=== id_scoreboard_flat ===
## src/rtl/id_scoreboard_if.sv

```systemverilog
// ID-stage hazard scoreboard bundle: ID operand/destination info in, stall and forward selects out.
// master = pipeline control side driving ID info, slave = the scoreboard.
interface id_scoreboard_if #(
  parameter int AW    = 5,
  parameter int NRD   = 2,
  parameter int DEPTH = 3
) ();
  localparam int SW = $clog2(DEPTH + 1);

  logic                  id_valid;
  logic [NRD*AW-1:0]     id_src_addr;
  logic [NRD-1:0]        id_src_used;
  logic                  id_is_branch;
  logic [AW-1:0]         id_dst_addr;
  logic                  id_dst_we;
  logic                  id_dst_ld;
  logic                  flush;
  logic                  hold;
  logic                  stall;
  logic [NRD*SW-1:0]     fwd_sel;
  logic [15:0]           stall_cnt;

  modport master (
    output id_valid, id_src_addr, id_src_used, id_is_branch,
           id_dst_addr, id_dst_we, id_dst_ld, flush, hold,
    input  stall, fwd_sel, stall_cnt
  );

  modport slave (
    input  id_valid, id_src_addr, id_src_used, id_is_branch,
           id_dst_addr, id_dst_we, id_dst_ld, flush, hold,
    output stall, fwd_sel, stall_cnt
  );
endinterface

```

## src/rtl/id_scoreboard.sv

```systemverilog
// Tracks in-flight register writers after ID; picks forward sources and stalls ID when a result is not yet forwardable.
// stall/fwd_sel are zero-latency (combinational); hold freezes all state.
module id_scoreboard #(
  parameter int AW      = 5,
  parameter int NRD     = 2,
  parameter int DEPTH   = 3,
  parameter int RDY_ALU = 1,
  parameter int RDY_LD  = 2
) (
  input  logic           clk,
  input  logic           reset,
  id_scoreboard_if.slave sb
);
  localparam int SW = $clog2(DEPTH + 1);

  logic [DEPTH-1:0] vld_q, vld_d;
  logic [DEPTH-1:0] ld_q,  ld_d;
  logic [AW-1:0]    addr_q [DEPTH];
  logic [AW-1:0]    addr_d [DEPTH];
  logic [15:0]      cnt_q, cnt_d;

  logic             stall_c;
  logic [NRD*SW-1:0] fwd_c;
  logic             load_e0;

  always_comb begin : lookup
    logic          not_rdy;
    logic          hit;
    logic          hit_ld;
    logic [SW-1:0] hit_k;
    logic [AW-1:0] src;
    int            eff;
    int            need;
    not_rdy = 1'b0;
    hit     = 1'b0;
    hit_ld  = 1'b0;
    hit_k   = '0;
    src     = '0;
    eff     = 0;
    need    = 0;
    fwd_c   = '0;
    for (int i = 0; i < NRD; i++) begin
      src    = sb.id_src_addr[i*AW +: AW];
      hit    = 1'b0;
      hit_ld = 1'b0;
      hit_k  = '0;
      // Scan oldest to youngest so the youngest matching writer is the last one kept.
      for (int k = DEPTH - 1; k >= 0; k--) begin
        if (vld_q[k] && addr_q[k] == src) begin
          hit    = 1'b1;
          hit_k  = SW'(k);
          hit_ld = ld_q[k];
        end
      end
      if (sb.id_src_used[i] && src != '0 && hit) begin
        fwd_c[i*SW +: SW] = hit_k + SW'(1);
        eff  = int'(hit_k) + (sb.id_is_branch ? 0 : 1);
        need = hit_ld ? RDY_LD : RDY_ALU;
        if (eff < need) not_rdy = 1'b1;
      end
    end
    stall_c = sb.id_valid && !sb.flush && not_rdy;
  end

  assign load_e0 = sb.id_valid && sb.id_dst_we && (sb.id_dst_addr != '0) && !stall_c && !sb.flush;

  always_comb begin
    vld_d  = vld_q;
    ld_d   = ld_q;
    addr_d = addr_q;
    cnt_d  = cnt_q;
    if (!sb.hold) begin
      for (int k = DEPTH - 1; k >= 1; k--) begin
        vld_d[k]  = vld_q[k-1];
        ld_d[k]   = ld_q[k-1];
        addr_d[k] = addr_q[k-1];
      end
      // A stalled, flushed or non-writing ID instruction enters EX as a bubble.
      vld_d[0]  = load_e0;
      ld_d[0]   = sb.id_dst_ld;
      addr_d[0] = sb.id_dst_addr;
      if (stall_c && cnt_q != 16'hFFFF) cnt_d = cnt_q + 16'd1;
    end
  end

  always_ff @(posedge clk or negedge reset) begin
    if (!reset) begin
      vld_q <= '0;
      ld_q  <= '0;
      cnt_q <= '0;
      for (int k = 0; k < DEPTH; k++) addr_q[k] <= '0;
    end else begin
      vld_q  <= vld_d;
      ld_q   <= ld_d;
      addr_q <= addr_d;
      cnt_q  <= cnt_d;
    end
  end

  assign sb.stall     = stall_c;
  assign sb.fwd_sel   = fwd_c;
  assign sb.stall_cnt = cnt_q;
endmodule

```

## src/flat_wrapper.sv

```systemverilog
// flat-port wrapper written by rule: the top's interface ports become plain ports
module id_scoreboard_flat 
#(
  parameter int AW      = 5,
  parameter int NRD     = 2,
  parameter int DEPTH   = 3,
  parameter int RDY_ALU = 1,
  parameter int RDY_LD  = 2
)
  (clk, reset, sb_id_valid, sb_id_src_addr, sb_id_src_used, sb_id_is_branch, sb_id_dst_addr, sb_id_dst_we, sb_id_dst_ld, sb_flush, sb_hold, sb_stall, sb_fwd_sel, sb_stall_cnt);
  id_scoreboard_if #(.AW(AW), .NRD(NRD), .DEPTH(DEPTH)) sb_i ();
  input  logic clk;
  input  logic reset;
  input wire logic [$bits(sb_i.id_valid)-1:0] sb_id_valid;
  input wire logic [$bits(sb_i.id_src_addr)-1:0] sb_id_src_addr;
  input wire logic [$bits(sb_i.id_src_used)-1:0] sb_id_src_used;
  input wire logic [$bits(sb_i.id_is_branch)-1:0] sb_id_is_branch;
  input wire logic [$bits(sb_i.id_dst_addr)-1:0] sb_id_dst_addr;
  input wire logic [$bits(sb_i.id_dst_we)-1:0] sb_id_dst_we;
  input wire logic [$bits(sb_i.id_dst_ld)-1:0] sb_id_dst_ld;
  input wire logic [$bits(sb_i.flush)-1:0] sb_flush;
  input wire logic [$bits(sb_i.hold)-1:0] sb_hold;
  output wire logic [$bits(sb_i.stall)-1:0] sb_stall;
  output wire logic [$bits(sb_i.fwd_sel)-1:0] sb_fwd_sel;
  output wire logic [$bits(sb_i.stall_cnt)-1:0] sb_stall_cnt;
  assign sb_i.id_valid = sb_id_valid;
  assign sb_i.id_src_addr = sb_id_src_addr;
  assign sb_i.id_src_used = sb_id_src_used;
  assign sb_i.id_is_branch = sb_id_is_branch;
  assign sb_i.id_dst_addr = sb_id_dst_addr;
  assign sb_i.id_dst_we = sb_id_dst_we;
  assign sb_i.id_dst_ld = sb_id_dst_ld;
  assign sb_i.flush = sb_flush;
  assign sb_i.hold = sb_hold;
  assign sb_stall = sb_i.stall;
  assign sb_fwd_sel = sb_i.fwd_sel;
  assign sb_stall_cnt = sb_i.stall_cnt;
  id_scoreboard #(.AW(AW), .NRD(NRD), .DEPTH(DEPTH), .RDY_ALU(RDY_ALU), .RDY_LD(RDY_LD)) u_core (.clk(clk), .reset(reset), .sb(sb_i));
endmodule
```

## config.mk

```make
export PLATFORM = sky130hd
export DESIGN_NAME = id_scoreboard_flat
export DESIGN_NICKNAME = d
export VERILOG_FILES = /design/src/rtl/id_scoreboard_if.sv /design/src/rtl/id_scoreboard.sv /design/src/flat_wrapper.sv
export SDC_FILE = /design/constraint.sdc
export NUM_CORES = 1
export LEC_CHECK = 0
export CORE_MARGIN = 5
export CORE_UTILIZATION = 51
export DETAILED_ROUTE_END_ITERATION = 10
export PLACE_DENSITY_LB_ADDON = 0.3
export SYNTH_ARGS = -nofsm -noshare
export SYNTH_HDL_FRONTEND = slang
export SYNTH_SLANG_ARGS = --single-unit
export TNS_END_PERCENT = 10
```

## constraint.sdc

```tcl
create_clock -name clk -period 5.3 [get_ports clk]
set_input_delay 1.06 -clock clk [delete_from_list [all_inputs] [get_ports clk]]
set_output_delay 1.06 -clock clk [all_outputs]
set_load 0.05 [all_outputs]
```

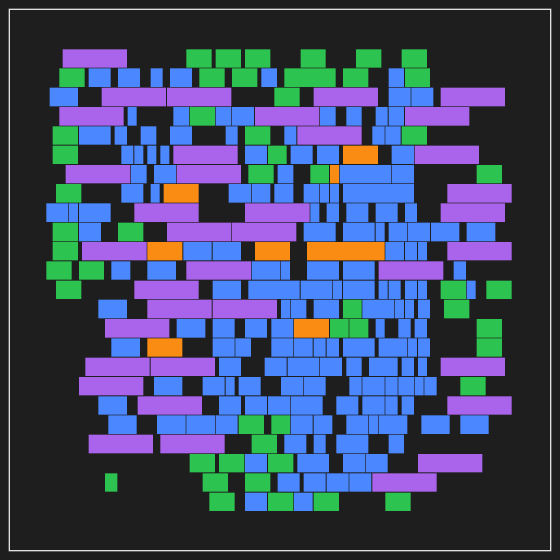
id_scoreboard_flat: cells colored by class
[remaining logic cells] blue | cells: 165 | share of their area: 46%
[registers] purple | cells: 37 | share of their area: 32%
[clock drivers and dummy loads] orange | cells: 8 | share of their area: 4.1%
[remaining buffers and delay cells] green | cells: 51 | share of their area: 17%

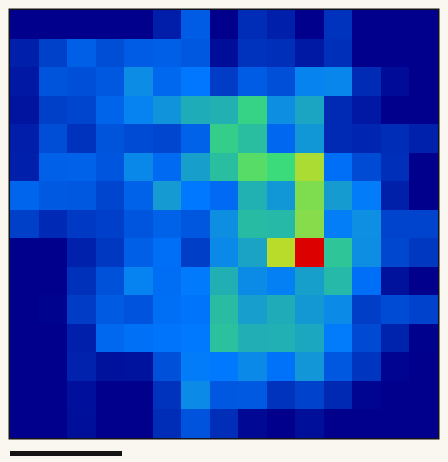
id_scoreboard_flat: routed metal per tile
Scale bar: 20 um. 15 x 15 tiles, from dark blue (low) to red (high), scaled to the fullest tile. Values are wire area over tile area, all layers added.
densest ninth of the die: center
mean over tiles: 0.14
tiles over half the peak: 2.7%
nearly empty tiles: 22%
fullest tile: 0.84
emptiest ninth of the die: lower left

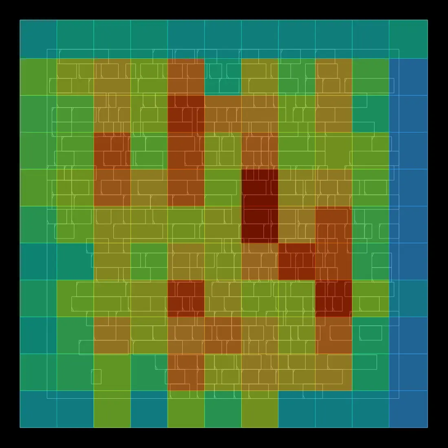
id_scoreboard_flat: routing congestion
met3 Usage GRT: 4.49%
WL/cell: 16.4 um

==> kinds of logic after synthesis <==
logic type | share of synthesized area [%]
and+or+nand+nor | 14.9
xor gates and xnor gates | 17.6
DFF | 41.4
AOI/OAI and AO/OA | 7.34
muxes | 10.1
buffers and inverters | 2.86
adders and majority gates | 5.71
==> power by group through the flow <==
stage | Clock (mW) | Combinational (mW) | Sequential, mW
6_report | 0.252 | 0.121 | 0.334
4_1_cts | 0.258 | 0.114 | 0.334
2_1_floorplan | 0 | 0.0686 | 0.333
3_3_place_gp | 0 | 0.111 | 0.339
5_1_grt | 0.269 | 0.134 | 0.338
3_5_place_dp | 0 | 0.114 | 0.339
==> layer usage <==
layer  vias up  track usage (%)  part of all wire (%)
met5         -                0                     0
met4         0             5.59                   2.5
met3        20             4.49                   6.8
met2        74             28.2                    47
met1       827             24.0                    44
li1        840                -                     -
==> cell type report <==
| cell class | instances | share of cell area (%) |
|---|---|---|
| inverters | 8 | 1.03 |
| well taps | 52 | 2.22 |
| clock inverters | 1 | 1.03 |
| repair buffers | 51 | 17.1 |
| multi-input cells | 157 | 44.0 |
| flip-flops and latches | 37 | 31.7 |
| clock buffers | 7 | 2.95 |
==> changes_impl.md <==
### Changed

* Final Hold Violating Endpoints at 0
* Placeable Area at 4290 um^2
* P_leak at 1.24 nW
* Fraction of layout cells with a size suffix above 1 at 18.0%
* Hold Buf Count CTS at 0
* Area leader share at 41.4%
* Ys flops at 37
* Slew of the pin with the lowest slew margin at 0.795 ns
* Post-CTS setup buffer count at 0
* Max Cap Viol at 0
* Routed wire length at 5140 um
* Total clock sinks at 37
* Total number of vias at 1,761
* Final Net Count at 294
* YS chip area at 2230 um^2
* Syn Inst Count at 208
* Total CTS buffers at 5
* Post-Syn Area per Cell at 10.7 um^2
* Int Power at 0.523 mW
* Cell taking the most area after synthesis: dfrtp_1
* First-pass GRT wire length at 8590 um
* N_diodes at 0
* Clock Skews at 0.00920 ns
* Max_slew headroom at 47.0%
* FF+latch area at 926 um^2
* Reg2reg path depth at 11
* Max VDD drop at 212 uV
* Startpoint Class: primary input
* Comb pwr share at 17.1%
* Status: complete, no violations
* Start of the worst register-to-register path: u_core.addr_q[11]
* Post-Syn Area at 2230 um^2
* Post-layout instance area at 2930 um^2
* Unique cell types at 38
* CP endpoint: sb_stall
* Clock Path Buffers at 2
* Placed instance area at 2760 um^2
* Fillers at 337
* WP buf/inv at 4
* Post-layout util at 68.1%

=== shift_sub_div512 ===
$ cat config.mk
export PLATFORM = sky130hd
export DESIGN_NAME = shift_sub_div512
export DESIGN_NICKNAME = d
export VERILOG_FILES = /design/src/rtl/shift_sub_div512.sv
export SDC_FILE = /design/constraint.sdc
export NUM_CORES = 2
export LEC_CHECK = 0
export CORE_MARGIN = 10
export CORE_UTILIZATION = 25
export DETAILED_ROUTE_END_ITERATION = 8
export PLACE_DENSITY = 0.55
export SETUP_SLACK_MARGIN = 0.2
export SLEW_MARGIN = 20
export SYNTH_ARGS = -nofsm -noshare
export SYNTH_HDL_FRONTEND = slang
export SYNTH_SLANG_ARGS = --single-unit
$ cat constraint.sdc
create_clock -name clk -period 70.6 [get_ports clk]
set_input_delay 21.18 -clock clk [delete_from_list [all_inputs] [get_ports clk]]
set_output_delay 21.18 -clock clk [all_outputs]
set_load 0.01 [all_outputs]
$ cat src/rtl/shift_sub_div512.sv
// Restoring shift-subtract divider: 2N-bit dividend / N-bit divisor -> N-bit quotient and remainder.
// Optional macro SHIFT_SUB_DIV_RADIX4_EN chains two restoring steps per clock (N/2 RUN cycles).
module shift_sub_div512 #(
    parameter int unsigned N = 256
) (
    input  logic           clk,
    input  logic           rst,
    input  logic           start,
    input  logic [2*N-1:0] dividend,
    input  logic [N-1:0]   divisor,
    output logic           busy,
    output logic           done,
    output logic [N-1:0]   quotient,
    output logic [N-1:0]   remainder,
    output logic           div_by_zero,
    output logic           overflow
);

    localparam int unsigned CW = $clog2(N);
`ifdef SHIFT_SUB_DIV_RADIX4_EN
    localparam int unsigned ITERS = N / 2;
`else
    localparam int unsigned ITERS = N;
`endif
    localparam logic [CW-1:0] CNT_LAST = CW'(ITERS - 1);

    localparam logic [1:0] S_IDLE = 2'd0;
    localparam logic [1:0] S_RUN  = 2'd1;
    localparam logic [1:0] S_DONE = 2'd2;

    // One restoring step. The partial remainder stays below the divisor after every
    // step, so its top bit is always zero and only the low N bits are carried.
    function automatic logic [2*N-1:0] div_step(
        input logic [N-1:0] r,
        input logic [N-1:0] q,
        input logic [N-1:0] d
    );
        logic [N:0]   t;
        logic [N-1:0] r_new;
        logic         qbit;
        t = {r, q[N-1]};
        if (t >= {1'b0, d}) begin
            r_new = t[N-1:0] - d;
            qbit  = 1'b1;
        end else begin
            r_new = t[N-1:0];
            qbit  = 1'b0;
        end
        return {r_new, q[N-2:0], qbit};
    endfunction

    logic [1:0]     r_state;
    logic [N-1:0]   r_prem;
    logic [N-1:0]   r_q;
    logic [N-1:0]   r_dvs;
    logic [CW-1:0]  r_cnt;
    logic [N-1:0]   r_quot;
    logic [N-1:0]   r_rem;
    logic           r_dz;
    logic           r_ov;
    logic           r_busy;
    logic           r_done;

    logic [1:0]     w_state_nxt;
    logic [N-1:0]   w_prem_nxt;
    logic [N-1:0]   w_q_nxt;
    logic [N-1:0]   w_dvs_nxt;
    logic [CW-1:0]  w_cnt_nxt;
    logic [N-1:0]   w_quot_nxt;
    logic [N-1:0]   w_rem_nxt;
    logic           w_dz_nxt;
    logic           w_ov_nxt;
    logic           w_busy_nxt;
    logic           w_done_nxt;

    logic [N-1:0]   w_div_hi;
    logic [2*N-1:0] w_step1;
    logic [2*N-1:0] w_step;

    assign w_div_hi = dividend[2*N-1:N];
    assign w_step1  = div_step(r_prem, r_q, r_dvs);

`ifdef SHIFT_SUB_DIV_RADIX4_EN
    assign w_step = div_step(w_step1[2*N-1:N], w_step1[N-1:0], r_dvs);
`else
    assign w_step = w_step1;
`endif

    // Next-state and datapath update
    always_comb begin
        w_state_nxt = r_state;
        w_prem_nxt  = r_prem;
        w_q_nxt     = r_q;
        w_dvs_nxt   = r_dvs;
        w_cnt_nxt   = r_cnt;
        w_quot_nxt  = r_quot;
        w_rem_nxt   = r_rem;
        w_dz_nxt    = r_dz;
        w_ov_nxt    = r_ov;
        w_busy_nxt  = 1'b0;
        w_done_nxt  = 1'b0;

        case (r_state)
            S_IDLE, S_DONE: begin
                w_state_nxt = S_IDLE;
                if (start) begin
                    if (divisor == '0) begin
                        w_dz_nxt    = 1'b1;
                        w_ov_nxt    = 1'b0;
                        w_quot_nxt  = '1;
                        w_rem_nxt   = '0;
                        w_done_nxt  = 1'b1;
                        w_state_nxt = S_DONE;
                    end else if (w_div_hi >= divisor) begin
                        w_dz_nxt    = 1'b0;
                        w_ov_nxt    = 1'b1;
                        w_quot_nxt  = '1;
                        w_rem_nxt   = '0;
                        w_done_nxt  = 1'b1;
                        w_state_nxt = S_DONE;
                    end else begin
                        w_prem_nxt  = w_div_hi;
                        w_q_nxt     = dividend[N-1:0];
                        w_dvs_nxt   = divisor;
                        w_cnt_nxt   = '0;
                        w_busy_nxt  = 1'b1;
                        w_state_nxt = S_RUN;
                    end
                end
            end
            S_RUN: begin
                w_busy_nxt = 1'b1;
                w_prem_nxt = w_step[2*N-1:N];
                w_q_nxt    = w_step[N-1:0];
                w_cnt_nxt  = r_cnt + CW'(1);
                if (r_cnt == CNT_LAST) begin
                    w_busy_nxt  = 1'b0;
                    w_done_nxt  = 1'b1;
                    w_quot_nxt  = w_step[N-1:0];
                    w_rem_nxt   = w_step[2*N-1:N];
                    w_dz_nxt    = 1'b0;
                    w_ov_nxt    = 1'b0;
                    w_state_nxt = S_DONE;
                end
            end
            default: begin
                w_state_nxt = S_IDLE;
            end
        endcase
    end

    always_ff @(posedge clk or posedge rst) begin
        if (rst) begin
            r_state <= S_IDLE;
            r_prem  <= '0;
            r_q     <= '0;
            r_dvs   <= '0;
            r_cnt   <= '0;
            r_quot  <= '0;
            r_rem   <= '0;
            r_dz    <= 1'b0;
            r_ov    <= 1'b0;
            r_busy  <= 1'b0;
            r_done  <= 1'b0;
        end else begin
            r_state <= w_state_nxt;
            r_prem  <= w_prem_nxt;
            r_q     <= w_q_nxt;
            r_dvs   <= w_dvs_nxt;
            r_cnt   <= w_cnt_nxt;
            r_quot  <= w_quot_nxt;
            r_rem   <= w_rem_nxt;
            r_dz    <= w_dz_nxt;
            r_ov    <= w_ov_nxt;
            r_busy  <= w_busy_nxt;
            r_done  <= w_done_nxt;
        end
    end

    assign busy        = r_busy;
    assign done        = r_done;
    assign quotient    = r_quot;
    assign remainder   = r_rem;
    assign div_by_zero = r_dz;
    assign overflow    = r_ov;

endmodule

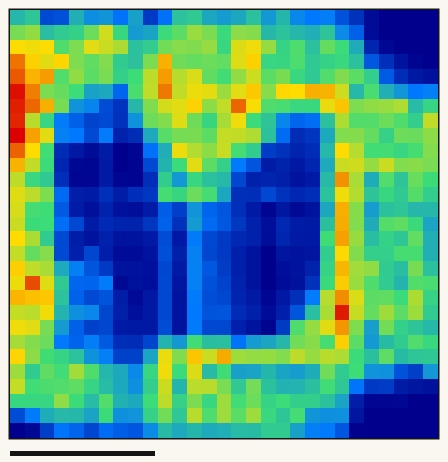
shift_sub_div512: routed metal per tile
Scale bar: 200 um. 29 x 29 tiles, from dark blue (low) to red (high), scaled to the fullest tile. Values are wire area over tile area, all layers added.
nearly empty tiles: 5.8%
densest ninth of the die: top center
fullest tile: 0.54
mean over tiles: 0.21
emptiest ninth of the die: center
tiles over half the peak: 36%
total number of vias: 78,211
WL/cell: 27.6 um

==> changes_impl.md <==
### Changed

* Power per cell area at 55.8 nW/um^2
* First-pass GRT wire length at 593,000 um
* Area leader share at 40.0%
* Crit path cell chain: clkdlybuf4s50_1 > ha_1 > a21o_1 > a21o_1 > a21oi_1 > nor2_1 > a211oi_1 > nor2_1 > a211oi_1 > nand3_1 > a31oi_1 > o22a_1 > a21boi_0 > nor3b_2 > buf_4 > buf_4 > buf_4 > buf_4 > buf_4 > buf_4 > mux2_2
* Commonest flop: dfrtp_1
* Hold EP: remainder[238]
* GPL Wtd Cong at 0.949
* Main area contributors: dfrtp_1 40%, nand2_1 9.7%, ha_1 7.9%
* Delay-heaviest family, CP: buffers and inverters
* Post-Place Worst Slack at 39.91 ns
* Worst hold path cell count at 2
* Reg2Reg Setup Slack at 63.14 ns
* Resize count post-CTS at 0
* Most common cell in the netlist: nand2_1
* Top cells by count: 2,088 x nand2_1, 1,294 x dfrtp_1, 1,240 x o21ai_0
* Reg2reg path depth at 18
* Crit-path max cell delay at 0.83 ns
* Yosys cell count at 9,875
* Synth warnings at 0
* Post-synth EDFFs at 0
* Starting Density at 25.1%
* 1st-iter DRT viols at 7,019
* RSZ-0062 raised after global routing: false
* Max VDD drop at 29.8 uV
* Stage-log warning count at 60
* Final Hold Violating Endpoints at 0
* P_leak at 42.3 nW
* Number of global-route vias before repair at 77,658
* Largest net degree at the start of global routing at 217
* Row cnt at 208
* Final period demand of the worst path at 29.86 ns
* M1 GR Usage at 27.6%
* Die X at 589 um
* HP Class: flop to flop
* Post-Syn Area per Cell at 8.19 um^2
* Buffers added on ports at 1,286
* Post-layout instance area at 103,000 um^2
* Crit-path max FO at 103
* Hold Buf Count CTS at 0
* Most used cell, CP: buf_4
* Unique cell types at 97
* Combinational power at 3.60 mW
* Clock Latency Late Sink at 0.85 ns
* Root Driver: clkbuf_16
* Status: complete, no violations
* Max Cap Viol at 0
* Start of the worst register-to-register path: r_prem[13]
* Pre-antenna DRT Iters at 9
* Slowest-stage cell, CP: buf_4
* Max_slew headroom at 15.4%
* Clock Path Buffers at 4
* Hold path startpoint: remainder[238]
* Post-Place Cells at 14,950
* Fmax at 33.5 MHz
* Syn_nets at 11,160
* Critical path depth in cells at 21
* Power in sequential cells at 1.29 mW
* Startpoint Class: primary input
* Worst-path clk slew at 0.06 ns
* Post-route insts no fill at 15,298
* Clock Skews at 0.0733 ns
* Setup ws final at 40.74 ns
* Placed instance area at 97,500 um^2
* Worst EP arrival at 30.56 ns
* Tcrit/Tclk final at 42.3%
* H-Tree Depth at 4
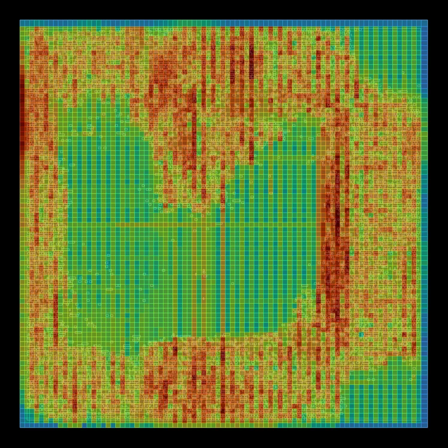
shift_sub_div512: routing congestion
Overall Global Routing Usage: 23.1%
GRT busiest layer: met2
met3 Usage GRT: 6.48%

==> kinds of logic after synthesis <==
kind of cell	after synthesis	share of synthesized area (%)
adders and majority gates	514	7.96
AOI/OAI and AO/OA	2998	22.4
xor gates and xnor gates	258	2.79
and+or+nand+nor	3284	17.2
buffers and inverters	1235	6.05
muxes	292	3.62
DFF	1294	40.0
==> layout make-up <==
cell class | instances | area (um^2)
multi-input combinational | 7346 | 43700
fill | 34425 | 219000
sequential | 1294 | 32400
clock inverter | 61 | 743
tap | 4305 | 5390
antenna | 57 | 143
clock buffer | 228 | 4670
timing repair buffer | 1392 | 13800
inverter | 615 | 2320
==> placed cells by master, fill, tap and decap left out, types with 107 or more instances in the layout <==
cell type        instances
nor2_1                 535
nand4_1                241
clkdlybuf4s50_1       1286
mux2i_1                290
clkbuf_16              164
inv_1                  612
a21o_1                 192
dfrtp_1               1294
nor3_1                 107
o31ai_1                160
o21ai_0               1240
xor2_1                 108
a21oi_1                710
o221ai_1               129
ha_1                   513
nand2_1               2088
xnor2_1                150
==> state kept, by name, summed over array words and instances, names as in the netlist <==
register,flops
r_cnt,8
busy,1
r_dvs,256
r_prem,256
overflow,1
r_state,2
div_by_zero,1
quotient,256
remainder,256
r_q,256
done,1

=== sensor_conditioner ===
sensor_conditioner, routing congestion:
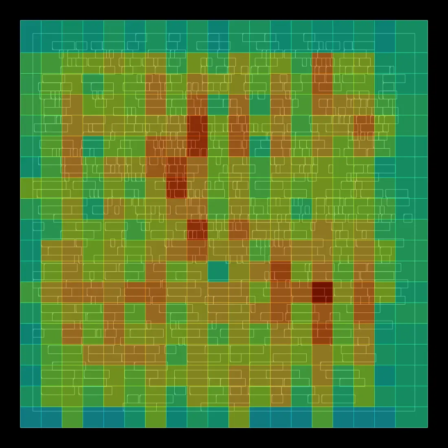
`src/rtl/sensor_pkg.sv`:
```
// Shared definitions for the sensor conditioner and the downstream FSM stage.
package sensor_pkg;

  localparam int unsigned W_DEF           = 12;
  localparam int unsigned AVG_LOG2_DEF    = 3;
  localparam int unsigned STALE_TICKS_DEF = 63;

  typedef enum logic [1:0] {
    ST_FILL  = 2'd0,
    ST_RUN   = 2'd1,
    ST_STALE = 2'd2
  } state_e;

endpackage

```
`src/rtl/sample_window.sv`:
```
// Boxcar window: circular sample buffer, write pointer, fill count and running sum.
module sample_window #(
  parameter int unsigned W        = 12,
  parameter int unsigned AVG_LOG2 = 3
) (
  input  logic         clk,
  input  logic         rst,
  input  logic         push,
  input  logic         flush,
  input  logic [W-1:0] din,
  output logic [W-1:0] avg_next,
  output logic         full_next
);

  localparam int unsigned D  = 1 << AVG_LOG2;
  localparam int unsigned SW = W + AVG_LOG2;
  localparam int unsigned CW = AVG_LOG2 + 1;

  logic [W-1:0]          buf_q [D];
  logic [AVG_LOG2-1:0]   wp_q, wp_d;
  logic [CW-1:0]         fill_cnt_q, fill_cnt_d;
  logic [SW-1:0]         sum_q, sum_d, sum_next;
  logic [W-1:0]          old;

  // Running-sum update and next pointer/fill state for the current cycle.
  always_comb begin
    old        = (fill_cnt_q == CW'(D)) ? buf_q[wp_q] : '0;
    sum_next   = sum_q + SW'(din) - SW'(old);
    avg_next   = sum_next[SW-1:AVG_LOG2];
    wp_d       = wp_q;
    fill_cnt_d = fill_cnt_q;
    sum_d      = sum_q;
    if (flush) begin
      wp_d       = '0;
      fill_cnt_d = '0;
      sum_d      = '0;
    end else if (push) begin
      sum_d = sum_next;
      wp_d  = wp_q + AVG_LOG2'(1);
      if (fill_cnt_q != CW'(D)) fill_cnt_d = fill_cnt_q + CW'(1);
    end
    full_next = (fill_cnt_d == CW'(D));
  end

  // Pointer, fill count and sum registers.
  always_ff @(posedge clk) begin
    if (rst) begin
      wp_q       <= '0;
      fill_cnt_q <= '0;
      sum_q      <= '0;
    end else begin
      wp_q       <= wp_d;
      fill_cnt_q <= fill_cnt_d;
      sum_q      <= sum_d;
    end
  end

  // Sample storage; contents are don't-care until the fill count covers them.
  always_ff @(posedge clk) begin
    if (!rst && push && !flush) buf_q[wp_q] <= din;
  end

endmodule

```
`src/rtl/sensor_conditioner.sv`:
```
// Sensor front end: moving average, baseline capture and stale-stream detection.
module sensor_conditioner
  import sensor_pkg::*;
#(
  parameter int unsigned W           = W_DEF,
  parameter int unsigned AVG_LOG2    = AVG_LOG2_DEF,
  parameter int unsigned STALE_TICKS = STALE_TICKS_DEF
) (
  input  logic         clk_16ms,
  input  logic         rst,
  input  logic         sample_valid,
  input  logic [W-1:0] sample_in,
  input  logic         cal_req,
  output logic [W-1:0] sen,
  output logic [W-1:0] sen_ref,
  output logic         ref_valid,
  output logic         enable_out,
  output logic         stale
);

  localparam int unsigned SCW = $clog2(STALE_TICKS + 1);

  state_e         state_q, state_d;
  logic [SCW-1:0] stale_cnt_q, stale_cnt_d, stale_cnt_inc;
  logic [W-1:0]   sen_q, sen_d, sen_ref_q, sen_ref_d;
  logic           ref_valid_q, ref_valid_d;
  logic           enable_q, enable_d;
  logic           stale_q, stale_d;
  logic           push;
  logic [W-1:0]   avg_next;
  logic           full_next;

  // A calibration request drops any coincident sample.
  assign push = sample_valid & ~cal_req;

  sample_window #(
    .W        (W),
    .AVG_LOG2 (AVG_LOG2)
  ) u_window (
    .clk       (clk_16ms),
    .rst       (rst),
    .push      (push),
    .flush     (cal_req),
    .din       (sample_in),
    .avg_next  (avg_next),
    .full_next (full_next)
  );

  // Next-state and output decode.
  always_comb begin
    state_d       = state_q;
    stale_cnt_d   = stale_cnt_q;
    sen_d         = sen_q;
    sen_ref_d     = sen_ref_q;
    ref_valid_d   = ref_valid_q;
    stale_d       = stale_q;
    stale_cnt_inc = stale_cnt_q + SCW'(1);
    if (cal_req) begin
      state_d     = ST_FILL;
      ref_valid_d = 1'b0;
      stale_d     = 1'b0;
      stale_cnt_d = '0;
    end else begin
      unique case (state_q)
        ST_FILL: begin
          if (sample_valid && full_next) begin
            sen_d       = avg_next;
            sen_ref_d   = avg_next;
            ref_valid_d = 1'b1;
            stale_cnt_d = '0;
            state_d     = ST_RUN;
          end
        end
        ST_RUN: begin
          if (sample_valid) begin
            sen_d       = avg_next;
            stale_cnt_d = '0;
          end else begin
            stale_cnt_d = stale_cnt_inc;
            if (stale_cnt_inc == SCW'(STALE_TICKS)) begin
              stale_d = 1'b1;
              state_d = ST_STALE;
            end
          end
        end
        ST_STALE: begin
          if (sample_valid) begin
            sen_d       = avg_next;
            stale_d     = 1'b0;
            stale_cnt_d = '0;
            state_d     = ST_RUN;
          end
        end
        default: state_d = ST_FILL;
      endcase
    end
    enable_d = (state_d == ST_RUN);
  end

  // State and output registers.
  always_ff @(posedge clk_16ms) begin
    if (rst) begin
      state_q     <= ST_FILL;
      stale_cnt_q <= '0;
      sen_q       <= '0;
      sen_ref_q   <= '0;
      ref_valid_q <= 1'b0;
      enable_q    <= 1'b0;
      stale_q     <= 1'b0;
    end else begin
      state_q     <= state_d;
      stale_cnt_q <= stale_cnt_d;
      sen_q       <= sen_d;
      sen_ref_q   <= sen_ref_d;
      ref_valid_q <= ref_valid_d;
      enable_q    <= enable_d;
      stale_q     <= stale_d;
    end
  end

  assign sen        = sen_q;
  assign sen_ref    = sen_ref_q;
  assign ref_valid  = ref_valid_q;
  assign enable_out = enable_q;
  assign stale      = stale_q;

endmodule

```
`config.mk`:
```
export PLATFORM = sky130hd
export DESIGN_NAME = sensor_conditioner
export DESIGN_NICKNAME = d
export VERILOG_FILES = /design/src/rtl/sensor_pkg.sv /design/src/rtl/sample_window.sv /design/src/rtl/sensor_conditioner.sv
export SDC_FILE = /design/constraint.sdc
export NUM_CORES = 1
export LEC_CHECK = 0
export CAP_MARGIN = 10
export CORE_MARGIN = 4
export CORE_UTILIZATION = 45
export DETAILED_ROUTE_END_ITERATION = 16
export GPL_ROUTABILITY_DRIVEN = 0
export PLACE_DENSITY_LB_ADDON = 0.05
export SETUP_SLACK_MARGIN = 0.15
export SLEW_MARGIN = 20
export SYNTH_ARGS = -nofsm -noshare
export SYNTH_HDL_FRONTEND = slang
export SYNTH_SLANG_ARGS = --single-unit
```
`constraint.sdc`:
```
create_clock -name clk_16ms -period 5.35 [get_ports clk_16ms]
set_input_delay 1.3375 -clock clk_16ms [delete_from_list [all_inputs] [get_ports clk_16ms]]
set_output_delay 1.3375 -clock clk_16ms [all_outputs]
set_load 0.03 [all_outputs]
```
==> changes_impl.md <==
### Changed

* Max VDD drop at 269 uV
* Cell taking the most area after synthesis: edfxtp_1
* Post-route insts no fill at 850
* Total number of vias at 4,458
* H-Tree Depth at 4
* Final setup viols at 0
* Placed instance area at 7990 um^2
* Crit-path max FO at 9
* Die X at 135 um
* Post-Place Cells at 818
* Post-synth EDFFs at 96
* Final Net Count at 674
* Hold EP: u_window.sum_q[11]
* Die Height at 135 um
* Fmax at 230 MHz
* Element type at the critical path end: flop
* Most frequent logic cell in the layout: edfxtp_1
* Number of global-route vias before repair at 4,549
* Met2 wire len at 7480 um
* Metal3 WL at 388 um
* Status: complete, no violations
* Total CTS buffers at 17
* Total Power at 2.75 mW
* FF-to-FF End: sen_ref[10]
* Met2 usage in global routing at 28.8%
* Post-layout util at 53.9%
* IO Count at 43
* Max FFs per register at 96
* Power per cell area at 322 nW/um^2
* Area leader share at 39.8%
* Crit-path max cell delay at 0.64 ns
* Resize count post-CTS at 0
* Max_slew headroom at 44.7%
* Setup ws final at 1.01 ns
* YS chip area at 7240 um^2
* Worst hold path cell count at 2
* Top Registers: u_window.buf_q: 96 flops, u_window.sum_q: 15 flops
* Hold path startpoint: u_window.sum_q[11]
* Register name with the most flops: u_window.buf_q
Notes on 'routing congestion' of sensor_conditioner above:
met3 Usage GRT: 4.25%
Overall Global Routing Usage: 17.5%
GRT busiest layer: met2

## power by group
part / internal [mW] / leakage (nW) / switching (mW) / total, mW
clock: 0.606 / 0.268 / 0.503 / 1.11
combinational: 0.135 / 1.40 / 0.206 / 0.341
sequential: 1.29 / 1.35 / 0.00823 / 1.30
## critical path, delay by kind of cell
kind,cells,cell delay (ns)
adders and majority gates,2,1.03
AOI/OAI and AO/OA,5,1.11
buffers and inverters,3,0.82
xor gates and xnor gates,1,0.30
## final cells by class
class	instances	area share [%]
clock buffer	19	5.07
clock inverter	13	1.29
inverter	59	2.60
multi-input combinational	330	33.8
sequential	156	47.9
tap	216	3.17
timing repair buffer	57	6.25
## logic make-up after synthesis
| kind of cell | after synthesis | synth area share (%) |
|---|---|---|
| mux | 61 | 12.6 |
| flops | 156 | 56.4 |
| fa+ha+maj | 37 | 7.63 |
| xor+xnor | 18 | 2.28 |
| compound gates | 80 | 8.00 |
| simple gates | 134 | 8.76 |
| buf+inv | 81 | 4.39 |

=== ysyx_halt_ctrl ===
==> config.mk <==
export PLATFORM = sky130hd
export DESIGN_NAME = ysyx_halt_ctrl
export DESIGN_NICKNAME = d
export VERILOG_FILES = /design/src/rtl/ysyx_halt_pkg.sv /design/src/rtl/ysyx_halt_perf_cnt.sv /design/src/rtl/ysyx_halt_ctrl.sv
export SDC_FILE = /design/constraint.sdc
export NUM_CORES = 1
export LEC_CHECK = 0
export ABC_AREA = 1
export CAP_MARGIN = 20
export CORE_AREA = 2 2 154 156
export CTS_BUF_LIST = sky130_fd_sc_hd__clkbuf_8 sky130_fd_sc_hd__clkbuf_16
export CTS_CLUSTER_DIAMETER = 50
export DETAILED_ROUTE_END_ITERATION = 10
export DIE_AREA = 0 0 156 158
export DONT_BUFFER_PORTS = 1
export GPL_ROUTABILITY_DRIVEN = 0
export RECOVER_POWER = 50
export SLEW_MARGIN = 5
export SYNTH_ARGS = -nofsm -noshare
export SYNTH_HDL_FRONTEND = slang
export SYNTH_SLANG_ARGS = --single-unit
==> constraint.sdc <==
create_clock -name clk -period 2 [get_ports clk]
set_clock_uncertainty 0.2 [all_clocks]
set_input_delay 0.3 -clock clk [delete_from_list [all_inputs] [get_ports clk]]
set_output_delay 0.3 -clock clk [all_outputs]
set_load 0.05 [all_outputs]
==> src/rtl/ysyx_halt_pkg.sv <==
// Shared types and default constants for the simulation-halt sequencer.
package ysyx_halt_pkg;

  localparam int XLEN          = 64;
  localparam int SETTLE_DEF    = 2;
  localparam int DRAIN_MAX_DEF = 64;
  localparam int TO_W_DEF      = 8;

  typedef enum logic [1:0] {
    RUN    = 2'd0,
    DRAIN  = 2'd1,
    HALTED = 2'd2
  } halt_state_e;

endpackage

==> src/rtl/ysyx_halt_perf_cnt.sv <==
// Cycle and retired-instruction counters for the halt sequencer.
// Only compiled and instantiated when YSYX_HALT_PERF_EN is defined.
`ifdef YSYX_HALT_PERF_EN
module ysyx_halt_perf_cnt (
  input  logic        clk,
  input  logic        rst,
  input  logic        cyc_inc_i,
  input  logic        ret_inc_i,
  input  logic        freeze_i,
  output logic [63:0] cycle_cnt_o,
  output logic [63:0] instret_cnt_o
);

  logic [63:0] cycle_q, cycle_d;
  logic [63:0] instret_q, instret_d;

  // Next counter values; both hold once the core has halted and wrap naturally.
  always_comb begin
    cycle_d   = cycle_q;
    instret_d = instret_q;
    if (!freeze_i && cyc_inc_i) cycle_d   = cycle_q + 64'd1;
    if (!freeze_i && ret_inc_i) instret_d = instret_q + 64'd1;
  end

  // Counter registers, cleared by the active-low asynchronous reset.
  always_ff @(posedge clk or negedge rst) begin
    if (!rst) begin
      cycle_q   <= '0;
      instret_q <= '0;
    end else begin
      cycle_q   <= cycle_d;
      instret_q <= instret_d;
    end
  end

  assign cycle_cnt_o   = cycle_q;
  assign instret_cnt_o = instret_q;

endmodule
`endif

==> src/rtl/ysyx_halt_ctrl.sv <==
// Simulation-halt sequencer: on a committed ebreak it freezes and flushes the
// pipeline, waits for fetch/LSU to drain (with timeout), then raises a sticky
// halt with the captured exit code and trap PC.
// Optional perf counters are enabled by defining YSYX_HALT_PERF_EN.
module ysyx_halt_ctrl #(
  parameter int XLEN      = ysyx_halt_pkg::XLEN,
  parameter int SETTLE    = ysyx_halt_pkg::SETTLE_DEF,
  parameter int DRAIN_MAX = ysyx_halt_pkg::DRAIN_MAX_DEF,
  parameter int TO_W      = ysyx_halt_pkg::TO_W_DEF
) (
  input  logic            clk,
  input  logic            rst,
  input  logic            commit_valid,
  input  logic            commit_ebreak,
  input  logic [XLEN-1:0] commit_pc,
  input  logic [XLEN-1:0] a0_data,
  input  logic            ifu_busy,
  input  logic            lsu_busy,
  output logic            stall_req,
  output logic            flush_req,
  output logic            halt,
  output logic            good_trap,
  output logic            timeout,
  output logic [XLEN-1:0] exit_code,
  output logic [XLEN-1:0] trap_pc,
  output logic [63:0]     cycle_cnt,
  output logic [63:0]     instret_cnt
);

  import ysyx_halt_pkg::*;

  localparam int SW = (SETTLE < 1) ? 1 : $clog2(SETTLE + 1);

  halt_state_e     state_q;
  logic            stall_q, flush_q, halt_q, good_q, timeout_q;
  logic [XLEN-1:0] exit_q, pc_q;
  logic [SW-1:0]   settle_q;
  logic [TO_W-1:0] to_q;

  logic idle, settleDone, toDone;

  assign idle       = !ifu_busy && !lsu_busy;
  assign settleDone = idle && (settle_q == SW'(SETTLE - 1));
  assign toDone     = (to_q == TO_W'(DRAIN_MAX - 1));

  // Halt sequencer FSM with all outputs registered; settle beats timeout on a tie.
  always_ff @(posedge clk or negedge rst) begin
    if (!rst) begin
      state_q   <= RUN;
      stall_q   <= 1'b0;
      flush_q   <= 1'b0;
      halt_q    <= 1'b0;
      good_q    <= 1'b0;
      timeout_q <= 1'b0;
      exit_q    <= '0;
      pc_q      <= '0;
      settle_q  <= '0;
      to_q      <= '0;
    end else begin
      flush_q <= 1'b0;
      case (state_q)
        RUN: begin
          if (commit_valid && commit_ebreak) begin
            state_q  <= DRAIN;
            stall_q  <= 1'b1;
            flush_q  <= 1'b1;
            exit_q   <= a0_data;
            pc_q     <= commit_pc;
            settle_q <= '0;
            to_q     <= '0;
          end
        end
        DRAIN: begin
          to_q     <= to_q + TO_W'(1);
          settle_q <= idle ? settle_q + SW'(1) : '0;
          if (settleDone) begin
            state_q   <= HALTED;
            halt_q    <= 1'b1;
            timeout_q <= 1'b0;
            good_q    <= (exit_q == '0);
          end else if (toDone) begin
            state_q   <= HALTED;
            halt_q    <= 1'b1;
            timeout_q <= 1'b1;
            good_q    <= 1'b0;
          end
        end
        HALTED: begin
          stall_q <= 1'b1;
        end
        default: begin
          state_q <= RUN;
        end
      endcase
    end
  end

  assign stall_req = stall_q;
  assign flush_req = flush_q;
  assign halt      = halt_q;
  assign good_trap = good_q;
  assign timeout   = timeout_q;
  assign exit_code = exit_q;
  assign trap_pc   = pc_q;

`ifdef YSYX_HALT_PERF_EN
  ysyx_halt_perf_cnt u_perf (
    .clk          (clk),
    .rst          (rst),
    .cyc_inc_i    (state_q != HALTED),
    .ret_inc_i    (commit_valid && (state_q == RUN)),
    .freeze_i     (state_q == HALTED),
    .cycle_cnt_o  (cycle_cnt),
    .instret_cnt_o(instret_cnt)
  );
`else
  assign cycle_cnt   = '0;
  assign instret_cnt = '0;
`endif

endmodule

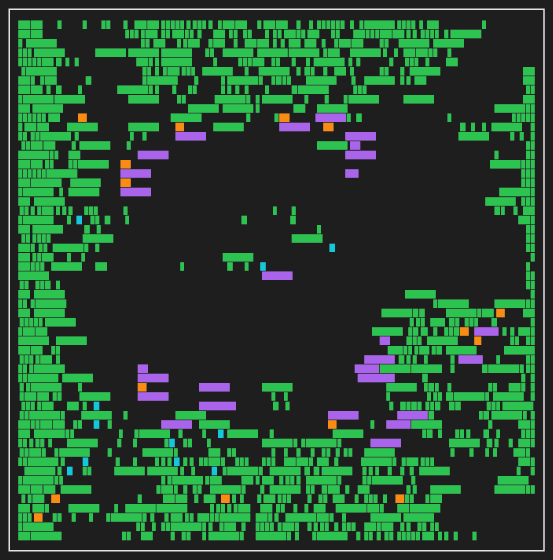
ysyx_halt_ctrl: cells by drive strength
[x6 and larger] purple | cells: 27 | share: 2.7%
[x3 and x4] orange | cells: 15 | share: 1.5%
[x2] cyan | cells: 11 | share: 1.1%
[x1 and smaller] green | cells: 962 | share: 95%

==> changes_impl.md <==
### Changed

* Status: finished, violations left
* Failing checks: negative hold slack
* Element type at the critical path end: primary output
* FF-to-FF End: good_trap
* Req. time, crit path at 1.50 ns
* Worst-path clk slew at 0.07 ns
* Top Consumer: the clock network
* Total clock sinks at 145
* Critical Path Start: exit_code[4]
* Startpoint Class: flop
* Routed wire length at 18,000 um
* WL/cell at 13.8 um
* Number of global-route vias before repair at 5,275
* Largest net degree at the start of global routing at 146
* Row cnt at 56
* Fmax at 559 MHz
* Setup ws final at 0.212 ns
* Sequential Power Share at 42.6%
* Clk power at 3.20 mW
* DP HPWL at 11,700 um
* Most frequent cells in the layout: 395 x nand2_1, 145 x dfrtp_1, 130 x dlygate4sd3_1, 128 x conb_1, 47 x clkbuf_1
* Reg2reg path depth at 9
* Stage-log warning count at 30
* Post-CTS setup buffer count at 0
* First-pass GRT wire length at 27,100 um
* Post-Place Cells at 1,144
* Delay-heaviest family, CP: buffers and inverters
* Synth Area in Adders at 0.370%
* Ys flops at 145
* Most frequent logic cell in the layout: nand2_1
* Int Power at 4.96 mW
* Comb area leader: simple AND/OR/NAND/NOR gates
* Post-Route M1 WL at 7440 um
* Combinational power at 0.742 mW
* HP Class: primary input to asynchronous set/reset pin
* Crit path cell chain: clkbuf_1
* IO Count at 395
* Total CTS buffers at 17
* Total number of vias at 5,392
* Met2 wire len at 9110 um
* Comb pwr share at 10.8%
* GR Overflow Total at 0
* Area Overhead vs Synth at 28.9%
* Tcrit/Tclk final at 89.4%
* H-Tree Depth at 4
* Post-synthesis sequential area ratio at 53.6%
* Die Height at 158 um
* Simple Share, Synth at 25.5%
* Top Metal Used: met4
* Crit-path max FO at 2
* Start of the worst register-to-register path: to_q[0]
* Final Hold Violating Endpoints at 145
* Metal3 WL at 1230 um
* Post-Syn Area at 6770 um^2
* Hold_ws at -0.630 ns
* Post-layout util at 37.8%
* Power per cell area at 788 nW/um^2
* Post-layout instance area at 8720 um^2
* Final Net Count at 1,139
* Crit-path max cell delay at 0.51 ns
[flip-flops by register name, summed over array words and instances (netlist names)]
signal	flops
exit_code	64
flush_req	1
good_trap	1
halt	1
settle_q	2
stall_req	1
state_q	2
timeout	1
to_q	8
trap_pc	64
[metal layers]
layer / global-route usage [%] / vias up
met5: 0 / -
met4: 4.59 / 0
met3: 4.24 / 15
met2: 24.4 / 252
met1: 16.8 / 2542
li1: - / 2583
[synth_stat cells]
cell type / number / area [um^2]
o21ai_0: 21 / 105
ha_1: 2 / 25.0
buf_2: 8 / 40.0
nand2_1: 395 / 1480
buf_4: 142 / 1070
inv_2: 1 / 3.75
nor2_1: 44 / 165
o22ai_1: 1 / 6.26
conb_1: 1 / 3.75
nand3_2: 1 / 10.0
clkbuf_1: 7 / 26.3
a21oi_1: 6 / 30.0
inv_1: 26 / 97.6
dfrtp_1: 145 / 3630
nor3_1: 3 / 15.0
a22o_1: 1 / 8.76
and3_1: 1 / 6.26
nand3_1: 10 / 50.1
[final cells by class]
class	count	area (um^2)
fill	2327	14300
sequential	145	3630
multi-input combinational	613	2380
timing repair buffer	199	1670
clock buffer	17	425
tap	290	363
clock inverter	14	159
inverter	27	104

=== nn_stream_loader ===
<file path="config.mk">
export PLATFORM = sky130hd
export DESIGN_NAME = nn_stream_loader
export DESIGN_NICKNAME = d
export VERILOG_FILES = /design/src/rtl/nn_stream_loader.sv
export SDC_FILE = /design/constraint.sdc
export NUM_CORES = 1
export LEC_CHECK = 0
export CAP_MARGIN = 20
export CELL_PAD_IN_SITES_DETAIL_PLACEMENT = 0
export CELL_PAD_IN_SITES_GLOBAL_PLACEMENT = 1
export CORE_MARGIN = 4
export CORE_UTILIZATION = 37
export CTS_CLUSTER_SIZE = 28
export DETAILED_ROUTE_END_ITERATION = 10
export GPL_TIMING_DRIVEN = 0
export PLACE_DENSITY = 0.81
export SLEW_MARGIN = 20
export SYNTH_ARGS = -nofsm -noshare
export SYNTH_HDL_FRONTEND = slang
export SYNTH_SLANG_ARGS = --single-unit
</file>
<file path="constraint.sdc">
create_clock -name clk -period 3 [get_ports clk]
set_input_delay 0.45 -clock clk [delete_from_list [all_inputs] [get_ports clk]]
set_output_delay 0.45 -clock clk [all_outputs]
set_load 0.005 [all_outputs]
</file>
<file path="src/rtl/nn_stream_loader.sv">
// Stream front end for the 4-2 inference core: assembles 28 serial words into the
// core's x/w buses, strobes the core, and returns its two results as a 2-beat stream.
module nn_stream_loader #(
   parameter int unsigned DATA_W  = 5,
   parameter int unsigned RES_W   = 17,
   parameter int unsigned TIMEOUT = 15
) (
   input  logic                     clk,
   input  logic                     rst,
   input  logic                     s_valid,
   output logic                     s_ready,
   input  logic signed [DATA_W-1:0] s_data,
   output logic signed [DATA_W-1:0] x0,
   output logic signed [DATA_W-1:0] x1,
   output logic signed [DATA_W-1:0] x2,
   output logic signed [DATA_W-1:0] x3,
   output logic signed [DATA_W-1:0] w04,
   output logic signed [DATA_W-1:0] w05,
   output logic signed [DATA_W-1:0] w06,
   output logic signed [DATA_W-1:0] w07,
   output logic signed [DATA_W-1:0] w14,
   output logic signed [DATA_W-1:0] w15,
   output logic signed [DATA_W-1:0] w16,
   output logic signed [DATA_W-1:0] w17,
   output logic signed [DATA_W-1:0] w24,
   output logic signed [DATA_W-1:0] w25,
   output logic signed [DATA_W-1:0] w26,
   output logic signed [DATA_W-1:0] w27,
   output logic signed [DATA_W-1:0] w34,
   output logic signed [DATA_W-1:0] w35,
   output logic signed [DATA_W-1:0] w36,
   output logic signed [DATA_W-1:0] w37,
   output logic signed [DATA_W-1:0] w48,
   output logic signed [DATA_W-1:0] w58,
   output logic signed [DATA_W-1:0] w49,
   output logic signed [DATA_W-1:0] w59,
   output logic signed [DATA_W-1:0] w68,
   output logic signed [DATA_W-1:0] w69,
   output logic signed [DATA_W-1:0] w78,
   output logic signed [DATA_W-1:0] w79,
   output logic                     in_ready,
   input  logic [RES_W-1:0]         out0,
   input  logic [RES_W-1:0]         out1,
   input  logic                     out0_ready,
   output logic                     m_valid,
   input  logic                     m_ready,
   output logic [RES_W-1:0]         m_data,
   output logic                     m_last,
   output logic                     busy,
   output logic                     timeout_err
);

   localparam int unsigned NUM_WORDS = 28;
   localparam int unsigned CNT_W     = $clog2(NUM_WORDS);
   localparam int unsigned WAIT_W    = $clog2(TIMEOUT + 1);
   localparam logic [CNT_W-1:0]  LAST_IDX  = CNT_W'(NUM_WORDS - 1);
   localparam logic [WAIT_W-1:0] WAIT_LAST = WAIT_W'(TIMEOUT - 1);

   typedef enum logic [2:0] {
      ST_LOAD,
      ST_FIRE,
      ST_WAIT,
      ST_SEND0,
      ST_SEND1
   } state_t;

   state_t                   state;
   logic [CNT_W-1:0]         word_cnt;
   logic [WAIT_W-1:0]        wait_cnt;
   logic [RES_W-1:0]         res1;
   logic signed [DATA_W-1:0] word_q [NUM_WORDS];

   // Sequencer: load, strobe, wait for the core, then hand back out0 and out1.
   always_ff @(posedge clk) begin
      if (rst) begin
         state       <= ST_LOAD;
         word_cnt    <= '0;
         wait_cnt    <= '0;
         res1        <= '0;
         s_ready     <= 1'b1;
         in_ready    <= 1'b0;
         m_valid     <= 1'b0;
         m_data      <= '0;
         m_last      <= 1'b0;
         busy        <= 1'b0;
         timeout_err <= 1'b0;
         for (int i = 0; i < NUM_WORDS; i++) begin
            word_q[i] <= '0;
         end
      end else begin
         in_ready <= 1'b0;
         case (state)
            ST_LOAD: begin
               if (s_valid && s_ready) begin
                  for (int i = 0; i < NUM_WORDS; i++) begin
                     if (word_cnt == CNT_W'(i)) begin
                        word_q[i] <= s_data;
                     end
                  end
                  if (word_cnt == LAST_IDX) begin
                     word_cnt <= '0;
                     state    <= ST_FIRE;
                     in_ready <= 1'b1;
                     s_ready  <= 1'b0;
                     busy     <= 1'b1;
                  end else begin
                     word_cnt <= word_cnt + CNT_W'(1);
                  end
               end
            end
            ST_FIRE: begin
               state    <= ST_WAIT;
               wait_cnt <= '0;
            end
            ST_WAIT: begin
               // x/w stay frozen here; the core samples output-layer weights late.
               if (out0_ready) begin
                  m_data  <= out0;
                  res1    <= out1;
                  m_valid <= 1'b1;
                  m_last  <= 1'b0;
                  state   <= ST_SEND0;
               end else if (wait_cnt == WAIT_LAST) begin
                  timeout_err <= 1'b1;
                  state       <= ST_LOAD;
                  s_ready     <= 1'b1;
                  busy        <= 1'b0;
               end else begin
                  wait_cnt <= wait_cnt + WAIT_W'(1);
               end
            end
            ST_SEND0: begin
               if (m_ready) begin
                  m_data <= res1;
                  m_last <= 1'b1;
                  state  <= ST_SEND1;
               end
            end
            ST_SEND1: begin
               if (m_ready) begin
                  m_valid <= 1'b0;
                  m_last  <= 1'b0;
                  state   <= ST_LOAD;
                  s_ready <= 1'b1;
                  busy    <= 1'b0;
               end
            end
            default: begin
               state   <= ST_LOAD;
               s_ready <= 1'b1;
               busy    <= 1'b0;
               m_valid <= 1'b0;
            end
         endcase
      end
   end

   // Word index to core port mapping follows the stream order.
   assign x0  = word_q[0];
   assign x1  = word_q[1];
   assign x2  = word_q[2];
   assign x3  = word_q[3];
   assign w04 = word_q[4];
   assign w05 = word_q[5];
   assign w06 = word_q[6];
   assign w07 = word_q[7];
   assign w14 = word_q[8];
   assign w15 = word_q[9];
   assign w16 = word_q[10];
   assign w17 = word_q[11];
   assign w24 = word_q[12];
   assign w25 = word_q[13];
   assign w26 = word_q[14];
   assign w27 = word_q[15];
   assign w34 = word_q[16];
   assign w35 = word_q[17];
   assign w36 = word_q[18];
   assign w37 = word_q[19];
   assign w48 = word_q[20];
   assign w58 = word_q[21];
   assign w49 = word_q[22];
   assign w59 = word_q[23];
   assign w68 = word_q[24];
   assign w69 = word_q[25];
   assign w78 = word_q[26];
   assign w79 = word_q[27];

endmodule

</file>
==> changes_impl.md <==
### Changed

* Req. time, crit path at 3.08 ns
* Most used cell, CP: buf_2
* H-Tree Depth at 4
* Post-Place Worst Slack at 0.289 ns
* Simple Share, Synth at 15.2%
* Clock Skews at 0.0135 ns
* Pre-antenna DRT Iters at 5
* Clock Path Buffers at 2
* Synth warnings at 0
* Sequential Power Share at 45.8%
* Combinational power at 1.56 mW
* Number of clock buffers in the layout at 17
* YS chip area at 7340 um^2
* Most frequent cells in the layout: 204 x clkdlybuf4s50_1, 140 x edfxtp_1, 121 x nor2_1, 80 x nand2_1, 52 x dfxtp_1
* Unique cell types at 41
* Status: complete, no violations
* N_taps at 265
* Slowest-stage cell, CP: clkbuf_1
* Delay-heaviest family, CP: buffers and inverters
* Slew of the pin with the lowest slew margin at 0.666 ns
* Fillers at 1,706
* Total number of vias at 5,217
* Asr flop ratio synth at 0%
* Int Power at 5.10 mW
* M1 GR Usage at 21.5%
* Critical path depth in cells at 6
* Final Hold Violating Endpoints at 0
* Stage-log warning count at 30
through the flow:
step           total power, mW  instances  hold slack, ns  utilization (%)  instance area, um^2
4_1_cts                   7.18       1090           0.293             53.1                10300
3_5_place_dp              4.90       1058           0.446             50.0                 9720
3_3_place_gp              4.87       1057           0.441             49.9                 9710
5_1_grt                   7.46       1090           0.308             53.1                10300
6_report                  7.12       1090           0.308             53.1                10300
2_1_floorplan             4.15        588           0.436                -                 7340
path summary, 6_finish.rpt:
kind               startpoint             to  slack [ns]
hold / removal            rst       state[1]        0.31
hold reg to reg       res1[1]        res1[1]        0.46
setup reg to reg  word_cnt[0]       state[2]        0.83
setup / recovery          rst  word_q[1][54]        0.82
flip-flops by register name (all words and copies together) (netlist names):
| register | count |
|---|---|
| busy | 1 |
| in_ready | 1 |
| m_data | 17 |
| m_last | 1 |
| m_valid | 1 |
| res1 | 17 |
| s_ready | 1 |
| state | 3 |
| timeout_err | 1 |
| wait_cnt | 4 |
| word_cnt | 5 |
| word_q | 140 |
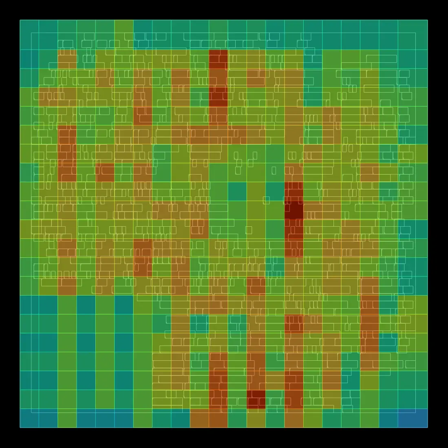
nn_stream_loader: routing congestion
Overall Global Routing Usage: 16.9%
met3 Usage GRT: 5.93%
GRT busiest layer: met2
met2 usage in global routing: 27.6%

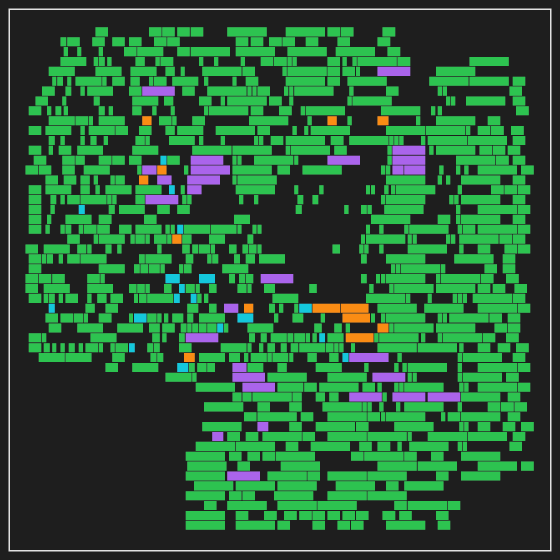
nn_stream_loader: cells by drive strength
[x1 and smaller] green | cells: 766 | share: 93%
[x3 and x4] orange | cells: 13 | share: 1.6%
[x6 and larger] purple | cells: 28 | share: 3.4%
[x2] cyan | cells: 18 | share: 2.2%


=== dpram_ctrl_param ===
dpram_ctrl_param, routing congestion:
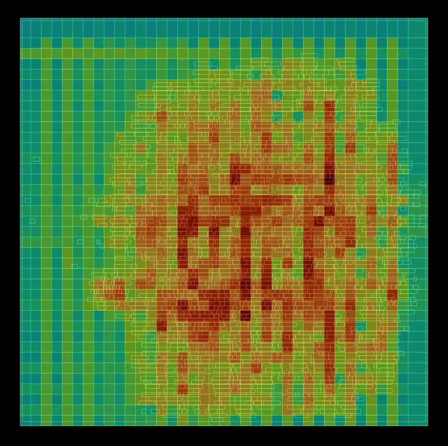
[src/rtl/dpram_pkg.sv]
// Purpose: shared types and limits for the parametrised dual-port RAM.
// Latency: n/a (types and constants only).
// Backpressure: n/a.
package dpram_pkg;

  // Clear engine states: CLEAR sweeps INIT_VAL through the array, READY serves we/re.
  typedef enum logic {CLEAR, READY} dpram_state_t;

  // Supported read latencies for the output pipeline.
  localparam int RD_LAT_MIN = 1;
  localparam int RD_LAT_MAX = 2;

endpackage

[src/rtl/dpram_rd_pipe.sv]
// Purpose: RD_LAT-stage data/valid register pipeline feeding the RAM read outputs.
// Latency: RD_LAT cycles from issue to rd_valid; one result per cycle sustained.
// Backpressure: none; every issued read completes, data_out holds when no read lands.
// Ports: clk, reset (async, active-high), issue/word (read accepted this cycle and its
//        word), data_out/rd_valid (registered result and its one-cycle strobe).
module dpram_rd_pipe #(
  parameter int DATA_W = 8,
  parameter int RD_LAT = 1
) (
  input  logic              clk,
  input  logic              reset,
  input  logic              issue,
  input  logic [DATA_W-1:0] word,
  output logic [DATA_W-1:0] data_out,
  output logic              rd_valid
);

  if (RD_LAT == 2) begin : g_two
    logic              s1_vld;
    logic [DATA_W-1:0] s1_dat;

    always_ff @(posedge clk or posedge reset) begin
      if (reset) begin
        s1_vld   <= 1'b0;
        s1_dat   <= '0;
        rd_valid <= 1'b0;
        data_out <= '0;
      end else begin
        s1_vld   <= issue;
        rd_valid <= s1_vld;
        if (issue)
          s1_dat <= word;
        // Output only moves when a result lands, so it holds between reads.
        if (s1_vld)
          data_out <= s1_dat;
      end
    end
  end else begin : g_one
    always_ff @(posedge clk or posedge reset) begin
      if (reset) begin
        rd_valid <= 1'b0;
        data_out <= '0;
      end else begin
        rd_valid <= issue;
        if (issue)
          data_out <= word;
      end
    end
  end

endmodule

[src/rtl/dpram_ctrl_param.sv]
// Purpose: simple dual-port RAM (1W/1R) with a hardware clear engine writing INIT_VAL everywhere.
// Latency: reads RD_LAT cycles (1 or 2); writes land at the edge; clear takes 2**ADDR_W cycles.
// Backpressure: busy high during clear; we/re presented while busy are dropped silently.
// Ports: clk, reset (async, active-high), clear_req (start clear, READY only),
//        we/wr_addr/data_in (write port), re/rd_addr (read port),
//        data_out/rd_valid (read result + strobe), busy (clear engine running).
module dpram_ctrl_param
  import dpram_pkg::*;
#(
  parameter int                DATA_W   = 8,
  parameter int                ADDR_W   = 6,
  parameter int                RD_LAT   = 1,
  parameter int                BYPASS   = 1,
  parameter logic [DATA_W-1:0] INIT_VAL = '0
) (
  input  logic              clk,
  input  logic              reset,
  input  logic              clear_req,
  input  logic              we,
  input  logic [ADDR_W-1:0] wr_addr,
  input  logic [DATA_W-1:0] data_in,
  input  logic              re,
  input  logic [ADDR_W-1:0] rd_addr,
  output logic [DATA_W-1:0] data_out,
  output logic              rd_valid,
  output logic              busy
);

  localparam int DEPTH = 1 << ADDR_W;

  if (RD_LAT < RD_LAT_MIN || RD_LAT > RD_LAT_MAX) begin : g_bad_lat
    $error("dpram_ctrl_param: RD_LAT must be 1 or 2");
  end

  logic [DATA_W-1:0] mem [DEPTH];
  dpram_state_t      state;
  logic [ADDR_W-1:0] clr_cnt;
  logic              rd_issue;
  logic              collide;
  logic [DATA_W-1:0] rd_word;

  // Ports are only live once the clear engine has finished.
  assign rd_issue = re && (state == READY);
  assign collide  = we && (wr_addr == rd_addr);
  // Write-first forwards the incoming word; otherwise the array still holds the old one.
  assign rd_word  = ((BYPASS != 0) && collide) ? data_in : mem[rd_addr];

  // The array itself is never reset; the clear engine owns initialisation.
  always_ff @(posedge clk) begin
    if (state == CLEAR)
      mem[clr_cnt] <= INIT_VAL;
    else if (we)
      mem[wr_addr] <= data_in;
  end

  always_ff @(posedge clk or posedge reset) begin
    if (reset) begin
      state   <= CLEAR;
      clr_cnt <= '0;
      busy    <= 1'b1;
    end else begin
      case (state)
        CLEAR: begin
          // Wraps to 0 naturally after the last word.
          clr_cnt <= clr_cnt + ADDR_W'(1);
          if (clr_cnt == ADDR_W'(DEPTH - 1)) begin
            state <= READY;
            busy  <= 1'b0;
          end
        end
        READY: begin
          if (clear_req) begin
            state   <= CLEAR;
            clr_cnt <= '0;
            busy    <= 1'b1;
          end
        end
        default: begin
          state <= CLEAR;
          busy  <= 1'b1;
        end
      endcase
    end
  end

  dpram_rd_pipe #(
    .DATA_W (DATA_W),
    .RD_LAT (RD_LAT)
  ) u_rd_pipe (
    .clk      (clk),
    .reset    (reset),
    .issue    (rd_issue),
    .word     (rd_word),
    .data_out (data_out),
    .rd_valid (rd_valid)
  );

endmodule

[config.mk]
export PLATFORM = sky130hd
export DESIGN_NAME = dpram_ctrl_param
export DESIGN_NICKNAME = d
export VERILOG_FILES = /design/src/rtl/dpram_pkg.sv /design/src/rtl/dpram_rd_pipe.sv /design/src/rtl/dpram_ctrl_param.sv
export SDC_FILE = /design/constraint.sdc
export NUM_CORES = 1
export LEC_CHECK = 0
export CAP_MARGIN = 20
export CORE_UTILIZATION = 30
export CTS_BUF_LIST = sky130_fd_sc_hd__clkbuf_4 sky130_fd_sc_hd__clkbuf_8 sky130_fd_sc_hd__clkbuf_16
export CTS_CLUSTER_SIZE = 28
export DETAILED_ROUTE_END_ITERATION = 16
export GPL_TIMING_DRIVEN = 0
export PLACE_DENSITY_LB_ADDON = 0.3
export SETUP_SLACK_MARGIN = 0.3
export SYNTH_ARGS = -nofsm -noshare
export SYNTH_HDL_FRONTEND = slang
export SYNTH_HIERARCHICAL = 1
export SYNTH_SLANG_ARGS = --single-unit
[constraint.sdc]
create_clock -name clk -period 2.2 [get_ports clk]
set_input_delay 0.44 -clock clk [delete_from_list [all_inputs] [get_ports clk]]
set_output_delay 0.44 -clock clk [all_outputs]
set_load 0.05 [all_outputs]
==> changes_impl.md <==
### Changed

* Status: finished, violations left
* Failing checks: negative setup slack
* Synth warnings at 6
* Non-clock buffers at 226
* RSZ-0062 raised after global routing: true
* Total CTS buffers at 54
* Yosys cell count at 1,222
* Worst EP arrival at 2.85 ns
* Comb area at 6510 um^2
* Final setup viols at 1
* Ys flops at 529
* Fmax at 422 MHz
* DP HPWL at 41,200 um
* GR Overflow Total at 0
* Setup ws final at -0.167 ns
* Buffers added on ports at 32
* Crit path cell chain: mux4_2 > mux4_2 > nor2_2 > nor3b_2 > a221o_1 > mux2_4
* Crit-path max cell delay at 0.57 ns
* Number of clock buffers in the layout at 69
* CP endpoint: u_rd_pipe/data_out[6]
* Crit path kind: flop to flop
* YS chip area at 21,300 um^2
* Max VDD drop at 670 uV
* Critical Path Start: mem[37][6]
* Max_slew headroom at 56.4%
About 'routing congestion' of dpram_ctrl_param:
GRT busiest layer: met2
WL/cell: 26.6 um
M1 GR Usage: 23.4%

-- cell families after synthesis --
group | count (synthesis) | synth area share, %
AND/OR/NAND/NOR | 189 | 4.17
AND-OR/OR-AND | 181 | 5.88
flip-flops | 529 | 74.4
buffers and inverters | 75 | 1.87
adder cells (fa/ha/maj) | 1 | 0.0589
XOR/XNOR | 8 | 0.330
multiplexers | 239 | 13.3
-- where the power goes --
| part | internal (mW) | total [mW] | switching (mW) |
|---|---|---|---|
| Clock | 5.19 | 8.97 | 3.78 |
| Combinational | 2.38 | 5.97 | 3.59 |
| Sequential | 11.8 | 12.1 | 0.300 |
-- repair_timing --
item	CTS	global route
cloned	3	6
endpoints found under the setup margin	1042	791
pin swaps	91	63
setup buffers	93	23
gates resized	283	35
-- sequential cells by signal, indices dropped and copies added (netlist names) --
register / cells
mem: 512
busy: 1
clr_cnt: 6
u_rd_pipe/rd_valid: 1
state: 1
u_rd_pipe/data_out: 8
-- per-layer routing --
metal | track usage, % | vias up | routed length (um)
met2 | 28.5 | 510 | 30200
met3 | 4.39 | 114 | 5760
met4 | 5.87 | 0 | 2240
li1 | - | 5378 | -
met1 | 23.4 | 6402 | 26500
met5 | 0 | - | 0

=== cnn_ram_loader_flat ===
<file path="src/rtl/cnn_pkg.sv">
// Shared types and defaults for the CNN RAM loader: FSM state encoding,
// default widths and a small power-of-two helper for capacity checks.
package cnn_pkg;

  typedef enum logic [1:0] {
    IDLE,
    LOAD_IMG,
    LOAD_WGT,
    CONV
  } loader_state_e;

  localparam int DEF_DATA_W  = 128;
  localparam int DEF_KSIZE   = 5;
  localparam int DEF_IMG_AW  = 10;
  localparam int DEF_WGT_AW  = 5;
  localparam int DEF_DIM_W   = 6;
  localparam int DEF_CH_W    = 5;
  localparam int DEF_LAYER_W = 3;

  // Capacity of a RAM with the given address width, as a 32-bit count.
  function automatic logic [31:0] pow2(input int unsigned aw);
    return 32'd1 << aw;
  endfunction

endpackage

</file>
<file path="src/rtl/cnn_ram_loader_if.sv">
// Valid/ready stream feeding the loader: the source is the master, the loader
// the slave.
interface cnn_ram_loader_if
  import cnn_pkg::*;
#(
  parameter int DATA_W = DEF_DATA_W
);

  logic              s_valid;
  logic              s_ready;
  logic [DATA_W-1:0] s_data;

  modport master (output s_valid, output s_data, input s_ready);
  modport slave  (input s_valid, input s_data, output s_ready);

endinterface

</file>
<file path="src/rtl/cnn_edge_detect.sv">
// Synchronous rising-edge detector: two-flop history of the input, pulse
// while the newest sample is 1 and the one before it is 0.
module cnn_edge_detect (
  input  logic clk,
  input  logic rst,
  input  logic din,
  output logic rise
);

  logic cur;
  logic prev;

  // NOTE: non-blocking so cur and prev shift together like real flops.
  always_ff @(posedge clk) begin
    if (rst) begin
      cur  <= 1'b0;
      prev <= 1'b0;
    end else begin
      cur  <= din;
      prev <= cur;
    end
  end

  assign rise = cur & ~prev;

endmodule

</file>
<file path="src/rtl/cnn_ram_loader.sv">
// Layer loader: fills image then weight RAM from a valid/ready stream, holds
// conv_start until the conv engine finishes. Macro LOADER_TEST_PATTERN_EN
// replaces stream data with a per-RAM incrementing counter at one word/cycle.
module cnn_ram_loader
  import cnn_pkg::*;
#(
  parameter int DATA_W  = DEF_DATA_W,
  parameter int IMG_AW  = DEF_IMG_AW,
  parameter int WGT_AW  = DEF_WGT_AW,
  parameter int KSIZE   = DEF_KSIZE,
  parameter int DIM_W   = DEF_DIM_W,
  parameter int CH_W    = DEF_CH_W,
  parameter int LAYER_W = DEF_LAYER_W
) (
  input  logic               clk,
  input  logic               rst,
  input  logic               load_req,
  input  logic [DIM_W-1:0]   cfg_w,
  input  logic [DIM_W-1:0]   cfg_h,
  input  logic [CH_W-1:0]    cfg_c,
  cnn_ram_loader_if.slave    strm,
  input  logic               conv_finish,
  output logic               conv_start,
  output logic               busy,
  output logic               cfg_err,
  output logic [LAYER_W-1:0] cnn_state,
  output logic [DIM_W-1:0]   W,
  output logic [DIM_W-1:0]   H,
  output logic [CH_W-1:0]    C,
  output logic               ram_image_en,
  output logic               ram_image_we,
  output logic [IMG_AW-1:0]  ram_image_addr,
  output logic [DATA_W-1:0]  ram_image_din,
  output logic               ram_weight_en,
  output logic               ram_weight_we,
  output logic [WGT_AW-1:0]  ram_weight_addr,
  output logic [DATA_W-1:0]  ram_weight_din
);

  loader_state_e state;
  loader_state_e nextState;

  logic [31:0]       nImg;
  logic [31:0]       nWgt;
  logic              cfgOk;
  logic              loadAccept;
  logic              loadReject;
  logic [IMG_AW-1:0] imgAddr;
  logic [IMG_AW-1:0] imgLast;
  logic [WGT_AW-1:0] wgtAddr;
  logic [WGT_AW-1:0] wgtLast;
  logic              strmValid;
  logic [DATA_W-1:0] imgData;
  logic [DATA_W-1:0] wgtData;
  logic              sReady;
  logic              imgAccept;
  logic              wgtAccept;
  logic              finishRise;
  logic              convDone;
  logic              convStartNext;

  // Products are formed at 32 bits so an oversized layer cannot wrap into range.
  assign nImg  = 32'(cfg_w) * 32'(cfg_h) * 32'(cfg_c);
  assign nWgt  = 32'(KSIZE * KSIZE) * 32'(cfg_c);
  assign cfgOk = (cfg_w != '0) && (cfg_h != '0) && (cfg_c != '0) &&
                 (nImg <= pow2(IMG_AW)) && (nWgt <= pow2(WGT_AW));

`ifdef LOADER_TEST_PATTERN_EN
  // The fill address doubles as the pattern counter: it restarts at 0 per RAM.
  assign strmValid = 1'b1;
  assign imgData   = DATA_W'(imgAddr);
  assign wgtData   = DATA_W'(wgtAddr);
`else
  assign strmValid = strm.s_valid;
  assign imgData   = strm.s_data;
  assign wgtData   = strm.s_data;
`endif

  assign strm.s_ready = sReady;

  cnn_edge_detect uFinishEdge (
    .clk  (clk),
    .rst  (rst),
    .din  (conv_finish),
    .rise (finishRise)
  );

  always_ff @(posedge clk) begin
    if (rst) state <= IDLE;
    else     state <= nextState;
  end

  always_comb begin
    nextState = state;
    unique case (state)
      IDLE:     if (loadAccept)                        nextState = LOAD_IMG;
      LOAD_IMG: if (imgAccept && (imgAddr == imgLast)) nextState = LOAD_WGT;
      LOAD_WGT: if (wgtAccept && (wgtAddr == wgtLast)) nextState = CONV;
      CONV:     if (convDone)                          nextState = IDLE;
      default:                                         nextState = IDLE;
    endcase
  end

  // NOTE: every output gets a default first so no path leaves one unassigned.
  always_comb begin
    sReady        = 1'b0;
    busy          = 1'b0;
    imgAccept     = 1'b0;
    wgtAccept     = 1'b0;
    loadAccept    = 1'b0;
    loadReject    = 1'b0;
    convDone      = 1'b0;
    convStartNext = 1'b0;
    unique case (state)
      IDLE: begin
        loadAccept = load_req && cfgOk;
        loadReject = load_req && !cfgOk;
      end
      LOAD_IMG: begin
        busy      = 1'b1;
        sReady    = 1'b1;
        imgAccept = strmValid;
      end
      LOAD_WGT: begin
        busy      = 1'b1;
        sReady    = 1'b1;
        wgtAccept = strmValid;
      end
      CONV: begin
        busy          = 1'b1;
        // conv_start is only high from the second CONV cycle, so an edge that
        // was already in the history when CONV was entered cannot end the layer.
        convDone      = conv_start && finishRise;
        convStartNext = !convDone;
      end
      default: ;
    endcase
  end

  always_ff @(posedge clk) begin
    if (rst) begin
      conv_start      <= 1'b0;
      cfg_err         <= 1'b0;
      cnn_state       <= '0;
      W               <= '0;
      H               <= '0;
      C               <= '0;
      imgAddr         <= '0;
      imgLast         <= '0;
      wgtAddr         <= '0;
      wgtLast         <= '0;
      ram_image_en    <= 1'b0;
      ram_image_we    <= 1'b0;
      ram_image_addr  <= '0;
      ram_image_din   <= '0;
      ram_weight_en   <= 1'b0;
      ram_weight_we   <= 1'b0;
      ram_weight_addr <= '0;
      ram_weight_din  <= '0;
    end else begin
      conv_start    <= convStartNext;
      ram_image_en  <= imgAccept;
      ram_image_we  <= imgAccept;
      ram_weight_en <= wgtAccept;
      ram_weight_we <= wgtAccept;

      if (loadAccept) begin
        W       <= cfg_w;
        H       <= cfg_h;
        C       <= cfg_c;
        imgLast <= IMG_AW'(nImg - 32'd1);
        wgtLast <= WGT_AW'(nWgt - 32'd1);
        imgAddr <= '0;
        wgtAddr <= '0;
        cfg_err <= 1'b0;
      end else if (loadReject) begin
        cfg_err <= 1'b1;
      end

      if (imgAccept) begin
        ram_image_addr <= imgAddr;
        ram_image_din  <= imgData;
        imgAddr        <= imgAddr + IMG_AW'(1);
      end

      if (wgtAccept) begin
        ram_weight_addr <= wgtAddr;
        ram_weight_din  <= wgtData;
        wgtAddr         <= wgtAddr + WGT_AW'(1);
      end

      if (convDone) cnn_state <= cnn_state + LAYER_W'(1);
    end
  end

endmodule
</file>
<file path="src/flat_wrapper.sv">
// flat-port wrapper written by rule: the top's interface ports become plain ports
module cnn_ram_loader_flat import cnn_pkg::*;
#(
  parameter int DATA_W  = DEF_DATA_W,
  parameter int IMG_AW  = DEF_IMG_AW,
  parameter int WGT_AW  = DEF_WGT_AW,
  parameter int KSIZE   = DEF_KSIZE,
  parameter int DIM_W   = DEF_DIM_W,
  parameter int CH_W    = DEF_CH_W,
  parameter int LAYER_W = DEF_LAYER_W
)
  (clk, rst, load_req, cfg_w, cfg_h, cfg_c, conv_finish, conv_start, busy, cfg_err, cnn_state, W, H, C, ram_image_en, ram_image_we, ram_image_addr, ram_image_din, ram_weight_en, ram_weight_we, ram_weight_addr, ram_weight_din, strm_s_valid, strm_s_data, strm_s_ready);
  cnn_ram_loader_if #(.DATA_W(DATA_W)) strm_i ();
  input  logic clk;
  input  logic rst;
  input  logic load_req;
  input  logic [DIM_W-1:0] cfg_w;
  input  logic [DIM_W-1:0] cfg_h;
  input  logic [CH_W-1:0] cfg_c;
  input  logic conv_finish;
  output logic conv_start;
  output logic busy;
  output logic cfg_err;
  output logic [LAYER_W-1:0] cnn_state;
  output logic [DIM_W-1:0] W;
  output logic [DIM_W-1:0] H;
  output logic [CH_W-1:0] C;
  output logic ram_image_en;
  output logic ram_image_we;
  output logic [IMG_AW-1:0] ram_image_addr;
  output logic [DATA_W-1:0] ram_image_din;
  output logic ram_weight_en;
  output logic ram_weight_we;
  output logic [WGT_AW-1:0] ram_weight_addr;
  output logic [DATA_W-1:0] ram_weight_din;
  input wire logic [$bits(strm_i.s_valid)-1:0] strm_s_valid;
  input wire logic [$bits(strm_i.s_data)-1:0] strm_s_data;
  output wire logic [$bits(strm_i.s_ready)-1:0] strm_s_ready;
  assign strm_i.s_valid = strm_s_valid;
  assign strm_i.s_data = strm_s_data;
  assign strm_s_ready = strm_i.s_ready;
  cnn_ram_loader #(.DATA_W(DATA_W), .IMG_AW(IMG_AW), .WGT_AW(WGT_AW), .KSIZE(KSIZE), .DIM_W(DIM_W), .CH_W(CH_W), .LAYER_W(LAYER_W)) u_core (.clk(clk), .rst(rst), .load_req(load_req), .cfg_w(cfg_w), .cfg_h(cfg_h), .cfg_c(cfg_c), .strm(strm_i), .conv_finish(conv_finish), .conv_start(conv_start), .busy(busy), .cfg_err(cfg_err), .cnn_state(cnn_state), .W(W), .H(H), .C(C), .ram_image_en(ram_image_en), .ram_image_we(ram_image_we), .ram_image_addr(ram_image_addr), .ram_image_din(ram_image_din), .ram_weight_en(ram_weight_en), .ram_weight_we(ram_weight_we), .ram_weight_addr(ram_weight_addr), .ram_weight_din(ram_weight_din));
endmodule
</file>
<file path="config.mk">
export PLATFORM = sky130hd
export DESIGN_NAME = cnn_ram_loader_flat
export DESIGN_NICKNAME = d
export VERILOG_FILES = /design/src/rtl/cnn_pkg.sv /design/src/rtl/cnn_ram_loader_if.sv /design/src/rtl/cnn_edge_detect.sv /design/src/rtl/cnn_ram_loader.sv /design/src/flat_wrapper.sv
export SDC_FILE = /design/constraint.sdc
export NUM_CORES = 1
export LEC_CHECK = 0
export ABC_AREA = 1
export CAP_MARGIN = 0
export CORE_MARGIN = 2
export CORE_UTILIZATION = 48
export DETAILED_ROUTE_END_ITERATION = 8
export GPL_TIMING_DRIVEN = 0
export PLACE_DENSITY_LB_ADDON = 0.3
export REMOVE_ABC_BUFFERS = 1
export SETUP_SLACK_MARGIN = 0.5
export SYNTH_ARGS = -nofsm -noshare
export SYNTH_HDL_FRONTEND = slang
export SYNTH_SLANG_ARGS = --single-unit
</file>
<file path="constraint.sdc">
create_clock -name clk -period 8.25 [get_ports clk]
set_input_delay 0.825 -clock clk [delete_from_list [all_inputs] [get_ports clk]]
set_output_delay 0.825 -clock clk [all_outputs]
set_load 0.1 [all_outputs]
</file>
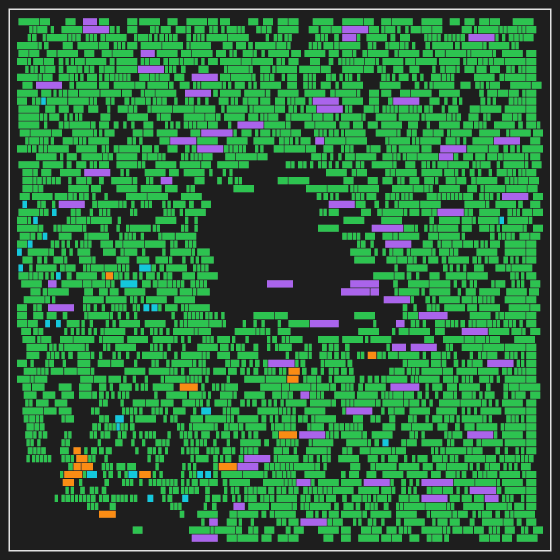
cnn_ram_loader_flat: cells by drive strength
[x1 and smaller] green | cells: 2,426 | share: 96%
[x3 and x4] orange | cells: 15 | share: 0.59%
[x2] cyan | cells: 26 | share: 1.0%
[x6 and larger] purple | cells: 61 | share: 2.4%

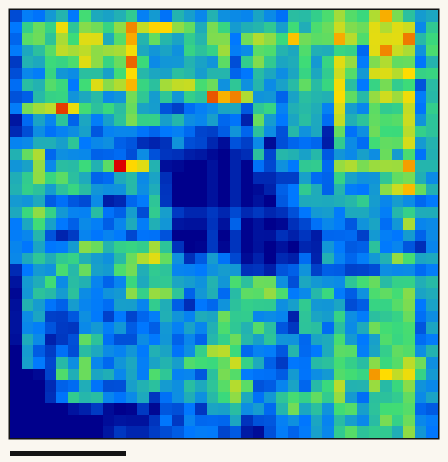
cnn_ram_loader_flat: routed metal per tile
Scale bar: 50 um. 37 x 37 tiles, from dark blue (low) to red (high), scaled to the fullest tile. Values are wire area over tile area, all layers added.
mean over tiles: 0.26
densest ninth of the die: upper right
fullest tile: 0.76
emptiest ninth of the die: center
Overall Global Routing Usage: 28.9%
total number of vias: 15,511
routed wire length: 52,000 um

==> changes_impl.md <==
### Changed

* Logic share of the area at 36.8%
* Area Overhead vs Synth at 38.4%
* Post-DRT Antenna Nets at 0
* Critical Path Start: cfg_w[0]
* Buffering overhead at 21.2%
* Status: complete, no violations
* Startpoint Class: primary input
* Stage-log warning count at 40
* Max VDD drop at 429 uV
* Clock Latency Late Sink at 0.53 ns
* FF-to-FF End: u_core.ram_image_din[14]
* Root Driver: clkbuf_16
* Met2 usage in global routing at 47.6%
* Invs w/o clock at 190
* Buffers added on ports at 448
* RSZ-0062 raised after global routing: true
* Top Consumer: combinational cells
* Most frequent logic cell in the layout: nor2_1
[logic make-up (layout without fill, tap and decap cells)]
logic type               count (synthesis)  count (layout)  share of synthesized area (%)
AND/OR/NAND/NOR                        957             959                           24.3
AND-OR/OR-AND                          382             382                           12.5
flip-flops                             329             329                           41.9
buffers and inverters                  315             709                           7.79
adder cells (fa/ha/maj)                121             121                           11.9
XOR/XNOR                                28              28                           1.56
other                                    0              18                              0
[critical path: cells and delay by family]
family                     cells  cell delay [ns]
xor gates and xnor gates       1             0.23
and+or+nand+nor               14             1.62
AOI/OAI and AO/OA              4             0.63
adders and majority gates      8             3.90
buffers and inverters          5             0.55
[timing repair]
| action | 4_1_cts | 5_1_grt |
|---|---|---|
| cloned | 2 | 0 |
| setup buffers | 4 | 0 |
| pin swaps | 3 | 1 |
| endpoints found under the hold margin | 0 | 0 |
| gates resized | 24 | 26 |
| setup endpoints to repair | 50 | 50 |
[per-stage QoR]
step	TNS, ns	setup slack, ns
after floorplan	0	0.866
after global placement	-466.67	-2.73
after detailed placement	-34.53	-0.889
after CTS	0	0.535
after global routing	0	0.477
final	0	0.934

=== bcd_display_scanner ===
--- src/rtl/bcd_display_scanner_pkg.sv ---
// Shared segment constants and the BCD-to-7-segment decode used by the display scanner.
// Segment order is {g,f,e,d,c,b,a}, active-high.
package bcd_display_scanner_pkg;

  localparam logic [6:0] SEG_0     = 7'h3F;
  localparam logic [6:0] SEG_1     = 7'h06;
  localparam logic [6:0] SEG_2     = 7'h5B;
  localparam logic [6:0] SEG_3     = 7'h4F;
  localparam logic [6:0] SEG_4     = 7'h66;
  localparam logic [6:0] SEG_5     = 7'h6D;
  localparam logic [6:0] SEG_6     = 7'h7D;
  localparam logic [6:0] SEG_7     = 7'h07;
  localparam logic [6:0] SEG_8     = 7'h7F;
  localparam logic [6:0] SEG_9     = 7'h6F;
  localparam logic [6:0] SEG_DASH  = 7'h40;
  localparam logic [6:0] SEG_BLANK = 7'h00;

  // Codes 10..15 are not BCD and show a centre dash.
  function automatic logic [6:0] bcd_decode(input logic [3:0] v);
    logic [6:0] seg;
    case (v)
      4'd0:    seg = SEG_0;
      4'd1:    seg = SEG_1;
      4'd2:    seg = SEG_2;
      4'd3:    seg = SEG_3;
      4'd4:    seg = SEG_4;
      4'd5:    seg = SEG_5;
      4'd6:    seg = SEG_6;
      4'd7:    seg = SEG_7;
      4'd8:    seg = SEG_8;
      4'd9:    seg = SEG_9;
      default: seg = SEG_DASH;
    endcase
    return seg;
  endfunction

endpackage

--- src/rtl/bcd_to_seg.sv ---
// Combinational BCD digit decoder: segment pattern plus a flag for non-BCD codes.
module bcd_to_seg
  import bcd_display_scanner_pkg::*;
(
  input  logic [3:0] bcd,
  output logic [6:0] seg,
  output logic       invalid
);

  always_comb begin
    seg     = bcd_decode(bcd);
    invalid = (bcd > 4'd9);
  end

endmodule

--- src/rtl/bcd_display_scanner.sv ---
// Time-multiplexed 7-segment scanner: latches packed BCD on L and cycles one-hot digit enables.
// Optional build macro LEADING_ZERO_BLANK_EN blanks leading zero digits (digit 0 is never blanked).
module bcd_display_scanner
  import bcd_display_scanner_pkg::*;
#(
  parameter int N_DIGITS    = 4,
  parameter int REFRESH_DIV = 1000
) (
  input  logic                  P,
  input  logic                  R,
  input  logic                  L,
  input  logic [4*N_DIGITS-1:0] D,
  output logic [6:0]            S,
  output logic [N_DIGITS-1:0]   A,
  output logic                  E
);

  localparam int DIV_W = (REFRESH_DIV > 1) ? $clog2(REFRESH_DIV) : 1;
  localparam int IDX_W = (N_DIGITS > 1) ? $clog2(N_DIGITS) : 1;
  localparam logic [DIV_W-1:0] DIV_LAST = DIV_W'(REFRESH_DIV - 1);
  localparam logic [IDX_W-1:0] IDX_LAST = IDX_W'(N_DIGITS - 1);

  logic [4*N_DIGITS-1:0] latch_q, latch_d;
  logic [IDX_W-1:0]      idx_q, idx_d;
  logic [DIV_W-1:0]      div_q, div_d;
  logic [6:0]            seg_q, seg_d;
  logic [N_DIGITS-1:0]   an_q, an_d;
  logic                  err_q, err_d;

  logic [N_DIGITS-1:0]   blank_mask;
  logic [3:0]            cur_digit;
  logic                  cur_blank;
  logic [6:0]            dec_seg;
  logic                  dec_invalid;

  always_comb begin
    blank_mask = '0;
`ifdef LEADING_ZERO_BLANK_EN
    begin : g_blank
      logic all_zero;
      all_zero = 1'b1;
      // Walk down from the top digit; a digit blanks only while everything above it is zero too.
      for (int i = N_DIGITS - 1; i > 0; i--) begin
        all_zero      = all_zero & (latch_q[4*i +: 4] == 4'd0);
        blank_mask[i] = all_zero;
      end
    end
`endif
  end

  always_comb begin
    cur_digit = 4'd0;
    cur_blank = 1'b0;
    an_d      = '0;
    for (int i = 0; i < N_DIGITS; i++) begin
      if (idx_q == IDX_W'(i)) begin
        cur_digit = latch_q[4*i +: 4];
        cur_blank = blank_mask[i];
        an_d[i]   = 1'b1;
      end
    end
  end

  bcd_to_seg u_dec (
    .bcd     (cur_digit),
    .seg     (dec_seg),
    .invalid (dec_invalid)
  );

  always_comb begin
    div_d   = div_q + DIV_W'(1);
    idx_d   = idx_q;
    latch_d = L ? D : latch_q;
    seg_d   = cur_blank ? SEG_BLANK : dec_seg;
    err_d   = dec_invalid & ~cur_blank;
    if (div_q == DIV_LAST) begin
      div_d = '0;
      idx_d = (idx_q == IDX_LAST) ? '0 : idx_q + IDX_W'(1);
    end
  end

  always_ff @(posedge P) begin
    if (R) begin
      latch_q <= '0;
      idx_q   <= '0;
      div_q   <= '0;
      seg_q   <= SEG_BLANK;
      an_q    <= '0;
      err_q   <= 1'b0;
    end else begin
      latch_q <= latch_d;
      idx_q   <= idx_d;
      div_q   <= div_d;
      seg_q   <= seg_d;
      an_q    <= an_d;
      err_q   <= err_d;
    end
  end

  assign S = seg_q;
  assign A = an_q;
  assign E = err_q;

endmodule
--- config.mk ---
export PLATFORM = sky130hd
export DESIGN_NAME = bcd_display_scanner
export DESIGN_NICKNAME = d
export VERILOG_FILES = /design/src/rtl/bcd_display_scanner_pkg.sv /design/src/rtl/bcd_to_seg.sv /design/src/rtl/bcd_display_scanner.sv
export SDC_FILE = /design/constraint.sdc
export NUM_CORES = 1
export LEC_CHECK = 0
export ABC_AREA = 1
export CORE_UTILIZATION = 52
export DETAILED_ROUTE_END_ITERATION = 8
export PLACE_DENSITY = 0.77
export SYNTH_ARGS = -nofsm -noshare
export SYNTH_HDL_FRONTEND = slang
export SYNTH_SLANG_ARGS = --single-unit
--- constraint.sdc ---
create_clock -name P -period 2.09 [get_ports P]
set_input_delay 0.3135 -clock P [delete_from_list [all_inputs] [get_ports P]]
set_output_delay 0.3135 -clock P [all_outputs]
set_load 0.02 [all_outputs]
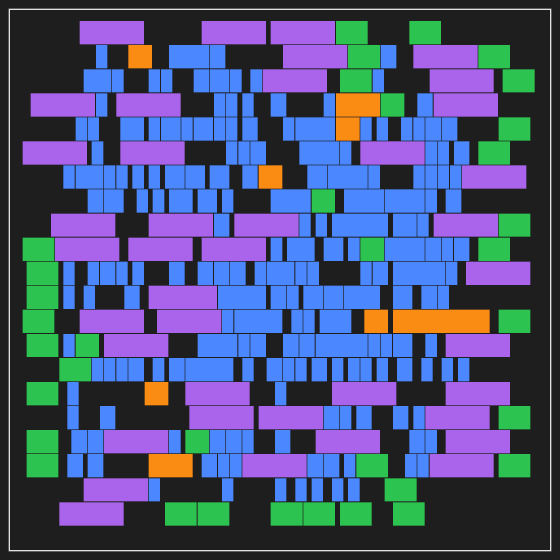
bcd_display_scanner: cells colored by class
[remaining logic cells] blue | cells: 190 | share of their area: 45%
[remaining buffers and delay cells] green | cells: 35 | share of their area: 15%
[clock drivers and dummy loads] orange | cells: 8 | share of their area: 4.2%
[registers] purple | cells: 40 | share of their area: 36%

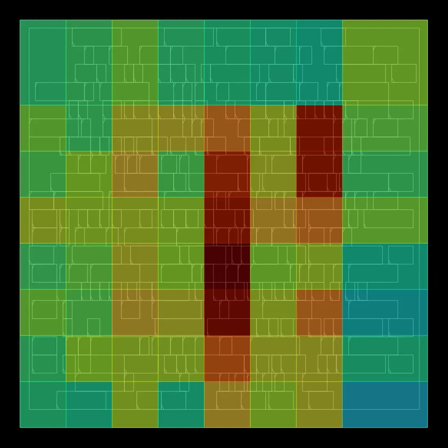
bcd_display_scanner: routing congestion
WL/cell: 10.5 um
Overall Global Routing Usage: 20.7%
met3 Usage GRT: 6.93%

==> changes_impl.md <==
### Changed

* Final period demand of the worst path at 1.86 ns
* Max VDD drop at 367 uV
* Post-layout util at 68.8%
* Area-dominant class: logic gates
* Clk power at 0.562 mW
* Tcrit/Tclk final at 89.1%
* Worst EP arrival at 2.16 ns
* Switching pwr at 0.378 mW
* Clock Path Buffers at 2
* Largest net degree at the start of global routing at 20
* Status: complete, no violations
* Slowest-stage cell, CP: dfxtp_2
* Worst hold path cell count at 2
* Sequential share of cell area at 34.9%
* Final Hold Violating Endpoints at 0
* Post-DRT Antenna Nets at 0
* Clock Skews at 0.0133 ns
* Main area contributors: dfxtp_1 44%, nor2_1 9.1%, ha_1 8.3%
* Reg2reg path depth at 13
* Delay-heaviest family, CP: adder cells
* Crit path cell chain: inv_1 > ha_2 > inv_2 > nand2_1 > o21ai_0 > o21ai_2 > buf_4 > ha_1 > inv_1 > nand2_1 > nand2_1 > nand2_1 > a21oi_1
* Top Metal Used: met4
* DRC Markers at 0
* Final TNS setup at 0 ns
* XOR/XNOR Area Share at 0.966%
* Post-synthesis sequential area ratio at 44.2%
* Hold path startpoint: latch_q[4]
* Sequential Power Share at 51.2%
* Area Overhead vs Synth at 26.7%
* YS chip area at 1810 um^2
* Comb gates at 164
* Yosys cell count at 235
* Die X at 61.0 um
* Die Height at 61.0 um
* Synth warnings at 0
* Post-route insts no fill at 319
* Initial antenna violation count at 0
* Vias per std cell at 4.90
* Chip Area at 3730 um^2
* Power in sequential cells at 0.823 mW
* Clock Latency Late Sink at 0.35 ns
* Top cells by count: 44 x nor2_1, 40 x dfxtp_1, 34 x nand2_1
* WP buf/inv at 4
* Post-synth EDFFs at 0
* Reg2Reg Setup Slack at 0.23 ns
* Metal3 WL at 186 um
* Startpoint Class: flop
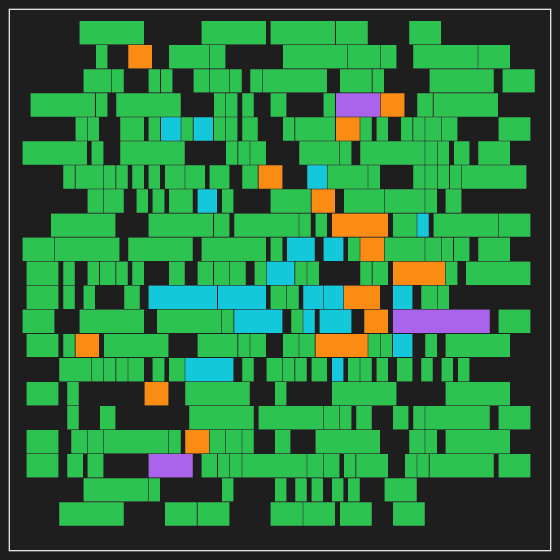
bcd_display_scanner: cells by drive strength
[x1 and smaller] green | cells: 237 | share: 87%
[x2] cyan | cells: 19 | share: 7.0%
[x3 and x4] orange | cells: 14 | share: 5.1%
[x6 and larger] purple | cells: 3 | share: 1.1%

[cell usage in the layout, fill, tap and decap left out]
| cell | count |
|---|---|
| clkinv_1 | 1 |
| clkbuf_8 | 2 |
| nor3_1 | 1 |
| or2_0 | 1 |
| nand2_2 | 5 |
| a21oi_2 | 1 |
| o21ai_0 | 20 |
| nor2_1 | 44 |
| xor2_1 | 2 |
| nand3_2 | 1 |
| a21oi_1 | 19 |
| ha_2 | 3 |
| nor2_2 | 4 |
| nand3_4 | 1 |
| buf_4 | 5 |
| clkbuf_4 | 5 |
| nand3b_1 | 1 |
| o21ai_2 | 1 |
| nand4_1 | 3 |
| bufinv_16 | 1 |
| inv_2 | 3 |
| nand2_4 | 1 |
| o21ai_1 | 1 |
| ha_1 | 9 |
| clkdlybuf4s50_1 | 30 |
| inv_1 | 22 |
| nand2_1 | 34 |
| nor3b_1 | 2 |
| dfxtp_1 | 39 |
| nand3_1 | 7 |
| a21oi_4 | 2 |
| dfxtp_2 | 1 |
| a31oi_1 | 1 |
[flip-flops by register name, summed over array words and instances, names as in the netlist]
signal,count
E,1
latch_q,16
A,4
S,7
idx_q,2
div_q,10

=== pc_fetch_ctrl ===
$ cat src/rtl/pc_fetch_ctrl.sv
// Program counter owner and instruction fetch sequencer over a req/gnt/rvalid bus.
// Arbitrates interrupt and jump redirects, applies ID hold and raises pipeline flush.
module pc_fetch_ctrl #(
    parameter int unsigned          ADDR_W     = 32,
    parameter logic [ADDR_W-1:0]    RESET_ADDR = '0,
    parameter int unsigned          PC_STEP    = 4
) (
    input  logic              clk,
    input  logic              rst,
    input  logic              ex_jump_i,
    input  logic [ADDR_W-1:0] ex_jump_addr_i,
    input  logic              irq_req_i,
    input  logic [ADDR_W-1:0] irq_vec_i,
    output logic              irq_ack_o,
    input  logic              id_hold_i,
    output logic              ifetch_req_o,
    output logic [ADDR_W-1:0] ifetch_addr_o,
    input  logic              ifetch_gnt_i,
    input  logic              ifetch_rvalid_i,
    output logic              inst_valid_o,
    output logic [ADDR_W-1:0] pc_o,
    output logic              flush_o
);

    typedef enum logic [1:0] {
        S_IDLE = 2'd0,
        S_REQ  = 2'd1,
        S_RESP = 2'd2
    } state_e;

    state_e            state_q, state_d;
    logic [ADDR_W-1:0] pc_q, pc_d;
    logic              pend_vld_q, pend_vld_d;
    logic              pend_irq_q, pend_irq_d;
    logic [ADDR_W-1:0] pend_addr_q, pend_addr_d;

    logic              take_irq_c;
    logic              take_jump_c;
    logic              redir_c;
    logic [ADDR_W-1:0] redir_addr_c;
    logic              req_c;
    logic              inst_valid_c;

    // A pending interrupt redirect must not be displaced by a later jump.
    always_comb begin
        take_irq_c   = irq_req_i;
        take_jump_c  = ex_jump_i && !irq_req_i && !(pend_vld_q && pend_irq_q);
        redir_c      = take_irq_c || take_jump_c;
        redir_addr_c = take_irq_c ? irq_vec_i : ex_jump_addr_i;
    end

    always_comb begin
        state_d      = state_q;
        pc_d         = pc_q;
        pend_vld_d   = pend_vld_q;
        pend_irq_d   = pend_irq_q;
        pend_addr_d  = pend_addr_q;
        req_c        = 1'b0;
        inst_valid_c = 1'b0;

        case (state_q)
            S_IDLE: begin
                state_d = S_REQ;
                if (redir_c) begin
                    pc_d = redir_addr_c;
                end
            end

            S_REQ: begin
                req_c = !id_hold_i;
                if (req_c && ifetch_gnt_i) begin
                    state_d = S_RESP;
                    // Granted fetch is in flight; defer the redirect until it returns.
                    if (redir_c) begin
                        pend_vld_d  = 1'b1;
                        pend_irq_d  = take_irq_c;
                        pend_addr_d = redir_addr_c;
                    end
                end else if (redir_c) begin
                    pc_d = redir_addr_c;
                end
            end

            S_RESP: begin
                if (ifetch_rvalid_i) begin
                    state_d    = S_REQ;
                    pend_vld_d = 1'b0;
                    pend_irq_d = 1'b0;
                    if (redir_c) begin
                        pc_d = redir_addr_c;
                    end else if (pend_vld_q) begin
                        pc_d = pend_addr_q;
                    end else begin
                        inst_valid_c = 1'b1;
                        pc_d         = pc_q + ADDR_W'(PC_STEP);
                    end
                end else if (redir_c) begin
                    pend_vld_d  = 1'b1;
                    pend_irq_d  = take_irq_c;
                    pend_addr_d = redir_addr_c;
                end
            end

            default: begin
                state_d = S_IDLE;
            end
        endcase
    end

    always_ff @(posedge clk or negedge rst) begin
        if (!rst) begin
            state_q     <= S_IDLE;
            pc_q        <= RESET_ADDR;
            pend_vld_q  <= 1'b0;
            pend_irq_q  <= 1'b0;
            pend_addr_q <= '0;
        end else begin
            state_q     <= state_d;
            pc_q        <= pc_d;
            pend_vld_q  <= pend_vld_d;
            pend_irq_q  <= pend_irq_d;
            pend_addr_q <= pend_addr_d;
        end
    end

    assign pc_o          = pc_q;
    assign ifetch_addr_o = pc_q;
    assign ifetch_req_o  = req_c;
    assign inst_valid_o  = inst_valid_c;
    assign irq_ack_o     = take_irq_c;
    assign flush_o       = redir_c;

endmodule

$ cat config.mk
export PLATFORM = sky130hd
export DESIGN_NAME = pc_fetch_ctrl
export DESIGN_NICKNAME = d
export VERILOG_FILES = /design/src/rtl/pc_fetch_ctrl.sv
export SDC_FILE = /design/constraint.sdc
export NUM_CORES = 1
export LEC_CHECK = 0
export CORE_MARGIN = 4
export CORE_UTILIZATION = 25
export DETAILED_ROUTE_END_ITERATION = 10
export PLACE_DENSITY = 0.48
export SYNTH_ARGS = -nofsm -noshare
export SYNTH_HDL_FRONTEND = slang
export SYNTH_SLANG_ARGS = --single-unit
export TNS_END_PERCENT = 20
$ cat constraint.sdc
create_clock -name clk -period 4.5 [get_ports clk]
set_input_delay 0.675 -clock clk [delete_from_list [all_inputs] [get_ports clk]]
set_output_delay 0.675 -clock clk [all_outputs]
set_load 0.01 [all_outputs]
==> changes_impl.md <==
### Changed

* Number of clock buffers in the layout at 12
* DP HPWL at 9020 um
* Number of global-route vias before repair at 3,838
* WL/cell at 16.3 um
* Placed instance area at 5550 um^2
* Stage-log warning count at 26
* N_taps at 220
* YS chip area at 4230 um^2
* DRC Markers at 0
* Post-CTS setup buffer count at 0
* Routed wire length at 12,800 um
* Yosys cell count at 470
* Final period demand of the worst path at 3.83 ns
* Post-Place Cells at 769
* Resize count post-CTS at 0
* WP buf/inv at 3
* Status: complete, no violations
* Overall Global Routing Usage at 13.5%
* Clock Path Buffers at 2
* GR Overflow Total at 0
* Area-dominant class: logic gates
* Post-DRT Antenna Nets at 0
## worst paths after layout
check                                from           endpoint  slack (ns)  cells after the start
max                             ex_jump_i       inst_valid_o        0.67                      5
min                                   rst    pend_addr_q[11]        0.47                      1
max reg2reg                    pend_vld_q  ifetch_addr_o[29]        2.03                      7
min reg2reg                pend_addr_q[4]     pend_addr_q[4]        0.48                      2
max in group asynchronous             rst    pend_addr_q[31]        3.44                      1
min in group clk           pend_addr_q[4]     pend_addr_q[4]        0.48                      2
## report_power, final
group	switching, mW	total (mW)	internal [mW]
Sequential	0.243	1.06	0.814
Clock	0.268	0.683	0.415
Combinational	0.462	1.03	0.573
## layer usage
layer | global-route usage, % | share of wire [%] | up-vias
li1 | - | - | 1823
met1 | 19.0 | 48 | 1789
met2 | 21.2 | 46 | 105
met3 | 2.83 | 4.5 | 13
met4 | 3.85 | 1.0 | 0
met5 | 0 | 0 | -
## kinds of logic after synthesis
group,count (synthesis),synth area share (%)
AOI/OAI and AO/OA,105,15.6
muxes,51,12.2
DFF,68,40.2
buffers and inverters,69,9.47
xor gates and xnor gates,22,4.56
and+or+nand+nor,154,17.7
adders and majority gates,1,0.296
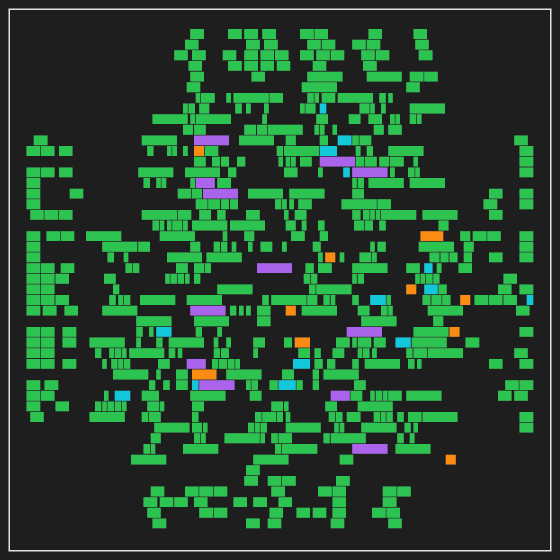
pc_fetch_ctrl: cells by drive strength
[x1 and smaller] green | cells: 529 | share: 94%
[x3 and x4] orange | cells: 10 | share: 1.8%
[x2] cyan | cells: 14 | share: 2.5%
[x6 and larger] purple | cells: 12 | share: 2.1%
Non-clock buffers: 143
post-layout instance area: 5840 um^2
Area Overhead vs Synth: 38.1%
setup ws final: 0.665 ns

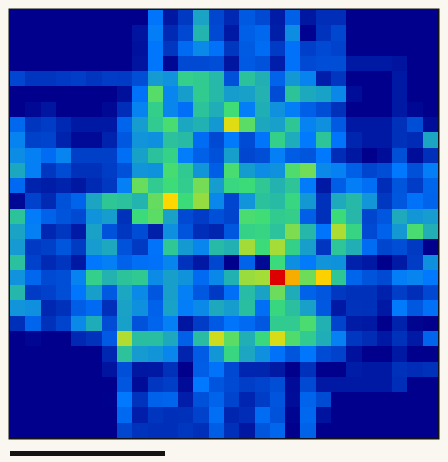
pc_fetch_ctrl: routed metal per tile
Scale bar: 50 um. 28 x 28 tiles, from dark blue (low) to red (high), scaled to the fullest tile. Values are wire area over tile area, all layers added.
mean over tiles: 0.10
emptiest ninth of the die: upper left
densest ninth of the die: center
fullest tile: 0.55
nearly empty tiles: 22%


=== gray_counter ===
gray_counter, cells colored by class:
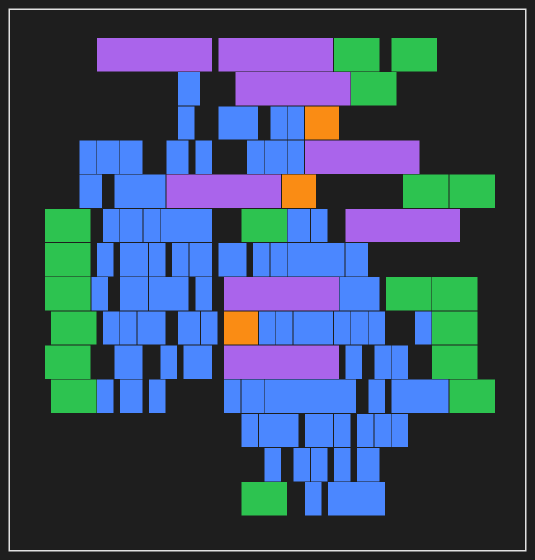
===== src/rtl/gray_counter.sv =====
// Registered up/down counter that keeps a binary count and its Gray encoding in lock-step.
// Loads accept binary or Gray values. A one-cycle wrap pulse marks each modular wrap step.
module gray_counter #(
  parameter int WIDTH = 4
) (
  input  logic             clk,
  input  logic             rst_n,
  input  logic             en,
  input  logic             up,
  input  logic             load,
  input  logic             load_is_gray,
  input  logic [WIDTH-1:0] load_val,
  output logic [WIDTH-1:0] bin_q,
  output logic [WIDTH-1:0] gray_q,
  output logic             wrap
);

  logic [WIDTH-1:0] load_dec;
  logic [WIDTH-1:0] next_bin;
  logic             next_wrap;

  always_comb begin
    load_dec = '0;
    load_dec[WIDTH-1] = load_val[WIDTH-1];
    for (int i = WIDTH - 2; i >= 0; i--) begin
      load_dec[i] = load_dec[i+1] ^ load_val[i];
    end
  end

  // Next-state selection: load beats count, count beats hold.
  always_comb begin
    next_bin  = bin_q;
    next_wrap = 1'b0;
    if (load) begin
      next_bin = load_is_gray ? load_dec : load_val;
    end else if (en) begin
      if (up) begin
        next_bin  = bin_q + 1'b1;
        next_wrap = (bin_q == '1);
      end else begin
        next_bin  = bin_q - 1'b1;
        next_wrap = (bin_q == '0);
      end
    end
  end

  // gray_q is registered from the encode of next_bin, so the output is glitch-free for CDC use.
  always_ff @(posedge clk or negedge rst_n) begin
    if (!rst_n) begin
      bin_q  <= '0;
      gray_q <= '0;
      wrap   <= 1'b0;
    end else begin
      bin_q  <= next_bin;
      gray_q <= next_bin ^ (next_bin >> 1);
      wrap   <= next_wrap;
    end
  end

endmodule


===== config.mk =====
export PLATFORM = sky130hd
export DESIGN_NAME = gray_counter
export DESIGN_NICKNAME = d
export VERILOG_FILES = /design/src/rtl/gray_counter.sv
export SDC_FILE = /design/constraint.sdc
export NUM_CORES = 1
export LEC_CHECK = 0
export ABC_AREA = 1
export CORE_AREA = 2 2 39 41
export CTS_CLUSTER_DIAMETER = 200
export DETAILED_ROUTE_END_ITERATION = 12
export DIE_AREA = 0 0 41 43
export PLACE_DENSITY = 0.83
export SLEW_MARGIN = 30
export SYNTH_ARGS = -nofsm -noshare
export SYNTH_HDL_FRONTEND = slang
export SYNTH_SLANG_ARGS = --single-unit

===== constraint.sdc =====
create_clock -name clk -period 4.4 [get_ports clk]
set_input_delay 1.32 -clock clk [delete_from_list [all_inputs] [get_ports clk]]
set_output_delay 1.32 -clock clk [all_outputs]
set_load 0.02 [all_outputs]

==> changes_impl.md <==
### Changed

* Root Driver: clkbuf_4
* Hold_ws at 0.675 ns
* WP buf/inv at 2
* Tcrit/Tclk final at 65.5%
* Crit-path max FO at 4
* Final Net Count at 120
* YS chip area at 611 um^2
* Post-synth EDFFs at 0
* Total clock sinks at 8
* Element type at the critical path end: flop
* Asr flop ratio synth at 100%
* Post-synthesis sequential area ratio at 32.8%
* CP endpoint: gray_q[2]
* Startpoint Class: primary input
* Chip Area at 1760 um^2
* RSZ-0062 raised after global routing: false
* Slowest-stage cell, CP: clkdlybuf4s50_1
* Unique cell types at 21
* Worst hold path cell count at 2
* Post-synth mux share at 0%
* DP HPWL at 1080 um
* Power in sequential cells at 0.0946 mW
* First-pass GRT wire length at 2300 um
* Worst-path clk slew at 0.05 ns
* Final setup viols at 0
* Aoi share at 10.7%
* Met3 Usage GRT at 1.57%
* Die X at 41 um
* Int Power at 0.171 mW
* Status: complete, no violations
* N_diodes at 0
* Reg2reg path depth at 6
* Most used cell, CP: nand2_1
* Combinational power at 0.120 mW
* Area leader share at 32.8%
* Syn_nets at 98
* Synth warnings at 0
* CTS tree: done
* Yosys cell count at 85
* Simple Share, Synth at 36.5%
* Post-Route M1 WL at 527 um
* Pre-antenna DRT Iters at 4
* Max VDD drop at 140 uV
* Resize count post-CTS at 0
* GR Overflow Total at 0
* Power per cell area at 326 nW/um^2
* Max_slew headroom at 75.1%
* Number of global-route vias before repair at 588
* Overall Global Routing Usage at 18.6%
* Top cells by count: 27 x nand2_1, 10 x nand3_1, 8 x dfrtp_1, 8 x inv_1, 6 x inv_2
* Comb area leader: simple AND/OR/NAND/NOR gates
* Top Consumer: combinational cells
* Post-Syn Area per Cell at 7.18 um^2
* Ys flops at 8
* HP Class: flop to flop
* WL/cell at 10.6 um
* Synth Area in Adders at 7.38%
* Syn Inst Count at 85
* Post-CTS setup buffer count at 0
* Commonest flop: dfrtp_1
About 'cells colored by class' of gray_counter:
[clock-net drivers] orange | cells: 3 | share of their area: 2.8%
[remaining logic cells] blue | cells: 76 | share of their area: 50%
[registers] purple | cells: 8 | share of their area: 25%
[remaining buffers and delay cells] green | cells: 18 | share of their area: 22%
sequential share of cell area: 24.2%
post-layout util: 59.7%
post-layout instance area: 826 um^2
Placeable Area: 1380 um^2
row cnt: 14

-- final cells by class --
type | count | area (um^2)
sequential | 8 | 200
tap | 16 | 20.0
clock buffer | 3 | 22.5
inverter | 14 | 52.6
fill | 127 | 558
timing repair buffer | 18 | 180
multi-input combinational | 62 | 350
-- worst min-delay path by stage --
stage,endpoint,start
after floorplan,wrap,bin_q[2]
after global placement,wrap,bin_q[2]
after detailed placement,wrap,bin_q[2]
after CTS,wrap,bin_q[2]
after global routing,wrap,bin_q[2]
final,wrap,bin_q[2]
-- metrics by stage --
| step | utilization (%) | std cells |
|---|---|---|
| 2_1_floorplan | - | 85 |
| 3_3_place_gp | 58.0 | 118 |
| 3_5_place_dp | 58.0 | 118 |
| 4_1_cts | 59.7 | 121 |
| 5_1_grt | 59.7 | 121 |
| 6_report | 59.7 | 121 |
-- cells in the final DEF, fill, tap and decap left out, drive strengths merged --
cell type and count:
inv 14, or2 1, dfrtp 8, xor2 2, a41oi 2, ha 2
clkbuf 3, o211ai 1, clkdlybuf4s50 18, a21oi 3, nand2 33, or3 1
fa 1, nor3 1, a21boi 1, nand3 10, o21ai 1, nor2 3
-- flip-flops by register name, indices dropped and copies added (netlist names) --
name    count
bin_q       4
gray_q      3
wrap        1

=== miner_job_controller_flat ===
miner_job_controller_flat, cells colored by class:
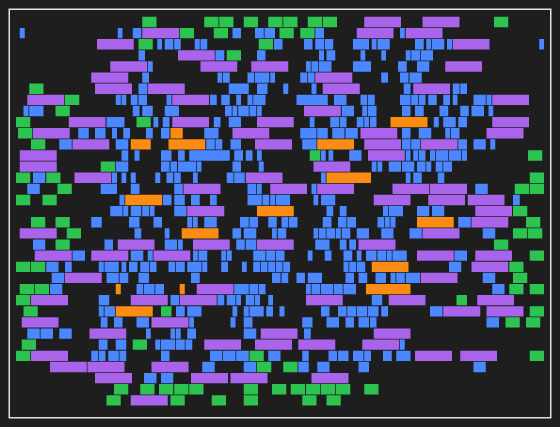
miner_job_controller_flat, cells by drive strength:
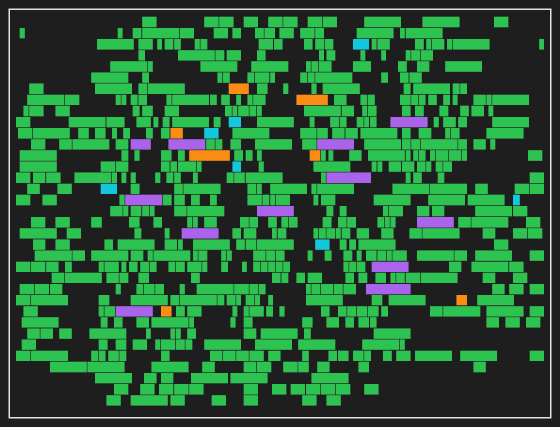
$ cat src/rtl/miner_job_if.sv
// Handshake bundle between the job controller, the SPI host side and the hashing cores.
interface miner_job_if #(
  parameter int NUM_CORES = 4,
  parameter int NONCE_W   = 32
);
  logic                 request_job;
  logic                 job_received;
  logic                 job_abort;
  logic                 core_start;
  logic [NONCE_W-1:0]   core_nonce_base;
  logic [NUM_CORES-1:0] core_done;
  logic [NUM_CORES-1:0] core_found;
  logic                 result_valid;
  logic                 result_ready;
  logic                 result_found;
  logic [NONCE_W-1:0]   result_nonce;
  logic [2:0]           fsm_state;

  modport master (
    output request_job, core_start, core_nonce_base,
           result_valid, result_found, result_nonce, fsm_state,
    input  job_received, job_abort, core_done, core_found, result_ready
  );

  modport slave (
    input  request_job, core_start, core_nonce_base,
           result_valid, result_found, result_nonce, fsm_state,
    output job_received, job_abort, core_done, core_found, result_ready
  );
endinterface

$ cat src/rtl/miner_job_controller.sv
// Job-control FSM: fetch a job with timeout/retry, sweep nonces over NUM_CORES cores in
// lock-step batches, and hand the found/exhausted result to the consumer.
module miner_job_controller #(
  parameter int NUM_CORES      = 4,
  parameter int NONCE_W        = 32,
  parameter int TIMEOUT_CYCLES = 1_000_000
) (
  input  logic         clk,
  input  logic         rst,
  miner_job_if.master  bus
);
  localparam int CNT_W = (TIMEOUT_CYCLES > 1) ? $clog2(TIMEOUT_CYCLES) : 1;
  localparam int IDX_W = (NUM_CORES > 1) ? $clog2(NUM_CORES) : 1;
  localparam logic [CNT_W-1:0]   CNT_MAX   = CNT_W'(TIMEOUT_CYCLES - 1);
  // Bases are multiples of NUM_CORES, so 2^NONCE_W - NUM_CORES is ~(NUM_CORES-1).
  localparam logic [NONCE_W-1:0] LAST_BASE = ~NONCE_W'(NUM_CORES - 1);

  typedef enum logic [2:0] {
    S_IDLE    = 3'd0,
    S_REQUEST = 3'd1,
    S_WAIT    = 3'd2,
    S_START   = 3'd3,
    S_COMPUTE = 3'd4,
    S_SEND    = 3'd5
  } state_t;

  state_t               state, state_n;
  logic [NONCE_W-1:0]   base, base_n;
  logic [CNT_W-1:0]     cnt, cnt_n;
  logic [NUM_CORES-1:0] done_seen, done_seen_n, found_seen, found_seen_n, hits;
  logic                 res_found, res_found_n, done_all;
  logic [NONCE_W-1:0]   res_nonce, res_nonce_n;
  logic [IDX_W-1:0]     hit_idx;

  always_ff @(posedge clk or posedge rst) begin
    if (rst) begin
      state      <= S_IDLE;
      base       <= '0;
      cnt        <= '0;
      done_seen  <= '0;
      found_seen <= '0;
      res_found  <= 1'b0;
      res_nonce  <= '0;
    end else begin
      state      <= state_n;
      base       <= base_n;
      cnt        <= cnt_n;
      done_seen  <= done_seen_n;
      found_seen <= found_seen_n;
      res_found  <= res_found_n;
      res_nonce  <= res_nonce_n;
    end
  end

  always_comb begin
    state_n      = state;
    base_n       = base;
    cnt_n        = cnt;
    done_seen_n  = done_seen;
    found_seen_n = found_seen;
    res_found_n  = res_found;
    res_nonce_n  = res_nonce;
    // This cycle's dones/founds count toward batch completion.
    done_all = &(done_seen | bus.core_done);
    hits     = found_seen | (bus.core_found & bus.core_done);
    hit_idx  = '0;
    for (int i = NUM_CORES - 1; i >= 0; i--)
      if (hits[i]) hit_idx = IDX_W'(i);

    case (state)
      S_IDLE:    state_n = S_REQUEST;
      S_REQUEST: begin
        cnt_n   = '0;
        state_n = S_WAIT;
      end
      S_WAIT: begin
        if (bus.job_received) begin
          base_n  = '0;
          state_n = S_START;
        end else begin
          cnt_n = cnt + 1'b1;
          if (cnt == CNT_MAX) state_n = S_REQUEST;
        end
      end
      S_START: begin
        if (bus.job_abort) state_n = S_REQUEST;
        else begin
          done_seen_n  = '0;
          found_seen_n = '0;
          state_n      = S_COMPUTE;
        end
      end
      S_COMPUTE: begin
        if (bus.job_abort) state_n = S_REQUEST;
        else begin
          done_seen_n  = done_seen | bus.core_done;
          found_seen_n = hits;
          if (done_all) begin
            if (|hits) begin
              res_found_n = 1'b1;
              res_nonce_n = base + NONCE_W'(hit_idx);
              state_n     = S_SEND;
            end else if (base == LAST_BASE) begin
              res_found_n = 1'b0;
              res_nonce_n = '1;
              state_n     = S_SEND;
            end else begin
              base_n  = base + NONCE_W'(NUM_CORES);
              state_n = S_START;
            end
          end
        end
      end
      S_SEND:  if (bus.result_ready) state_n = S_REQUEST;
      default: state_n = S_IDLE;
    endcase
  end

  assign bus.request_job     = (state == S_REQUEST);
  assign bus.core_start      = (state == S_START);
  assign bus.result_valid    = (state == S_SEND);
  assign bus.core_nonce_base = base;
  assign bus.result_found    = res_found;
  assign bus.result_nonce    = res_nonce;
  assign bus.fsm_state       = state;
endmodule
$ cat src/flat_wrapper.sv
// flat-port wrapper written by rule: the top's interface ports become plain ports
module miner_job_controller_flat 
#(
  parameter int NUM_CORES      = 4,
  parameter int NONCE_W        = 32,
  parameter int TIMEOUT_CYCLES = 1_000_000
)
  (clk, rst, bus_request_job, bus_core_start, bus_core_nonce_base, bus_result_valid, bus_result_found, bus_result_nonce, bus_fsm_state, bus_job_received, bus_job_abort, bus_core_done, bus_core_found, bus_result_ready);
  miner_job_if #(.NUM_CORES(NUM_CORES), .NONCE_W(NONCE_W)) bus_i ();
  input  logic clk;
  input  logic rst;
  output wire logic [$bits(bus_i.request_job)-1:0] bus_request_job;
  output wire logic [$bits(bus_i.core_start)-1:0] bus_core_start;
  output wire logic [$bits(bus_i.core_nonce_base)-1:0] bus_core_nonce_base;
  output wire logic [$bits(bus_i.result_valid)-1:0] bus_result_valid;
  output wire logic [$bits(bus_i.result_found)-1:0] bus_result_found;
  output wire logic [$bits(bus_i.result_nonce)-1:0] bus_result_nonce;
  output wire logic [$bits(bus_i.fsm_state)-1:0] bus_fsm_state;
  input wire logic [$bits(bus_i.job_received)-1:0] bus_job_received;
  input wire logic [$bits(bus_i.job_abort)-1:0] bus_job_abort;
  input wire logic [$bits(bus_i.core_done)-1:0] bus_core_done;
  input wire logic [$bits(bus_i.core_found)-1:0] bus_core_found;
  input wire logic [$bits(bus_i.result_ready)-1:0] bus_result_ready;
  assign bus_request_job = bus_i.request_job;
  assign bus_core_start = bus_i.core_start;
  assign bus_core_nonce_base = bus_i.core_nonce_base;
  assign bus_result_valid = bus_i.result_valid;
  assign bus_result_found = bus_i.result_found;
  assign bus_result_nonce = bus_i.result_nonce;
  assign bus_fsm_state = bus_i.fsm_state;
  assign bus_i.job_received = bus_job_received;
  assign bus_i.job_abort = bus_job_abort;
  assign bus_i.core_done = bus_core_done;
  assign bus_i.core_found = bus_core_found;
  assign bus_i.result_ready = bus_result_ready;
  miner_job_controller #(.NUM_CORES(NUM_CORES), .NONCE_W(NONCE_W), .TIMEOUT_CYCLES(TIMEOUT_CYCLES)) u_core (.clk(clk), .rst(rst), .bus(bus_i));
endmodule
$ cat config.mk
export PLATFORM = sky130hd
export DESIGN_NAME = miner_job_controller_flat
export DESIGN_NICKNAME = d
export VERILOG_FILES = /design/src/rtl/miner_job_if.sv /design/src/rtl/miner_job_controller.sv /design/src/flat_wrapper.sv
export SDC_FILE = /design/constraint.sdc
export NUM_CORES = 1
export LEC_CHECK = 0
export CORE_ASPECT_RATIO = 0.75
export CORE_MARGIN = 1
export CORE_UTILIZATION = 40
export DETAILED_ROUTE_END_ITERATION = 10
export GPL_ROUTABILITY_DRIVEN = 0
export SLEW_MARGIN = 10
export SYNTH_ARGS = -nofsm -noshare
export SYNTH_HDL_FRONTEND = slang
export SYNTH_SLANG_ARGS = --single-unit
export TNS_END_PERCENT = 1
$ cat constraint.sdc
create_clock -name clk -period 8.16 [get_ports clk]
set_input_delay 0.816 -clock clk [delete_from_list [all_inputs] [get_ports clk]]
set_output_delay 0.816 -clock clk [all_outputs]
set_load 0.01 [all_outputs]
==> changes_impl.md <==
### Changed

* Die Height at 99.5 um
* 1st-iter DRT viols at 382
* Commonest flop: dfrtp_1
* Comb pwr share at 29.7%
* Crit-path max FO at 11
* Slowest-stage cell, CP: o21ai_0
* Post-Syn Area per Cell at 9.40 um^2
* Top Consumer: sequential cells
* Vias per std cell at 5.81
* Most frequent logic cell in the layout: dfrtp_1
* Post-CTS setup buffer count at 0
* Element type at the critical path end: flop
* Post-Place Worst Slack at 4.34 ns
* Power per cell area at 244 nW/um^2
* Most frequent cells in the layout: 94 x dfrtp_1, 81 x clkdlybuf4s50_1, 51 x nand2_1, 40 x nor2_1, 27 x o22a_1
* Critical Path Start: bus_job_abort
* Status: complete, no violations
* Post-DRT Antenna Nets at 0
* Total CTS buffers at 9
* Unique cell types at 50
* Post-Route M1 WL at 6900 um
About 'cells colored by class' of miner_job_controller_flat:
[remaining buffers and delay cells] green | cells: 84 | share of their area: 14%
[remaining logic cells] blue | cells: 411 | share of their area: 43%
[registers] purple | cells: 94 | share of their area: 39%
[clock drivers and dummy loads] orange | cells: 15 | share of their area: 5.2%

About 'cells by drive strength' of miner_job_controller_flat:
[x6 and larger] purple | cells: 12 | share: 2.0%
[x2] cyan | cells: 7 | share: 1.2%
[x3 and x4] orange | cells: 7 | share: 1.2%
[x1 and smaller] green | cells: 578 | share: 96%

-- kinds of logic (layout without fill, tap and decap cells) --
family          count (synthesis)  in the layout  share of synthesized area, %
fa+ha+maj                       3              3                         0.741
mux                            16             16                          3.21
xor+xnor                       29             29                          5.01
flops                          94             94                          46.4
compound gates                108            108                          15.2
simple gates                  242            242                          25.6
other cells                     1              3                        0.0740
buf+inv                        46            109                          3.78
-- cell type report --
| class | instances | area [um^2] |
|---|---|---|
| Fill cell | 1113 | 6010 |
| Multi-Input combinational cell | 401 | 2550 |
| Sequential cell | 94 | 2350 |
| Timing Repair Buffer | 84 | 833 |
| Clock buffer | 12 | 246 |
| Tap cell | 166 | 208 |
| Clock inverter | 3 | 68.8 |
| Inverter | 10 | 38.8 |
-- worst paths after layout --
kind	end	slack, ns	depth (start not counted)
worst min-delay path	u_core.found_seen[3]	0.50	2
max in group asynchronous	u_core.bus.result_nonce[9]	6.09	3
worst max register to register	u_core.bus.core_nonce_base[5]	4.96	5
min in group asynchronous	u_core.bus.result_nonce[31]	0.84	2
worst min register to register	u_core.found_seen[3]	0.50	2
worst max-delay path	u_core.bus.core_nonce_base[5]	4.65	6

=== fetch_unit ===
fetch_unit, local utilization:
Scale bar: 100 um. 26 x 13 tiles, from dark blue (low) to red (high), 0 to 100% covered.
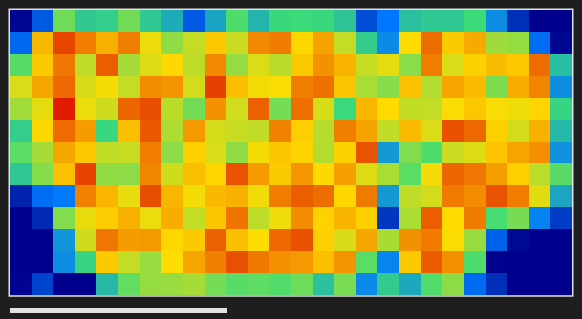
fetch_unit, cells colored by class:
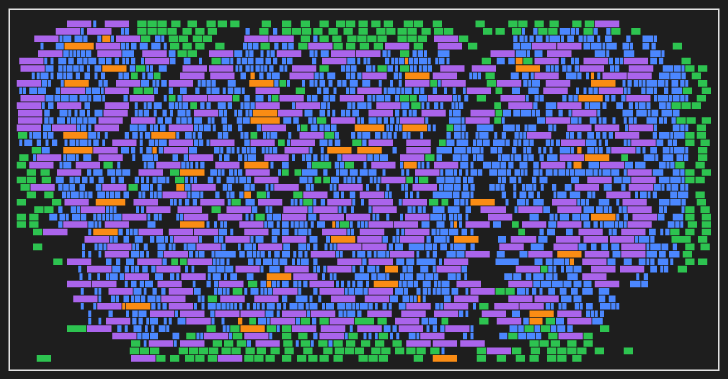
`src/rtl/y86_pkg.sv`:
```
// Shared Y86-64 definitions for the fetch stage.
//   - icode constants I_HALT..I_POPQ
//   - REG_NONE register id used when an instruction has no register byte
//   - STAT_* status codes reported with each fetched instruction
//   - fetch_state_e : fetch FSM encoding (also exported on a debug port)
//   - ilen()        : instruction length in bytes, 0 for an invalid icode
package y86_pkg;

  localparam logic [3:0] I_HALT   = 4'h0;
  localparam logic [3:0] I_NOP    = 4'h1;
  localparam logic [3:0] I_RRMOVQ = 4'h2;
  localparam logic [3:0] I_IRMOVQ = 4'h3;
  localparam logic [3:0] I_RMMOVQ = 4'h4;
  localparam logic [3:0] I_MRMOVQ = 4'h5;
  localparam logic [3:0] I_OPQ    = 4'h6;
  localparam logic [3:0] I_JXX    = 4'h7;
  localparam logic [3:0] I_CALL   = 4'h8;
  localparam logic [3:0] I_RET    = 4'h9;
  localparam logic [3:0] I_PUSHQ  = 4'hA;
  localparam logic [3:0] I_POPQ   = 4'hB;

  localparam logic [3:0] REG_NONE = 4'hF;

  localparam logic [1:0] STAT_AOK = 2'd0;
  localparam logic [1:0] STAT_HLT = 2'd1;
  localparam logic [1:0] STAT_ADR = 2'd2;
  localparam logic [1:0] STAT_INS = 2'd3;

  typedef enum logic [1:0] {
    S_IDLE  = 2'd0,
    S_FETCH = 2'd1,
    S_DONE  = 2'd2
  } fetch_state_e;

  // Length 0 marks an icode outside the instruction set.
  function automatic logic [3:0] ilen(input logic [3:0] icode);
    case (icode)
      I_HALT, I_NOP, I_RET:                 ilen = 4'd1;
      I_RRMOVQ, I_OPQ, I_PUSHQ, I_POPQ:     ilen = 4'd2;
      I_IRMOVQ, I_RMMOVQ, I_MRMOVQ:         ilen = 4'd10;
      I_JXX, I_CALL:                        ilen = 4'd9;
      default:                              ilen = 4'd0;
    endcase
  endfunction

endpackage

```
`src/rtl/fetch_align.sv`:
```
// Combinational field extraction for a fetched instruction.
// Ports:
//   icode  in  4       instruction code (byte 0 high nibble)
//   ibytes in  72      instruction bytes 1..9, byte 1 in [7:0]
//   ra/rb  out 4       register ids, REG_NONE when no register byte
//   valc   out ADDR_W  little-endian constant, 0 when none
module fetch_align
  import y86_pkg::*;
#(
  parameter int ADDR_W = 64
) (
  input  logic [3:0]        icode,
  input  logic [71:0]       ibytes,
  output logic [3:0]        ra,
  output logic [3:0]        rb,
  output logic [ADDR_W-1:0] valc
);

  logic [63:0] const64;

  always_comb begin
    ra      = REG_NONE;
    rb      = REG_NONE;
    const64 = 64'd0;
    case (icode)
      I_RRMOVQ, I_OPQ, I_PUSHQ, I_POPQ: begin
        ra = ibytes[7:4];
        rb = ibytes[3:0];
      end
      I_IRMOVQ, I_RMMOVQ, I_MRMOVQ: begin
        ra      = ibytes[7:4];
        rb      = ibytes[3:0];
        const64 = ibytes[71:8];   // bytes 2..9
      end
      I_JXX, I_CALL: begin
        const64 = ibytes[63:0];   // bytes 1..8, no register byte
      end
      default: ;
    endcase
  end

  assign valc = const64[ADDR_W-1:0];

endmodule

```
`src/rtl/fetch_unit.sv`:
```
// Y86-64 fetch stage: accepts a PC, reads the instruction byte-serially from
// a byte-wide memory, and presents icode/ifun/rA/rB/valC/valP/stat until the
// consumer takes them.
// Handshakes: a transfer happens on a rising edge where valid and ready are
// both 1 (pc_valid/pc_ready, out_valid/out_ready); mem_req/mem_ack work the
// same way with mem_ack as the ready side, and mem_addr holds while mem_req=1.
// Ports:
//   pc_in/pc_valid/pc_ready        PC input; pc_ready only in IDLE
//   mem_req/mem_addr/mem_ack/...   one outstanding byte read at a time
//   icode..stat/out_valid/out_ready decoded result, held in DONE
//   dbg_state                      current FSM state
module fetch_unit
  import y86_pkg::*;
#(
  parameter int ADDR_W  = 64,
  parameter int TIMEOUT = 16
) (
  input  logic              clk,
  input  logic              rst_n,
  input  logic [ADDR_W-1:0] pc_in,
  input  logic              pc_valid,
  output logic              pc_ready,
  output logic              mem_req,
  output logic [ADDR_W-1:0] mem_addr,
  input  logic              mem_ack,
  input  logic [7:0]        mem_rdata,
  input  logic              mem_err,
  output logic [3:0]        icode,
  output logic [3:0]        ifun,
  output logic [3:0]        rA,
  output logic [3:0]        rB,
  output logic [ADDR_W-1:0] valC,
  output logic [ADDR_W-1:0] valP,
  output logic [1:0]        stat,
  output logic              out_valid,
  input  logic              out_ready,
  output logic [1:0]        dbg_state
);

  localparam logic [31:0] WAIT_LAST = 32'(TIMEOUT - 1);

  fetch_state_e      state_q, state_d;
  logic [ADDR_W-1:0] pc_q, pc_d;
  logic [ADDR_W-1:0] mem_addr_q, mem_addr_d;
  logic [3:0]        byte_cnt_q, byte_cnt_d;
  logic [3:0]        len_q, len_d;
  logic [79:0]       ibuf_q, ibuf_d;
  logic [ADDR_W-1:0] valp_q, valp_d;
  logic [1:0]        stat_q, stat_d;
  logic [31:0]       wait_q, wait_d;
  logic [3:0]        cur_len;
  logic [6:0]        bit_idx;

  always_ff @(posedge clk or negedge rst_n) begin
    if (!rst_n) begin
      state_q    <= S_IDLE;
      pc_q       <= '0;
      mem_addr_q <= '0;
      byte_cnt_q <= '0;
      len_q      <= '0;
      ibuf_q     <= '0;
      valp_q     <= '0;
      stat_q     <= STAT_AOK;
      wait_q     <= '0;
    end else begin
      state_q    <= state_d;
      pc_q       <= pc_d;
      mem_addr_q <= mem_addr_d;
      byte_cnt_q <= byte_cnt_d;
      len_q      <= len_d;
      ibuf_q     <= ibuf_d;
      valp_q     <= valp_d;
      stat_q     <= stat_d;
      wait_q     <= wait_d;
    end
  end

  always_comb begin
    state_d    = state_q;
    pc_d       = pc_q;
    mem_addr_d = mem_addr_q;
    byte_cnt_d = byte_cnt_q;
    len_d      = len_q;
    ibuf_d     = ibuf_q;
    valp_d     = valp_q;
    stat_d     = stat_q;
    wait_d     = wait_q;
    bit_idx    = {byte_cnt_q, 3'b000};
    // The length is only known once byte 0 arrives, so use it directly then.
    cur_len    = (byte_cnt_q == 4'd0) ? ilen(mem_rdata[7:4]) : len_q;

    case (state_q)
      S_IDLE: begin
        if (pc_valid) begin
          pc_d       = pc_in;
          mem_addr_d = pc_in;
          byte_cnt_d = '0;
          len_d      = '0;
          ibuf_d     = '0;
          valp_d     = '0;
          stat_d     = STAT_AOK;
          wait_d     = '0;
          state_d    = S_FETCH;
        end
      end

      S_FETCH: begin
        if (mem_ack) begin
          wait_d = '0;
          if (mem_err) begin
            stat_d  = STAT_ADR;
            state_d = S_DONE;
          end else begin
            ibuf_d[bit_idx +: 8] = mem_rdata;
            if (byte_cnt_q == 4'd0) begin
              len_d  = cur_len;
              valp_d = pc_q + ADDR_W'(cur_len);
            end
            if (cur_len == 4'd0) begin
              stat_d  = STAT_INS;
              state_d = S_DONE;
            end else if (byte_cnt_q == cur_len - 4'd1) begin
              state_d = S_DONE;
              // halt is the only 1-byte instruction that changes status
              if (byte_cnt_q == 4'd0 && mem_rdata[7:4] == I_HALT) begin
                stat_d = STAT_HLT;
              end
            end else begin
              byte_cnt_d = byte_cnt_q + 4'd1;
              mem_addr_d = mem_addr_q + ADDR_W'(1);
            end
          end
        end else if (TIMEOUT != 0 && wait_q == WAIT_LAST) begin
          stat_d  = STAT_ADR;
          state_d = S_DONE;
        end else begin
          wait_d = wait_q + 32'd1;
        end
      end

      S_DONE: begin
        if (out_ready) begin
          state_d = S_IDLE;
        end
      end

      default: state_d = S_IDLE;
    endcase
  end

  fetch_align #(.ADDR_W(ADDR_W)) u_align (
    .icode  (ibuf_q[7:4]),
    .ibytes (ibuf_q[79:8]),
    .ra     (rA),
    .rb     (rB),
    .valc   (valC)
  );

  assign pc_ready  = (state_q == S_IDLE);
  assign mem_req   = (state_q == S_FETCH);
  assign out_valid = (state_q == S_DONE);
  assign mem_addr  = mem_addr_q;
  assign icode     = ibuf_q[7:4];
  assign ifun      = ibuf_q[3:0];
  assign valP      = valp_q;
  assign stat      = stat_q;
  assign dbg_state = state_q;

endmodule

```
`config.mk`:
```
export PLATFORM = sky130hd
export DESIGN_NAME = fetch_unit
export DESIGN_NICKNAME = d
export VERILOG_FILES = /design/src/rtl/y86_pkg.sv /design/src/rtl/fetch_align.sv /design/src/rtl/fetch_unit.sv
export SDC_FILE = /design/constraint.sdc
export NUM_CORES = 1
export LEC_CHECK = 0
export CORE_ASPECT_RATIO = 0.5
export CORE_MARGIN = 2
export CORE_UTILIZATION = 55
export DETAILED_ROUTE_END_ITERATION = 8
export MAX_ROUTING_LAYER = met4
export PLACE_DENSITY = 0.82
export SLEW_MARGIN = 20
export SYNTH_ARGS = -nofsm -noshare
export SYNTH_HDL_FRONTEND = slang
export SYNTH_HIERARCHICAL = 1
export SYNTH_SLANG_ARGS = --single-unit
```
`constraint.sdc`:
```
create_clock -name clk -period 4.85 [get_ports clk]
set_input_delay 0.7275 -clock clk [delete_from_list [all_inputs] [get_ports clk]]
set_output_delay 0.7275 -clock clk [all_outputs]
set_load 0.03 [all_outputs]
```
==> changes_impl.md <==
### Changed

* Number of clock buffers in the layout at 38
* Root Driver: clkbuf_16
* Post-DRT Antenna Nets at 0
* Fraction of layout cells with a size suffix above 1 at 5.75%
* Asr flop ratio synth at 100%
* Switching pwr at 6.27 mW
* Die X at 259 um
* First-pass GRT wire length at 89,200 um
* Delay-heaviest family, CP: simple AND/OR/NAND/NOR gates
* Non-clock buffers at 328
* Slew of the pin with the lowest slew margin at 1.14 ns
* Int Power at 7.22 mW
* Unique cell types at 80
* Hold_ws at 0.185 ns
* Status: complete, no violations
* Buffering overhead at 14.8%
* RSZ-0062 raised after global routing: false
* Comb area leader: simple AND/OR/NAND/NOR gates
* Reg2reg path depth at 14
* 1st-iter DRT viols at 2,072
* Startpoint Class: flop
* Die Height at 132 um
* FF+latch area at 7910 um^2
* Met2 usage in global routing at 52.8%
* Main area contributors: dfrtp_1 44%, nand2_1 9.3%, o21ai_0 4.2%
* H-Tree Depth at 1
* Final Net Count at 2,381
* WL/cell at 20.6 um
* CP endpoint: valP[53]
* Post-Place Worst Slack at 0.778 ns
* Final setup viols at 0
* GRT busiest layer: met2
* Chip Area at 34,100 um^2
* Cell taking the most area after synthesis: dfrtp_1
* Total Power at 13.5 mW
* Area-dominant class: logic gates
* Comb pwr share at 48.5%
## Picture notes: 'local utilization' of fetch_unit
tiles over 75% full: 43%
fullest tile: 97%
mean over tiles: 63%
nearly empty tiles: 6.5%
Placeable Area: 31,800 um^2
post-layout util: 69.2%
Starting Density: 56.2%

## Picture notes: 'cells colored by class' of fetch_unit
[registers] purple | cells: 316 | share of their area: 37%
[remaining buffers and delay cells] green | cells: 328 | share of their area: 15%
[clock drivers and dummy loads] orange | cells: 54 | share of their area: 4.7%
[remaining logic cells] blue | cells: 1,617 | share of their area: 43%
row cnt: 46
post-layout instance area: 22,000 um^2
sequential share of cell area: 35.9%

## cells by family (layout without fill, tap and decap cells)
| group | Yosys count | count (layout) |
|---|---|---|
| mux | 67 | 67 |
| fa+ha+maj | 11 | 11 |
| simple gates | 857 | 857 |
| compound gates | 542 | 542 |
| flops | 316 | 316 |
| buf+inv | 198 | 433 |
| xor+xnor | 89 | 89 |
## power groups by stage
| stage | combinational [mW] | clock, mW | sequential [mW] |
|---|---|---|---|
| 2_1_floorplan | 3.39 | 0 | 5.09 |
| 4_1_cts | 6.50 | 2.49 | 4.43 |
| 6_report | 6.55 | 2.47 | 4.47 |
| 3_3_place_gp | 6.33 | 0 | 4.44 |
| 5_1_grt | 7.01 | 2.61 | 4.56 |
| 3_5_place_dp | 6.46 | 0 | 4.47 |
## sequential cells by signal, summed over array words and instances, names as in the netlist
| signal | flops |
|---|---|
| byte_cnt_q | 4 |
| valP | 64 |
| wait_q | 32 |
| ibuf_q | 80 |
| stat | 2 |
| pc_q | 64 |
| dbg_state | 2 |
| mem_addr | 64 |
| len_q | 4 |

=== vram_fill_flat ===
vram_fill_flat, routing congestion:
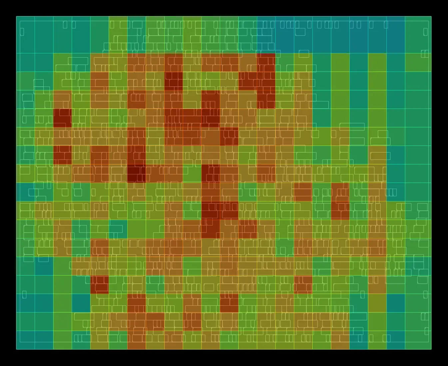
vram_fill_flat, cells colored by class:
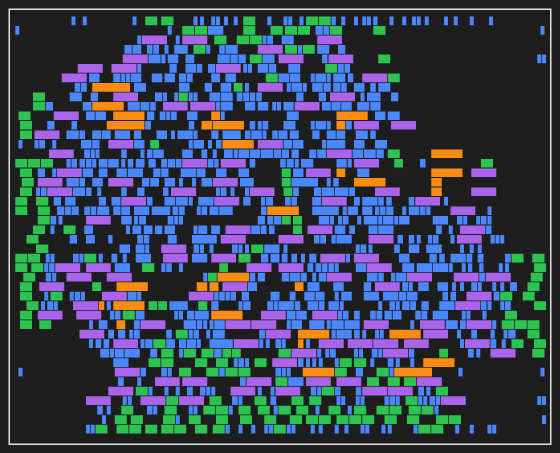
## config.mk

```make
export PLATFORM = sky130hd
export DESIGN_NAME = vram_fill_flat
export DESIGN_NICKNAME = d
export VERILOG_FILES = /design/src/rtl/vram_fill_if.sv /design/src/rtl/vram_fill.sv /design/src/flat_wrapper.sv
export SDC_FILE = /design/constraint.sdc
export NUM_CORES = 1
export LEC_CHECK = 0
export CAP_MARGIN = 10
export CORE_ASPECT_RATIO = 0.8
export CORE_UTILIZATION = 40
export DETAILED_ROUTE_END_ITERATION = 8
export GPL_ROUTABILITY_DRIVEN = 0
export PLACE_DENSITY = 0.7
export SLEW_MARGIN = 40
export SYNTH_ARGS = -nofsm -noshare
export SYNTH_HDL_FRONTEND = slang
export SYNTH_SLANG_ARGS = --single-unit
```

## constraint.sdc

```tcl
create_clock -name ACLK -period 4.21 [get_ports ACLK]
set_input_delay 0.6315 -clock ACLK [delete_from_list [all_inputs] [get_ports ACLK]]
set_output_delay 0.6315 -clock ACLK [all_outputs]
set_load 0.02 [all_outputs]
```

## src/rtl/vram_fill_if.sv

```systemverilog
// AXI write-only channel bundle (AW/W/B) for the vram_fill master.
// Master drives address/data and BREADY; slave drives the ready/response side.
interface vram_fill_if #(
  parameter int ID_W   = 1,
  parameter int ADDR_W = 32,
  parameter int DATA_W = 64
);

  logic [ID_W-1:0]     awid;
  logic [ADDR_W-1:0]   awaddr;
  logic [7:0]          awlen;
  logic [2:0]          awsize;
  logic [1:0]          awburst;
  logic                awlock;
  logic [3:0]          awcache;
  logic [2:0]          awprot;
  logic [3:0]          awqos;
  logic                awuser;
  logic                awvalid;
  logic                awready;

  logic [DATA_W-1:0]   wdata;
  logic [DATA_W/8-1:0] wstrb;
  logic                wlast;
  logic                wuser;
  logic                wvalid;
  logic                wready;

  logic [ID_W-1:0]     bid;
  logic [1:0]          bresp;
  logic                buser;
  logic                bvalid;
  logic                bready;

  modport master (
    output awid,
    output awaddr,
    output awlen,
    output awsize,
    output awburst,
    output awlock,
    output awcache,
    output awprot,
    output awqos,
    output awuser,
    output awvalid,
    input  awready,
    output wdata,
    output wstrb,
    output wlast,
    output wuser,
    output wvalid,
    input  wready,
    input  bid,
    input  bresp,
    input  buser,
    input  bvalid,
    output bready
  );

  modport slave (
    input  awid,
    input  awaddr,
    input  awlen,
    input  awsize,
    input  awburst,
    input  awlock,
    input  awcache,
    input  awprot,
    input  awqos,
    input  awuser,
    input  awvalid,
    output awready,
    input  wdata,
    input  wstrb,
    input  wlast,
    input  wuser,
    input  wvalid,
    output wready,
    output bid,
    output bresp,
    output buser,
    output bvalid,
    input  bready
  );

endinterface

```

## src/rtl/vram_fill.sv

```systemverilog
// Solid-colour rectangle fill: AXI write master issuing 32x64-bit bursts,
// one burst in flight, walking bursts across a line then lines by stride.
module vram_fill #(
  parameter int C_M_AXI_THREAD_ID_WIDTH = 1,
  parameter int C_M_AXI_ADDR_WIDTH      = 32,
  parameter int C_M_AXI_DATA_WIDTH      = 64
) (
  input  logic        ACLK,
  input  logic        ARESETN,
  input  logic        START,
  input  logic [28:0] DSTADDR,
  input  logic [5:0]  FILL_W,
  input  logic [10:0] FILL_H,
  input  logic [15:0] STRIDE,
  input  logic [23:0] COLOR,
  vram_fill_if.master m_axi,
  output logic        BUSY,
  output logic        DONE,
  output logic        BRESP_ERR
);

  typedef enum logic [2:0] {
    S_IDLE,
    S_AW,
    S_W,
    S_B,
    S_DONE
  } state_t;

  state_t state;
  state_t state_nxt;

  logic [28:0] cur_addr;
  logic [28:0] line_addr;
  logic [28:0] nxt_line;
  logic [5:0]  fill_w;
  logic [5:0]  burst_cnt;
  logic [10:0] fill_h;
  logic [10:0] line_cnt;
  logic [7:0]  stride_hi;
  logic [23:0] color;
  logic [4:0]  beat_cnt;
  logic        bresp_err;

  logic accept;
  logic zero_size;
  logic aw_hs;
  logic w_hs;
  logic b_hs;
  logic last_beat;
  logic burst_more;
  logic line_more;

  assign accept    = (state == S_IDLE) && START;
  assign zero_size = (FILL_W == 6'd0) || (FILL_H == 11'd0);
  assign aw_hs     = (state == S_AW) && m_axi.awready;
  assign w_hs      = (state == S_W) && m_axi.wready;
  assign b_hs      = (state == S_B) && m_axi.bvalid;
  assign last_beat = (beat_cnt == 5'd31);

  assign burst_more = (7'(burst_cnt) + 7'd1) < {1'b0, fill_w};
  assign line_more  = (12'(line_cnt) + 12'd1) < {1'b0, fill_h};

  // Stride low byte is dropped so every line start stays 256-byte aligned.
  assign nxt_line = line_addr + {13'd0, stride_hi, 8'd0};

  always_ff @(posedge ACLK) begin
    if (!ARESETN) begin
      state <= S_IDLE;
    end else begin
      state <= state_nxt;
    end
  end

  always_comb begin
    state_nxt = state;
    unique case (state)
      S_IDLE: begin
        if (START) begin
          state_nxt = zero_size ? S_DONE : S_AW;
        end
      end
      S_AW: begin
        if (m_axi.awready) begin
          state_nxt = S_W;
        end
      end
      S_W: begin
        if (m_axi.wready && last_beat) begin
          state_nxt = S_B;
        end
      end
      S_B: begin
        if (m_axi.bvalid) begin
          state_nxt = (burst_more || line_more) ? S_AW : S_DONE;
        end
      end
      S_DONE: begin
        state_nxt = S_IDLE;
      end
      default: begin
        state_nxt = S_IDLE;
      end
    endcase
  end

  always_ff @(posedge ACLK) begin
    if (!ARESETN) begin
      cur_addr  <= '0;
      line_addr <= '0;
      fill_w    <= '0;
      fill_h    <= '0;
      stride_hi <= '0;
      color     <= '0;
      burst_cnt <= '0;
      line_cnt  <= '0;
      beat_cnt  <= '0;
      bresp_err <= 1'b0;
    end else begin
      if (accept) begin
        cur_addr  <= {DSTADDR[28:8], 8'd0};
        line_addr <= {DSTADDR[28:8], 8'd0};
        fill_w    <= FILL_W;
        fill_h    <= FILL_H;
        stride_hi <= STRIDE[15:8];
        color     <= COLOR;
        burst_cnt <= '0;
        line_cnt  <= '0;
        beat_cnt  <= '0;
        bresp_err <= 1'b0;
      end
      if (aw_hs) begin
        beat_cnt <= '0;
      end
      if (w_hs) begin
        beat_cnt <= beat_cnt + 5'd1;
      end
      if (b_hs) begin
        if (m_axi.bresp != 2'b00) begin
          bresp_err <= 1'b1;
        end
        unique case (1'b1)
          burst_more: begin
            burst_cnt <= burst_cnt + 6'd1;
            cur_addr  <= cur_addr + 29'd256;
          end
          (!burst_more && line_more): begin
            burst_cnt <= '0;
            line_cnt  <= line_cnt + 11'd1;
            line_addr <= nxt_line;
            cur_addr  <= nxt_line;
          end
          default: begin
          end
        endcase
      end
    end
  end

  // Top bits pin the window to 0x20000000-0x3FFFFFFF.
  assign m_axi.awaddr  = C_M_AXI_ADDR_WIDTH'({3'b001, cur_addr[28:8], 8'h00});
  assign m_axi.awid    = C_M_AXI_THREAD_ID_WIDTH'(0);
  assign m_axi.awlen   = 8'h1F;
  assign m_axi.awsize  = 3'b011;
  assign m_axi.awburst = 2'b01;
  assign m_axi.awlock  = 1'b0;
  assign m_axi.awcache = 4'b0011;
  assign m_axi.awprot  = 3'b000;
  assign m_axi.awqos   = 4'b0000;
  assign m_axi.awuser  = 1'b0;
  assign m_axi.awvalid = (state == S_AW);

  assign m_axi.wdata  = C_M_AXI_DATA_WIDTH'({8'h00, color, 8'h00, color});
  assign m_axi.wstrb  = '1;
  assign m_axi.wlast  = (state == S_W) && last_beat;
  assign m_axi.wuser  = 1'b0;
  assign m_axi.wvalid = (state == S_W);

  assign m_axi.bready = (state == S_B);

  assign BUSY      = (state == S_AW) || (state == S_W) || (state == S_B);
  assign DONE      = (state == S_DONE);
  assign BRESP_ERR = bresp_err;

  logic unused_ok;
  assign unused_ok = ^{DSTADDR[7:0], STRIDE[7:0], m_axi.bid, m_axi.buser};

endmodule

```

## src/flat_wrapper.sv

```systemverilog
// flat-port wrapper written by rule: the top's interface ports become plain ports
module vram_fill_flat 
#(
  parameter int C_M_AXI_THREAD_ID_WIDTH = 1,
  parameter int C_M_AXI_ADDR_WIDTH      = 32,
  parameter int C_M_AXI_DATA_WIDTH      = 64
)
  (ACLK, ARESETN, START, DSTADDR, FILL_W, FILL_H, STRIDE, COLOR, BUSY, DONE, BRESP_ERR, m_axi_awid, m_axi_awaddr, m_axi_awlen, m_axi_awsize, m_axi_awburst, m_axi_awlock, m_axi_awcache, m_axi_awprot, m_axi_awqos, m_axi_awuser, m_axi_awvalid, m_axi_awready, m_axi_wdata, m_axi_wstrb, m_axi_wlast, m_axi_wuser, m_axi_wvalid, m_axi_wready, m_axi_bid, m_axi_bresp, m_axi_buser, m_axi_bvalid, m_axi_bready);
  vram_fill_if #(.ID_W(1), .ADDR_W(32), .DATA_W(64)) m_axi_i ();
  input  logic ACLK;
  input  logic ARESETN;
  input  logic START;
  input  logic [28:0] DSTADDR;
  input  logic [5:0] FILL_W;
  input  logic [10:0] FILL_H;
  input  logic [15:0] STRIDE;
  input  logic [23:0] COLOR;
  output logic BUSY;
  output logic DONE;
  output logic BRESP_ERR;
  output wire logic [$bits(m_axi_i.awid)-1:0] m_axi_awid;
  output wire logic [$bits(m_axi_i.awaddr)-1:0] m_axi_awaddr;
  output wire logic [$bits(m_axi_i.awlen)-1:0] m_axi_awlen;
  output wire logic [$bits(m_axi_i.awsize)-1:0] m_axi_awsize;
  output wire logic [$bits(m_axi_i.awburst)-1:0] m_axi_awburst;
  output wire logic [$bits(m_axi_i.awlock)-1:0] m_axi_awlock;
  output wire logic [$bits(m_axi_i.awcache)-1:0] m_axi_awcache;
  output wire logic [$bits(m_axi_i.awprot)-1:0] m_axi_awprot;
  output wire logic [$bits(m_axi_i.awqos)-1:0] m_axi_awqos;
  output wire logic [$bits(m_axi_i.awuser)-1:0] m_axi_awuser;
  output wire logic [$bits(m_axi_i.awvalid)-1:0] m_axi_awvalid;
  input wire logic [$bits(m_axi_i.awready)-1:0] m_axi_awready;
  output wire logic [$bits(m_axi_i.wdata)-1:0] m_axi_wdata;
  output wire logic [$bits(m_axi_i.wstrb)-1:0] m_axi_wstrb;
  output wire logic [$bits(m_axi_i.wlast)-1:0] m_axi_wlast;
  output wire logic [$bits(m_axi_i.wuser)-1:0] m_axi_wuser;
  output wire logic [$bits(m_axi_i.wvalid)-1:0] m_axi_wvalid;
  input wire logic [$bits(m_axi_i.wready)-1:0] m_axi_wready;
  input wire logic [$bits(m_axi_i.bid)-1:0] m_axi_bid;
  input wire logic [$bits(m_axi_i.bresp)-1:0] m_axi_bresp;
  input wire logic [$bits(m_axi_i.buser)-1:0] m_axi_buser;
  input wire logic [$bits(m_axi_i.bvalid)-1:0] m_axi_bvalid;
  output wire logic [$bits(m_axi_i.bready)-1:0] m_axi_bready;
  assign m_axi_awid = m_axi_i.awid;
  assign m_axi_awaddr = m_axi_i.awaddr;
  assign m_axi_awlen = m_axi_i.awlen;
  assign m_axi_awsize = m_axi_i.awsize;
  assign m_axi_awburst = m_axi_i.awburst;
  assign m_axi_awlock = m_axi_i.awlock;
  assign m_axi_awcache = m_axi_i.awcache;
  assign m_axi_awprot = m_axi_i.awprot;
  assign m_axi_awqos = m_axi_i.awqos;
  assign m_axi_awuser = m_axi_i.awuser;
  assign m_axi_awvalid = m_axi_i.awvalid;
  assign m_axi_i.awready = m_axi_awready;
  assign m_axi_wdata = m_axi_i.wdata;
  assign m_axi_wstrb = m_axi_i.wstrb;
  assign m_axi_wlast = m_axi_i.wlast;
  assign m_axi_wuser = m_axi_i.wuser;
  assign m_axi_wvalid = m_axi_i.wvalid;
  assign m_axi_i.wready = m_axi_wready;
  assign m_axi_i.bid = m_axi_bid;
  assign m_axi_i.bresp = m_axi_bresp;
  assign m_axi_i.buser = m_axi_buser;
  assign m_axi_i.bvalid = m_axi_bvalid;
  assign m_axi_bready = m_axi_i.bready;
  vram_fill #(.C_M_AXI_THREAD_ID_WIDTH(C_M_AXI_THREAD_ID_WIDTH), .C_M_AXI_ADDR_WIDTH(C_M_AXI_ADDR_WIDTH), .C_M_AXI_DATA_WIDTH(C_M_AXI_DATA_WIDTH)) u_core (.ACLK(ACLK), .ARESETN(ARESETN), .START(START), .DSTADDR(DSTADDR), .FILL_W(FILL_W), .FILL_H(FILL_H), .STRIDE(STRIDE), .COLOR(COLOR), .m_axi(m_axi_i), .BUSY(BUSY), .DONE(DONE), .BRESP_ERR(BRESP_ERR));
endmodule
```

==> changes_impl.md <==
### Changed

* Setup ws final at 0.509 ns
* WL/cell at 15.4 um
* Comb gates at 718
* Crit path kind: flop to flop
* Tcrit/Tclk final at 87.9%
* Post-synthesis sequential area ratio at 31.4%
* Met2 wire len at 9470 um
* Stage-log warning count at 44
* Invs w/o clock at 36
* Total Power at 4.43 mW
* Clock Path Buffers at 2
* Element type at the critical path end: flop
* Fin. max-slew vios at 0
* Area-dominant class: logic gates
* Synth Area in Adders at 4.97%
* Req. time, crit path at 4.52 ns
* Top Metal Used: met4
* Final setup viols at 0
* YS chip area at 7460 um^2
* Final TNS setup at 0 ns
* CTS tree: done
* Max_slew headroom at 40.9%
* Hold path startpoint: u_core.BRESP_ERR
* Comb area at 4320 um^2
* Fmax at 270 MHz
* Max FFs per register at 24
* Syn Inst Count at 951
* Startpoint Class: flop
* Crit-path max cell delay at 0.49 ns
* Sequential Power Share at 32.1%
* Starting Density at 40.9%
* Routed wire length at 20,500 um
* Comb area leader: AND-OR/OR-AND gates
* Number of global-route vias before repair at 6,333
* Slew of the pin with the lowest slew margin at 0.882 ns
* Post-Place Worst Slack at 0.575 ns
* Final Hold Violating Endpoints at 0
* N_taps at 253
* Die Height at 124 um
* Non-clock buffers at 172
* Metal3 WL at 1310 um
* Commonest flop: dfxtp_1
* Power per cell area at 472 nW/um^2
* Comb pwr share at 34.0%
* N_diodes at 1
* Status: complete, no violations
* Worst hold path cell count at 2
* FF+latch area at 2340 um^2
* Final Net Count at 1,187
* Worst EP arrival at 4.01 ns
* Clock-cell share of area at 6.44%
Notes on 'routing congestion' of vram_fill_flat above:
M1 GR Usage: 28.1%
GRT busiest layer: met2

Notes on 'cells colored by class' of vram_fill_flat above:
[remaining buffers and delay cells] green | cells: 172 | share of their area: 18%
[remaining logic cells] blue | cells: 754 | share of their area: 49%
[registers] purple | cells: 117 | share of their area: 26%
[clock drivers and dummy loads] orange | cells: 32 | share of their area: 6.7%
post-layout util: 51.6%
post-layout instance area: 9400 um^2
row cnt: 44
sequential share of cell area: 24.9%
Placeable Area: 18,200 um^2

==> synthesized netlist by cell type (23+ instances only) <==
cell type / number
xnor2_1: 26
buf_4: 90
nor2_1: 36
inv_1: 35
nand3_1: 27
dfxtp_1: 117
o21ai_0: 27
a21oi_1: 104
clkbuf_1: 36
a211oi_1: 23
ha_1: 28
nand2_1: 161
==> power groups by stage <==
| stage | clock, mW | sequential (mW) | combinational, mW |
|---|---|---|---|
| floorplan | 0 | 1.47 | 0.988 |
| detailed placement | 0 | 1.44 | 1.50 |
| global placement | 0 | 1.44 | 1.48 |
| finish | 1.50 | 1.42 | 1.51 |
| CTS | 1.52 | 1.42 | 1.51 |
| global route | 1.57 | 1.44 | 1.64 |
==> worst max path at each step <==
stage	from	endpoint	depth (start not counted)
CTS	u_core.line_cnt[0]	u_core.cur_addr[14]	11
global placement	u_core.line_cnt[0]	u_core.cur_addr[23]	11
finish	u_core.line_cnt[0]	u_core.cur_addr[14]	11
floorplan	u_core.line_cnt[0]	u_core.line_addr[27]	13
global route	u_core.line_cnt[0]	u_core.cur_addr[14]	11
detailed placement	u_core.line_cnt[0]	u_core.cur_addr[14]	11

=== voice_mixer ===
File: config.mk
export PLATFORM = sky130hd
export DESIGN_NAME = voice_mixer
export DESIGN_NICKNAME = d
export VERILOG_FILES = /design/src/rtl/voice_mixer.sv
export SDC_FILE = /design/constraint.sdc
export NUM_CORES = 1
export LEC_CHECK = 0
export ABC_AREA = 1
export CORE_UTILIZATION = 33
export DETAILED_ROUTE_END_ITERATION = 16
export GPL_ROUTABILITY_DRIVEN = 1
export GPL_TIMING_DRIVEN = 1
export PLACE_DENSITY = 0.53
export SLEW_MARGIN = 25
export SYNTH_ARGS = -nofsm -noshare
export SYNTH_HDL_FRONTEND = slang
export SYNTH_SLANG_ARGS = --single-unit
File: constraint.sdc
create_clock -name clk -period 5.4 [get_ports clk]
set_input_delay 0.54 -clock clk [delete_from_list [all_inputs] [get_ports clk]]
set_output_delay 0.54 -clock clk [all_outputs]
set_load 0.05 [all_outputs]
File: src/rtl/voice_mixer.sv
// voice_mixer: collects one sample per active voice each codec period, sums
// the held samples one voice per cycle, attenuates, saturates and presents
// a single mixed sample with a one-cycle ready pulse.
module voice_mixer #(
  parameter int NUM_VOICES   = 4,
  parameter int SAMPLE_WIDTH = 16,
  parameter int GAIN_SHIFT   = 2,
  parameter int TIMEOUT      = 255
) (
  input  logic                               clk,
  input  logic                               reset,
  input  logic                               mix_request,
  input  logic [NUM_VOICES-1:0]              voice_active,
  input  logic [NUM_VOICES-1:0]              voice_ready,
  input  logic [NUM_VOICES*SAMPLE_WIDTH-1:0] voice_samples,
  output logic [SAMPLE_WIDTH-1:0]            mix_sample,
  output logic                               mix_ready,
  output logic                               busy,
  output logic                               clip,
  output logic                               collect_timeout,
  output logic                               overrun
);

  // Accumulator has room for NUM_VOICES full-scale samples plus sign margin.
  localparam int ACC_W = SAMPLE_WIDTH + $clog2(NUM_VOICES) + 1;
  localparam int IDX_W = (NUM_VOICES > 1) ? $clog2(NUM_VOICES) : 1;
  localparam int CNT_W = 16;

  localparam logic signed [ACC_W-1:0] SAT_MAX =
    {{(ACC_W-SAMPLE_WIDTH+1){1'b0}}, {(SAMPLE_WIDTH-1){1'b1}}};
  localparam logic signed [ACC_W-1:0] SAT_MIN =
    {{(ACC_W-SAMPLE_WIDTH+1){1'b1}}, {(SAMPLE_WIDTH-1){1'b0}}};

  typedef enum logic [1:0] {
    IDLE    = 2'd0,
    COLLECT = 2'd1,
    SUM     = 2'd2,
    OUT     = 2'd3
  } state_t;

  state_t                          r_state;
  state_t                          w_next_state;
  logic signed [SAMPLE_WIDTH-1:0]  r_hold [NUM_VOICES];
  logic [NUM_VOICES-1:0]           r_pending;
  logic [NUM_VOICES-1:0]           w_collect_left;
  logic                            w_timed_out;
  logic signed [ACC_W-1:0]         r_acc;
  logic [IDX_W-1:0]                r_idx;
  logic [CNT_W-1:0]                r_cnt;
  logic [SAMPLE_WIDTH-1:0]         r_mix_sample;
  logic                            r_mix_ready;
  logic                            r_clip;
  logic                            r_timeout;
  logic                            r_overrun;
  logic signed [ACC_W-1:0]         w_term;
  logic signed [ACC_W-1:0]         w_shifted;
  logic                            w_sat_hi;
  logic                            w_sat_lo;
  logic [SAMPLE_WIDTH-1:0]         w_mix_next;

  // State register.
  always_ff @(posedge clk or negedge reset) begin
    if (!reset) r_state <= IDLE;
    else        r_state <= w_next_state;
  end

  // Next-state logic; a collect exit counts as a timeout only if voices are still missing.
  always_comb begin
    w_next_state   = r_state;
    w_collect_left = r_pending & ~voice_ready;
    w_timed_out    = 1'b0;
    case (r_state)
      IDLE: begin
        if (mix_request) w_next_state = COLLECT;
      end
      COLLECT: begin
        if (w_collect_left == '0) begin
          w_next_state = SUM;
        end else if (r_cnt == CNT_W'(TIMEOUT - 1)) begin
          w_next_state = SUM;
          w_timed_out  = 1'b1;
        end
      end
      SUM: begin
        if (r_idx == IDX_W'(NUM_VOICES - 1)) w_next_state = OUT;
      end
      OUT: begin
        w_next_state = IDLE;
      end
      default: w_next_state = IDLE;
    endcase
  end

  // Summing term, attenuation and saturation of the finished accumulator.
  always_comb begin
    w_term = '0;
    if (voice_active[r_idx])
      w_term = {{(ACC_W-SAMPLE_WIDTH){r_hold[r_idx][SAMPLE_WIDTH-1]}}, r_hold[r_idx]};
    w_shifted  = r_acc >>> GAIN_SHIFT;
    w_sat_hi   = (w_shifted > SAT_MAX);
    w_sat_lo   = (w_shifted < SAT_MIN);
    w_mix_next = w_shifted[SAMPLE_WIDTH-1:0];
    if (w_sat_hi)      w_mix_next = {1'b0, {(SAMPLE_WIDTH-1){1'b1}}};
    else if (w_sat_lo) w_mix_next = {1'b1, {(SAMPLE_WIDTH-1){1'b0}}};
  end

  // Per-voice hold registers capture every ready pulse, whatever the state.
  always_ff @(posedge clk or negedge reset) begin
    if (!reset) begin
      for (int i = 0; i < NUM_VOICES; i++) r_hold[i] <= '0;
    end else begin
      for (int i = 0; i < NUM_VOICES; i++)
        if (voice_ready[i]) r_hold[i] <= voice_samples[i*SAMPLE_WIDTH +: SAMPLE_WIDTH];
    end
  end

  // Collect bookkeeping, sequential accumulation and registered output pulses.
  always_ff @(posedge clk or negedge reset) begin
    if (!reset) begin
      r_pending    <= '0;
      r_cnt        <= '0;
      r_acc        <= '0;
      r_idx        <= '0;
      r_mix_sample <= '0;
      r_mix_ready  <= 1'b0;
      r_clip       <= 1'b0;
      r_timeout    <= 1'b0;
      r_overrun    <= 1'b0;
    end else begin
      r_mix_ready <= 1'b0;
      r_clip      <= 1'b0;
      r_timeout   <= 1'b0;
      r_overrun   <= mix_request && (r_state != IDLE);
      case (r_state)
        IDLE: begin
          if (mix_request) begin
            r_pending <= voice_active & ~voice_ready;
            r_cnt     <= '0;
          end
        end
        COLLECT: begin
          r_pending <= w_collect_left;
          r_cnt     <= r_cnt + CNT_W'(1);
          if (w_next_state == SUM) begin
            r_acc     <= '0;
            r_idx     <= '0;
            r_timeout <= w_timed_out;
          end
        end
        SUM: begin
          r_acc <= r_acc + w_term;
          r_idx <= r_idx + IDX_W'(1);
        end
        OUT: begin
          r_mix_sample <= w_mix_next;
          r_mix_ready  <= 1'b1;
          r_clip       <= w_sat_hi | w_sat_lo;
        end
        default: ;
      endcase
    end
  end

  assign mix_sample      = r_mix_sample;
  assign mix_ready       = r_mix_ready;
  assign busy            = (r_state != IDLE);
  assign clip            = r_clip;
  assign collect_timeout = r_timeout;
  assign overrun         = r_overrun;

endmodule

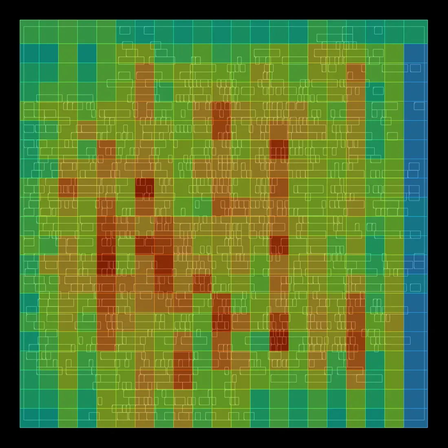
voice_mixer: routing congestion
WL/cell: 14.7 um
met2 usage in global routing: 27.6%

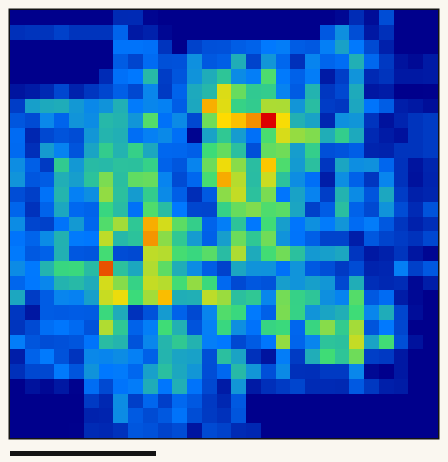
voice_mixer: routed metal per tile
Scale bar: 50 um. 29 x 29 tiles, from dark blue (low) to red (high), scaled to the fullest tile. Values are wire area over tile area, all layers added.
mean over tiles: 0.13
tiles over half the peak: 11%
densest ninth of the die: center
fullest tile: 0.55
nearly empty tiles: 17%
Overall Global Routing Usage: 18.2%
total number of vias: 5,864
routed wire length: 18,200 um

==> changes_impl.md <==
### Changed

* FF+latch area at 3180 um^2
* Asr flop ratio synth at 100%
* CTS tree: done
* Fmax at 304 MHz
* Most frequent logic cell in the layout: nand2_1
* Buffering overhead at 11.1%
* Post-layout instance area at 8580 um^2
* Row cnt at 52
* Crit path kind: flop to flop
* Crit path cell chain: inv_2 > nand2_1 > nand3_1 > nand2_2 > nand2_1 > inv_1 > ha_1 > fa_1 > nand2_1 > nand3_1 > nand3_1 > nand2_1 > nand2_1 > nand3b_1 > nand3_1 > nand2_1
* Met3 Usage GRT at 3.91%
* Comb pwr share at 44.0%
* Post-synth EDFFs at 0
* CP endpoint: r_acc[16]
* Ys flops at 127
* Max VDD drop at 251 uV
* Area Overhead vs Synth at 24.5%
* Power per cell area at 514 nW/um^2
* Met2 wire len at 7840 um
* Clock Latency Late Sink at 0.43 ns
* Area leader share at 46.1%
* Top Metal Used: met4
* Combinational power at 1.94 mW
* Flop count at 127
* Simple Share, Synth at 22.1%
* Placeable Area at 20,400 um^2
* Syn Inst Count at 870
* Clock Skews at 0.00921 ns
* Final setup viols at 0
* Metal3 WL at 845 um
* YS chip area at 6890 um^2
* Placed instance area at 8010 um^2
* Main area contributors: dfrtp_1 46%, nand2_1 12%, o21ai_0 7.4%
* Comb area at 3130 um^2
* Req. time, crit path at 5.72 ns
* Synth Area in Adders at 4.10%
* Status: complete, no violations
* Post-CTS setup buffer count at 0
* Clock-cell share of area at 6.66%
* Chip Area at 21,500 um^2
* Switching pwr at 1.96 mW
* Pre-antenna DRT Iters at 5
* Final Net Count at 1,048
* Number of clock buffers in the layout at 17
* Post-Syn Area per Cell at 7.92 um^2
* Non-clock buffers at 97
* Element type at the critical path end: flop
* Root Driver: clkbuf_16
* Slowest-stage cell, CP: dfrtp_2
* Comb area leader: simple AND/OR/NAND/NOR gates
* Post-synth mux share at 4.90%
* Sequential Power Share at 30.4%
* Die X at 147 um
* Clk power at 1.13 mW
* Delay-heaviest family, CP: simple AND/OR/NAND/NOR gates
* DRC Markers at 0
* Stage-log warning count at 27
-- through the flow --
stage                     cells  worst slack [ns]  utilization, %
after floorplan             870              2.92               -
after global placement     1202              1.83            39.4
final                      1234              2.11            42.1
after global routing       1234              1.71            42.1
after detailed placement   1202              1.77            39.3
after CTS                  1234              1.77            42.1
-- how the worst min path moves through the flow --
stage           from  slack [ns]        endpoint  depth (start not counted)
2_1_floorplan  reset        0.24            clip                          0
3_3_place_gp   reset        0.48  mix_sample[12]                          1
3_5_place_dp   reset        0.48       mix_ready                          1
4_1_cts        reset        0.03       mix_ready                          1
5_1_grt        reset        0.04       mix_ready                          1
6_report       reset        0.02  mix_sample[13]                          1
-- state kept, by name, summed over array words and instances, names as in the netlist --
register / cells
clip: 1
collect_timeout: 1
mix_ready: 1
mix_sample: 16
overrun: 1
r_acc: 19
r_cnt: 16
r_hold: 64
r_idx: 2
r_pending: 4
r_state: 2
-- cell usage after synthesis (6+ instances only) --
cell type / count
mux2_2: 30
o21ai_0: 102
ha_1: 21
buf_2: 16
dfrtp_1: 127
a21oi_1: 77
inv_1: 105
nor2_1: 52
nand3b_1: 6
nand3_1: 54
nor3_1: 7
nand2_1: 212
clkbuf_1: 13

=== nb_rd_seq ===
nb_rd_seq, cells by drive strength:
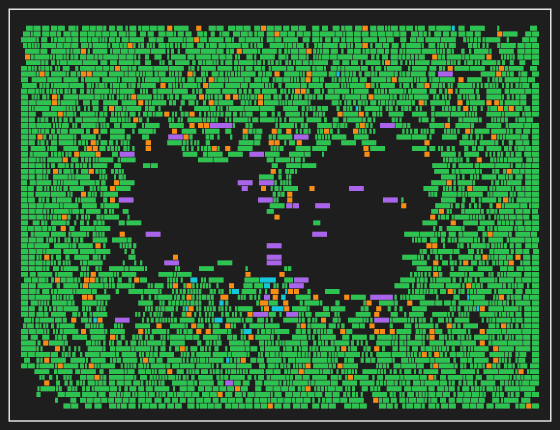
nb_rd_seq, local utilization:
Scale bar: 100 um. 26 x 20 tiles, from dark blue (low) to red (high), 0 to 100% covered.
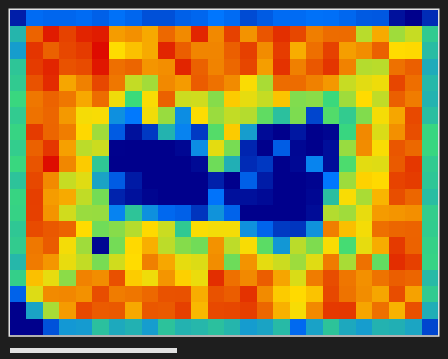
nb_rd_seq, routed metal per tile:
Scale bar: 100 um. 26 x 20 tiles, from dark blue (low) to red (high), scaled to the fullest tile. Values are wire area over tile area, all layers added.
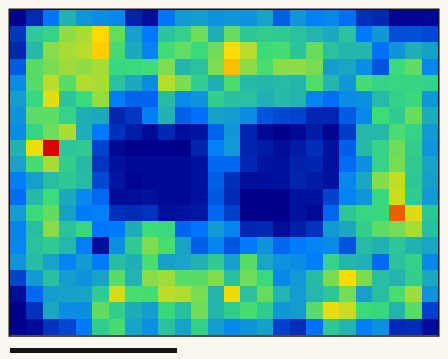
$ cat src/rtl/nb_rd_seq_pkg.sv
// rtl/nb_rd_seq_pkg.sv - shared widths and state encoding for the neuron buffer read sequencer
package nb_rd_seq_pkg;
    localparam int N         = 16;
    localparam int TN        = 16;
    localparam int NXTN      = N * TN;
    localparam int ADDR      = 6;
    localparam int NUM_WORDS = 64;
    localparam int LEN_W     = ADDR + 1;

    localparam logic [1:0] ST_IDLE  = 2'd0;
    localparam logic [1:0] ST_RUN   = 2'd1;
    localparam logic [1:0] ST_DRAIN = 2'd2;
endpackage

$ cat src/rtl/nb_rd_q.sv
// rtl/nb_rd_q.sv - 2-entry valid/ready FIFO with a registered head word
module nb_rd_q
    import nb_rd_seq_pkg::*;
(
    input  logic            clk,
    input  logic            rst,
    input  logic            push,
    input  logic [NXTN-1:0] push_data,
    input  logic            ready,
    output logic            valid,
    output logic [NXTN-1:0] data,
    output logic            pop,
    output logic [1:0]      occ
);
    logic [NXTN-1:0] tail;
    logic [1:0]      wr_slot;
    logic            do_push;

    assign valid   = (occ != 2'd0);
    assign pop     = valid && ready;
    assign do_push = push && ((occ != 2'd2) || pop);
    // Slot the incoming word lands in once this cycle's pop has shifted the tail forward.
    assign wr_slot = occ - {1'b0, pop};

    always_ff @(posedge clk) begin
        if (rst) begin
            occ  <= 2'd0;
            data <= '0;
            tail <= '0;
        end else begin
            if (pop) begin
                data <= tail;
            end
            if (do_push) begin
                if (wr_slot == 2'd0) begin
                    data <= push_data;
                end else begin
                    tail <= push_data;
                end
            end
            occ <= occ + {1'b0, do_push} - {1'b0, pop};
        end
    end
endmodule

$ cat src/rtl/nb_rd_seq.sv
// rtl/nb_rd_seq.sv - burst read sequencer streaming neuron buffer words downstream
module nb_rd_seq
    import nb_rd_seq_pkg::*;
(
    input  logic             clk,
    input  logic             rst,
    input  logic             i_start,
    input  logic [ADDR-1:0]  i_base,
    input  logic [LEN_W-1:0] i_len,
    output logic             o_busy,
    output logic             o_done,
    output logic [ADDR-1:0]  o_addr,
    output logic             o_wen,
    input  logic [NXTN-1:0]  i_mem_data,
    output logic             o_valid,
    output logic [NXTN-1:0]  o_data,
    input  logic             i_ready
);
    logic [1:0]       state;
    logic [LEN_W-1:0] rem;
    logic             inflight;
    logic             issue;
    logic             pop;
    logic [1:0]       occ;
    logic [2:0]       credit_used;
    logic [2:0]       credit_cap;
    logic             drained;

    assign o_wen  = 1'b1;
    assign o_busy = (state != ST_IDLE);

    // o_addr doubles as the read pointer: the word it names is read by the buffer at the
    // end of this cycle, so a read is only issued when the queue can absorb it.
    assign credit_used = {1'b0, occ} + {2'b00, inflight};
    assign credit_cap  = 3'd2 + {2'b00, pop};
    assign issue       = (state == ST_RUN) && (rem != '0) && (credit_used < credit_cap);
    assign drained     = !inflight && ((occ == 2'd0) || ((occ == 2'd1) && pop));

    nb_rd_q u_q (
        .clk       (clk),
        .rst       (rst),
        .push      (inflight),
        .push_data (i_mem_data),
        .ready     (i_ready),
        .valid     (o_valid),
        .data      (o_data),
        .pop       (pop),
        .occ       (occ)
    );

    always_ff @(posedge clk) begin
        if (rst) begin
            state    <= ST_IDLE;
            rem      <= '0;
            o_addr   <= '0;
            inflight <= 1'b0;
            o_done   <= 1'b0;
        end else begin
            o_done   <= 1'b0;
            inflight <= issue;
            case (state)
                ST_IDLE: begin
                    if (i_start) begin
                        if (i_len == '0) begin
                            o_done <= 1'b1;
                        end else begin
                            o_addr <= i_base;
                            rem    <= i_len;
                            state  <= ST_RUN;
                        end
                    end
                end
                ST_RUN: begin
                    if (issue) begin
                        rem <= rem - LEN_W'(1);
                        // Keep the last address on the bus once the final read is out.
                        if (rem != LEN_W'(1)) begin
                            o_addr <= o_addr + ADDR'(1);
                        end else begin
                            state <= ST_DRAIN;
                        end
                    end
                end
                ST_DRAIN: begin
                    if (drained) begin
                        o_done <= 1'b1;
                        state  <= ST_IDLE;
                    end
                end
                default: state <= ST_IDLE;
            endcase
        end
    end
endmodule

$ cat config.mk
export PLATFORM = sky130hd
export DESIGN_NAME = nb_rd_seq
export DESIGN_NICKNAME = d
export VERILOG_FILES = /design/src/rtl/nb_rd_seq_pkg.sv /design/src/rtl/nb_rd_q.sv /design/src/rtl/nb_rd_seq.sv
export SDC_FILE = /design/constraint.sdc
export NUM_CORES = 1
export LEC_CHECK = 0
export ABC_AREA = 1
export CAP_MARGIN = 30
export CORE_ASPECT_RATIO = 0.75
export CORE_MARGIN = 5
export CORE_UTILIZATION = 46
export CTS_BUF_LIST = sky130_fd_sc_hd__clkbuf_4
export DETAILED_ROUTE_END_ITERATION = 8
export PLACE_DENSITY = 0.8
export SLEW_MARGIN = 5
export SYNTH_ARGS = -nofsm -noshare
export SYNTH_HDL_FRONTEND = slang
export SYNTH_SLANG_ARGS = --single-unit
$ cat constraint.sdc
create_clock -name clk -period 2.5 [get_ports clk]
set_clock_uncertainty 0.2 [all_clocks]
set_input_delay 0.25 -clock clk [delete_from_list [all_inputs] [get_ports clk]]
set_output_delay 0.25 -clock clk [all_outputs]
set_load 0.05 [all_outputs]
==> changes_impl.md <==
### Changed

* DP HPWL at 45,700 um
* Total Power at 38.2 mW
* Startpoint Class: flop
* Fin. max-slew vios at 0
* First-pass GRT wire length at 120,000 um
* Clock share of power at 18.3%
* Yosys cell count at 2,776
* Unique cell types at 31
* Largest net degree at the start of global routing at 186
* HP Class: primary input to flop
* Post-CTS setup buffer count at 0
* Status: complete, no violations
* Clock-cell share of area at 5.02%
* Chip Area at 50,100 um^2
* Post-synth mux share at 0%
* Max Cap Viol at 0
* Post-Place Worst Slack at -0.201 ns
* Req. time, crit path at 3.03 ns
* Final Net Count at 3,829
* Fillers at 3,291
* Number of clock buffers in the layout at 182
* Synth Area in Adders at 0.417%
* Int Power at 20.1 mW
* Switching share of power at 47.2%
* Buffers added on ports at 537
* Hold Buf Count CTS at 268
* Ys flops at 531
* Die X at 257 um
* Worst EP arrival at 2.94 ns
* H-Tree Depth at 4
* Post-Syn Area per Cell at 7.56 um^2
* Total clock sinks at 531
* Max VDD drop at 890 uV
* Placed instance area at 26,600 um^2
* Stage-log warning count at 40
* Worst-path clk slew at 0.06 ns
* P_leak at 12.5 nW
* DRC Markers at 0
* Resize count post-CTS at 262
* WL/cell at 18.2 um
## Picture notes: 'cells by drive strength' of nb_rd_seq
[x1 and smaller] green | cells: 3,350 | share: 92%
[x3 and x4] orange | cells: 223 | share: 6.2%
[x6 and larger] purple | cells: 32 | share: 0.88%
[x2] cyan | cells: 18 | share: 0.50%
Area Overhead vs Synth: 45.7%
setup ws final: 0.0868 ns
post-layout instance area: 30,600 um^2
Non-clock buffers: 863

## Picture notes: 'local utilization' of nb_rd_seq
mean over tiles: 60%
emptiest ninth of the die: center
fullest tile: 99%
post-layout util: 68.1%
Placeable Area: 44,900 um^2
Starting Density: 46.7%

## Picture notes: 'routed metal per tile' of nb_rd_seq
mean over tiles: 0.26
nearly empty tiles: 6.0%
fullest tile: 0.77
emptiest ninth of the die: center
tiles over half the peak: 20%

## path summary, 6_finish.rpt
kind / to / slack [ns] / cells after the start
max: u_q.data[40] / 0.09 / 13
min: rem[3] / 0.08 / 5
max reg2reg: u_q.data[40] / 0.09 / 13
min reg2reg: u_q.data[94] / 0.25 / 2
## power by group through the flow
stage,Clock [mW],Combinational [mW],Sequential [mW]
CTS,7.08,17.5,13.1
global placement,0,17.8,13.2
global route,7.62,19.1,13.5
detailed placement,0,18.2,13.3
finish,6.99,18.0,13.2
floorplan,0,6.63,18.8
## tightest hold or removal path, delay by kind of cell
| family | cells | cell delay (ns) |
|---|---|---|
| AOI/OAI and AO/OA | 1 | 0.09 |
| buffers and inverters | 1 | 0.50 |
| and+or+nand+nor | 3 | 0.23 |
## sequential cells by signal, summed over array words and instances, names as in the netlist
signal    cells
o_addr        6
rem           7
inflight      1
u_q.tail    256
u_q.occ       2
u_q.data    256
o_done        1
state         2
## routing by layer
metal | track usage, % | part of all wire (%) | vias up
met5 | 0 | 0.035 | -
met4 | 15.3 | 5.2 | 4
met3 | 7.99 | 8.7 | 296
met2 | 48.2 | 48 | 1381
met1 | 33.6 | 38 | 10887
li1 | - | - | 10852

=== id_ex_stage_flat ===
id_ex_stage_flat, routing congestion:
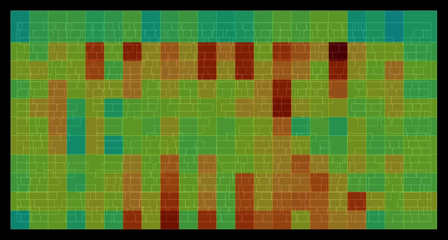
id_ex_stage_flat, cells colored by class:
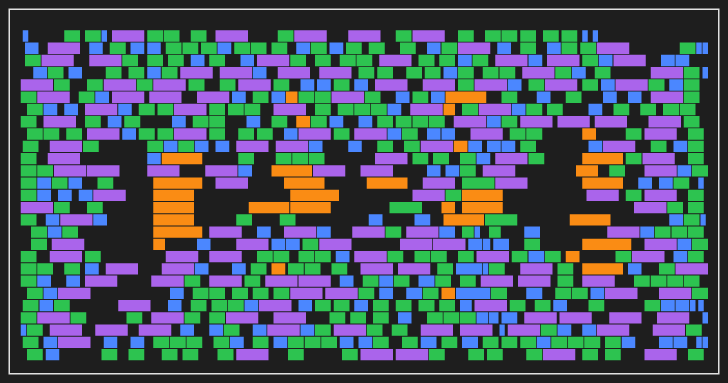
id_ex_stage_flat, routed metal per tile:
Scale bar: 50 um. 31 x 16 tiles, from dark blue (low) to red (high), scaled to the fullest tile. Values are wire area over tile area, all layers added.
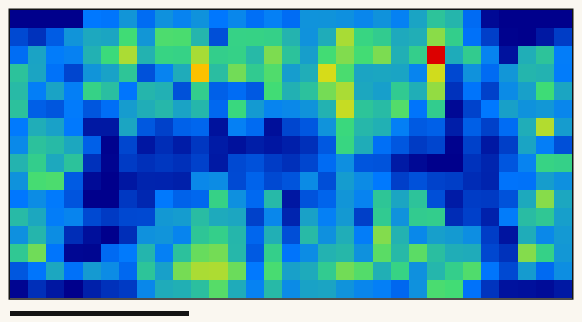
--- src/rtl/id_ex_stage_if.sv ---
`default_nettype none
// ============================================================================
//  Module   : id_ex_stage_if
//  Purpose  : Bundles the ID/EX pipeline register signals. This covers the
//             decoder-side fields, the pipeline controls (stall, flush), the
//             registered EX-side fields and the status outputs.
//  Modports : master - decode stage / environment (drives id_*, controls)
//             slave  - id_ex_stage (drives ex_*, stall_out, halted, bubble_cnt)
//  Revision : 1.0 - initial release
// ============================================================================
interface id_ex_stage_if #(
  parameter int DATA_W = 32,
  parameter int PC_W   = 9
);
  // decode side
  logic              id_valid;
  logic              stall_in;
  logic              flush;
  logic              alu_src;
  logic [1:0]        wb_data_src;
  logic              reg_write;
  logic              mem_read;
  logic              mem_write;
  logic [1:0]        alu_op;
  logic [1:0]        ctrl_transfer;
  logic              halt;
  logic [PC_W-1:0]   id_pc;
  logic [DATA_W-1:0] id_rd1;
  logic [DATA_W-1:0] id_rd2;
  logic [DATA_W-1:0] id_imm;
  logic [4:0]        id_rs1;
  logic [4:0]        id_rs2;
  logic [4:0]        id_rd;
  logic [2:0]        id_funct3;
  logic [6:0]        id_funct7;
  // execute side
  logic              ex_valid;
  logic              ex_alu_src;
  logic [1:0]        ex_wb_data_src;
  logic              ex_reg_write;
  logic              ex_mem_read;
  logic              ex_mem_write;
  logic [1:0]        ex_alu_op;
  logic [1:0]        ex_ctrl_transfer;
  logic              ex_halt;
  logic [PC_W-1:0]   ex_pc;
  logic [DATA_W-1:0] ex_rd1;
  logic [DATA_W-1:0] ex_rd2;
  logic [DATA_W-1:0] ex_imm;
  logic [4:0]        ex_rs1;
  logic [4:0]        ex_rs2;
  logic [4:0]        ex_rd;
  logic [2:0]        ex_funct3;
  logic [6:0]        ex_funct7;
  // status
  logic              stall_out;
  logic              halted;
  logic [15:0]       bubble_cnt;

  modport master (
    output id_valid, stall_in, flush, alu_src, wb_data_src, reg_write,
           mem_read, mem_write, alu_op, ctrl_transfer, halt, id_pc, id_rd1,
           id_rd2, id_imm, id_rs1, id_rs2, id_rd, id_funct3, id_funct7,
    input  ex_valid, ex_alu_src, ex_wb_data_src, ex_reg_write, ex_mem_read,
           ex_mem_write, ex_alu_op, ex_ctrl_transfer, ex_halt, ex_pc, ex_rd1,
           ex_rd2, ex_imm, ex_rs1, ex_rs2, ex_rd, ex_funct3, ex_funct7,
           stall_out, halted, bubble_cnt
  );

  modport slave (
    input  id_valid, stall_in, flush, alu_src, wb_data_src, reg_write,
           mem_read, mem_write, alu_op, ctrl_transfer, halt, id_pc, id_rd1,
           id_rd2, id_imm, id_rs1, id_rs2, id_rd, id_funct3, id_funct7,
    output ex_valid, ex_alu_src, ex_wb_data_src, ex_reg_write, ex_mem_read,
           ex_mem_write, ex_alu_op, ex_ctrl_transfer, ex_halt, ex_pc, ex_rd1,
           ex_rd2, ex_imm, ex_rs1, ex_rs2, ex_rd, ex_funct3, ex_funct7,
           stall_out, halted, bubble_cnt
  );
endinterface
`default_nettype wire

--- src/rtl/id_ex_stage.sv ---
`default_nettype none
// ============================================================================
//  Module   : id_ex_stage
//  Purpose  : ID/EX pipeline register with flush, external stall, sticky
//             halt and optional load-use hazard detection / bubble insertion.
//  Ports    : clk   - single rising-edge clock
//             reset - synchronous active-high reset
//             bus   - id_ex_stage_if.slave (decode inputs, ex_* registered
//                     outputs, stall_out, halted, bubble_cnt)
//  Config   : define ID_EX_LOAD_USE_EN to enable load-use detection and the
//             bubble counter; otherwise load_use and bubble_cnt are tied to 0.
//  Revision : 1.0 - initial release
// ============================================================================
module id_ex_stage #(
  parameter int DATA_W = 32,
  parameter int PC_W   = 9
) (
  input logic          clk,
  input logic          reset,
  id_ex_stage_if.slave bus
);

  typedef struct packed {
    logic       alu_src;
    logic [1:0] wb_data_src;
    logic       reg_write;
    logic       mem_read;
    logic       mem_write;
    logic [1:0] alu_op;
    logic [1:0] ctrl_transfer;
    logic       halt;
  } ctrl_t;

  typedef struct packed {
    logic [PC_W-1:0]   pc;
    logic [DATA_W-1:0] rd1;
    logic [DATA_W-1:0] rd2;
    logic [DATA_W-1:0] imm;
    logic [4:0]        rs1;
    logic [4:0]        rs2;
    logic [4:0]        rd;
    logic [2:0]        funct3;
    logic [6:0]        funct7;
  } data_t;

  localparam logic [15:0] CNT_MAX = 16'hFFFF;

  logic        valid_q,      valid_d;
  ctrl_t       ctrl_q,       ctrl_d,  ctrl_in;
  data_t       data_q,       data_d,  data_in;
  logic        halted_q,     halted_d;
  logic [15:0] bubble_cnt_q, bubble_cnt_d;
  logic        load_use;

  assign ctrl_in = {bus.alu_src, bus.wb_data_src, bus.reg_write, bus.mem_read,
                    bus.mem_write, bus.alu_op, bus.ctrl_transfer, bus.halt};
  assign data_in = {bus.id_pc, bus.id_rd1, bus.id_rd2, bus.id_imm, bus.id_rs1,
                    bus.id_rs2, bus.id_rd, bus.id_funct3, bus.id_funct7};

`ifdef ID_EX_LOAD_USE_EN
  // x0 is never a real producer, so a load targeting it cannot create a hazard
  assign load_use = valid_q & ctrl_q.mem_read & (data_q.rd != 5'd0) &
                    bus.id_valid &
                    ((data_q.rd == bus.id_rs1) | (data_q.rd == bus.id_rs2));
`else
  assign load_use = 1'b0;
`endif

  assign bus.stall_out = load_use | bus.stall_in | halted_q;

  // Next-state: flush > stall_in > halted > load_use > load
  always_comb begin
    valid_d      = valid_q;
    ctrl_d       = ctrl_q;
    data_d       = data_q;
    bubble_cnt_d = bubble_cnt_q;
    // a halt instruction reaching EX latches the sticky flag on the next edge
    halted_d     = halted_q | (valid_q & ctrl_q.halt);

    if (bus.flush) begin
      // data fields are left as they were; with valid and controls clear
      // the EX stage ignores them
      valid_d = 1'b0;
      ctrl_d  = '0;
    end else if (bus.stall_in) begin
      // hold everything
    end else if (halted_q || load_use) begin
      valid_d = 1'b0;
      ctrl_d  = '0;
      data_d  = '0;
    end else begin
      valid_d = bus.id_valid;
      ctrl_d  = bus.id_valid ? ctrl_in : '0;
      data_d  = data_in;
    end

`ifdef ID_EX_LOAD_USE_EN
    // only a bubble actually inserted by the hazard branch above is counted
    if (load_use && !bus.flush && !bus.stall_in && !halted_q &&
        (bubble_cnt_q != CNT_MAX)) begin
      bubble_cnt_d = bubble_cnt_q + 16'd1;
    end
`else
    bubble_cnt_d = '0;
`endif
  end

  always_ff @(posedge clk) begin
    if (reset) begin
      valid_q      <= 1'b0;
      ctrl_q       <= '0;
      data_q       <= '0;
      halted_q     <= 1'b0;
      bubble_cnt_q <= '0;
    end else begin
      valid_q      <= valid_d;
      ctrl_q       <= ctrl_d;
      data_q       <= data_d;
      halted_q     <= halted_d;
      bubble_cnt_q <= bubble_cnt_d;
    end
  end

  assign bus.ex_valid         = valid_q;
  assign bus.ex_alu_src       = ctrl_q.alu_src;
  assign bus.ex_wb_data_src   = ctrl_q.wb_data_src;
  assign bus.ex_reg_write     = ctrl_q.reg_write;
  assign bus.ex_mem_read      = ctrl_q.mem_read;
  assign bus.ex_mem_write     = ctrl_q.mem_write;
  assign bus.ex_alu_op        = ctrl_q.alu_op;
  assign bus.ex_ctrl_transfer = ctrl_q.ctrl_transfer;
  assign bus.ex_halt          = ctrl_q.halt;
  assign bus.ex_pc            = data_q.pc;
  assign bus.ex_rd1           = data_q.rd1;
  assign bus.ex_rd2           = data_q.rd2;
  assign bus.ex_imm           = data_q.imm;
  assign bus.ex_rs1           = data_q.rs1;
  assign bus.ex_rs2           = data_q.rs2;
  assign bus.ex_rd            = data_q.rd;
  assign bus.ex_funct3        = data_q.funct3;
  assign bus.ex_funct7        = data_q.funct7;
  assign bus.halted           = halted_q;
  assign bus.bubble_cnt       = bubble_cnt_q;

endmodule
`default_nettype wire
--- src/flat_wrapper.sv ---
// flat-port wrapper written by rule: the top's interface ports become plain ports
module id_ex_stage_flat 
#(
  parameter int DATA_W = 32,
  parameter int PC_W   = 9
)
  (clk, reset, bus_id_valid, bus_stall_in, bus_flush, bus_alu_src, bus_wb_data_src, bus_reg_write, bus_mem_read, bus_mem_write, bus_alu_op, bus_ctrl_transfer, bus_halt, bus_id_pc, bus_id_rd1, bus_id_rd2, bus_id_imm, bus_id_rs1, bus_id_rs2, bus_id_rd, bus_id_funct3, bus_id_funct7, bus_ex_valid, bus_ex_alu_src, bus_ex_wb_data_src, bus_ex_reg_write, bus_ex_mem_read, bus_ex_mem_write, bus_ex_alu_op, bus_ex_ctrl_transfer, bus_ex_halt, bus_ex_pc, bus_ex_rd1, bus_ex_rd2, bus_ex_imm, bus_ex_rs1, bus_ex_rs2, bus_ex_rd, bus_ex_funct3, bus_ex_funct7, bus_stall_out, bus_halted, bus_bubble_cnt);
  id_ex_stage_if #(.DATA_W(DATA_W), .PC_W(PC_W)) bus_i ();
  input logic clk;
  input logic reset;
  input wire logic [$bits(bus_i.id_valid)-1:0] bus_id_valid;
  input wire logic [$bits(bus_i.stall_in)-1:0] bus_stall_in;
  input wire logic [$bits(bus_i.flush)-1:0] bus_flush;
  input wire logic [$bits(bus_i.alu_src)-1:0] bus_alu_src;
  input wire logic [$bits(bus_i.wb_data_src)-1:0] bus_wb_data_src;
  input wire logic [$bits(bus_i.reg_write)-1:0] bus_reg_write;
  input wire logic [$bits(bus_i.mem_read)-1:0] bus_mem_read;
  input wire logic [$bits(bus_i.mem_write)-1:0] bus_mem_write;
  input wire logic [$bits(bus_i.alu_op)-1:0] bus_alu_op;
  input wire logic [$bits(bus_i.ctrl_transfer)-1:0] bus_ctrl_transfer;
  input wire logic [$bits(bus_i.halt)-1:0] bus_halt;
  input wire logic [$bits(bus_i.id_pc)-1:0] bus_id_pc;
  input wire logic [$bits(bus_i.id_rd1)-1:0] bus_id_rd1;
  input wire logic [$bits(bus_i.id_rd2)-1:0] bus_id_rd2;
  input wire logic [$bits(bus_i.id_imm)-1:0] bus_id_imm;
  input wire logic [$bits(bus_i.id_rs1)-1:0] bus_id_rs1;
  input wire logic [$bits(bus_i.id_rs2)-1:0] bus_id_rs2;
  input wire logic [$bits(bus_i.id_rd)-1:0] bus_id_rd;
  input wire logic [$bits(bus_i.id_funct3)-1:0] bus_id_funct3;
  input wire logic [$bits(bus_i.id_funct7)-1:0] bus_id_funct7;
  output wire logic [$bits(bus_i.ex_valid)-1:0] bus_ex_valid;
  output wire logic [$bits(bus_i.ex_alu_src)-1:0] bus_ex_alu_src;
  output wire logic [$bits(bus_i.ex_wb_data_src)-1:0] bus_ex_wb_data_src;
  output wire logic [$bits(bus_i.ex_reg_write)-1:0] bus_ex_reg_write;
  output wire logic [$bits(bus_i.ex_mem_read)-1:0] bus_ex_mem_read;
  output wire logic [$bits(bus_i.ex_mem_write)-1:0] bus_ex_mem_write;
  output wire logic [$bits(bus_i.ex_alu_op)-1:0] bus_ex_alu_op;
  output wire logic [$bits(bus_i.ex_ctrl_transfer)-1:0] bus_ex_ctrl_transfer;
  output wire logic [$bits(bus_i.ex_halt)-1:0] bus_ex_halt;
  output wire logic [$bits(bus_i.ex_pc)-1:0] bus_ex_pc;
  output wire logic [$bits(bus_i.ex_rd1)-1:0] bus_ex_rd1;
  output wire logic [$bits(bus_i.ex_rd2)-1:0] bus_ex_rd2;
  output wire logic [$bits(bus_i.ex_imm)-1:0] bus_ex_imm;
  output wire logic [$bits(bus_i.ex_rs1)-1:0] bus_ex_rs1;
  output wire logic [$bits(bus_i.ex_rs2)-1:0] bus_ex_rs2;
  output wire logic [$bits(bus_i.ex_rd)-1:0] bus_ex_rd;
  output wire logic [$bits(bus_i.ex_funct3)-1:0] bus_ex_funct3;
  output wire logic [$bits(bus_i.ex_funct7)-1:0] bus_ex_funct7;
  output wire logic [$bits(bus_i.stall_out)-1:0] bus_stall_out;
  output wire logic [$bits(bus_i.halted)-1:0] bus_halted;
  output wire logic [$bits(bus_i.bubble_cnt)-1:0] bus_bubble_cnt;
  assign bus_i.id_valid = bus_id_valid;
  assign bus_i.stall_in = bus_stall_in;
  assign bus_i.flush = bus_flush;
  assign bus_i.alu_src = bus_alu_src;
  assign bus_i.wb_data_src = bus_wb_data_src;
  assign bus_i.reg_write = bus_reg_write;
  assign bus_i.mem_read = bus_mem_read;
  assign bus_i.mem_write = bus_mem_write;
  assign bus_i.alu_op = bus_alu_op;
  assign bus_i.ctrl_transfer = bus_ctrl_transfer;
  assign bus_i.halt = bus_halt;
  assign bus_i.id_pc = bus_id_pc;
  assign bus_i.id_rd1 = bus_id_rd1;
  assign bus_i.id_rd2 = bus_id_rd2;
  assign bus_i.id_imm = bus_id_imm;
  assign bus_i.id_rs1 = bus_id_rs1;
  assign bus_i.id_rs2 = bus_id_rs2;
  assign bus_i.id_rd = bus_id_rd;
  assign bus_i.id_funct3 = bus_id_funct3;
  assign bus_i.id_funct7 = bus_id_funct7;
  assign bus_ex_valid = bus_i.ex_valid;
  assign bus_ex_alu_src = bus_i.ex_alu_src;
  assign bus_ex_wb_data_src = bus_i.ex_wb_data_src;
  assign bus_ex_reg_write = bus_i.ex_reg_write;
  assign bus_ex_mem_read = bus_i.ex_mem_read;
  assign bus_ex_mem_write = bus_i.ex_mem_write;
  assign bus_ex_alu_op = bus_i.ex_alu_op;
  assign bus_ex_ctrl_transfer = bus_i.ex_ctrl_transfer;
  assign bus_ex_halt = bus_i.ex_halt;
  assign bus_ex_pc = bus_i.ex_pc;
  assign bus_ex_rd1 = bus_i.ex_rd1;
  assign bus_ex_rd2 = bus_i.ex_rd2;
  assign bus_ex_imm = bus_i.ex_imm;
  assign bus_ex_rs1 = bus_i.ex_rs1;
  assign bus_ex_rs2 = bus_i.ex_rs2;
  assign bus_ex_rd = bus_i.ex_rd;
  assign bus_ex_funct3 = bus_i.ex_funct3;
  assign bus_ex_funct7 = bus_i.ex_funct7;
  assign bus_stall_out = bus_i.stall_out;
  assign bus_halted = bus_i.halted;
  assign bus_bubble_cnt = bus_i.bubble_cnt;
  id_ex_stage #(.DATA_W(DATA_W), .PC_W(PC_W)) u_core (.clk(clk), .reset(reset), .bus(bus_i));
endmodule
--- config.mk ---
export PLATFORM = sky130hd
export DESIGN_NAME = id_ex_stage_flat
export DESIGN_NICKNAME = d
export VERILOG_FILES = /design/src/rtl/id_ex_stage_if.sv /design/src/rtl/id_ex_stage.sv /design/src/flat_wrapper.sv
export SDC_FILE = /design/constraint.sdc
export NUM_CORES = 1
export LEC_CHECK = 0
export CAP_MARGIN = 5
export CORE_ASPECT_RATIO = 0.5
export CORE_MARGIN = 2
export CORE_UTILIZATION = 38
export DETAILED_ROUTE_END_ITERATION = 8
export PLACE_DENSITY = 0.9
export SYNTH_ARGS = -nofsm -noshare
export SYNTH_HDL_FRONTEND = slang
export SYNTH_SLANG_ARGS = --single-unit
export TNS_END_PERCENT = 10
--- constraint.sdc ---
create_clock -name clk -period 2.71 [get_ports clk]
set_input_delay 0.4065 -clock clk [delete_from_list [all_inputs] [get_ports clk]]
set_output_delay 0.4065 -clock clk [all_outputs]
set_load 0.02 [all_outputs]
==> changes_impl.md <==
### Changed

* Req. time, crit path at 2.30 ns
* Commonest flop: dfxtp_1
* Fraction of layout cells with a size suffix above 1 at 6.46%
* Sequential share of cell area at 35.5%
* Crit-path max FO at 6
* Stage-log warning count at 28
* Max_slew headroom at 59.1%
* YS chip area at 4460 um^2
* Delay-heaviest family, CP: buffers and inverters
* Met2 usage in global routing at 37.9%
* Power in sequential cells at 2.26 mW
* Combinational power at 0.743 mW
* Hold EP: u_core.bus.ex_alu_op[1]
* Met2 wire len at 7330 um
* Fin. max-slew vios at 0
* GR Overflow Total at 0
* Post-Route M1 WL at 5750 um
* Status: complete, no violations
* Ys flops at 143
* Cell taking the most area after synthesis: dfxtp_1
* Yosys cell count at 341
* Crit path kind: primary input to primary output
* Hold path startpoint: u_core.bus.ex_alu_op[1]
* Area Overhead vs Synth at 80.8%
* Post-DRT Antenna Nets at 0
* Buffering overhead at 36.8%
* Hold Buf Count CTS at 0
* Hold_ws at 0.468 ns
* N_taps at 159
* Total CTS buffers at 17
* Slowest-stage cell, CP: clkdlybuf4s50_1
* Post-Place Cells at 762
* Comb area at 1390 um^2
* Power per cell area at 682 nW/um^2
* Top Metal Used: met4
* Placeable Area at 11,200 um^2
* Placed instance area at 7420 um^2
* Largest net degree at the start of global routing at 113
* Top cells by count: 143 x dfxtp_1, 130 x a22o_1, 25 x buf_4
* Most used cell, CP: clkdlybuf4s50_1
* Final Net Count at 768
* Initial antenna violation count at 0
* Pre-antenna DRT Iters at 4
* RSZ-0062 raised after global routing: false
* Die X at 157 um
* CP endpoint: bus_stall_out
* Post-route insts no fill at 794
* Die Height at 80.6 um
* Fmax at 444 MHz
* FF-to-FF End: u_core.bus.ex_rs2[1]
* Non-clock buffers at 294
* Worst-path clk slew at 0.06 ns
About 'routing congestion' of id_ex_stage_flat:
GRT busiest layer: met2
post-layout util: 71.9%
Overall Global Routing Usage: 21.0%
M1 GR Usage: 24.7%
WL/cell: 17.6 um

About 'cells colored by class' of id_ex_stage_flat:
[remaining buffers and delay cells] green | cells: 294 | share of their area: 38%
[registers] purple | cells: 143 | share of their area: 36%
[clock drivers and dummy loads] orange | cells: 32 | share of their area: 8.2%
[remaining logic cells] blue | cells: 166 | share of their area: 18%

About 'routed metal per tile' of id_ex_stage_flat:
densest ninth of the die: top center
fullest tile: 0.59
tiles over half the peak: 9.7%
nearly empty tiles: 5.2%
mean over tiles: 0.17
total number of vias: 3,906
routed wire length: 14,000 um

[cells by family (layout without fill, tap and decap cells)]
logic type,count (synthesis),after routing,share of synthesized area [%]
other,1,16,0.0841
buffers and inverters,47,326,6.23
and+or+nand+nor,6,6,0.954
AOI/OAI and AO/OA,144,144,28.5
DFF,143,143,64.2
[cell usage in the layout (no fill, tap or decap), drive strengths merged]
master	instances
clkinv	2
nand2	1
inv	5
o21ba	1
conb	16
a211oi	1
nor2	1
bufinv	4
buf	5
a22o	130
nor4	1
nor3b	1
dfxtp	143
a21oi	1
or2	1
clkinvlp	3
clkdlybuf4s50	289
clkbuf	18
a32o	11
or3b	1
[flip-flops by register name, indices dropped and copies added, names as in the netlist, 2 cells and up]
name	count
u_core.bus.ex_imm	32
u_core.bus.ex_rd	5
u_core.bus.ex_rd1	32
u_core.bus.ex_pc	9
u_core.bus.ex_rs2	5
u_core.bus.ex_rd2	32
u_core.bus.ex_alu_op	2
u_core.bus.ex_rs1	5
u_core.bus.ex_ctrl_transfer	2
u_core.bus.ex_wb_data_src	2
u_core.bus.ex_funct7	7
u_core.bus.ex_funct3	3

=== mdu_seq_flat ===
## src/rtl/mdu_seq_if.sv

```systemverilog
// EX-stage handshake and result bus between the pipeline and the multiply/divide sequencer.
interface mdu_seq_if #(
  parameter int WIDTH = 16
);
  logic             start;
  logic             op;
  logic [WIDTH-1:0] a;
  logic [WIDTH-1:0] b;
  logic             busy;
  logic             stall_req;
  logic             done;
  logic             div_by_zero;
  logic [WIDTH-1:0] result_hi;
  logic [WIDTH-1:0] result_lo;

  modport master (
    output start, op, a, b,
    input  busy, stall_req, done, div_by_zero, result_hi, result_lo
  );

  modport slave (
    input  start, op, a, b,
    output busy, stall_req, done, div_by_zero, result_hi, result_lo
  );
endinterface

```

## src/rtl/mdu_seq.sv

```systemverilog
// Iterative signed multiply (shift-add) / divide (restoring) sequencer, one bit per cycle.
//   state   | meaning
//   IDLE    | waiting for start; stall_req follows start
//   RUN     | WIDTH iterations on operand magnitudes, stall_req high
//   DONE    | one cycle, done pulse, results just updated, stall released
module mdu_seq #(
  parameter int WIDTH = 16
) (
  input  logic        clk,
  input  logic        rst,
  mdu_seq_if.slave    s
);
  localparam int CW = $clog2(WIDTH + 1);

  typedef enum logic [1:0] {ST_IDLE, ST_RUN, ST_DONE} state_t;

  state_t             r_state;
  logic [CW-1:0]      r_cnt;
  logic               r_op;
  logic               r_sa;
  logic               r_neg;
  logic [WIDTH-1:0]   r_opnd;
  logic [2*WIDTH-1:0] r_acc;
  logic               r_busy;
  logic               r_done;
  logic               r_dbz;
  logic [WIDTH-1:0]   r_hi;
  logic [WIDTH-1:0]   r_lo;

  logic [WIDTH-1:0]   w_abs_a;
  logic [WIDTH-1:0]   w_abs_b;
  logic [WIDTH:0]     w_mul_sum;
  logic [2*WIDTH-1:0] w_mul_next;
  logic [WIDTH:0]     w_shift;
  logic               w_ge;
  logic [WIDTH-1:0]   w_rem_sub;
  logic [2*WIDTH-1:0] w_div_next;
  logic [2*WIDTH-1:0] w_prod_fix;
  logic [WIDTH-1:0]   w_quot;
  logic [WIDTH-1:0]   w_rem;
  logic [WIDTH-1:0]   w_res_hi;
  logic [WIDTH-1:0]   w_res_lo;

  assign w_abs_a = s.a[WIDTH-1] ? -s.a : s.a;
  assign w_abs_b = s.b[WIDTH-1] ? -s.b : s.b;

  // MUL: acc = {partial, multiplier}; add multiplicand on lsb, then shift right with carry
  assign w_mul_sum  = {1'b0, r_acc[2*WIDTH-1:WIDTH]} + (r_acc[0] ? {1'b0, r_opnd} : '0);
  assign w_mul_next = {w_mul_sum, r_acc[WIDTH-1:1]};

  // DIV: acc = {remainder, dividend/quotient}; the W-bit subtract is exact whenever w_ge holds
  assign w_shift    = {r_acc[2*WIDTH-1:WIDTH], r_acc[WIDTH-1]};
  assign w_ge       = (w_shift >= {1'b0, r_opnd});
  assign w_rem_sub  = w_shift[WIDTH-1:0] - r_opnd;
  assign w_div_next = w_ge ? {w_rem_sub, r_acc[WIDTH-2:0], 1'b1}
                           : {w_shift[WIDTH-1:0], r_acc[WIDTH-2:0], 1'b0};

  assign w_prod_fix = r_neg ? -w_mul_next : w_mul_next;
  assign w_quot     = r_neg ? -w_div_next[WIDTH-1:0] : w_div_next[WIDTH-1:0];
  assign w_rem      = r_sa  ? -w_div_next[2*WIDTH-1:WIDTH] : w_div_next[2*WIDTH-1:WIDTH];

  always_comb begin
    w_res_hi = w_prod_fix[2*WIDTH-1:WIDTH];
    w_res_lo = w_prod_fix[WIDTH-1:0];
    if (r_op) begin
      w_res_hi = w_rem;
      w_res_lo = w_quot;
    end
  end

  always_ff @(posedge clk) begin
    if (rst) begin
      r_state <= ST_IDLE;
      r_cnt   <= '0;
      r_op    <= 1'b0;
      r_sa    <= 1'b0;
      r_neg   <= 1'b0;
      r_opnd  <= '0;
      r_acc   <= '0;
      r_busy  <= 1'b0;
      r_done  <= 1'b0;
      r_dbz   <= 1'b0;
      r_hi    <= '0;
      r_lo    <= '0;
    end else begin
      r_done <= 1'b0;
      case (r_state)
        ST_IDLE: begin
          if (s.start) begin
            r_op  <= s.op;
            r_sa  <= s.a[WIDTH-1];
            r_neg <= s.a[WIDTH-1] ^ s.b[WIDTH-1];
            r_dbz <= 1'b0;
            if (s.op && (s.b == '0)) begin
              r_hi    <= s.a;
              r_lo    <= '1;
              r_dbz   <= 1'b1;
              r_done  <= 1'b1;
              r_state <= ST_DONE;
            end else begin
              r_opnd  <= s.op ? w_abs_b : w_abs_a;
              r_acc   <= {{WIDTH{1'b0}}, (s.op ? w_abs_a : w_abs_b)};
              r_cnt   <= CW'(WIDTH);
              r_busy  <= 1'b1;
              r_state <= ST_RUN;
            end
          end
        end
        ST_RUN: begin
          r_acc <= r_op ? w_div_next : w_mul_next;
          r_cnt <= r_cnt - CW'(1);
          if (r_cnt == CW'(1)) begin
            r_hi    <= w_res_hi;
            r_lo    <= w_res_lo;
            r_busy  <= 1'b0;
            r_done  <= 1'b1;
            r_state <= ST_DONE;
          end
        end
        ST_DONE: r_state <= ST_IDLE;
        default: r_state <= ST_IDLE;
      endcase
    end
  end

  assign s.busy        = r_busy;
  assign s.done        = r_done;
  assign s.div_by_zero = r_dbz;
  assign s.result_hi   = r_hi;
  assign s.result_lo   = r_lo;
  assign s.stall_req   = (s.start && (r_state == ST_IDLE)) || (r_state == ST_RUN);
endmodule

```

## src/flat_wrapper.sv

```systemverilog
// flat-port wrapper written by rule: the top's interface ports become plain ports
module mdu_seq_flat 
#(
  parameter int WIDTH = 16
)
  (clk, rst, s_start, s_op, s_a, s_b, s_busy, s_stall_req, s_done, s_div_by_zero, s_result_hi, s_result_lo);
  mdu_seq_if #(.WIDTH(WIDTH)) s_i ();
  input  logic clk;
  input  logic rst;
  input wire logic [$bits(s_i.start)-1:0] s_start;
  input wire logic [$bits(s_i.op)-1:0] s_op;
  input wire logic [$bits(s_i.a)-1:0] s_a;
  input wire logic [$bits(s_i.b)-1:0] s_b;
  output wire logic [$bits(s_i.busy)-1:0] s_busy;
  output wire logic [$bits(s_i.stall_req)-1:0] s_stall_req;
  output wire logic [$bits(s_i.done)-1:0] s_done;
  output wire logic [$bits(s_i.div_by_zero)-1:0] s_div_by_zero;
  output wire logic [$bits(s_i.result_hi)-1:0] s_result_hi;
  output wire logic [$bits(s_i.result_lo)-1:0] s_result_lo;
  assign s_i.start = s_start;
  assign s_i.op = s_op;
  assign s_i.a = s_a;
  assign s_i.b = s_b;
  assign s_busy = s_i.busy;
  assign s_stall_req = s_i.stall_req;
  assign s_done = s_i.done;
  assign s_div_by_zero = s_i.div_by_zero;
  assign s_result_hi = s_i.result_hi;
  assign s_result_lo = s_i.result_lo;
  mdu_seq #(.WIDTH(WIDTH)) u_core (.clk(clk), .rst(rst), .s(s_i));
endmodule
```

## config.mk

```make
export PLATFORM = sky130hd
export DESIGN_NAME = mdu_seq_flat
export DESIGN_NICKNAME = d
export VERILOG_FILES = /design/src/rtl/mdu_seq_if.sv /design/src/rtl/mdu_seq.sv /design/src/flat_wrapper.sv
export SDC_FILE = /design/constraint.sdc
export NUM_CORES = 1
export LEC_CHECK = 0
export ABC_AREA = 1
export CORE_ASPECT_RATIO = 0.6
export CORE_MARGIN = 2
export CORE_UTILIZATION = 25
export DETAILED_ROUTE_END_ITERATION = 8
export GPL_ROUTABILITY_DRIVEN = 0
export GPL_TIMING_DRIVEN = 0
export PLACE_DENSITY = 0.49
export SETUP_SLACK_MARGIN = 0.3
export SYNTH_ARGS = -nofsm -noshare
export SYNTH_HDL_FRONTEND = slang
export SYNTH_SLANG_ARGS = --single-unit
```

## constraint.sdc

```tcl
create_clock -name clk -period 6 [get_ports clk]
set_input_delay 0.9 -clock clk [delete_from_list [all_inputs] [get_ports clk]]
set_output_delay 0.9 -clock clk [all_outputs]
set_load 0.01 [all_outputs]
```

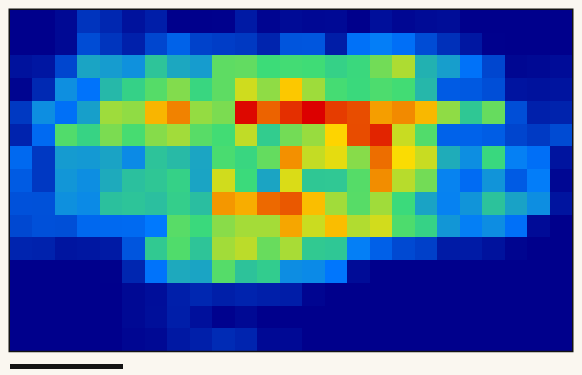
mdu_seq_flat: routed metal per tile
Scale bar: 50 um. 25 x 15 tiles, from dark blue (low) to red (high), scaled to the fullest tile. Values are wire area over tile area, all layers added.
densest ninth of the die: center
tiles over half the peak: 23%
fullest tile: 0.76
emptiest ninth of the die: lower right

==> changes_impl.md <==
### Changed

* Asr flop ratio synth at 0%
* Setup ws final at 1.39 ns
* Worst EP arrival at 4.86 ns
* DP HPWL at 36,000 um
* Starting Density at 25.5%
* Reg2reg path depth at 18
* Placed instance area at 10,200 um^2
* N_diodes at 0
* HP Class: flop to flop
* Ys flops at 93
* GR Overflow Total at 0
* Sequential share of cell area at 17.7%
* Post-layout instance area at 10,500 um^2
* Comb gates at 1,160
* Total clock sinks at 93
* Critical Path Start: u_core.r_acc[0]
* Crit path kind: flop to flop
* Clock Path Buffers at 2
* Total Power at 3.14 mW
* Number of clock buffers in the layout at 10
* Area Overhead vs Synth at 17.4%
* Number of global-route vias before repair at 9,571
* IO Count at 72
* Stage-log warning count at 27
* Commonest flop: dfxtp_1
* Die X at 248 um
* Total CTS buffers at 9
* Cell taking the most area after synthesis: dfxtp_1
* P_leak at 4.87 nW
* Initial antenna violation count at 0
* Area leader share at 20.8%
* Delay-heaviest family, CP: simple AND/OR/NAND/NOR gates
* Buffers added on ports at 69
* Crit path cell chain: clkbuf_1 > buf_1 > nand2_1 > inv_1 > ha_1 > fa_1 > nand3_1 > nand3_1 > xor2_1 > inv_1 > nand3_1 > nor2_1 > nand2_1 > o21ai_0 > o21ai_0 > nand4_1 > nand2_1 > a21oi_2
* Critical path depth in cells at 18
* Overall Global Routing Usage at 22.7%
* Max Cap Viol at 0
* Pre-antenna DRT Iters at 6
* 1st-iter DRT viols at 1,453
* Fmax at 217 MHz
* Post-Syn Area per Cell at 5.86 um^2
* Status: complete, no violations
* Largest net degree at the start of global routing at 18
* Slew of the pin with the lowest slew margin at 0.862 ns
* Fin. max-slew vios at 0
* Placeable Area at 35,100 um^2
* WP buf/inv at 4
* Worst hold path cell count at 2
* Final Net Count at 1,686
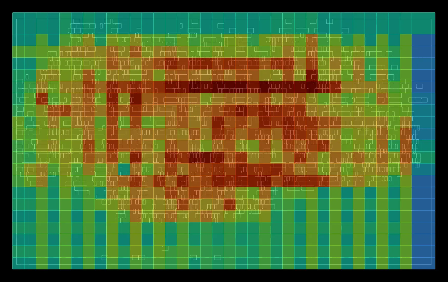
mdu_seq_flat: routing congestion
GRT busiest layer: met1
post-layout util: 29.9%
M1 GR Usage: 34.5%
WL/cell: 20.6 um

-- cells by family (layout without fill, tap and decap cells) --
family / after synthesis / after routing / synth area share, %
buffers and inverters: 276 / 361 / 11.9
and+or+nand+nor: 731 / 731 / 35.1
DFF: 93 / 93 / 20.8
AOI/OAI and AO/OA: 343 / 343 / 21.9
adders and majority gates: 41 / 41 / 5.89
xor gates and xnor gates: 45 / 45 / 4.40
-- per-layer routing --
| metal | wire length [um] | global-route usage (%) |
|---|---|---|
| met1 | 20500 | 34.5 |
| met2 | 14100 | 26.0 |
| met3 | 7680 | 13.3 |
| met4 | 507 | 3.36 |
| met5 | 117 | 2.27 |
-- worst register-to-register path: cells and delay by family, from the launching register on --
family	cells	cell delay, ns
fa+ha+maj	2	0.61
simple gates	8	1.25
compound gates	3	0.75
flops	1	0.42
xor+xnor	1	0.37
buf+inv	4	1.10
-- power by group --
group	leakage (nW)	switching [mW]	internal, mW
combinational	3.97	1.24	0.542
clock	0.145	0.283	0.299
sequential	0.762	0.0846	0.690

=== pt_check ===
pt_check, routing congestion:
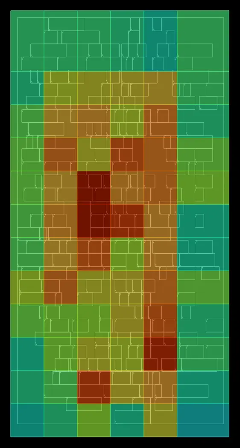
`config.mk`:
```
export PLATFORM = sky130hd
export DESIGN_NAME = pt_check
export DESIGN_NICKNAME = d
export VERILOG_FILES = /design/src/rtl/arc4_pkg.sv /design/src/rtl/pt_check.sv
export SDC_FILE = /design/constraint.sdc
export NUM_CORES = 1
export LEC_CHECK = 0
export CAP_MARGIN = 20
export CORE_ASPECT_RATIO = 2
export CORE_MARGIN = 1
export CORE_UTILIZATION = 40
export CTS_CLUSTER_SIZE = 25
export DETAILED_ROUTE_END_ITERATION = 8
export GPL_ROUTABILITY_DRIVEN = 0
export PLACE_DENSITY_LB_ADDON = 0.12
export RECOVER_POWER = 25
export SYNTH_ARGS = -nofsm -noshare
export SYNTH_HDL_FRONTEND = slang
export SYNTH_SLANG_ARGS = --single-unit
```
`constraint.sdc`:
```
create_clock -name clk -period 1.9 [get_ports clk]
set_input_delay 0.38 -clock clk [delete_from_list [all_inputs] [get_ports clk]]
set_output_delay 0.38 -clock clk [all_outputs]
set_load 0.02 [all_outputs]
```
`src/rtl/arc4_pkg.sv`:
```
// Shared ARC4 key-search types and constants: plaintext-checker FSM states,
// the length-byte address and the printable character range.
package arc4_pkg;

  typedef enum logic [2:0] {
    ST_IDLE,
    ST_LEN_ISSUE,
    ST_LEN_WAIT,
    ST_BYTE_ISSUE,
    ST_BYTE_CHECK,
    ST_FINISH
  } pt_check_state_t;

  localparam logic [7:0] PT_LEN_ADDR = 8'd0;
  localparam logic [7:0] PRINT_LO    = 8'h20;
  localparam logic [7:0] PRINT_HI    = 8'h7E;

endpackage

```
`src/rtl/pt_check.sv`:
```
// Scans a length-prefixed plaintext for printable chars; done after 3+2L cycles (3+2k on abort at byte k).
// Backpressure: en is taken only while rdy=1; requests during a scan are dropped, not queued.
module pt_check
  import arc4_pkg::*;
#(
  parameter logic [7:0] LO_CHAR = PRINT_LO,
  parameter logic [7:0] HI_CHAR = PRINT_HI
) (
  input  logic       clk,
  input  logic       rst_n,
  input  logic       en,
  output logic       rdy,
  output logic [7:0] pt_addr,
  input  logic [7:0] pt_rddata,
  output logic       done,
  output logic       valid,
  output logic [7:0] bad_idx
);

  pt_check_state_t state_q, state_d;
  logic [7:0] len_q, len_d;
  logic [7:0] idx_q, idx_d;
  logic       valid_q, valid_d;
  logic [7:0] bad_idx_q, bad_idx_d;
  logic       char_ok;

  assign char_ok = (pt_rddata >= LO_CHAR) && (pt_rddata <= HI_CHAR);

  always_comb begin
    state_d   = state_q;
    len_d     = len_q;
    idx_d     = idx_q;
    valid_d   = valid_q;
    bad_idx_d = bad_idx_q;
    pt_addr   = PT_LEN_ADDR;
    rdy       = 1'b0;
    done      = 1'b0;
    case (state_q)
      ST_IDLE: begin
        rdy = 1'b1;
        if (en) begin
          valid_d   = 1'b0;
          bad_idx_d = 8'd0;
          state_d   = ST_LEN_ISSUE;
        end
      end
      ST_LEN_ISSUE: state_d = ST_LEN_WAIT;
      ST_LEN_WAIT: begin
        len_d = pt_rddata;
        if (pt_rddata == 8'd0) begin
          valid_d = 1'b1;
          state_d = ST_FINISH;
        end else begin
          idx_d   = 8'd1;
          state_d = ST_BYTE_ISSUE;
        end
      end
      ST_BYTE_ISSUE: begin
        pt_addr = idx_q;
        state_d = ST_BYTE_CHECK;
      end
      ST_BYTE_CHECK: begin
        // Hold the address so the read port never sees idx+1 on an abort.
        pt_addr = idx_q;
        if (!char_ok) begin
          valid_d   = 1'b0;
          bad_idx_d = idx_q;
          state_d   = ST_FINISH;
        end else if (idx_q == len_q) begin
          valid_d = 1'b1;
          state_d = ST_FINISH;
        end else begin
          idx_d   = idx_q + 8'd1;
          state_d = ST_BYTE_ISSUE;
        end
      end
      ST_FINISH: begin
        done    = 1'b1;
        state_d = ST_IDLE;
      end
      default: state_d = ST_IDLE;
    endcase
  end

  always_ff @(posedge clk) begin
    if (!rst_n) begin
      state_q   <= ST_IDLE;
      len_q     <= 8'd0;
      idx_q     <= 8'd0;
      valid_q   <= 1'b0;
      bad_idx_q <= 8'd0;
    end else begin
      state_q   <= state_d;
      len_q     <= len_d;
      idx_q     <= idx_d;
      valid_q   <= valid_d;
      bad_idx_q <= bad_idx_d;
    end
  end

  assign valid   = valid_q;
  assign bad_idx = bad_idx_q;

endmodule

```
==> changes_impl.md <==
### Changed

* FF+latch area at 561 um^2
* 1st-iter DRT viols at 20
* Area-dominant class: logic gates
* Status: complete, no violations
* Commonest flop: dfxtp_1
* Die X at 45.3 um
* Number of clock buffers in the layout at 3
* Hold path startpoint: valid
* CTS tree: done
* Comb pwr share at 22.4%
* DRC Markers at 0
* Ys flops at 28
* Vias per std cell at 5.17
* Final Hold Violating Endpoints at 0
* Crit path kind: primary input to flop
* Invs w/o clock at 4
* Pre-antenna DRT Iters at 4
* Final Net Count at 231
* Switching share of power at 27.0%
* Worst EP arrival at 2.02 ns
* Sequential share of cell area at 27.3%
* Clock share of power at 26.4%
* Syn_nets at 174
* Post-layout instance area at 2050 um^2
* Top cells by count: 28 x dfxtp_1, 23 x nor2_1, 19 x mux2i_1
* P_leak at 0.946 nW
* Sequential Power Share at 51.2%
* Post-synthesis sequential area ratio at 37.5%
* Main area contributors: dfxtp_1 37%, mux2i_1 13%, and2_1 6.3%
* Hold Buf Count CTS at 0
* Area Overhead vs Synth at 37.0%
* Row cnt at 31
* Crit-path max FO at 8
* IO Count at 30
* Most frequent cells in the layout: 30 x buf_4, 28 x dfxtp_1, 22 x nor2_1, 19 x mux2i_1, 15 x and2_1
* Non-clock buffers at 60
* Die Height at 88.5 um
* Post-Place Cells at 263
About 'routing congestion' of pt_check:
GRT busiest layer: met2
M1 GR Usage: 21.2%
met2 usage in global routing: 44.3%
Overall Global Routing Usage: 22.3%
post-layout util: 56.9%

-- power by group through the flow --
stage / Sequential, mW / Clock (mW) / Combinational (mW)
floorplan: 0.637 / 0 / 0.146
global placement: 0.632 / 0 / 0.266
detailed placement: 0.634 / 0 / 0.274
CTS: 0.621 / 0.335 / 0.273
global route: 0.623 / 0.361 / 0.295
finish: 0.621 / 0.320 / 0.271
-- cells by family after synthesis --
kind of cell | Yosys count | share of synthesized area [%]
AND/OR/NAND/NOR | 73 | 27.3
flip-flops | 28 | 37.5
AND-OR/OR-AND | 19 | 11.0
multiplexers | 19 | 12.7
buffers and inverters | 12 | 4.26
XOR/XNOR | 10 | 6.36
adder cells (fa/ha/maj) | 1 | 0.836
-- routing by layer --
metal,part of all wire (%),up-vias
li1,-,676
met1,36,646
met2,58,43
met3,3.0,10
met4,3.2,0
met5,0,-
-- what timing repair did --
item,4_1_cts,5_1_grt
endpoints found under the setup margin,14,20
pin swaps,0,2
buffers inserted,0,0
resized,29,15
-- critical path, stage by stage --
cell             delay [ns]
clkdlybuf4s50_1        0.42
buf_4                  0.14
nor4_2                 0.26
buf_4                  0.18
a21boi_2               0.10
or3b_1                 0.40
a21oi_2                0.13

=== fetch_pc_gen ===
### src/rtl/fetch_pc_gen.sv
// fetch_pc_gen: fetch-block PC generator with redirect priority, BTB/RAS/TAGE prediction and post-redirect bubbles.
module fetch_pc_gen #(
  parameter int ADDR_W = 32,
  parameter int FETCH_BYTES = 16,
  parameter logic [ADDR_W-1:0] RESET_PC = 32'h1C000000,
  parameter int REDIR_BUBBLE = 1
) (
  input  logic              Clk,
  input  logic              Rest,
  input  logic              PcStop,
  input  logic              PcFlash,
  input  logic [ADDR_W-1:0] FlashPc,
  input  logic              BtbAble,
  input  logic [2:0]        BtbType,
  input  logic [ADDR_W-1:0] BtbPc,
  input  logic              RasAble,
  input  logic [ADDR_W-1:0] RasAddr,
  input  logic              TageAble,
  input  logic              TageMode,
  input  logic              ReDirectAble,
  input  logic [ADDR_W-1:0] ReDirEctPc,
  input  logic              PreNextAble,
  input  logic [ADDR_W-1:0] PreNextPc,
  input  logic              IcacheStop,
  output logic [ADDR_W-1:0] OutPc,
  output logic              OutValid
);
  localparam int CW = REDIR_BUBBLE > 0 ? $clog2(REDIR_BUBBLE + 1) : 1;
  localparam logic [ADDR_W-1:0] WORD_MASK = ~ADDR_W'(3);
  localparam logic [ADDR_W-1:0] BLOCK_MASK = ~ADDR_W'(FETCH_BYTES - 1);
  typedef enum logic [1:0] {BOOT, RUN, BUBBLE} state_t;
  state_t state;
  logic [CW-1:0] cnt;
  logic redir, taken, fire;
  logic [ADDR_W-1:0] redir_pc, seq_pc, pred_pc;
  always_comb begin
    redir = PcFlash | ReDirectAble | PreNextAble;
    redir_pc = (PcFlash ? FlashPc : ReDirectAble ? ReDirEctPc : PreNextPc) & WORD_MASK;
    taken = BtbAble & ((BtbType >= 3'd1 && BtbType <= 3'd4) | (BtbType == 3'd0 && TageAble && TageMode));
    seq_pc = (OutPc & BLOCK_MASK) + ADDR_W'(FETCH_BYTES);
    pred_pc = taken ? (((BtbType == 3'd3 && RasAble) ? RasAddr : BtbPc) & WORD_MASK) : seq_pc;
    fire = OutValid & ~PcStop & ~IcacheStop;
  end
  always_ff @(posedge Clk or posedge Rest) begin
    if (Rest) begin
      state <= BOOT;
      OutPc <= RESET_PC;
      OutValid <= 1'b0;
      cnt <= '0;
    end else if (redir) begin
      OutPc <= redir_pc;
      state <= REDIR_BUBBLE > 0 ? BUBBLE : RUN;
      OutValid <= (REDIR_BUBBLE == 0);
      cnt <= CW'(REDIR_BUBBLE);
    end else begin
      case (state)
        BOOT: begin
          state <= RUN;
          OutValid <= 1'b1;
        end
        RUN: if (fire) OutPc <= pred_pc;
        default: begin
          cnt <= cnt - 1'b1;
          if (cnt <= CW'(1)) begin
            state <= RUN;
            OutValid <= 1'b1;
          end
        end
      endcase
    end
  end
endmodule

### config.mk
export PLATFORM = sky130hd
export DESIGN_NAME = fetch_pc_gen
export DESIGN_NICKNAME = d
export VERILOG_FILES = /design/src/rtl/fetch_pc_gen.sv
export SDC_FILE = /design/constraint.sdc
export NUM_CORES = 1
export LEC_CHECK = 0
export ABC_CLOCK_PERIOD_IN_PS = 2300
export CAP_MARGIN = 20
export CORE_MARGIN = 8
export CORE_UTILIZATION = 38
export CTS_BUF_LIST = sky130_fd_sc_hd__clkbuf_2
export DETAILED_ROUTE_END_ITERATION = 16
export PLACE_DENSITY = 0.83
export SKIP_CTS_REPAIR_TIMING = 1
export SLEW_MARGIN = 20
export SYNTH_ARGS = -nofsm -noshare
export SYNTH_HDL_FRONTEND = slang
export SYNTH_SLANG_ARGS = --single-unit
### constraint.sdc
create_clock -name Clk -period 2.3 [get_ports Clk]
set_input_delay 0.69 -clock Clk [delete_from_list [all_inputs] [get_ports Clk]]
set_output_delay 0.69 -clock Clk [all_outputs]
set_load 0.1 [all_outputs]
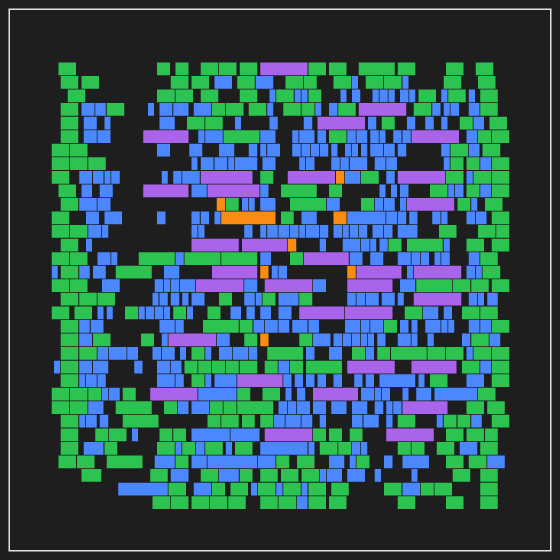
fetch_pc_gen: cells colored by class
[clock drivers and dummy loads] orange | cells: 8 | share of their area: 1.2%
[remaining logic cells] blue | cells: 361 | share of their area: 40%
[registers] purple | cells: 32 | share of their area: 15%
[remaining buffers and delay cells] green | cells: 253 | share of their area: 44%

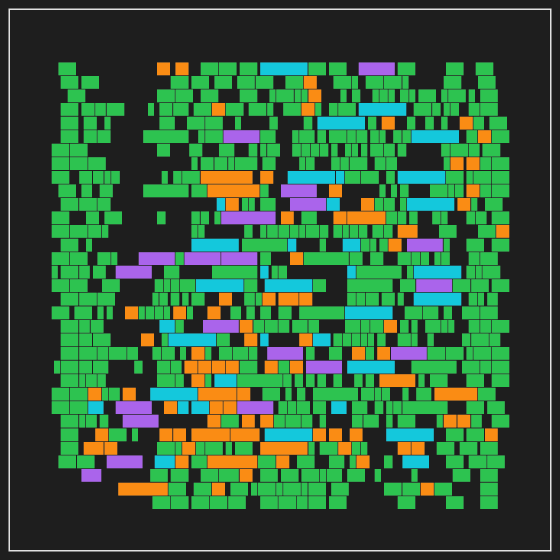
fetch_pc_gen: cells by drive strength
[x1 and smaller] green | cells: 513 | share: 78%
[x6 and larger] purple | cells: 20 | share: 3.1%
[x2] cyan | cells: 35 | share: 5.4%
[x3 and x4] orange | cells: 86 | share: 13%

==> changes_impl.md <==
### Changed

* Status: finished, violations left
* Failing checks: negative setup slack
* Unique cell types at 71
* Final setup viols at 1
* Number of global-route vias before repair at 4,681
* Post-synth EDFFs at 0
* Post-DRT Antenna Nets at 0
* WL/cell at 19.5 um
* Top Registers: OutPc: 30 flops, state: 2 flops
* Met2 wire len at 7140 um
* Setup ws final at -0.00712 ns
* Hold EP: OutPc[3]
* Int Power at 1.44 mW
* Post-layout instance area at 5840 um^2
* Tcrit/Tclk final at 100%
* Final Net Count at 828
* Post-layout util at 70.7%
* Initial antenna violation count at 0
* YS chip area at 3240 um^2
* M1 GR Usage at 28.0%
* Met3 Usage GRT at 5.95%
* Reg2Reg Setup Slack at 0.13 ns
* First-pass GRT wire length at 22,900 um
* Crit-path max cell delay at 0.46 ns
* Clock Path Buffers at 2
* Post-Route M1 WL at 5900 um
* Clock Latency Late Sink at 0.40 ns
* Most used cell, CP: buf_4
layout make-up:
class / instances / area (um^2)
repair buffers: 253 / 2540
fillers: 633 / 2420
multi-input cells: 352 / 2240
flip-flops and latches: 32 / 831
well taps: 105 / 131
clock inverters: 3 / 42.5
inverters: 9 / 33.8
clock buffers: 5 / 25.0
synth_stat cells (4+ instances only):
cell | number | share of area, %
a211oi_1 | 4 | 0.93
nor2b_1 | 6 | 1.2
nand2_1 | 75 | 8.7
o31ai_1 | 15 | 3.5
buf_2 | 13 | 2.0
mux2i_1 | 16 | 4.9
o22ai_1 | 19 | 3.7
a22oi_1 | 9 | 2.1
nor3b_1 | 6 | 1.4
inv_1 | 6 | 0.69
a21oi_1 | 31 | 4.8
o21ai_0 | 33 | 5.1
nor3_1 | 14 | 2.2
nand3_1 | 20 | 3.1
nand4_1 | 7 | 1.4
dfrtp_1 | 29 | 22
buf_6 | 7 | 2.4
clkbuf_1 | 8 | 0.93
and3_1 | 4 | 0.77
a221oi_1 | 6 | 1.6
nor2_1 | 20 | 2.3
buf_4 | 4 | 0.93

=== edit_field_controller ===
## src/rtl/edit_field_controller.sv

```systemverilog
`default_nettype none
// ============================================================================
// Module      : edit_field_controller
// Description : Edit sequencer for the six RTC time/date fields. Holds a BCD
//               shadow copy of each field, moves a cursor with key pulses,
//               applies BCD increment/decrement with per-field wrap and, when
//               edit mode ends, writes back only the modified fields over a
//               req/ack handshake with an acknowledge timeout.
// Revision    : 1.0 - initial release
// ============================================================================
module edit_field_controller #(
    parameter logic [7:0] ADDR_BASE   = 8'h21,
    parameter int         ACK_TIMEOUT = 1023
) (
    input  logic        clk,
    input  logic        reset,
    input  logic        edit_en,
    input  logic        sumar,
    input  logic        restar,
    input  logic        izquierda,
    input  logic        derecha,
    input  logic        live_load,
    input  logic [2:0]  live_sel,
    input  logic [7:0]  live_data,
    input  logic        wr_ack,
    output logic [2:0]  cursor,
    output logic [47:0] field_bcd,
    output logic [5:0]  dirty,
    output logic        editing,
    output logic        busy,
    output logic        wr_req,
    output logic [7:0]  wr_addr,
    output logic [7:0]  wr_data,
    output logic        err
);

    // The counter only has to reach ACK_TIMEOUT-1, so clog2(ACK_TIMEOUT) bits
    // are enough.
    localparam int CNT_W = (ACK_TIMEOUT > 1) ? $clog2(ACK_TIMEOUT) : 1;
    localparam logic [CNT_W-1:0] TMO_LAST = CNT_W'(ACK_TIMEOUT - 1);
    localparam logic [2:0] LAST_FIELD = 3'd5;

    typedef enum logic [1:0] {
        S_IDLE   = 2'd0,
        S_EDIT   = 2'd1,
        S_COMMIT = 2'd2,
        S_WAIT   = 2'd3
    } state_t;

    state_t           state_q;
    logic [2:0]       cursor_q;
    logic [7:0]       field_q [0:5];
    logic [5:0]       dirty_q;
    logic             editing_q;
    logic             busy_q;
    logic             wr_req_q;
    logic [7:0]       wr_addr_q;
    logic [7:0]       wr_data_q;
    logic             err_q;
    logic [2:0]       idx_q;
    logic [CNT_W-1:0] tmo_q;

    // Candidate next values for the field under the cursor.
    logic [7:0] cur_val;
    logic [7:0] cur_min;
    logic [7:0] cur_max;
    logic [7:0] inc_d;
    logic [7:0] dec_d;

    // Lowest legal BCD value of a field (day and month start at 1).
    function automatic logic [7:0] field_min(input logic [2:0] i);
        case (i)
            3'd3, 3'd4: field_min = 8'h01;
            default:    field_min = 8'h00;
        endcase
    endfunction

    // Highest legal BCD value of a field; day is fixed at 31 regardless of month.
    function automatic logic [7:0] field_max(input logic [2:0] i);
        case (i)
            3'd0, 3'd1: field_max = 8'h59;
            3'd2:       field_max = 8'h23;
            3'd3:       field_max = 8'h31;
            3'd4:       field_max = 8'h12;
            default:    field_max = 8'h99;
        endcase
    endfunction

    // BCD increment/decrement with wrap for the field under the cursor.
    always_comb begin
        cur_val = field_q[cursor_q];
        cur_min = field_min(cursor_q);
        cur_max = field_max(cursor_q);

        if (cur_val == cur_max) begin
            inc_d = cur_min;
        end else if (cur_val[3:0] >= 4'd9) begin
            inc_d = {cur_val[7:4] + 4'd1, 4'd0};
        end else begin
            inc_d = {cur_val[7:4], cur_val[3:0] + 4'd1};
        end

        if (cur_val == cur_min) begin
            dec_d = cur_max;
        end else if (cur_val[3:0] == 4'd0) begin
            dec_d = {cur_val[7:4] - 4'd1, 4'd9};
        end else begin
            dec_d = {cur_val[7:4], cur_val[3:0] - 4'd1};
        end
    end

    // Main sequencer: idle live loads, key editing, commit scan and ack wait.
    always_ff @(posedge clk) begin
        if (reset) begin
            state_q    <= S_IDLE;
            cursor_q   <= 3'd0;
            field_q[0] <= 8'h00;
            field_q[1] <= 8'h00;
            field_q[2] <= 8'h00;
            field_q[3] <= 8'h01;
            field_q[4] <= 8'h01;
            field_q[5] <= 8'h00;
            dirty_q    <= 6'd0;
            editing_q  <= 1'b0;
            busy_q     <= 1'b0;
            wr_req_q   <= 1'b0;
            wr_addr_q  <= 8'h00;
            wr_data_q  <= 8'h00;
            err_q      <= 1'b0;
            idx_q      <= 3'd0;
            tmo_q      <= '0;
        end else begin
            case (state_q)
                S_IDLE: begin
                    if (live_load && (live_sel <= LAST_FIELD)) begin
                        field_q[live_sel] <= live_data;
                    end
                    if (edit_en) begin
                        state_q   <= S_EDIT;
                        cursor_q  <= 3'd0;
                        editing_q <= 1'b1;
                    end
                end

                S_EDIT: begin
                    // One key action per cycle, highest priority first.
                    if (sumar) begin
                        field_q[cursor_q] <= inc_d;
                        dirty_q[cursor_q] <= 1'b1;
                    end else if (restar) begin
                        field_q[cursor_q] <= dec_d;
                        dirty_q[cursor_q] <= 1'b1;
                    end else if (izquierda) begin
                        cursor_q <= (cursor_q == 3'd0) ? LAST_FIELD : cursor_q - 3'd1;
                    end else if (derecha) begin
                        cursor_q <= (cursor_q == LAST_FIELD) ? 3'd0 : cursor_q + 3'd1;
                    end
                    if (!edit_en) begin
                        state_q   <= S_COMMIT;
                        idx_q     <= 3'd0;
                        editing_q <= 1'b0;
                        busy_q    <= 1'b1;
                    end
                end

                S_COMMIT: begin
                    if (dirty_q[idx_q]) begin
                        wr_req_q  <= 1'b1;
                        wr_addr_q <= ADDR_BASE + {5'd0, idx_q};
                        wr_data_q <= field_q[idx_q];
                        tmo_q     <= '0;
                        state_q   <= S_WAIT;
                    end else if (idx_q == LAST_FIELD) begin
                        state_q <= S_IDLE;
                        busy_q  <= 1'b0;
                    end else begin
                        idx_q <= idx_q + 3'd1;
                    end
                end

                S_WAIT: begin
                    // Ack wins over a timeout landing in the same cycle.
                    if (wr_ack || (tmo_q == TMO_LAST)) begin
                        wr_req_q <= 1'b0;
                        if (wr_ack) begin
                            dirty_q[idx_q] <= 1'b0;
                        end else begin
                            err_q <= 1'b1;
                        end
                        if (idx_q == LAST_FIELD) begin
                            state_q <= S_IDLE;
                            busy_q  <= 1'b0;
                        end else begin
                            idx_q   <= idx_q + 3'd1;
                            state_q <= S_COMMIT;
                        end
                    end else begin
                        tmo_q <= tmo_q + CNT_W'(1);
                    end
                end

                default: begin
                    state_q <= S_IDLE;
                end
            endcase
        end
    end

    genvar gi;
    generate
        for (gi = 0; gi < 6; gi++) begin : g_pack
            assign field_bcd[8*gi +: 8] = field_q[gi];
        end
    endgenerate

    assign cursor  = cursor_q;
    assign dirty   = dirty_q;
    assign editing = editing_q;
    assign busy    = busy_q;
    assign wr_req  = wr_req_q;
    assign wr_addr = wr_addr_q;
    assign wr_data = wr_data_q;
    assign err     = err_q;

endmodule
`default_nettype wire

```

## config.mk

```make
export PLATFORM = sky130hd
export DESIGN_NAME = edit_field_controller
export DESIGN_NICKNAME = d
export VERILOG_FILES = /design/src/rtl/edit_field_controller.sv
export SDC_FILE = /design/constraint.sdc
export NUM_CORES = 1
export LEC_CHECK = 0
export CAP_MARGIN = 20
export CORE_MARGIN = 4
export CORE_UTILIZATION = 49
export CTS_CLUSTER_DIAMETER = 30
export DETAILED_ROUTE_END_ITERATION = 6
export PLACE_DENSITY = 0.85
export SLEW_MARGIN = 5
export SYNTH_ARGS = -nofsm -noshare
export SYNTH_HDL_FRONTEND = slang
export SYNTH_SLANG_ARGS = --single-unit
export TNS_END_PERCENT = 5
```

## constraint.sdc

```tcl
create_clock -name clk -period 2.7 [get_ports clk]
set_input_delay 0.405 -clock clk [delete_from_list [all_inputs] [get_ports clk]]
set_output_delay 0.405 -clock clk [all_outputs]
set_load 0.005 [all_outputs]
```

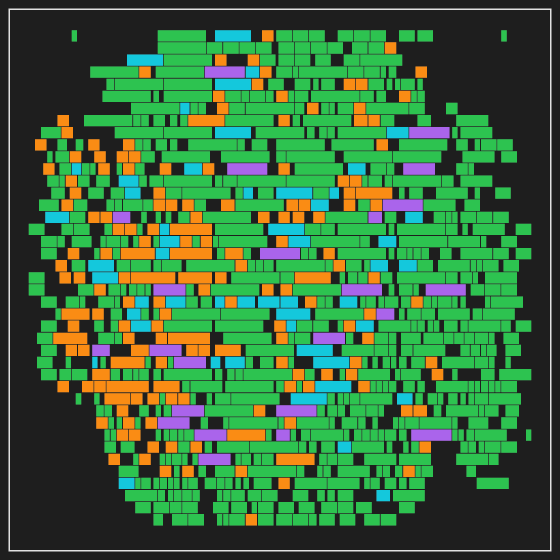
edit_field_controller: cells by drive strength
[x2] cyan | cells: 51 | share: 6.0%
[x1 and smaller] green | cells: 619 | share: 72%
[x6 and larger] purple | cells: 23 | share: 2.7%
[x3 and x4] orange | cells: 161 | share: 19%
Area Overhead vs Synth: 43.0%
Non-clock buffers: 240
setup ws final: -0.321 ns

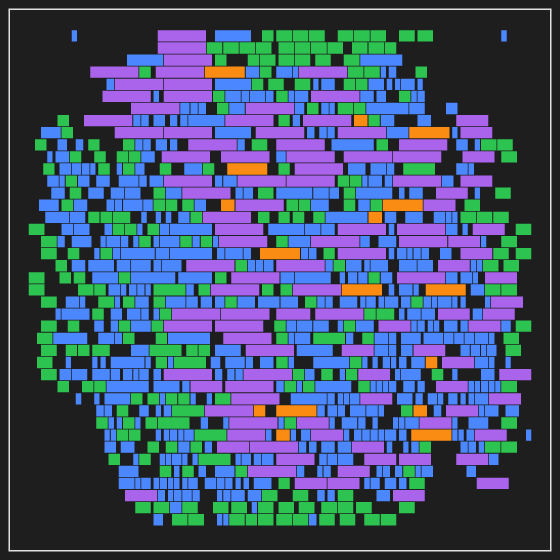
edit_field_controller: cells colored by class
[clock drivers and dummy loads] orange | cells: 16 | share of their area: 3.2%
[remaining buffers and delay cells] green | cells: 240 | share of their area: 25%
[registers] purple | cells: 108 | share of their area: 32%
[remaining logic cells] blue | cells: 490 | share of their area: 40%

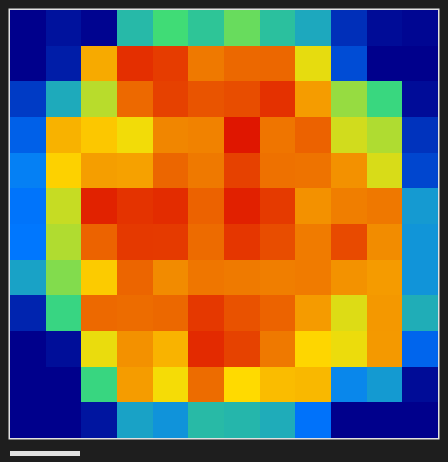
edit_field_controller: local utilization
Scale bar: 20 um. 12 x 12 tiles, from dark blue (low) to red (high), 0 to 100% covered.
fullest tile: 98%
tiles over 75% full: 52%
densest ninth of the die: center

-- power breakdown --
part,internal [mW],switching (mW),leakage [nW]
clock,0.638,0.652,0.133
combinational,0.477,0.486,2.21
sequential,1.81,0.0545,0.993
-- what timing repair did --
item	4_1_cts	5_1_grt
setup buffers	3	7
resized	29	17
hold buffers	0	0
setup endpoints to repair	64	64
gates cloned	1	0
pin swaps	11	11
-- state kept, by name (all words and copies together) (netlist names), named ones only --
register	count
wr_data	8
busy	1
dirty	6
wr_addr	5
editing	1
idx_q	3
tmo_q	10
state_q	2
field_q	64
err	1
cursor	3
wr_req	1
-- how the worst max path moves through the flow --
stage / start / depth (start not counted) / to / slack (ns)
after floorplan: flop / 9 / field_q[5][4] / -0.14
after global placement: flop / 8 / field_q[5][5] / -0.36
after detailed placement: flop / 8 / field_q[7][7] / -0.45
after CTS: flop / 8 / field_q[4][0] / -0.18
after global routing: field_q[5][1] / 8 / field_q[4][0] / -0.35
final: field_q[5][1] / 8 / field_q[4][0] / -0.32
-- area by class of cell --
class	instances	area [um^2]
clock inverters	7	58.8
fillers	883	3600
inverters	18	67.6
well taps	172	215
repair buffers	240	2160
clock buffers	9	225
multi-input cells	472	3480
flip-flops and latches	108	2810
==> changes_impl.md <==
### Changed

* Post-synth EDFFs at 64
* Final TNS setup at -12.96 ns
* Setup ws final at -0.321 ns
* DRC Markers at 0
* Req. time, crit path at 2.80 ns
* Crit path kind: flop to flop
* Failing checks: negative setup slack
* Hold_ws at 0.485 ns
* Comb area leader: AND-OR/OR-AND gates
* Initial antenna violation count at 0
* Die Height at 121 um
* Simple Share, Synth at 15.3%
* Row cnt at 41
* Total CTS buffers at 9
* GRT busiest layer: met2
* Met2 usage in global routing at 50.0%
* Final setup viols at 64
* Post-Syn Area at 6300 um^2
* Overall Global Routing Usage at 30.3%
* Vias per std cell at 6.36
* Status: finished, violations left
* First-pass GRT wire length at 34,400 um
* Post-route insts no fill at 1,026
* Fin. max-slew vios at 0
* H-Tree Depth at 3
* GPL Wtd Cong at 0.975
* Crit path cell chain: mux4_2 > mux2i_4 > inv_2 > or4_4 > o21ai_4 > o211ai_4 > o32ai_4 > o21bai_1
* Hold path startpoint: wr_req
* FF-to-FF End: field_q[4][0]

=== pipe_hazard_ctrl ===
pipe_hazard_ctrl, routing congestion:
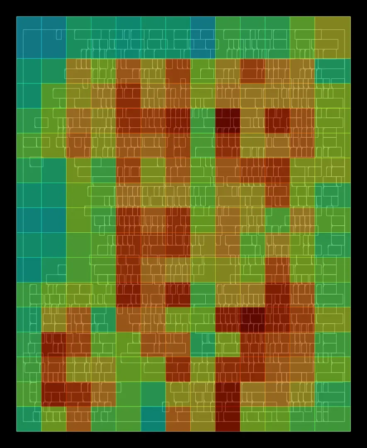
pipe_hazard_ctrl, cells by drive strength:
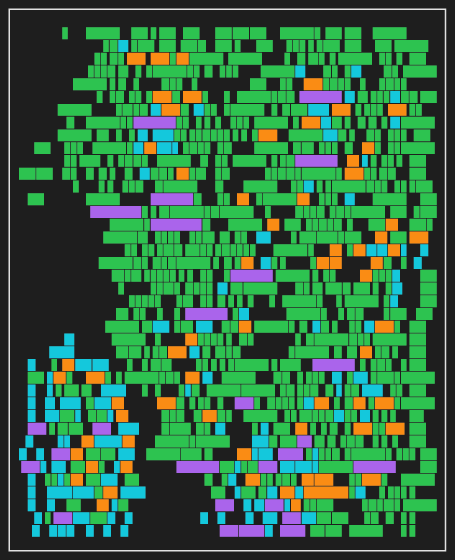
===== config.mk =====
export PLATFORM = sky130hd
export DESIGN_NAME = pipe_hazard_ctrl
export DESIGN_NICKNAME = d
export VERILOG_FILES = /design/src/rtl/pipe_hazard_ctrl_pkg.sv /design/src/rtl/sat_counter.sv /design/src/rtl/pipe_hazard_ctrl.sv
export SDC_FILE = /design/constraint.sdc
export NUM_CORES = 1
export LEC_CHECK = 0
export ABC_AREA = 1
export CAP_MARGIN = 20
export CORE_ASPECT_RATIO = 1.25
export CORE_MARGIN = 1.5
export CORE_UTILIZATION = 46
export CTS_CLUSTER_DIAMETER = 100
export DETAILED_ROUTE_END_ITERATION = 6
export PLACE_DENSITY = 0.79
export SLEW_MARGIN = 20
export SYNTH_ARGS = -nofsm -noshare
export SYNTH_HDL_FRONTEND = slang
export SYNTH_HIERARCHICAL = 1
export SYNTH_SLANG_ARGS = --single-unit

===== constraint.sdc =====
create_clock -name clk -period 2.48 [get_ports clk]
set_input_delay 0.744 -clock clk [delete_from_list [all_inputs] [get_ports clk]]
set_output_delay 0.744 -clock clk [all_outputs]
set_load 0.01 [all_outputs]

===== src/rtl/pipe_hazard_ctrl_pkg.sv =====
// Shared encodings for the pipeline hazard controller: forwarding-mux selects
// and wait-state FSM codes, kept as plain constants for legacy decoders.
package pipe_hazard_ctrl_pkg;

  localparam logic [1:0] FWD_RF  = 2'd0;
  localparam logic [1:0] FWD_MEM = 2'd1;
  localparam logic [1:0] FWD_WB  = 2'd2;

  localparam logic [1:0] WS_RUN   = 2'd0;
  localparam logic [1:0] WS_DWAIT = 2'd1;
  localparam logic [1:0] WS_IWAIT = 2'd2;

  localparam int unsigned WAIT_CNT_W = 16;

endpackage


===== src/rtl/sat_counter.sv =====
// Saturating up-counter with synchronous clear; clear wins over increment.
module sat_counter #(
  parameter int unsigned CNT_W = 16
) (
  input  logic             clk,
  input  logic             rst,
  input  logic             inc,
  input  logic             clr,
  output logic [CNT_W-1:0] count
);

  always_ff @(posedge clk) begin
    if (rst || clr)
      count <= '0;
    else if (inc && (count != '1))
      count <= count + CNT_W'(1);
  end

endmodule


===== src/rtl/pipe_hazard_ctrl.sv =====
// Hazard, forwarding and stall controller for the 5-stage in-order pipeline,
// with a memory wait-state FSM, sticky timeout watchdog and perf counters.
module pipe_hazard_ctrl
  import pipe_hazard_ctrl_pkg::*;
#(
  parameter int unsigned REG_W      = 5,
  parameter int unsigned CNT_W      = 16,
  parameter int unsigned WAIT_LIMIT = 255
) (
  input  logic             clk,
  input  logic             rst,
  input  logic [REG_W-1:0] id_rs,
  input  logic [REG_W-1:0] id_rt,
  input  logic             id_use_rs,
  input  logic             id_use_rt,
  input  logic [REG_W-1:0] ex_rs,
  input  logic [REG_W-1:0] ex_rt,
  input  logic [REG_W-1:0] ex_rd,
  input  logic             ex_regw,
  input  logic             ex_memr,
  input  logic             ex_redirect,
  input  logic [REG_W-1:0] mem_rd,
  input  logic [REG_W-1:0] wb_rd,
  input  logic             mem_regw,
  input  logic             mem_memr,
  input  logic             wb_regw,
  input  logic             imem_ready,
  input  logic             dmem_access,
  input  logic             dmem_ready,
  input  logic             cnt_clr,
  output logic [1:0]       fwd_sel_a,
  output logic [1:0]       fwd_sel_b,
  output logic             if_stall,
  output logic             id_stall,
  output logic             ex_stall,
  output logic             mem_stall,
  output logic             wb_stall,
  output logic             if_id_flush,
  output logic             id_ex_flush,
  output logic             ex_mem_flush,
  output logic [1:0]       wait_state,
  output logic             mem_timeout,
  output logic [CNT_W-1:0] stall_cycles,
  output logic [CNT_W-1:0] bubble_cnt,
  output logic [CNT_W-1:0] flush_cnt
);

  localparam logic [WAIT_CNT_W-1:0] LIMIT = WAIT_CNT_W'(WAIT_LIMIT);

  logic                  cond_d, cond_l, cond_r, cond_i;
  logic [1:0]            state_nxt;
  logic [WAIT_CNT_W-1:0] wait_cnt;

  // A loaded value in MEM is not yet available, so only ALU results forward from MEM.
  function automatic logic [1:0] fwd_for(
    input logic [REG_W-1:0] r,
    input logic [REG_W-1:0] m_rd,
    input logic             m_regw,
    input logic             m_memr,
    input logic [REG_W-1:0] w_rd,
    input logic             w_regw
  );
    if (r == '0)                              return FWD_RF;
    else if (m_regw && !m_memr && m_rd == r)  return FWD_MEM;
    else if (w_regw && w_rd == r)             return FWD_WB;
    else                                      return FWD_RF;
  endfunction

  assign fwd_sel_a = fwd_for(ex_rs, mem_rd, mem_regw, mem_memr, wb_rd, wb_regw);
  assign fwd_sel_b = fwd_for(ex_rt, mem_rd, mem_regw, mem_memr, wb_rd, wb_regw);

  assign cond_d = dmem_access && !dmem_ready;
  assign cond_l = ex_memr && ex_regw && (ex_rd != '0) &&
                  ((id_use_rs && id_rs == ex_rd) || (id_use_rt && id_rt == ex_rd));
  assign cond_r = ex_redirect;
  assign cond_i = !imem_ready;

  always_comb begin
    if_stall     = 1'b0;
    id_stall     = 1'b0;
    ex_stall     = 1'b0;
    mem_stall    = 1'b0;
    wb_stall     = 1'b0;
    if_id_flush  = 1'b0;
    id_ex_flush  = 1'b0;
    ex_mem_flush = 1'b0;
    if (cond_d) begin
      if_stall  = 1'b1;
      id_stall  = 1'b1;
      ex_stall  = 1'b1;
      mem_stall = 1'b1;
      wb_stall  = 1'b1;
    end else if (cond_r) begin
      if_id_flush = 1'b1;
      id_ex_flush = 1'b1;
    end else if (cond_l) begin
      if_stall    = 1'b1;
      id_stall    = 1'b1;
      id_ex_flush = 1'b1;
    end else if (cond_i) begin
      if_stall    = 1'b1;
      if_id_flush = 1'b1;
    end
  end

  always_comb begin
    state_nxt = wait_state;
    case (wait_state)
      WS_RUN:   if (cond_d) state_nxt = WS_DWAIT;
                else if (cond_i && !cond_r) state_nxt = WS_IWAIT;
      WS_DWAIT: if (!cond_d) state_nxt = WS_RUN;
      WS_IWAIT: if (cond_d) state_nxt = WS_DWAIT;
                else if (imem_ready) state_nxt = WS_RUN;
      default:  state_nxt = WS_RUN;
    endcase
  end

  // wait_cnt stops at LIMIT so a very long wait cannot wrap the watchdog.
  always_ff @(posedge clk) begin
    if (rst) begin
      wait_state  <= WS_RUN;
      wait_cnt    <= '0;
      mem_timeout <= 1'b0;
    end else begin
      wait_state <= state_nxt;
      if (state_nxt == WS_RUN)
        wait_cnt <= '0;
      else if (wait_state != WS_RUN && (cond_d || cond_i) && wait_cnt != LIMIT) begin
        wait_cnt <= wait_cnt + WAIT_CNT_W'(1);
        if (wait_cnt + WAIT_CNT_W'(1) == LIMIT)
          mem_timeout <= 1'b1;
      end
    end
  end

  sat_counter #(.CNT_W(CNT_W)) u_stall_cnt (
    .clk   (clk),
    .rst   (rst),
    .inc   (cond_d || (cond_i && !cond_r)),
    .clr   (cnt_clr),
    .count (stall_cycles)
  );

  sat_counter #(.CNT_W(CNT_W)) u_bubble_cnt (
    .clk   (clk),
    .rst   (rst),
    .inc   (cond_l && !cond_d && !cond_r),
    .clr   (cnt_clr),
    .count (bubble_cnt)
  );

  sat_counter #(.CNT_W(CNT_W)) u_flush_cnt (
    .clk   (clk),
    .rst   (rst),
    .inc   (cond_r),
    .clr   (cnt_clr),
    .count (flush_cnt)
  );

endmodule

==> changes_impl.md <==
### Changed

* Post-Route M1 WL at 5270 um
* Final Net Count at 949
* Crit path kind: primary input to primary output
* Aoi share at 11.2%
* Top Metal Used: met4
* Setup ws final at -0.0559 ns
* Die Height at 115 um
* Worst-path clk slew at 0.06 ns
* Sequential Power Share at 39.0%
* Hold Buf Count CTS at 0
* Number of global-route vias before repair at 5,006
* Tcrit/Tclk final at 102%
* Comb pwr share at 12.5%
* Clock Latency Late Sink at 0.34 ns
* GR Overflow Total at 0
* Status: finished, violations left
* Hold_ws at 0.486 ns
* Final period demand of the worst path at 2.54 ns
* Syn_nets at 803
* Int Power at 2.14 mW
* Most frequent cells in the layout: 176 x nand2_1, 146 x nor2_1, 67 x dfxtp_1, 60 x inv_1, 56 x clkdlybuf4s50_1
* Most frequent logic cell in the layout: nand2_1
* Total clock sinks at 67
* Clock share of power at 48.6%
* Crit path cell chain: buf_8 > inv_8 > o21ai_2 > nor2_1 > nand3_2 > o21ai_2 > inv_2 > nor2_4 > nand2_2 > nand2_2 > nor2_1 > buf_2
* Largest net degree at the start of global routing at 17
* Fin. max-slew vios at 0
* H-Tree Depth at 3
* Met2 usage in global routing at 47.2%
* Post-synth mux share at 0%
* Final setup viols at 3
* Commonest flop: dfxtp_1
* Comb area leader: simple AND/OR/NAND/NOR gates
* Root Driver: clkbuf_16
* Ys flops at 67
* Main area contributors: dfxtp_1 29%, nand2_1 15%, nor2_1 12%
* P_leak at 2.55 nW
* Failing checks: negative setup slack
* Pre-antenna DRT Iters at 5
* Post-route insts no fill at 1,026
* Yosys cell count at 749
* HP Class: flop to flop
* 1st-iter DRT viols at 262
* Switching share of power at 24.4%
* Met2 wire len at 6940 um
## Picture notes: 'routing congestion' of pipe_hazard_ctrl
M1 GR Usage: 27.1%
met3 Usage GRT: 4.63%
post-layout util: 66.4%
GRT busiest layer: met2
WL/cell: 12.9 um

## Picture notes: 'cells by drive strength' of pipe_hazard_ctrl
[x1 and smaller] green | cells: 690 | share: 77%
[x3 and x4] orange | cells: 65 | share: 7.2%
[x2] cyan | cells: 119 | share: 13%
[x6 and larger] purple | cells: 26 | share: 2.9%
post-layout instance area: 6440 um^2
setup ws final: -0.0559 ns
Area Overhead vs Synth: 39.3%
Non-clock buffers: 146

## registers in the layout, summed over array words and instances, names as in the netlist
signal              flops
wait_cnt               16
u_bubble_cnt/count     16
mem_timeout             1
u_flush_cnt/count      16
u_stall_cnt/count      16
wait_state              2
## layout make-up
cell class | count | area [um^2]
Fill cell | 855 | 3270
Multi-Input combinational cell | 584 | 3050
Sequential cell | 67 | 1340
Timing Repair Buffer | 146 | 1230
Inverter | 87 | 342
Clock buffer | 10 | 229
Tap cell | 126 | 158
Clock inverter | 6 | 90.1
## path summary, 6_finish.rpt
check	startpoint	endpoint	slack (ns)	cells after the start
worst max register to register	wait_cnt[0]	wait_cnt[15]	0.66	8
worst min register to register	mem_timeout	mem_timeout	0.49	2
worst max-delay path	ex_rd[3]	if_id_flush	-0.06	12
worst min-delay path	mem_timeout	mem_timeout	0.49	2
## synthesized netlist by cell type, types with 4 or more instances
library cell  number
nand2_1          181
nor2_1           152
inv_1             80
dfxtp_1           67
nand3_1           57
a21oi_1           38
o21ai_0           28
nand4_1           20
nor2_4            14
nand2_2           12
nor2_2            12
xor2_1             9
nor3_1             8
buf_4              7
a211oi_1           6
or2_2              6
ha_1               5
buf_6              4
inv_2              4

=== light_sequencer ===
light_sequencer, routing congestion:
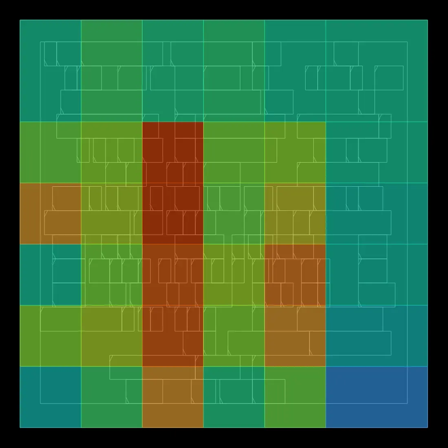
light_sequencer, routed metal per tile:
Scale bar: 10 um. 9 x 9 tiles, from dark blue (low) to red (high), scaled to the fullest tile. Values are wire area over tile area, all layers added.
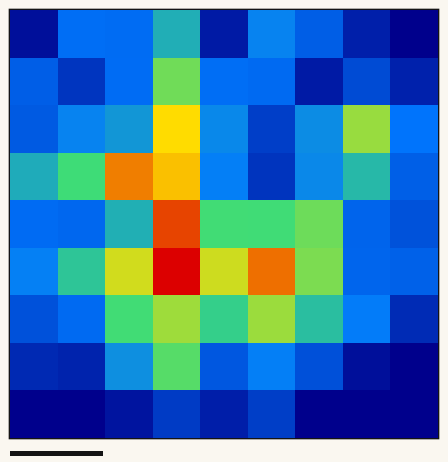
light_sequencer, cells by drive strength:
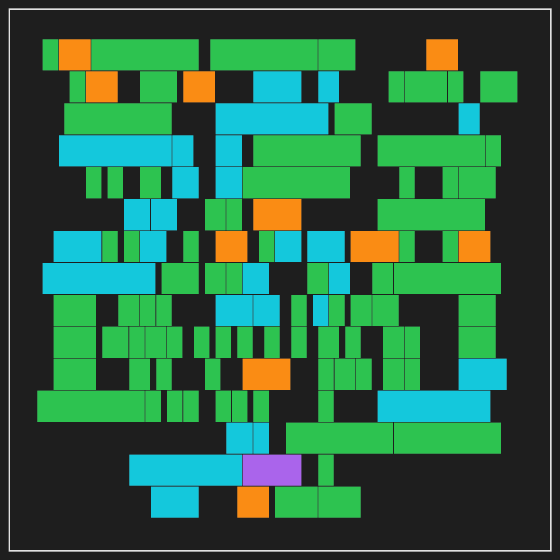
==> src/rtl/light_sequencer.sv <==
// Phase controller for a two-road intersection: drives an external BCD down-counter,
// steps the light phases on counter zero, serves pedestrian requests and overrides on emergency.
module light_sequencer #(
    parameter logic [7:0] T_GREEN  = 8'h25,
    parameter logic [7:0] T_WALK   = 8'h35,
    parameter logic [7:0] T_YELLOW = 8'h03,
    parameter logic [7:0] T_ALLRED = 8'h02
) (
    input  logic       clk,
    input  logic       rst,
    input  logic       tick,
    input  logic       done,
    input  logic       ped_req,
    input  logic       emerg,
    output logic       load,
    output logic [7:0] data,
    output logic [2:0] ns_light,
    output logic [2:0] ew_light,
    output logic       walk,
    output logic [2:0] state
);

    typedef enum logic [2:0] {
        ALLR2 = 3'd0,
        NS_G  = 3'd1,
        NS_Y  = 3'd2,
        ALLR1 = 3'd3,
        EW_G  = 3'd4,
        EW_Y  = 3'd5,
        EMERG = 3'd6
    } state_t;

    localparam logic [2:0] LAMP_R = 3'b100;
    localparam logic [2:0] LAMP_Y = 3'b010;
    localparam logic [2:0] LAMP_G = 3'b001;

    // Held as a plain vector so the unused code 7 is representable and recoverable.
    logic [2:0] state_reg, state_next;
    state_t     target;
    logic       step;
    logic       advance;
    logic       enter_ew_g;
    logic       load_reg, load_next;
    logic [7:0] data_reg, data_next;
    logic [2:0] ns_reg, ns_next;
    logic [2:0] ew_reg, ew_next;
    logic       walk_reg, walk_next;
    logic       ped_pend_reg, ped_pend_next;

    function automatic logic [7:0] duration_of(input state_t s, input logic serve_walk);
        logic [7:0] d;
        d = 8'h00;
        case (s)
            NS_G:        d = T_GREEN;
            EW_G:        d = serve_walk ? T_WALK : T_GREEN;
            NS_Y, EW_Y:  d = T_YELLOW;
            ALLR1,ALLR2: d = T_ALLRED;
            default:     d = 8'h00;
        endcase
        return d;
    endfunction

    always_comb begin
        // done is stale while a load is still waiting for its tick
        advance = tick && done && !load_reg;
        step    = 1'b0;
        target  = ALLR2;
        if (emerg) begin
            target = EMERG;
            step   = (state_reg != EMERG);
        end else begin
            case (state_reg)
                ALLR2:   begin target = NS_G;  step = advance; end
                NS_G:    begin target = NS_Y;  step = advance; end
                NS_Y:    begin target = ALLR1; step = advance; end
                ALLR1:   begin target = EW_G;  step = advance; end
                EW_G:    begin target = EW_Y;  step = advance; end
                EW_Y:    begin target = ALLR2; step = advance; end
                default: begin target = ALLR2; step = 1'b1;    end
            endcase
        end

        state_next    = step ? target : state_reg;
        enter_ew_g    = step && (target == EW_G);
        load_next     = step ? 1'b1 : (tick ? 1'b0 : load_reg);
        data_next     = step ? duration_of(target, ped_pend_reg) : data_reg;
        walk_next     = step ? (enter_ew_g && ped_pend_reg) : walk_reg;
        ped_pend_next = ped_req | (ped_pend_reg & ~enter_ew_g);
    end

    always_comb begin
        ns_next = LAMP_R;
        ew_next = LAMP_R;
        case (state_next)
            NS_G:    ns_next = LAMP_G;
            NS_Y:    ns_next = LAMP_Y;
            EW_G:    ew_next = LAMP_G;
            EW_Y:    ew_next = LAMP_Y;
            default: begin
                ns_next = LAMP_R;
                ew_next = LAMP_R;
            end
        endcase
    end

    always_ff @(posedge clk or posedge rst) begin
        if (rst) begin
            state_reg    <= ALLR2;
            load_reg     <= 1'b1;
            data_reg     <= T_ALLRED;
            ns_reg       <= LAMP_R;
            ew_reg       <= LAMP_R;
            walk_reg     <= 1'b0;
            ped_pend_reg <= 1'b0;
        end else begin
            state_reg    <= state_next;
            load_reg     <= load_next;
            data_reg     <= data_next;
            ns_reg       <= ns_next;
            ew_reg       <= ew_next;
            walk_reg     <= walk_next;
            ped_pend_reg <= ped_pend_next;
        end
    end

    assign state    = state_reg;
    assign load     = load_reg;
    assign data     = data_reg;
    assign ns_light = ns_reg;
    assign ew_light = ew_reg;
    assign walk     = walk_reg;

endmodule

==> config.mk <==
export PLATFORM = sky130hd
export DESIGN_NAME = light_sequencer
export DESIGN_NICKNAME = d
export VERILOG_FILES = /design/src/rtl/light_sequencer.sv
export SDC_FILE = /design/constraint.sdc
export NUM_CORES = 1
export LEC_CHECK = 0
export ABC_AREA = 1
export CORE_MARGIN = 2
export CORE_UTILIZATION = 45
export CTS_BUF_LIST = sky130_fd_sc_hd__clkbuf_2 sky130_fd_sc_hd__clkbuf_4 sky130_fd_sc_hd__clkbuf_8
export DETAILED_ROUTE_END_ITERATION = 8
export GPL_ROUTABILITY_DRIVEN = 0
export GPL_TIMING_DRIVEN = 0
export MAX_ROUTING_LAYER = met4
export PLACE_DENSITY = 0.8
export SETUP_SLACK_MARGIN = 0.02
export SYNTH_ARGS = -nofsm -noshare
export SYNTH_HDL_FRONTEND = slang
export SYNTH_SLANG_ARGS = --single-unit
==> constraint.sdc <==
create_clock -name clk -period 1.5 [get_ports clk]
set_input_delay 0.3 -clock clk [delete_from_list [all_inputs] [get_ports clk]]
set_output_delay 0.3 -clock clk [all_outputs]
set_load 0.03 [all_outputs]
==> changes_impl.md <==
### Changed

* Flop count at 16
* Post-DRT Antenna Nets at 0
* Most common cell in the netlist: nand2_1
* HP Class: primary input to asynchronous set/reset pin
* P_leak at 0.575 nW
* IO Count at 25
* FF+latch area at 407 um^2
* Vias per std cell at 4.78
* First-pass GRT wire length at 2350 um
* Yosys cell count at 94
* Crit path kind: flop to primary output
* Max VDD drop at 882 uV
* Largest net degree at the start of global routing at 17
* Sequential share of cell area at 38.7%
* Die Height at 46.0 um
* Tcrit/Tclk final at 95.8%
* Stage-log warning count at 26
* Clock Latency Late Sink at 0.29 ns
* Initial antenna violation count at 0
* Max FFs per register at 4
* Post-Syn Area per Cell at 8.44 um^2
* Total CTS buffers at 3
* Ys flops at 16
* Element type at the critical path end: primary output
* XOR/XNOR Area Share at 0%
* Clock Path Buffers at 2
* Synth warnings at 0
* Invs w/o clock at 12
* Most frequent cells in the layout: 22 x nand2_1, 11 x dfrtp_1, 9 x inv_1, 9 x nor2_1, 8 x dlygate4sd2_1
* GR Overflow Total at 0
* Fraction of layout cells with a size suffix above 1 at 31.4%
* Top cells by count: 22 x nand2_1, 12 x dfrtp_1, 9 x inv_1, 9 x nor2_1, 7 x o21ai_0
* Logic share of the area at 30.4%
* Aoi share at 6.62%
* Max Cap Viol at 0
* Main area contributors: dfrtp_1 38%, dfstp_2 13%, nand2_1 10%
* Status: complete, no violations
* Area leader share at 37.9%
* H-Tree Depth at 1
* Number of global-route vias before repair at 567
* Metal3 WL at 61 um
* Power in sequential cells at 0.656 mW
* Row cnt at 15
* Buffering overhead at 21.0%
* Root Driver: clkbuf_4
* Fin. max-slew vios at 0
* Crit-path max cell delay at 0.55 ns
* Resize count post-CTS at 27
* Post-Route M1 WL at 628 um
* Pre-antenna DRT Iters at 4
* Comb pwr share at 49.4%
* Int Power at 1.02 mW
* Final Net Count at 128
About 'routing congestion' of light_sequencer:
met2 usage in global routing: 25.6%
met3 Usage GRT: 2.38%

About 'routed metal per tile' of light_sequencer:
densest ninth of the die: center
fullest tile: 0.38
nearly empty tiles: 8.6%
emptiest ninth of the die: lower right
WL/cell: 10.7 um
routed wire length: 1480 um
Overall Global Routing Usage: 16.9%
total number of vias: 660

About 'cells by drive strength' of light_sequencer:
[x1 and smaller] green | cells: 83 | share: 69%
[x3 and x4] orange | cells: 10 | share: 8.3%
[x2] cyan | cells: 27 | share: 22%
[x6 and larger] purple | cells: 1 | share: 0.83%
Area Overhead vs Synth: 32.3%
setup ws final: 0.0628 ns
Non-clock buffers: 25
post-layout instance area: 1050 um^2

-- metrics by stage --
| stage | cells | hold WS (ns) | setup TNS (ns) | area [um^2] | util, % |
|---|---|---|---|---|---|
| 2_1_floorplan | 96 | 0.211 | 0 | 801 | - |
| 3_3_place_gp | 134 | 0.465 | -0.519 | 1030 | 61.1 |
| 3_5_place_dp | 134 | 0.477 | -0.764 | 1030 | 61.1 |
| 4_1_cts | 138 | 0.377 | 0 | 1060 | 62.9 |
| 5_1_grt | 138 | 0.410 | 0 | 1050 | 62.1 |
| 6_report | 138 | 0.355 | 0 | 1050 | 62.1 |
-- final timing paths --
check,startpoint,endpoint,slack [ns],cells past startpoint
worst max-delay path,load,load,0.06,1
worst min-delay path,rst,data[2],0.36,2
worst max register to register,load,ns_light[2],0.14,7
worst min register to register,data[4],data[4],0.49,2
max in group asynchronous,rst,state[1],0.74,2
min in group clk,data[4],data[4],0.49,2
-- cells by family after synthesis --
logic type | Yosys count
AND/OR/NAND/NOR | 52
buffers and inverters | 16
flip-flops | 16
AND-OR/OR-AND | 9
other | 1
-- per-layer routing --
layer,global-route usage (%),up-vias
met5,-,-
met4,12.0,0
met3,2.38,7
met2,25.6,18
met1,20.3,297
li1,-,338


==> screenshots <==
Routed metal per tile.
picture 1
Scale bar: 20 um. 19 x 23 tiles, from dark blue (low) to red (high), scaled to the fullest tile. Values are wire area over tile area, all layers added.
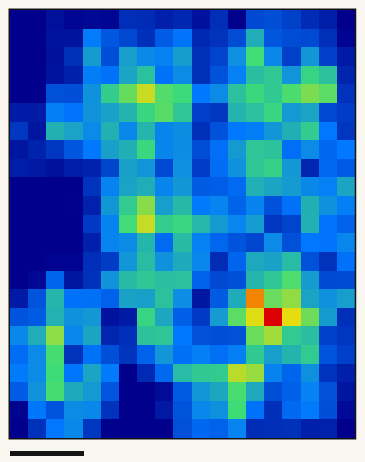
picture 2
Scale bar: 20 um. 22 x 22 tiles, from dark blue (low) to red (high), scaled to the fullest tile. Values are wire area over tile area, all layers added.
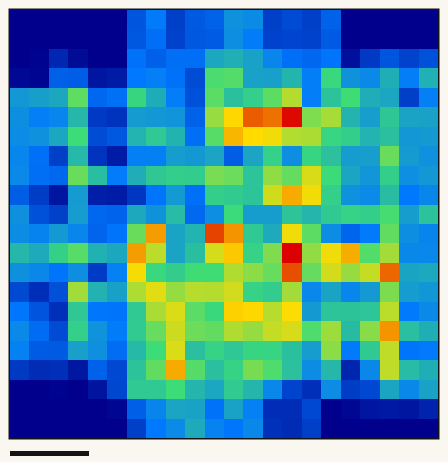
picture 3
Scale bar: 50 um. 31 x 32 tiles, from dark blue (low) to red (high), scaled to the fullest tile. Values are wire area over tile area, all layers added.
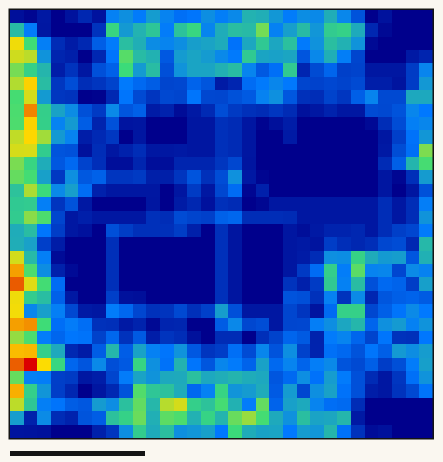
picture 4
Scale bar: 50 um. 26 x 20 tiles, from dark blue (low) to red (high), scaled to the fullest tile. Values are wire area over tile area, all layers added.
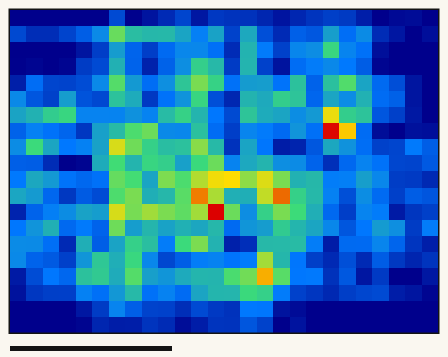
picture 5
Scale bar: 50 um. 27 x 27 tiles, from dark blue (low) to red (high), scaled to the fullest tile. Values are wire area over tile area, all layers added.
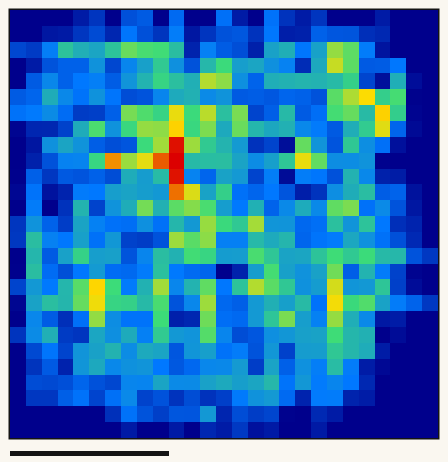
picture 6
Scale bar: 10 um. 9 x 18 tiles, from dark blue (low) to red (high), scaled to the fullest tile. Values are wire area over tile area, all layers added.
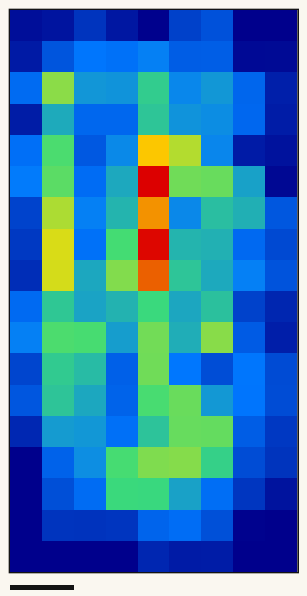
pt_check -> picture 6
sensor_conditioner -> picture 5
ysyx_halt_ctrl -> picture 3
fetch_pc_gen -> picture 2
pipe_hazard_ctrl -> picture 1
miner_job_controller_flat -> picture 4


==> screenshots <==
Routing congestion.
(a)
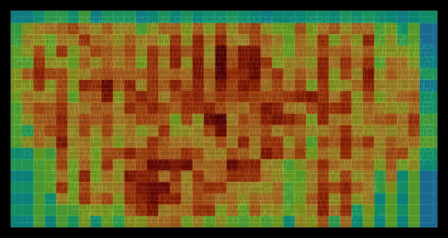
(b)
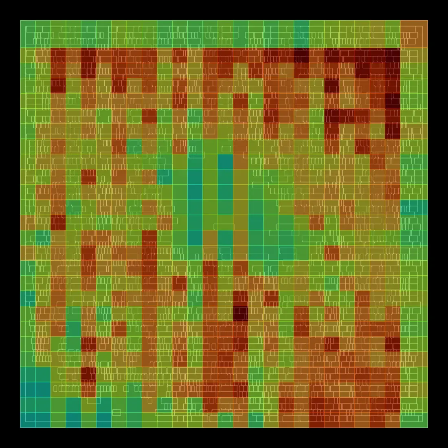
(c)
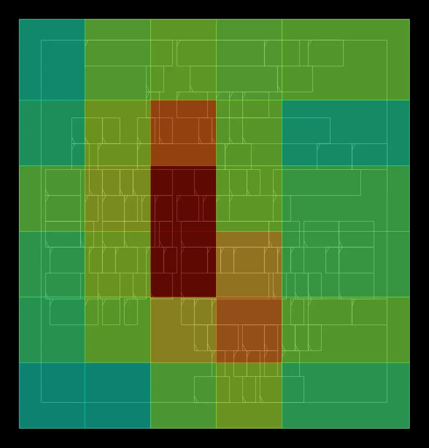
(d)
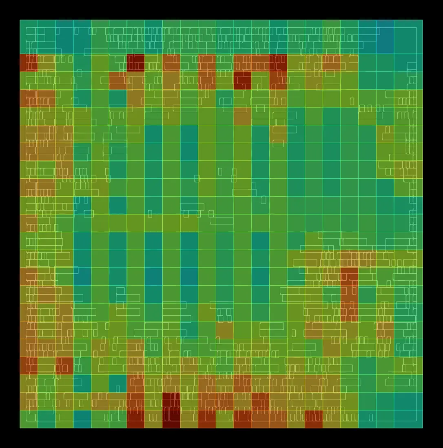
(e)
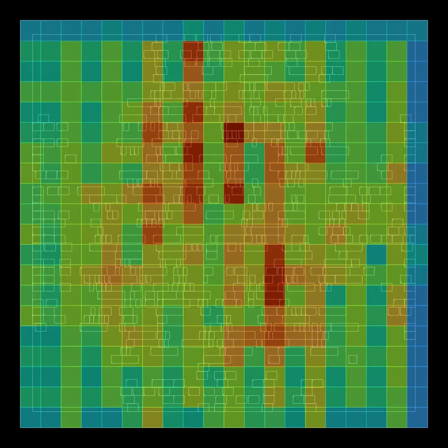
(f)
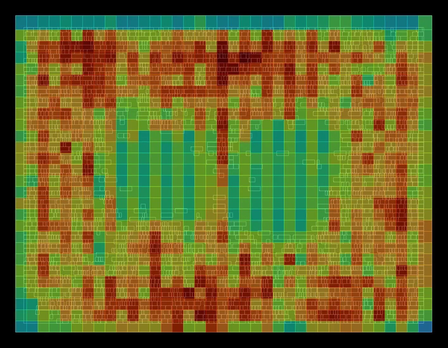
(f) comes from nb_rd_seq.
(a) comes from fetch_unit.
(e) comes from pc_fetch_ctrl.
(d) comes from ysyx_halt_ctrl.
(c) comes from gray_counter.
(b) comes from cnn_ram_loader_flat.
The one with the least wire per cell is (c).
The one with the highest track usage is (a).

No activity file was given, so power comes from the tool's default toggle rates.
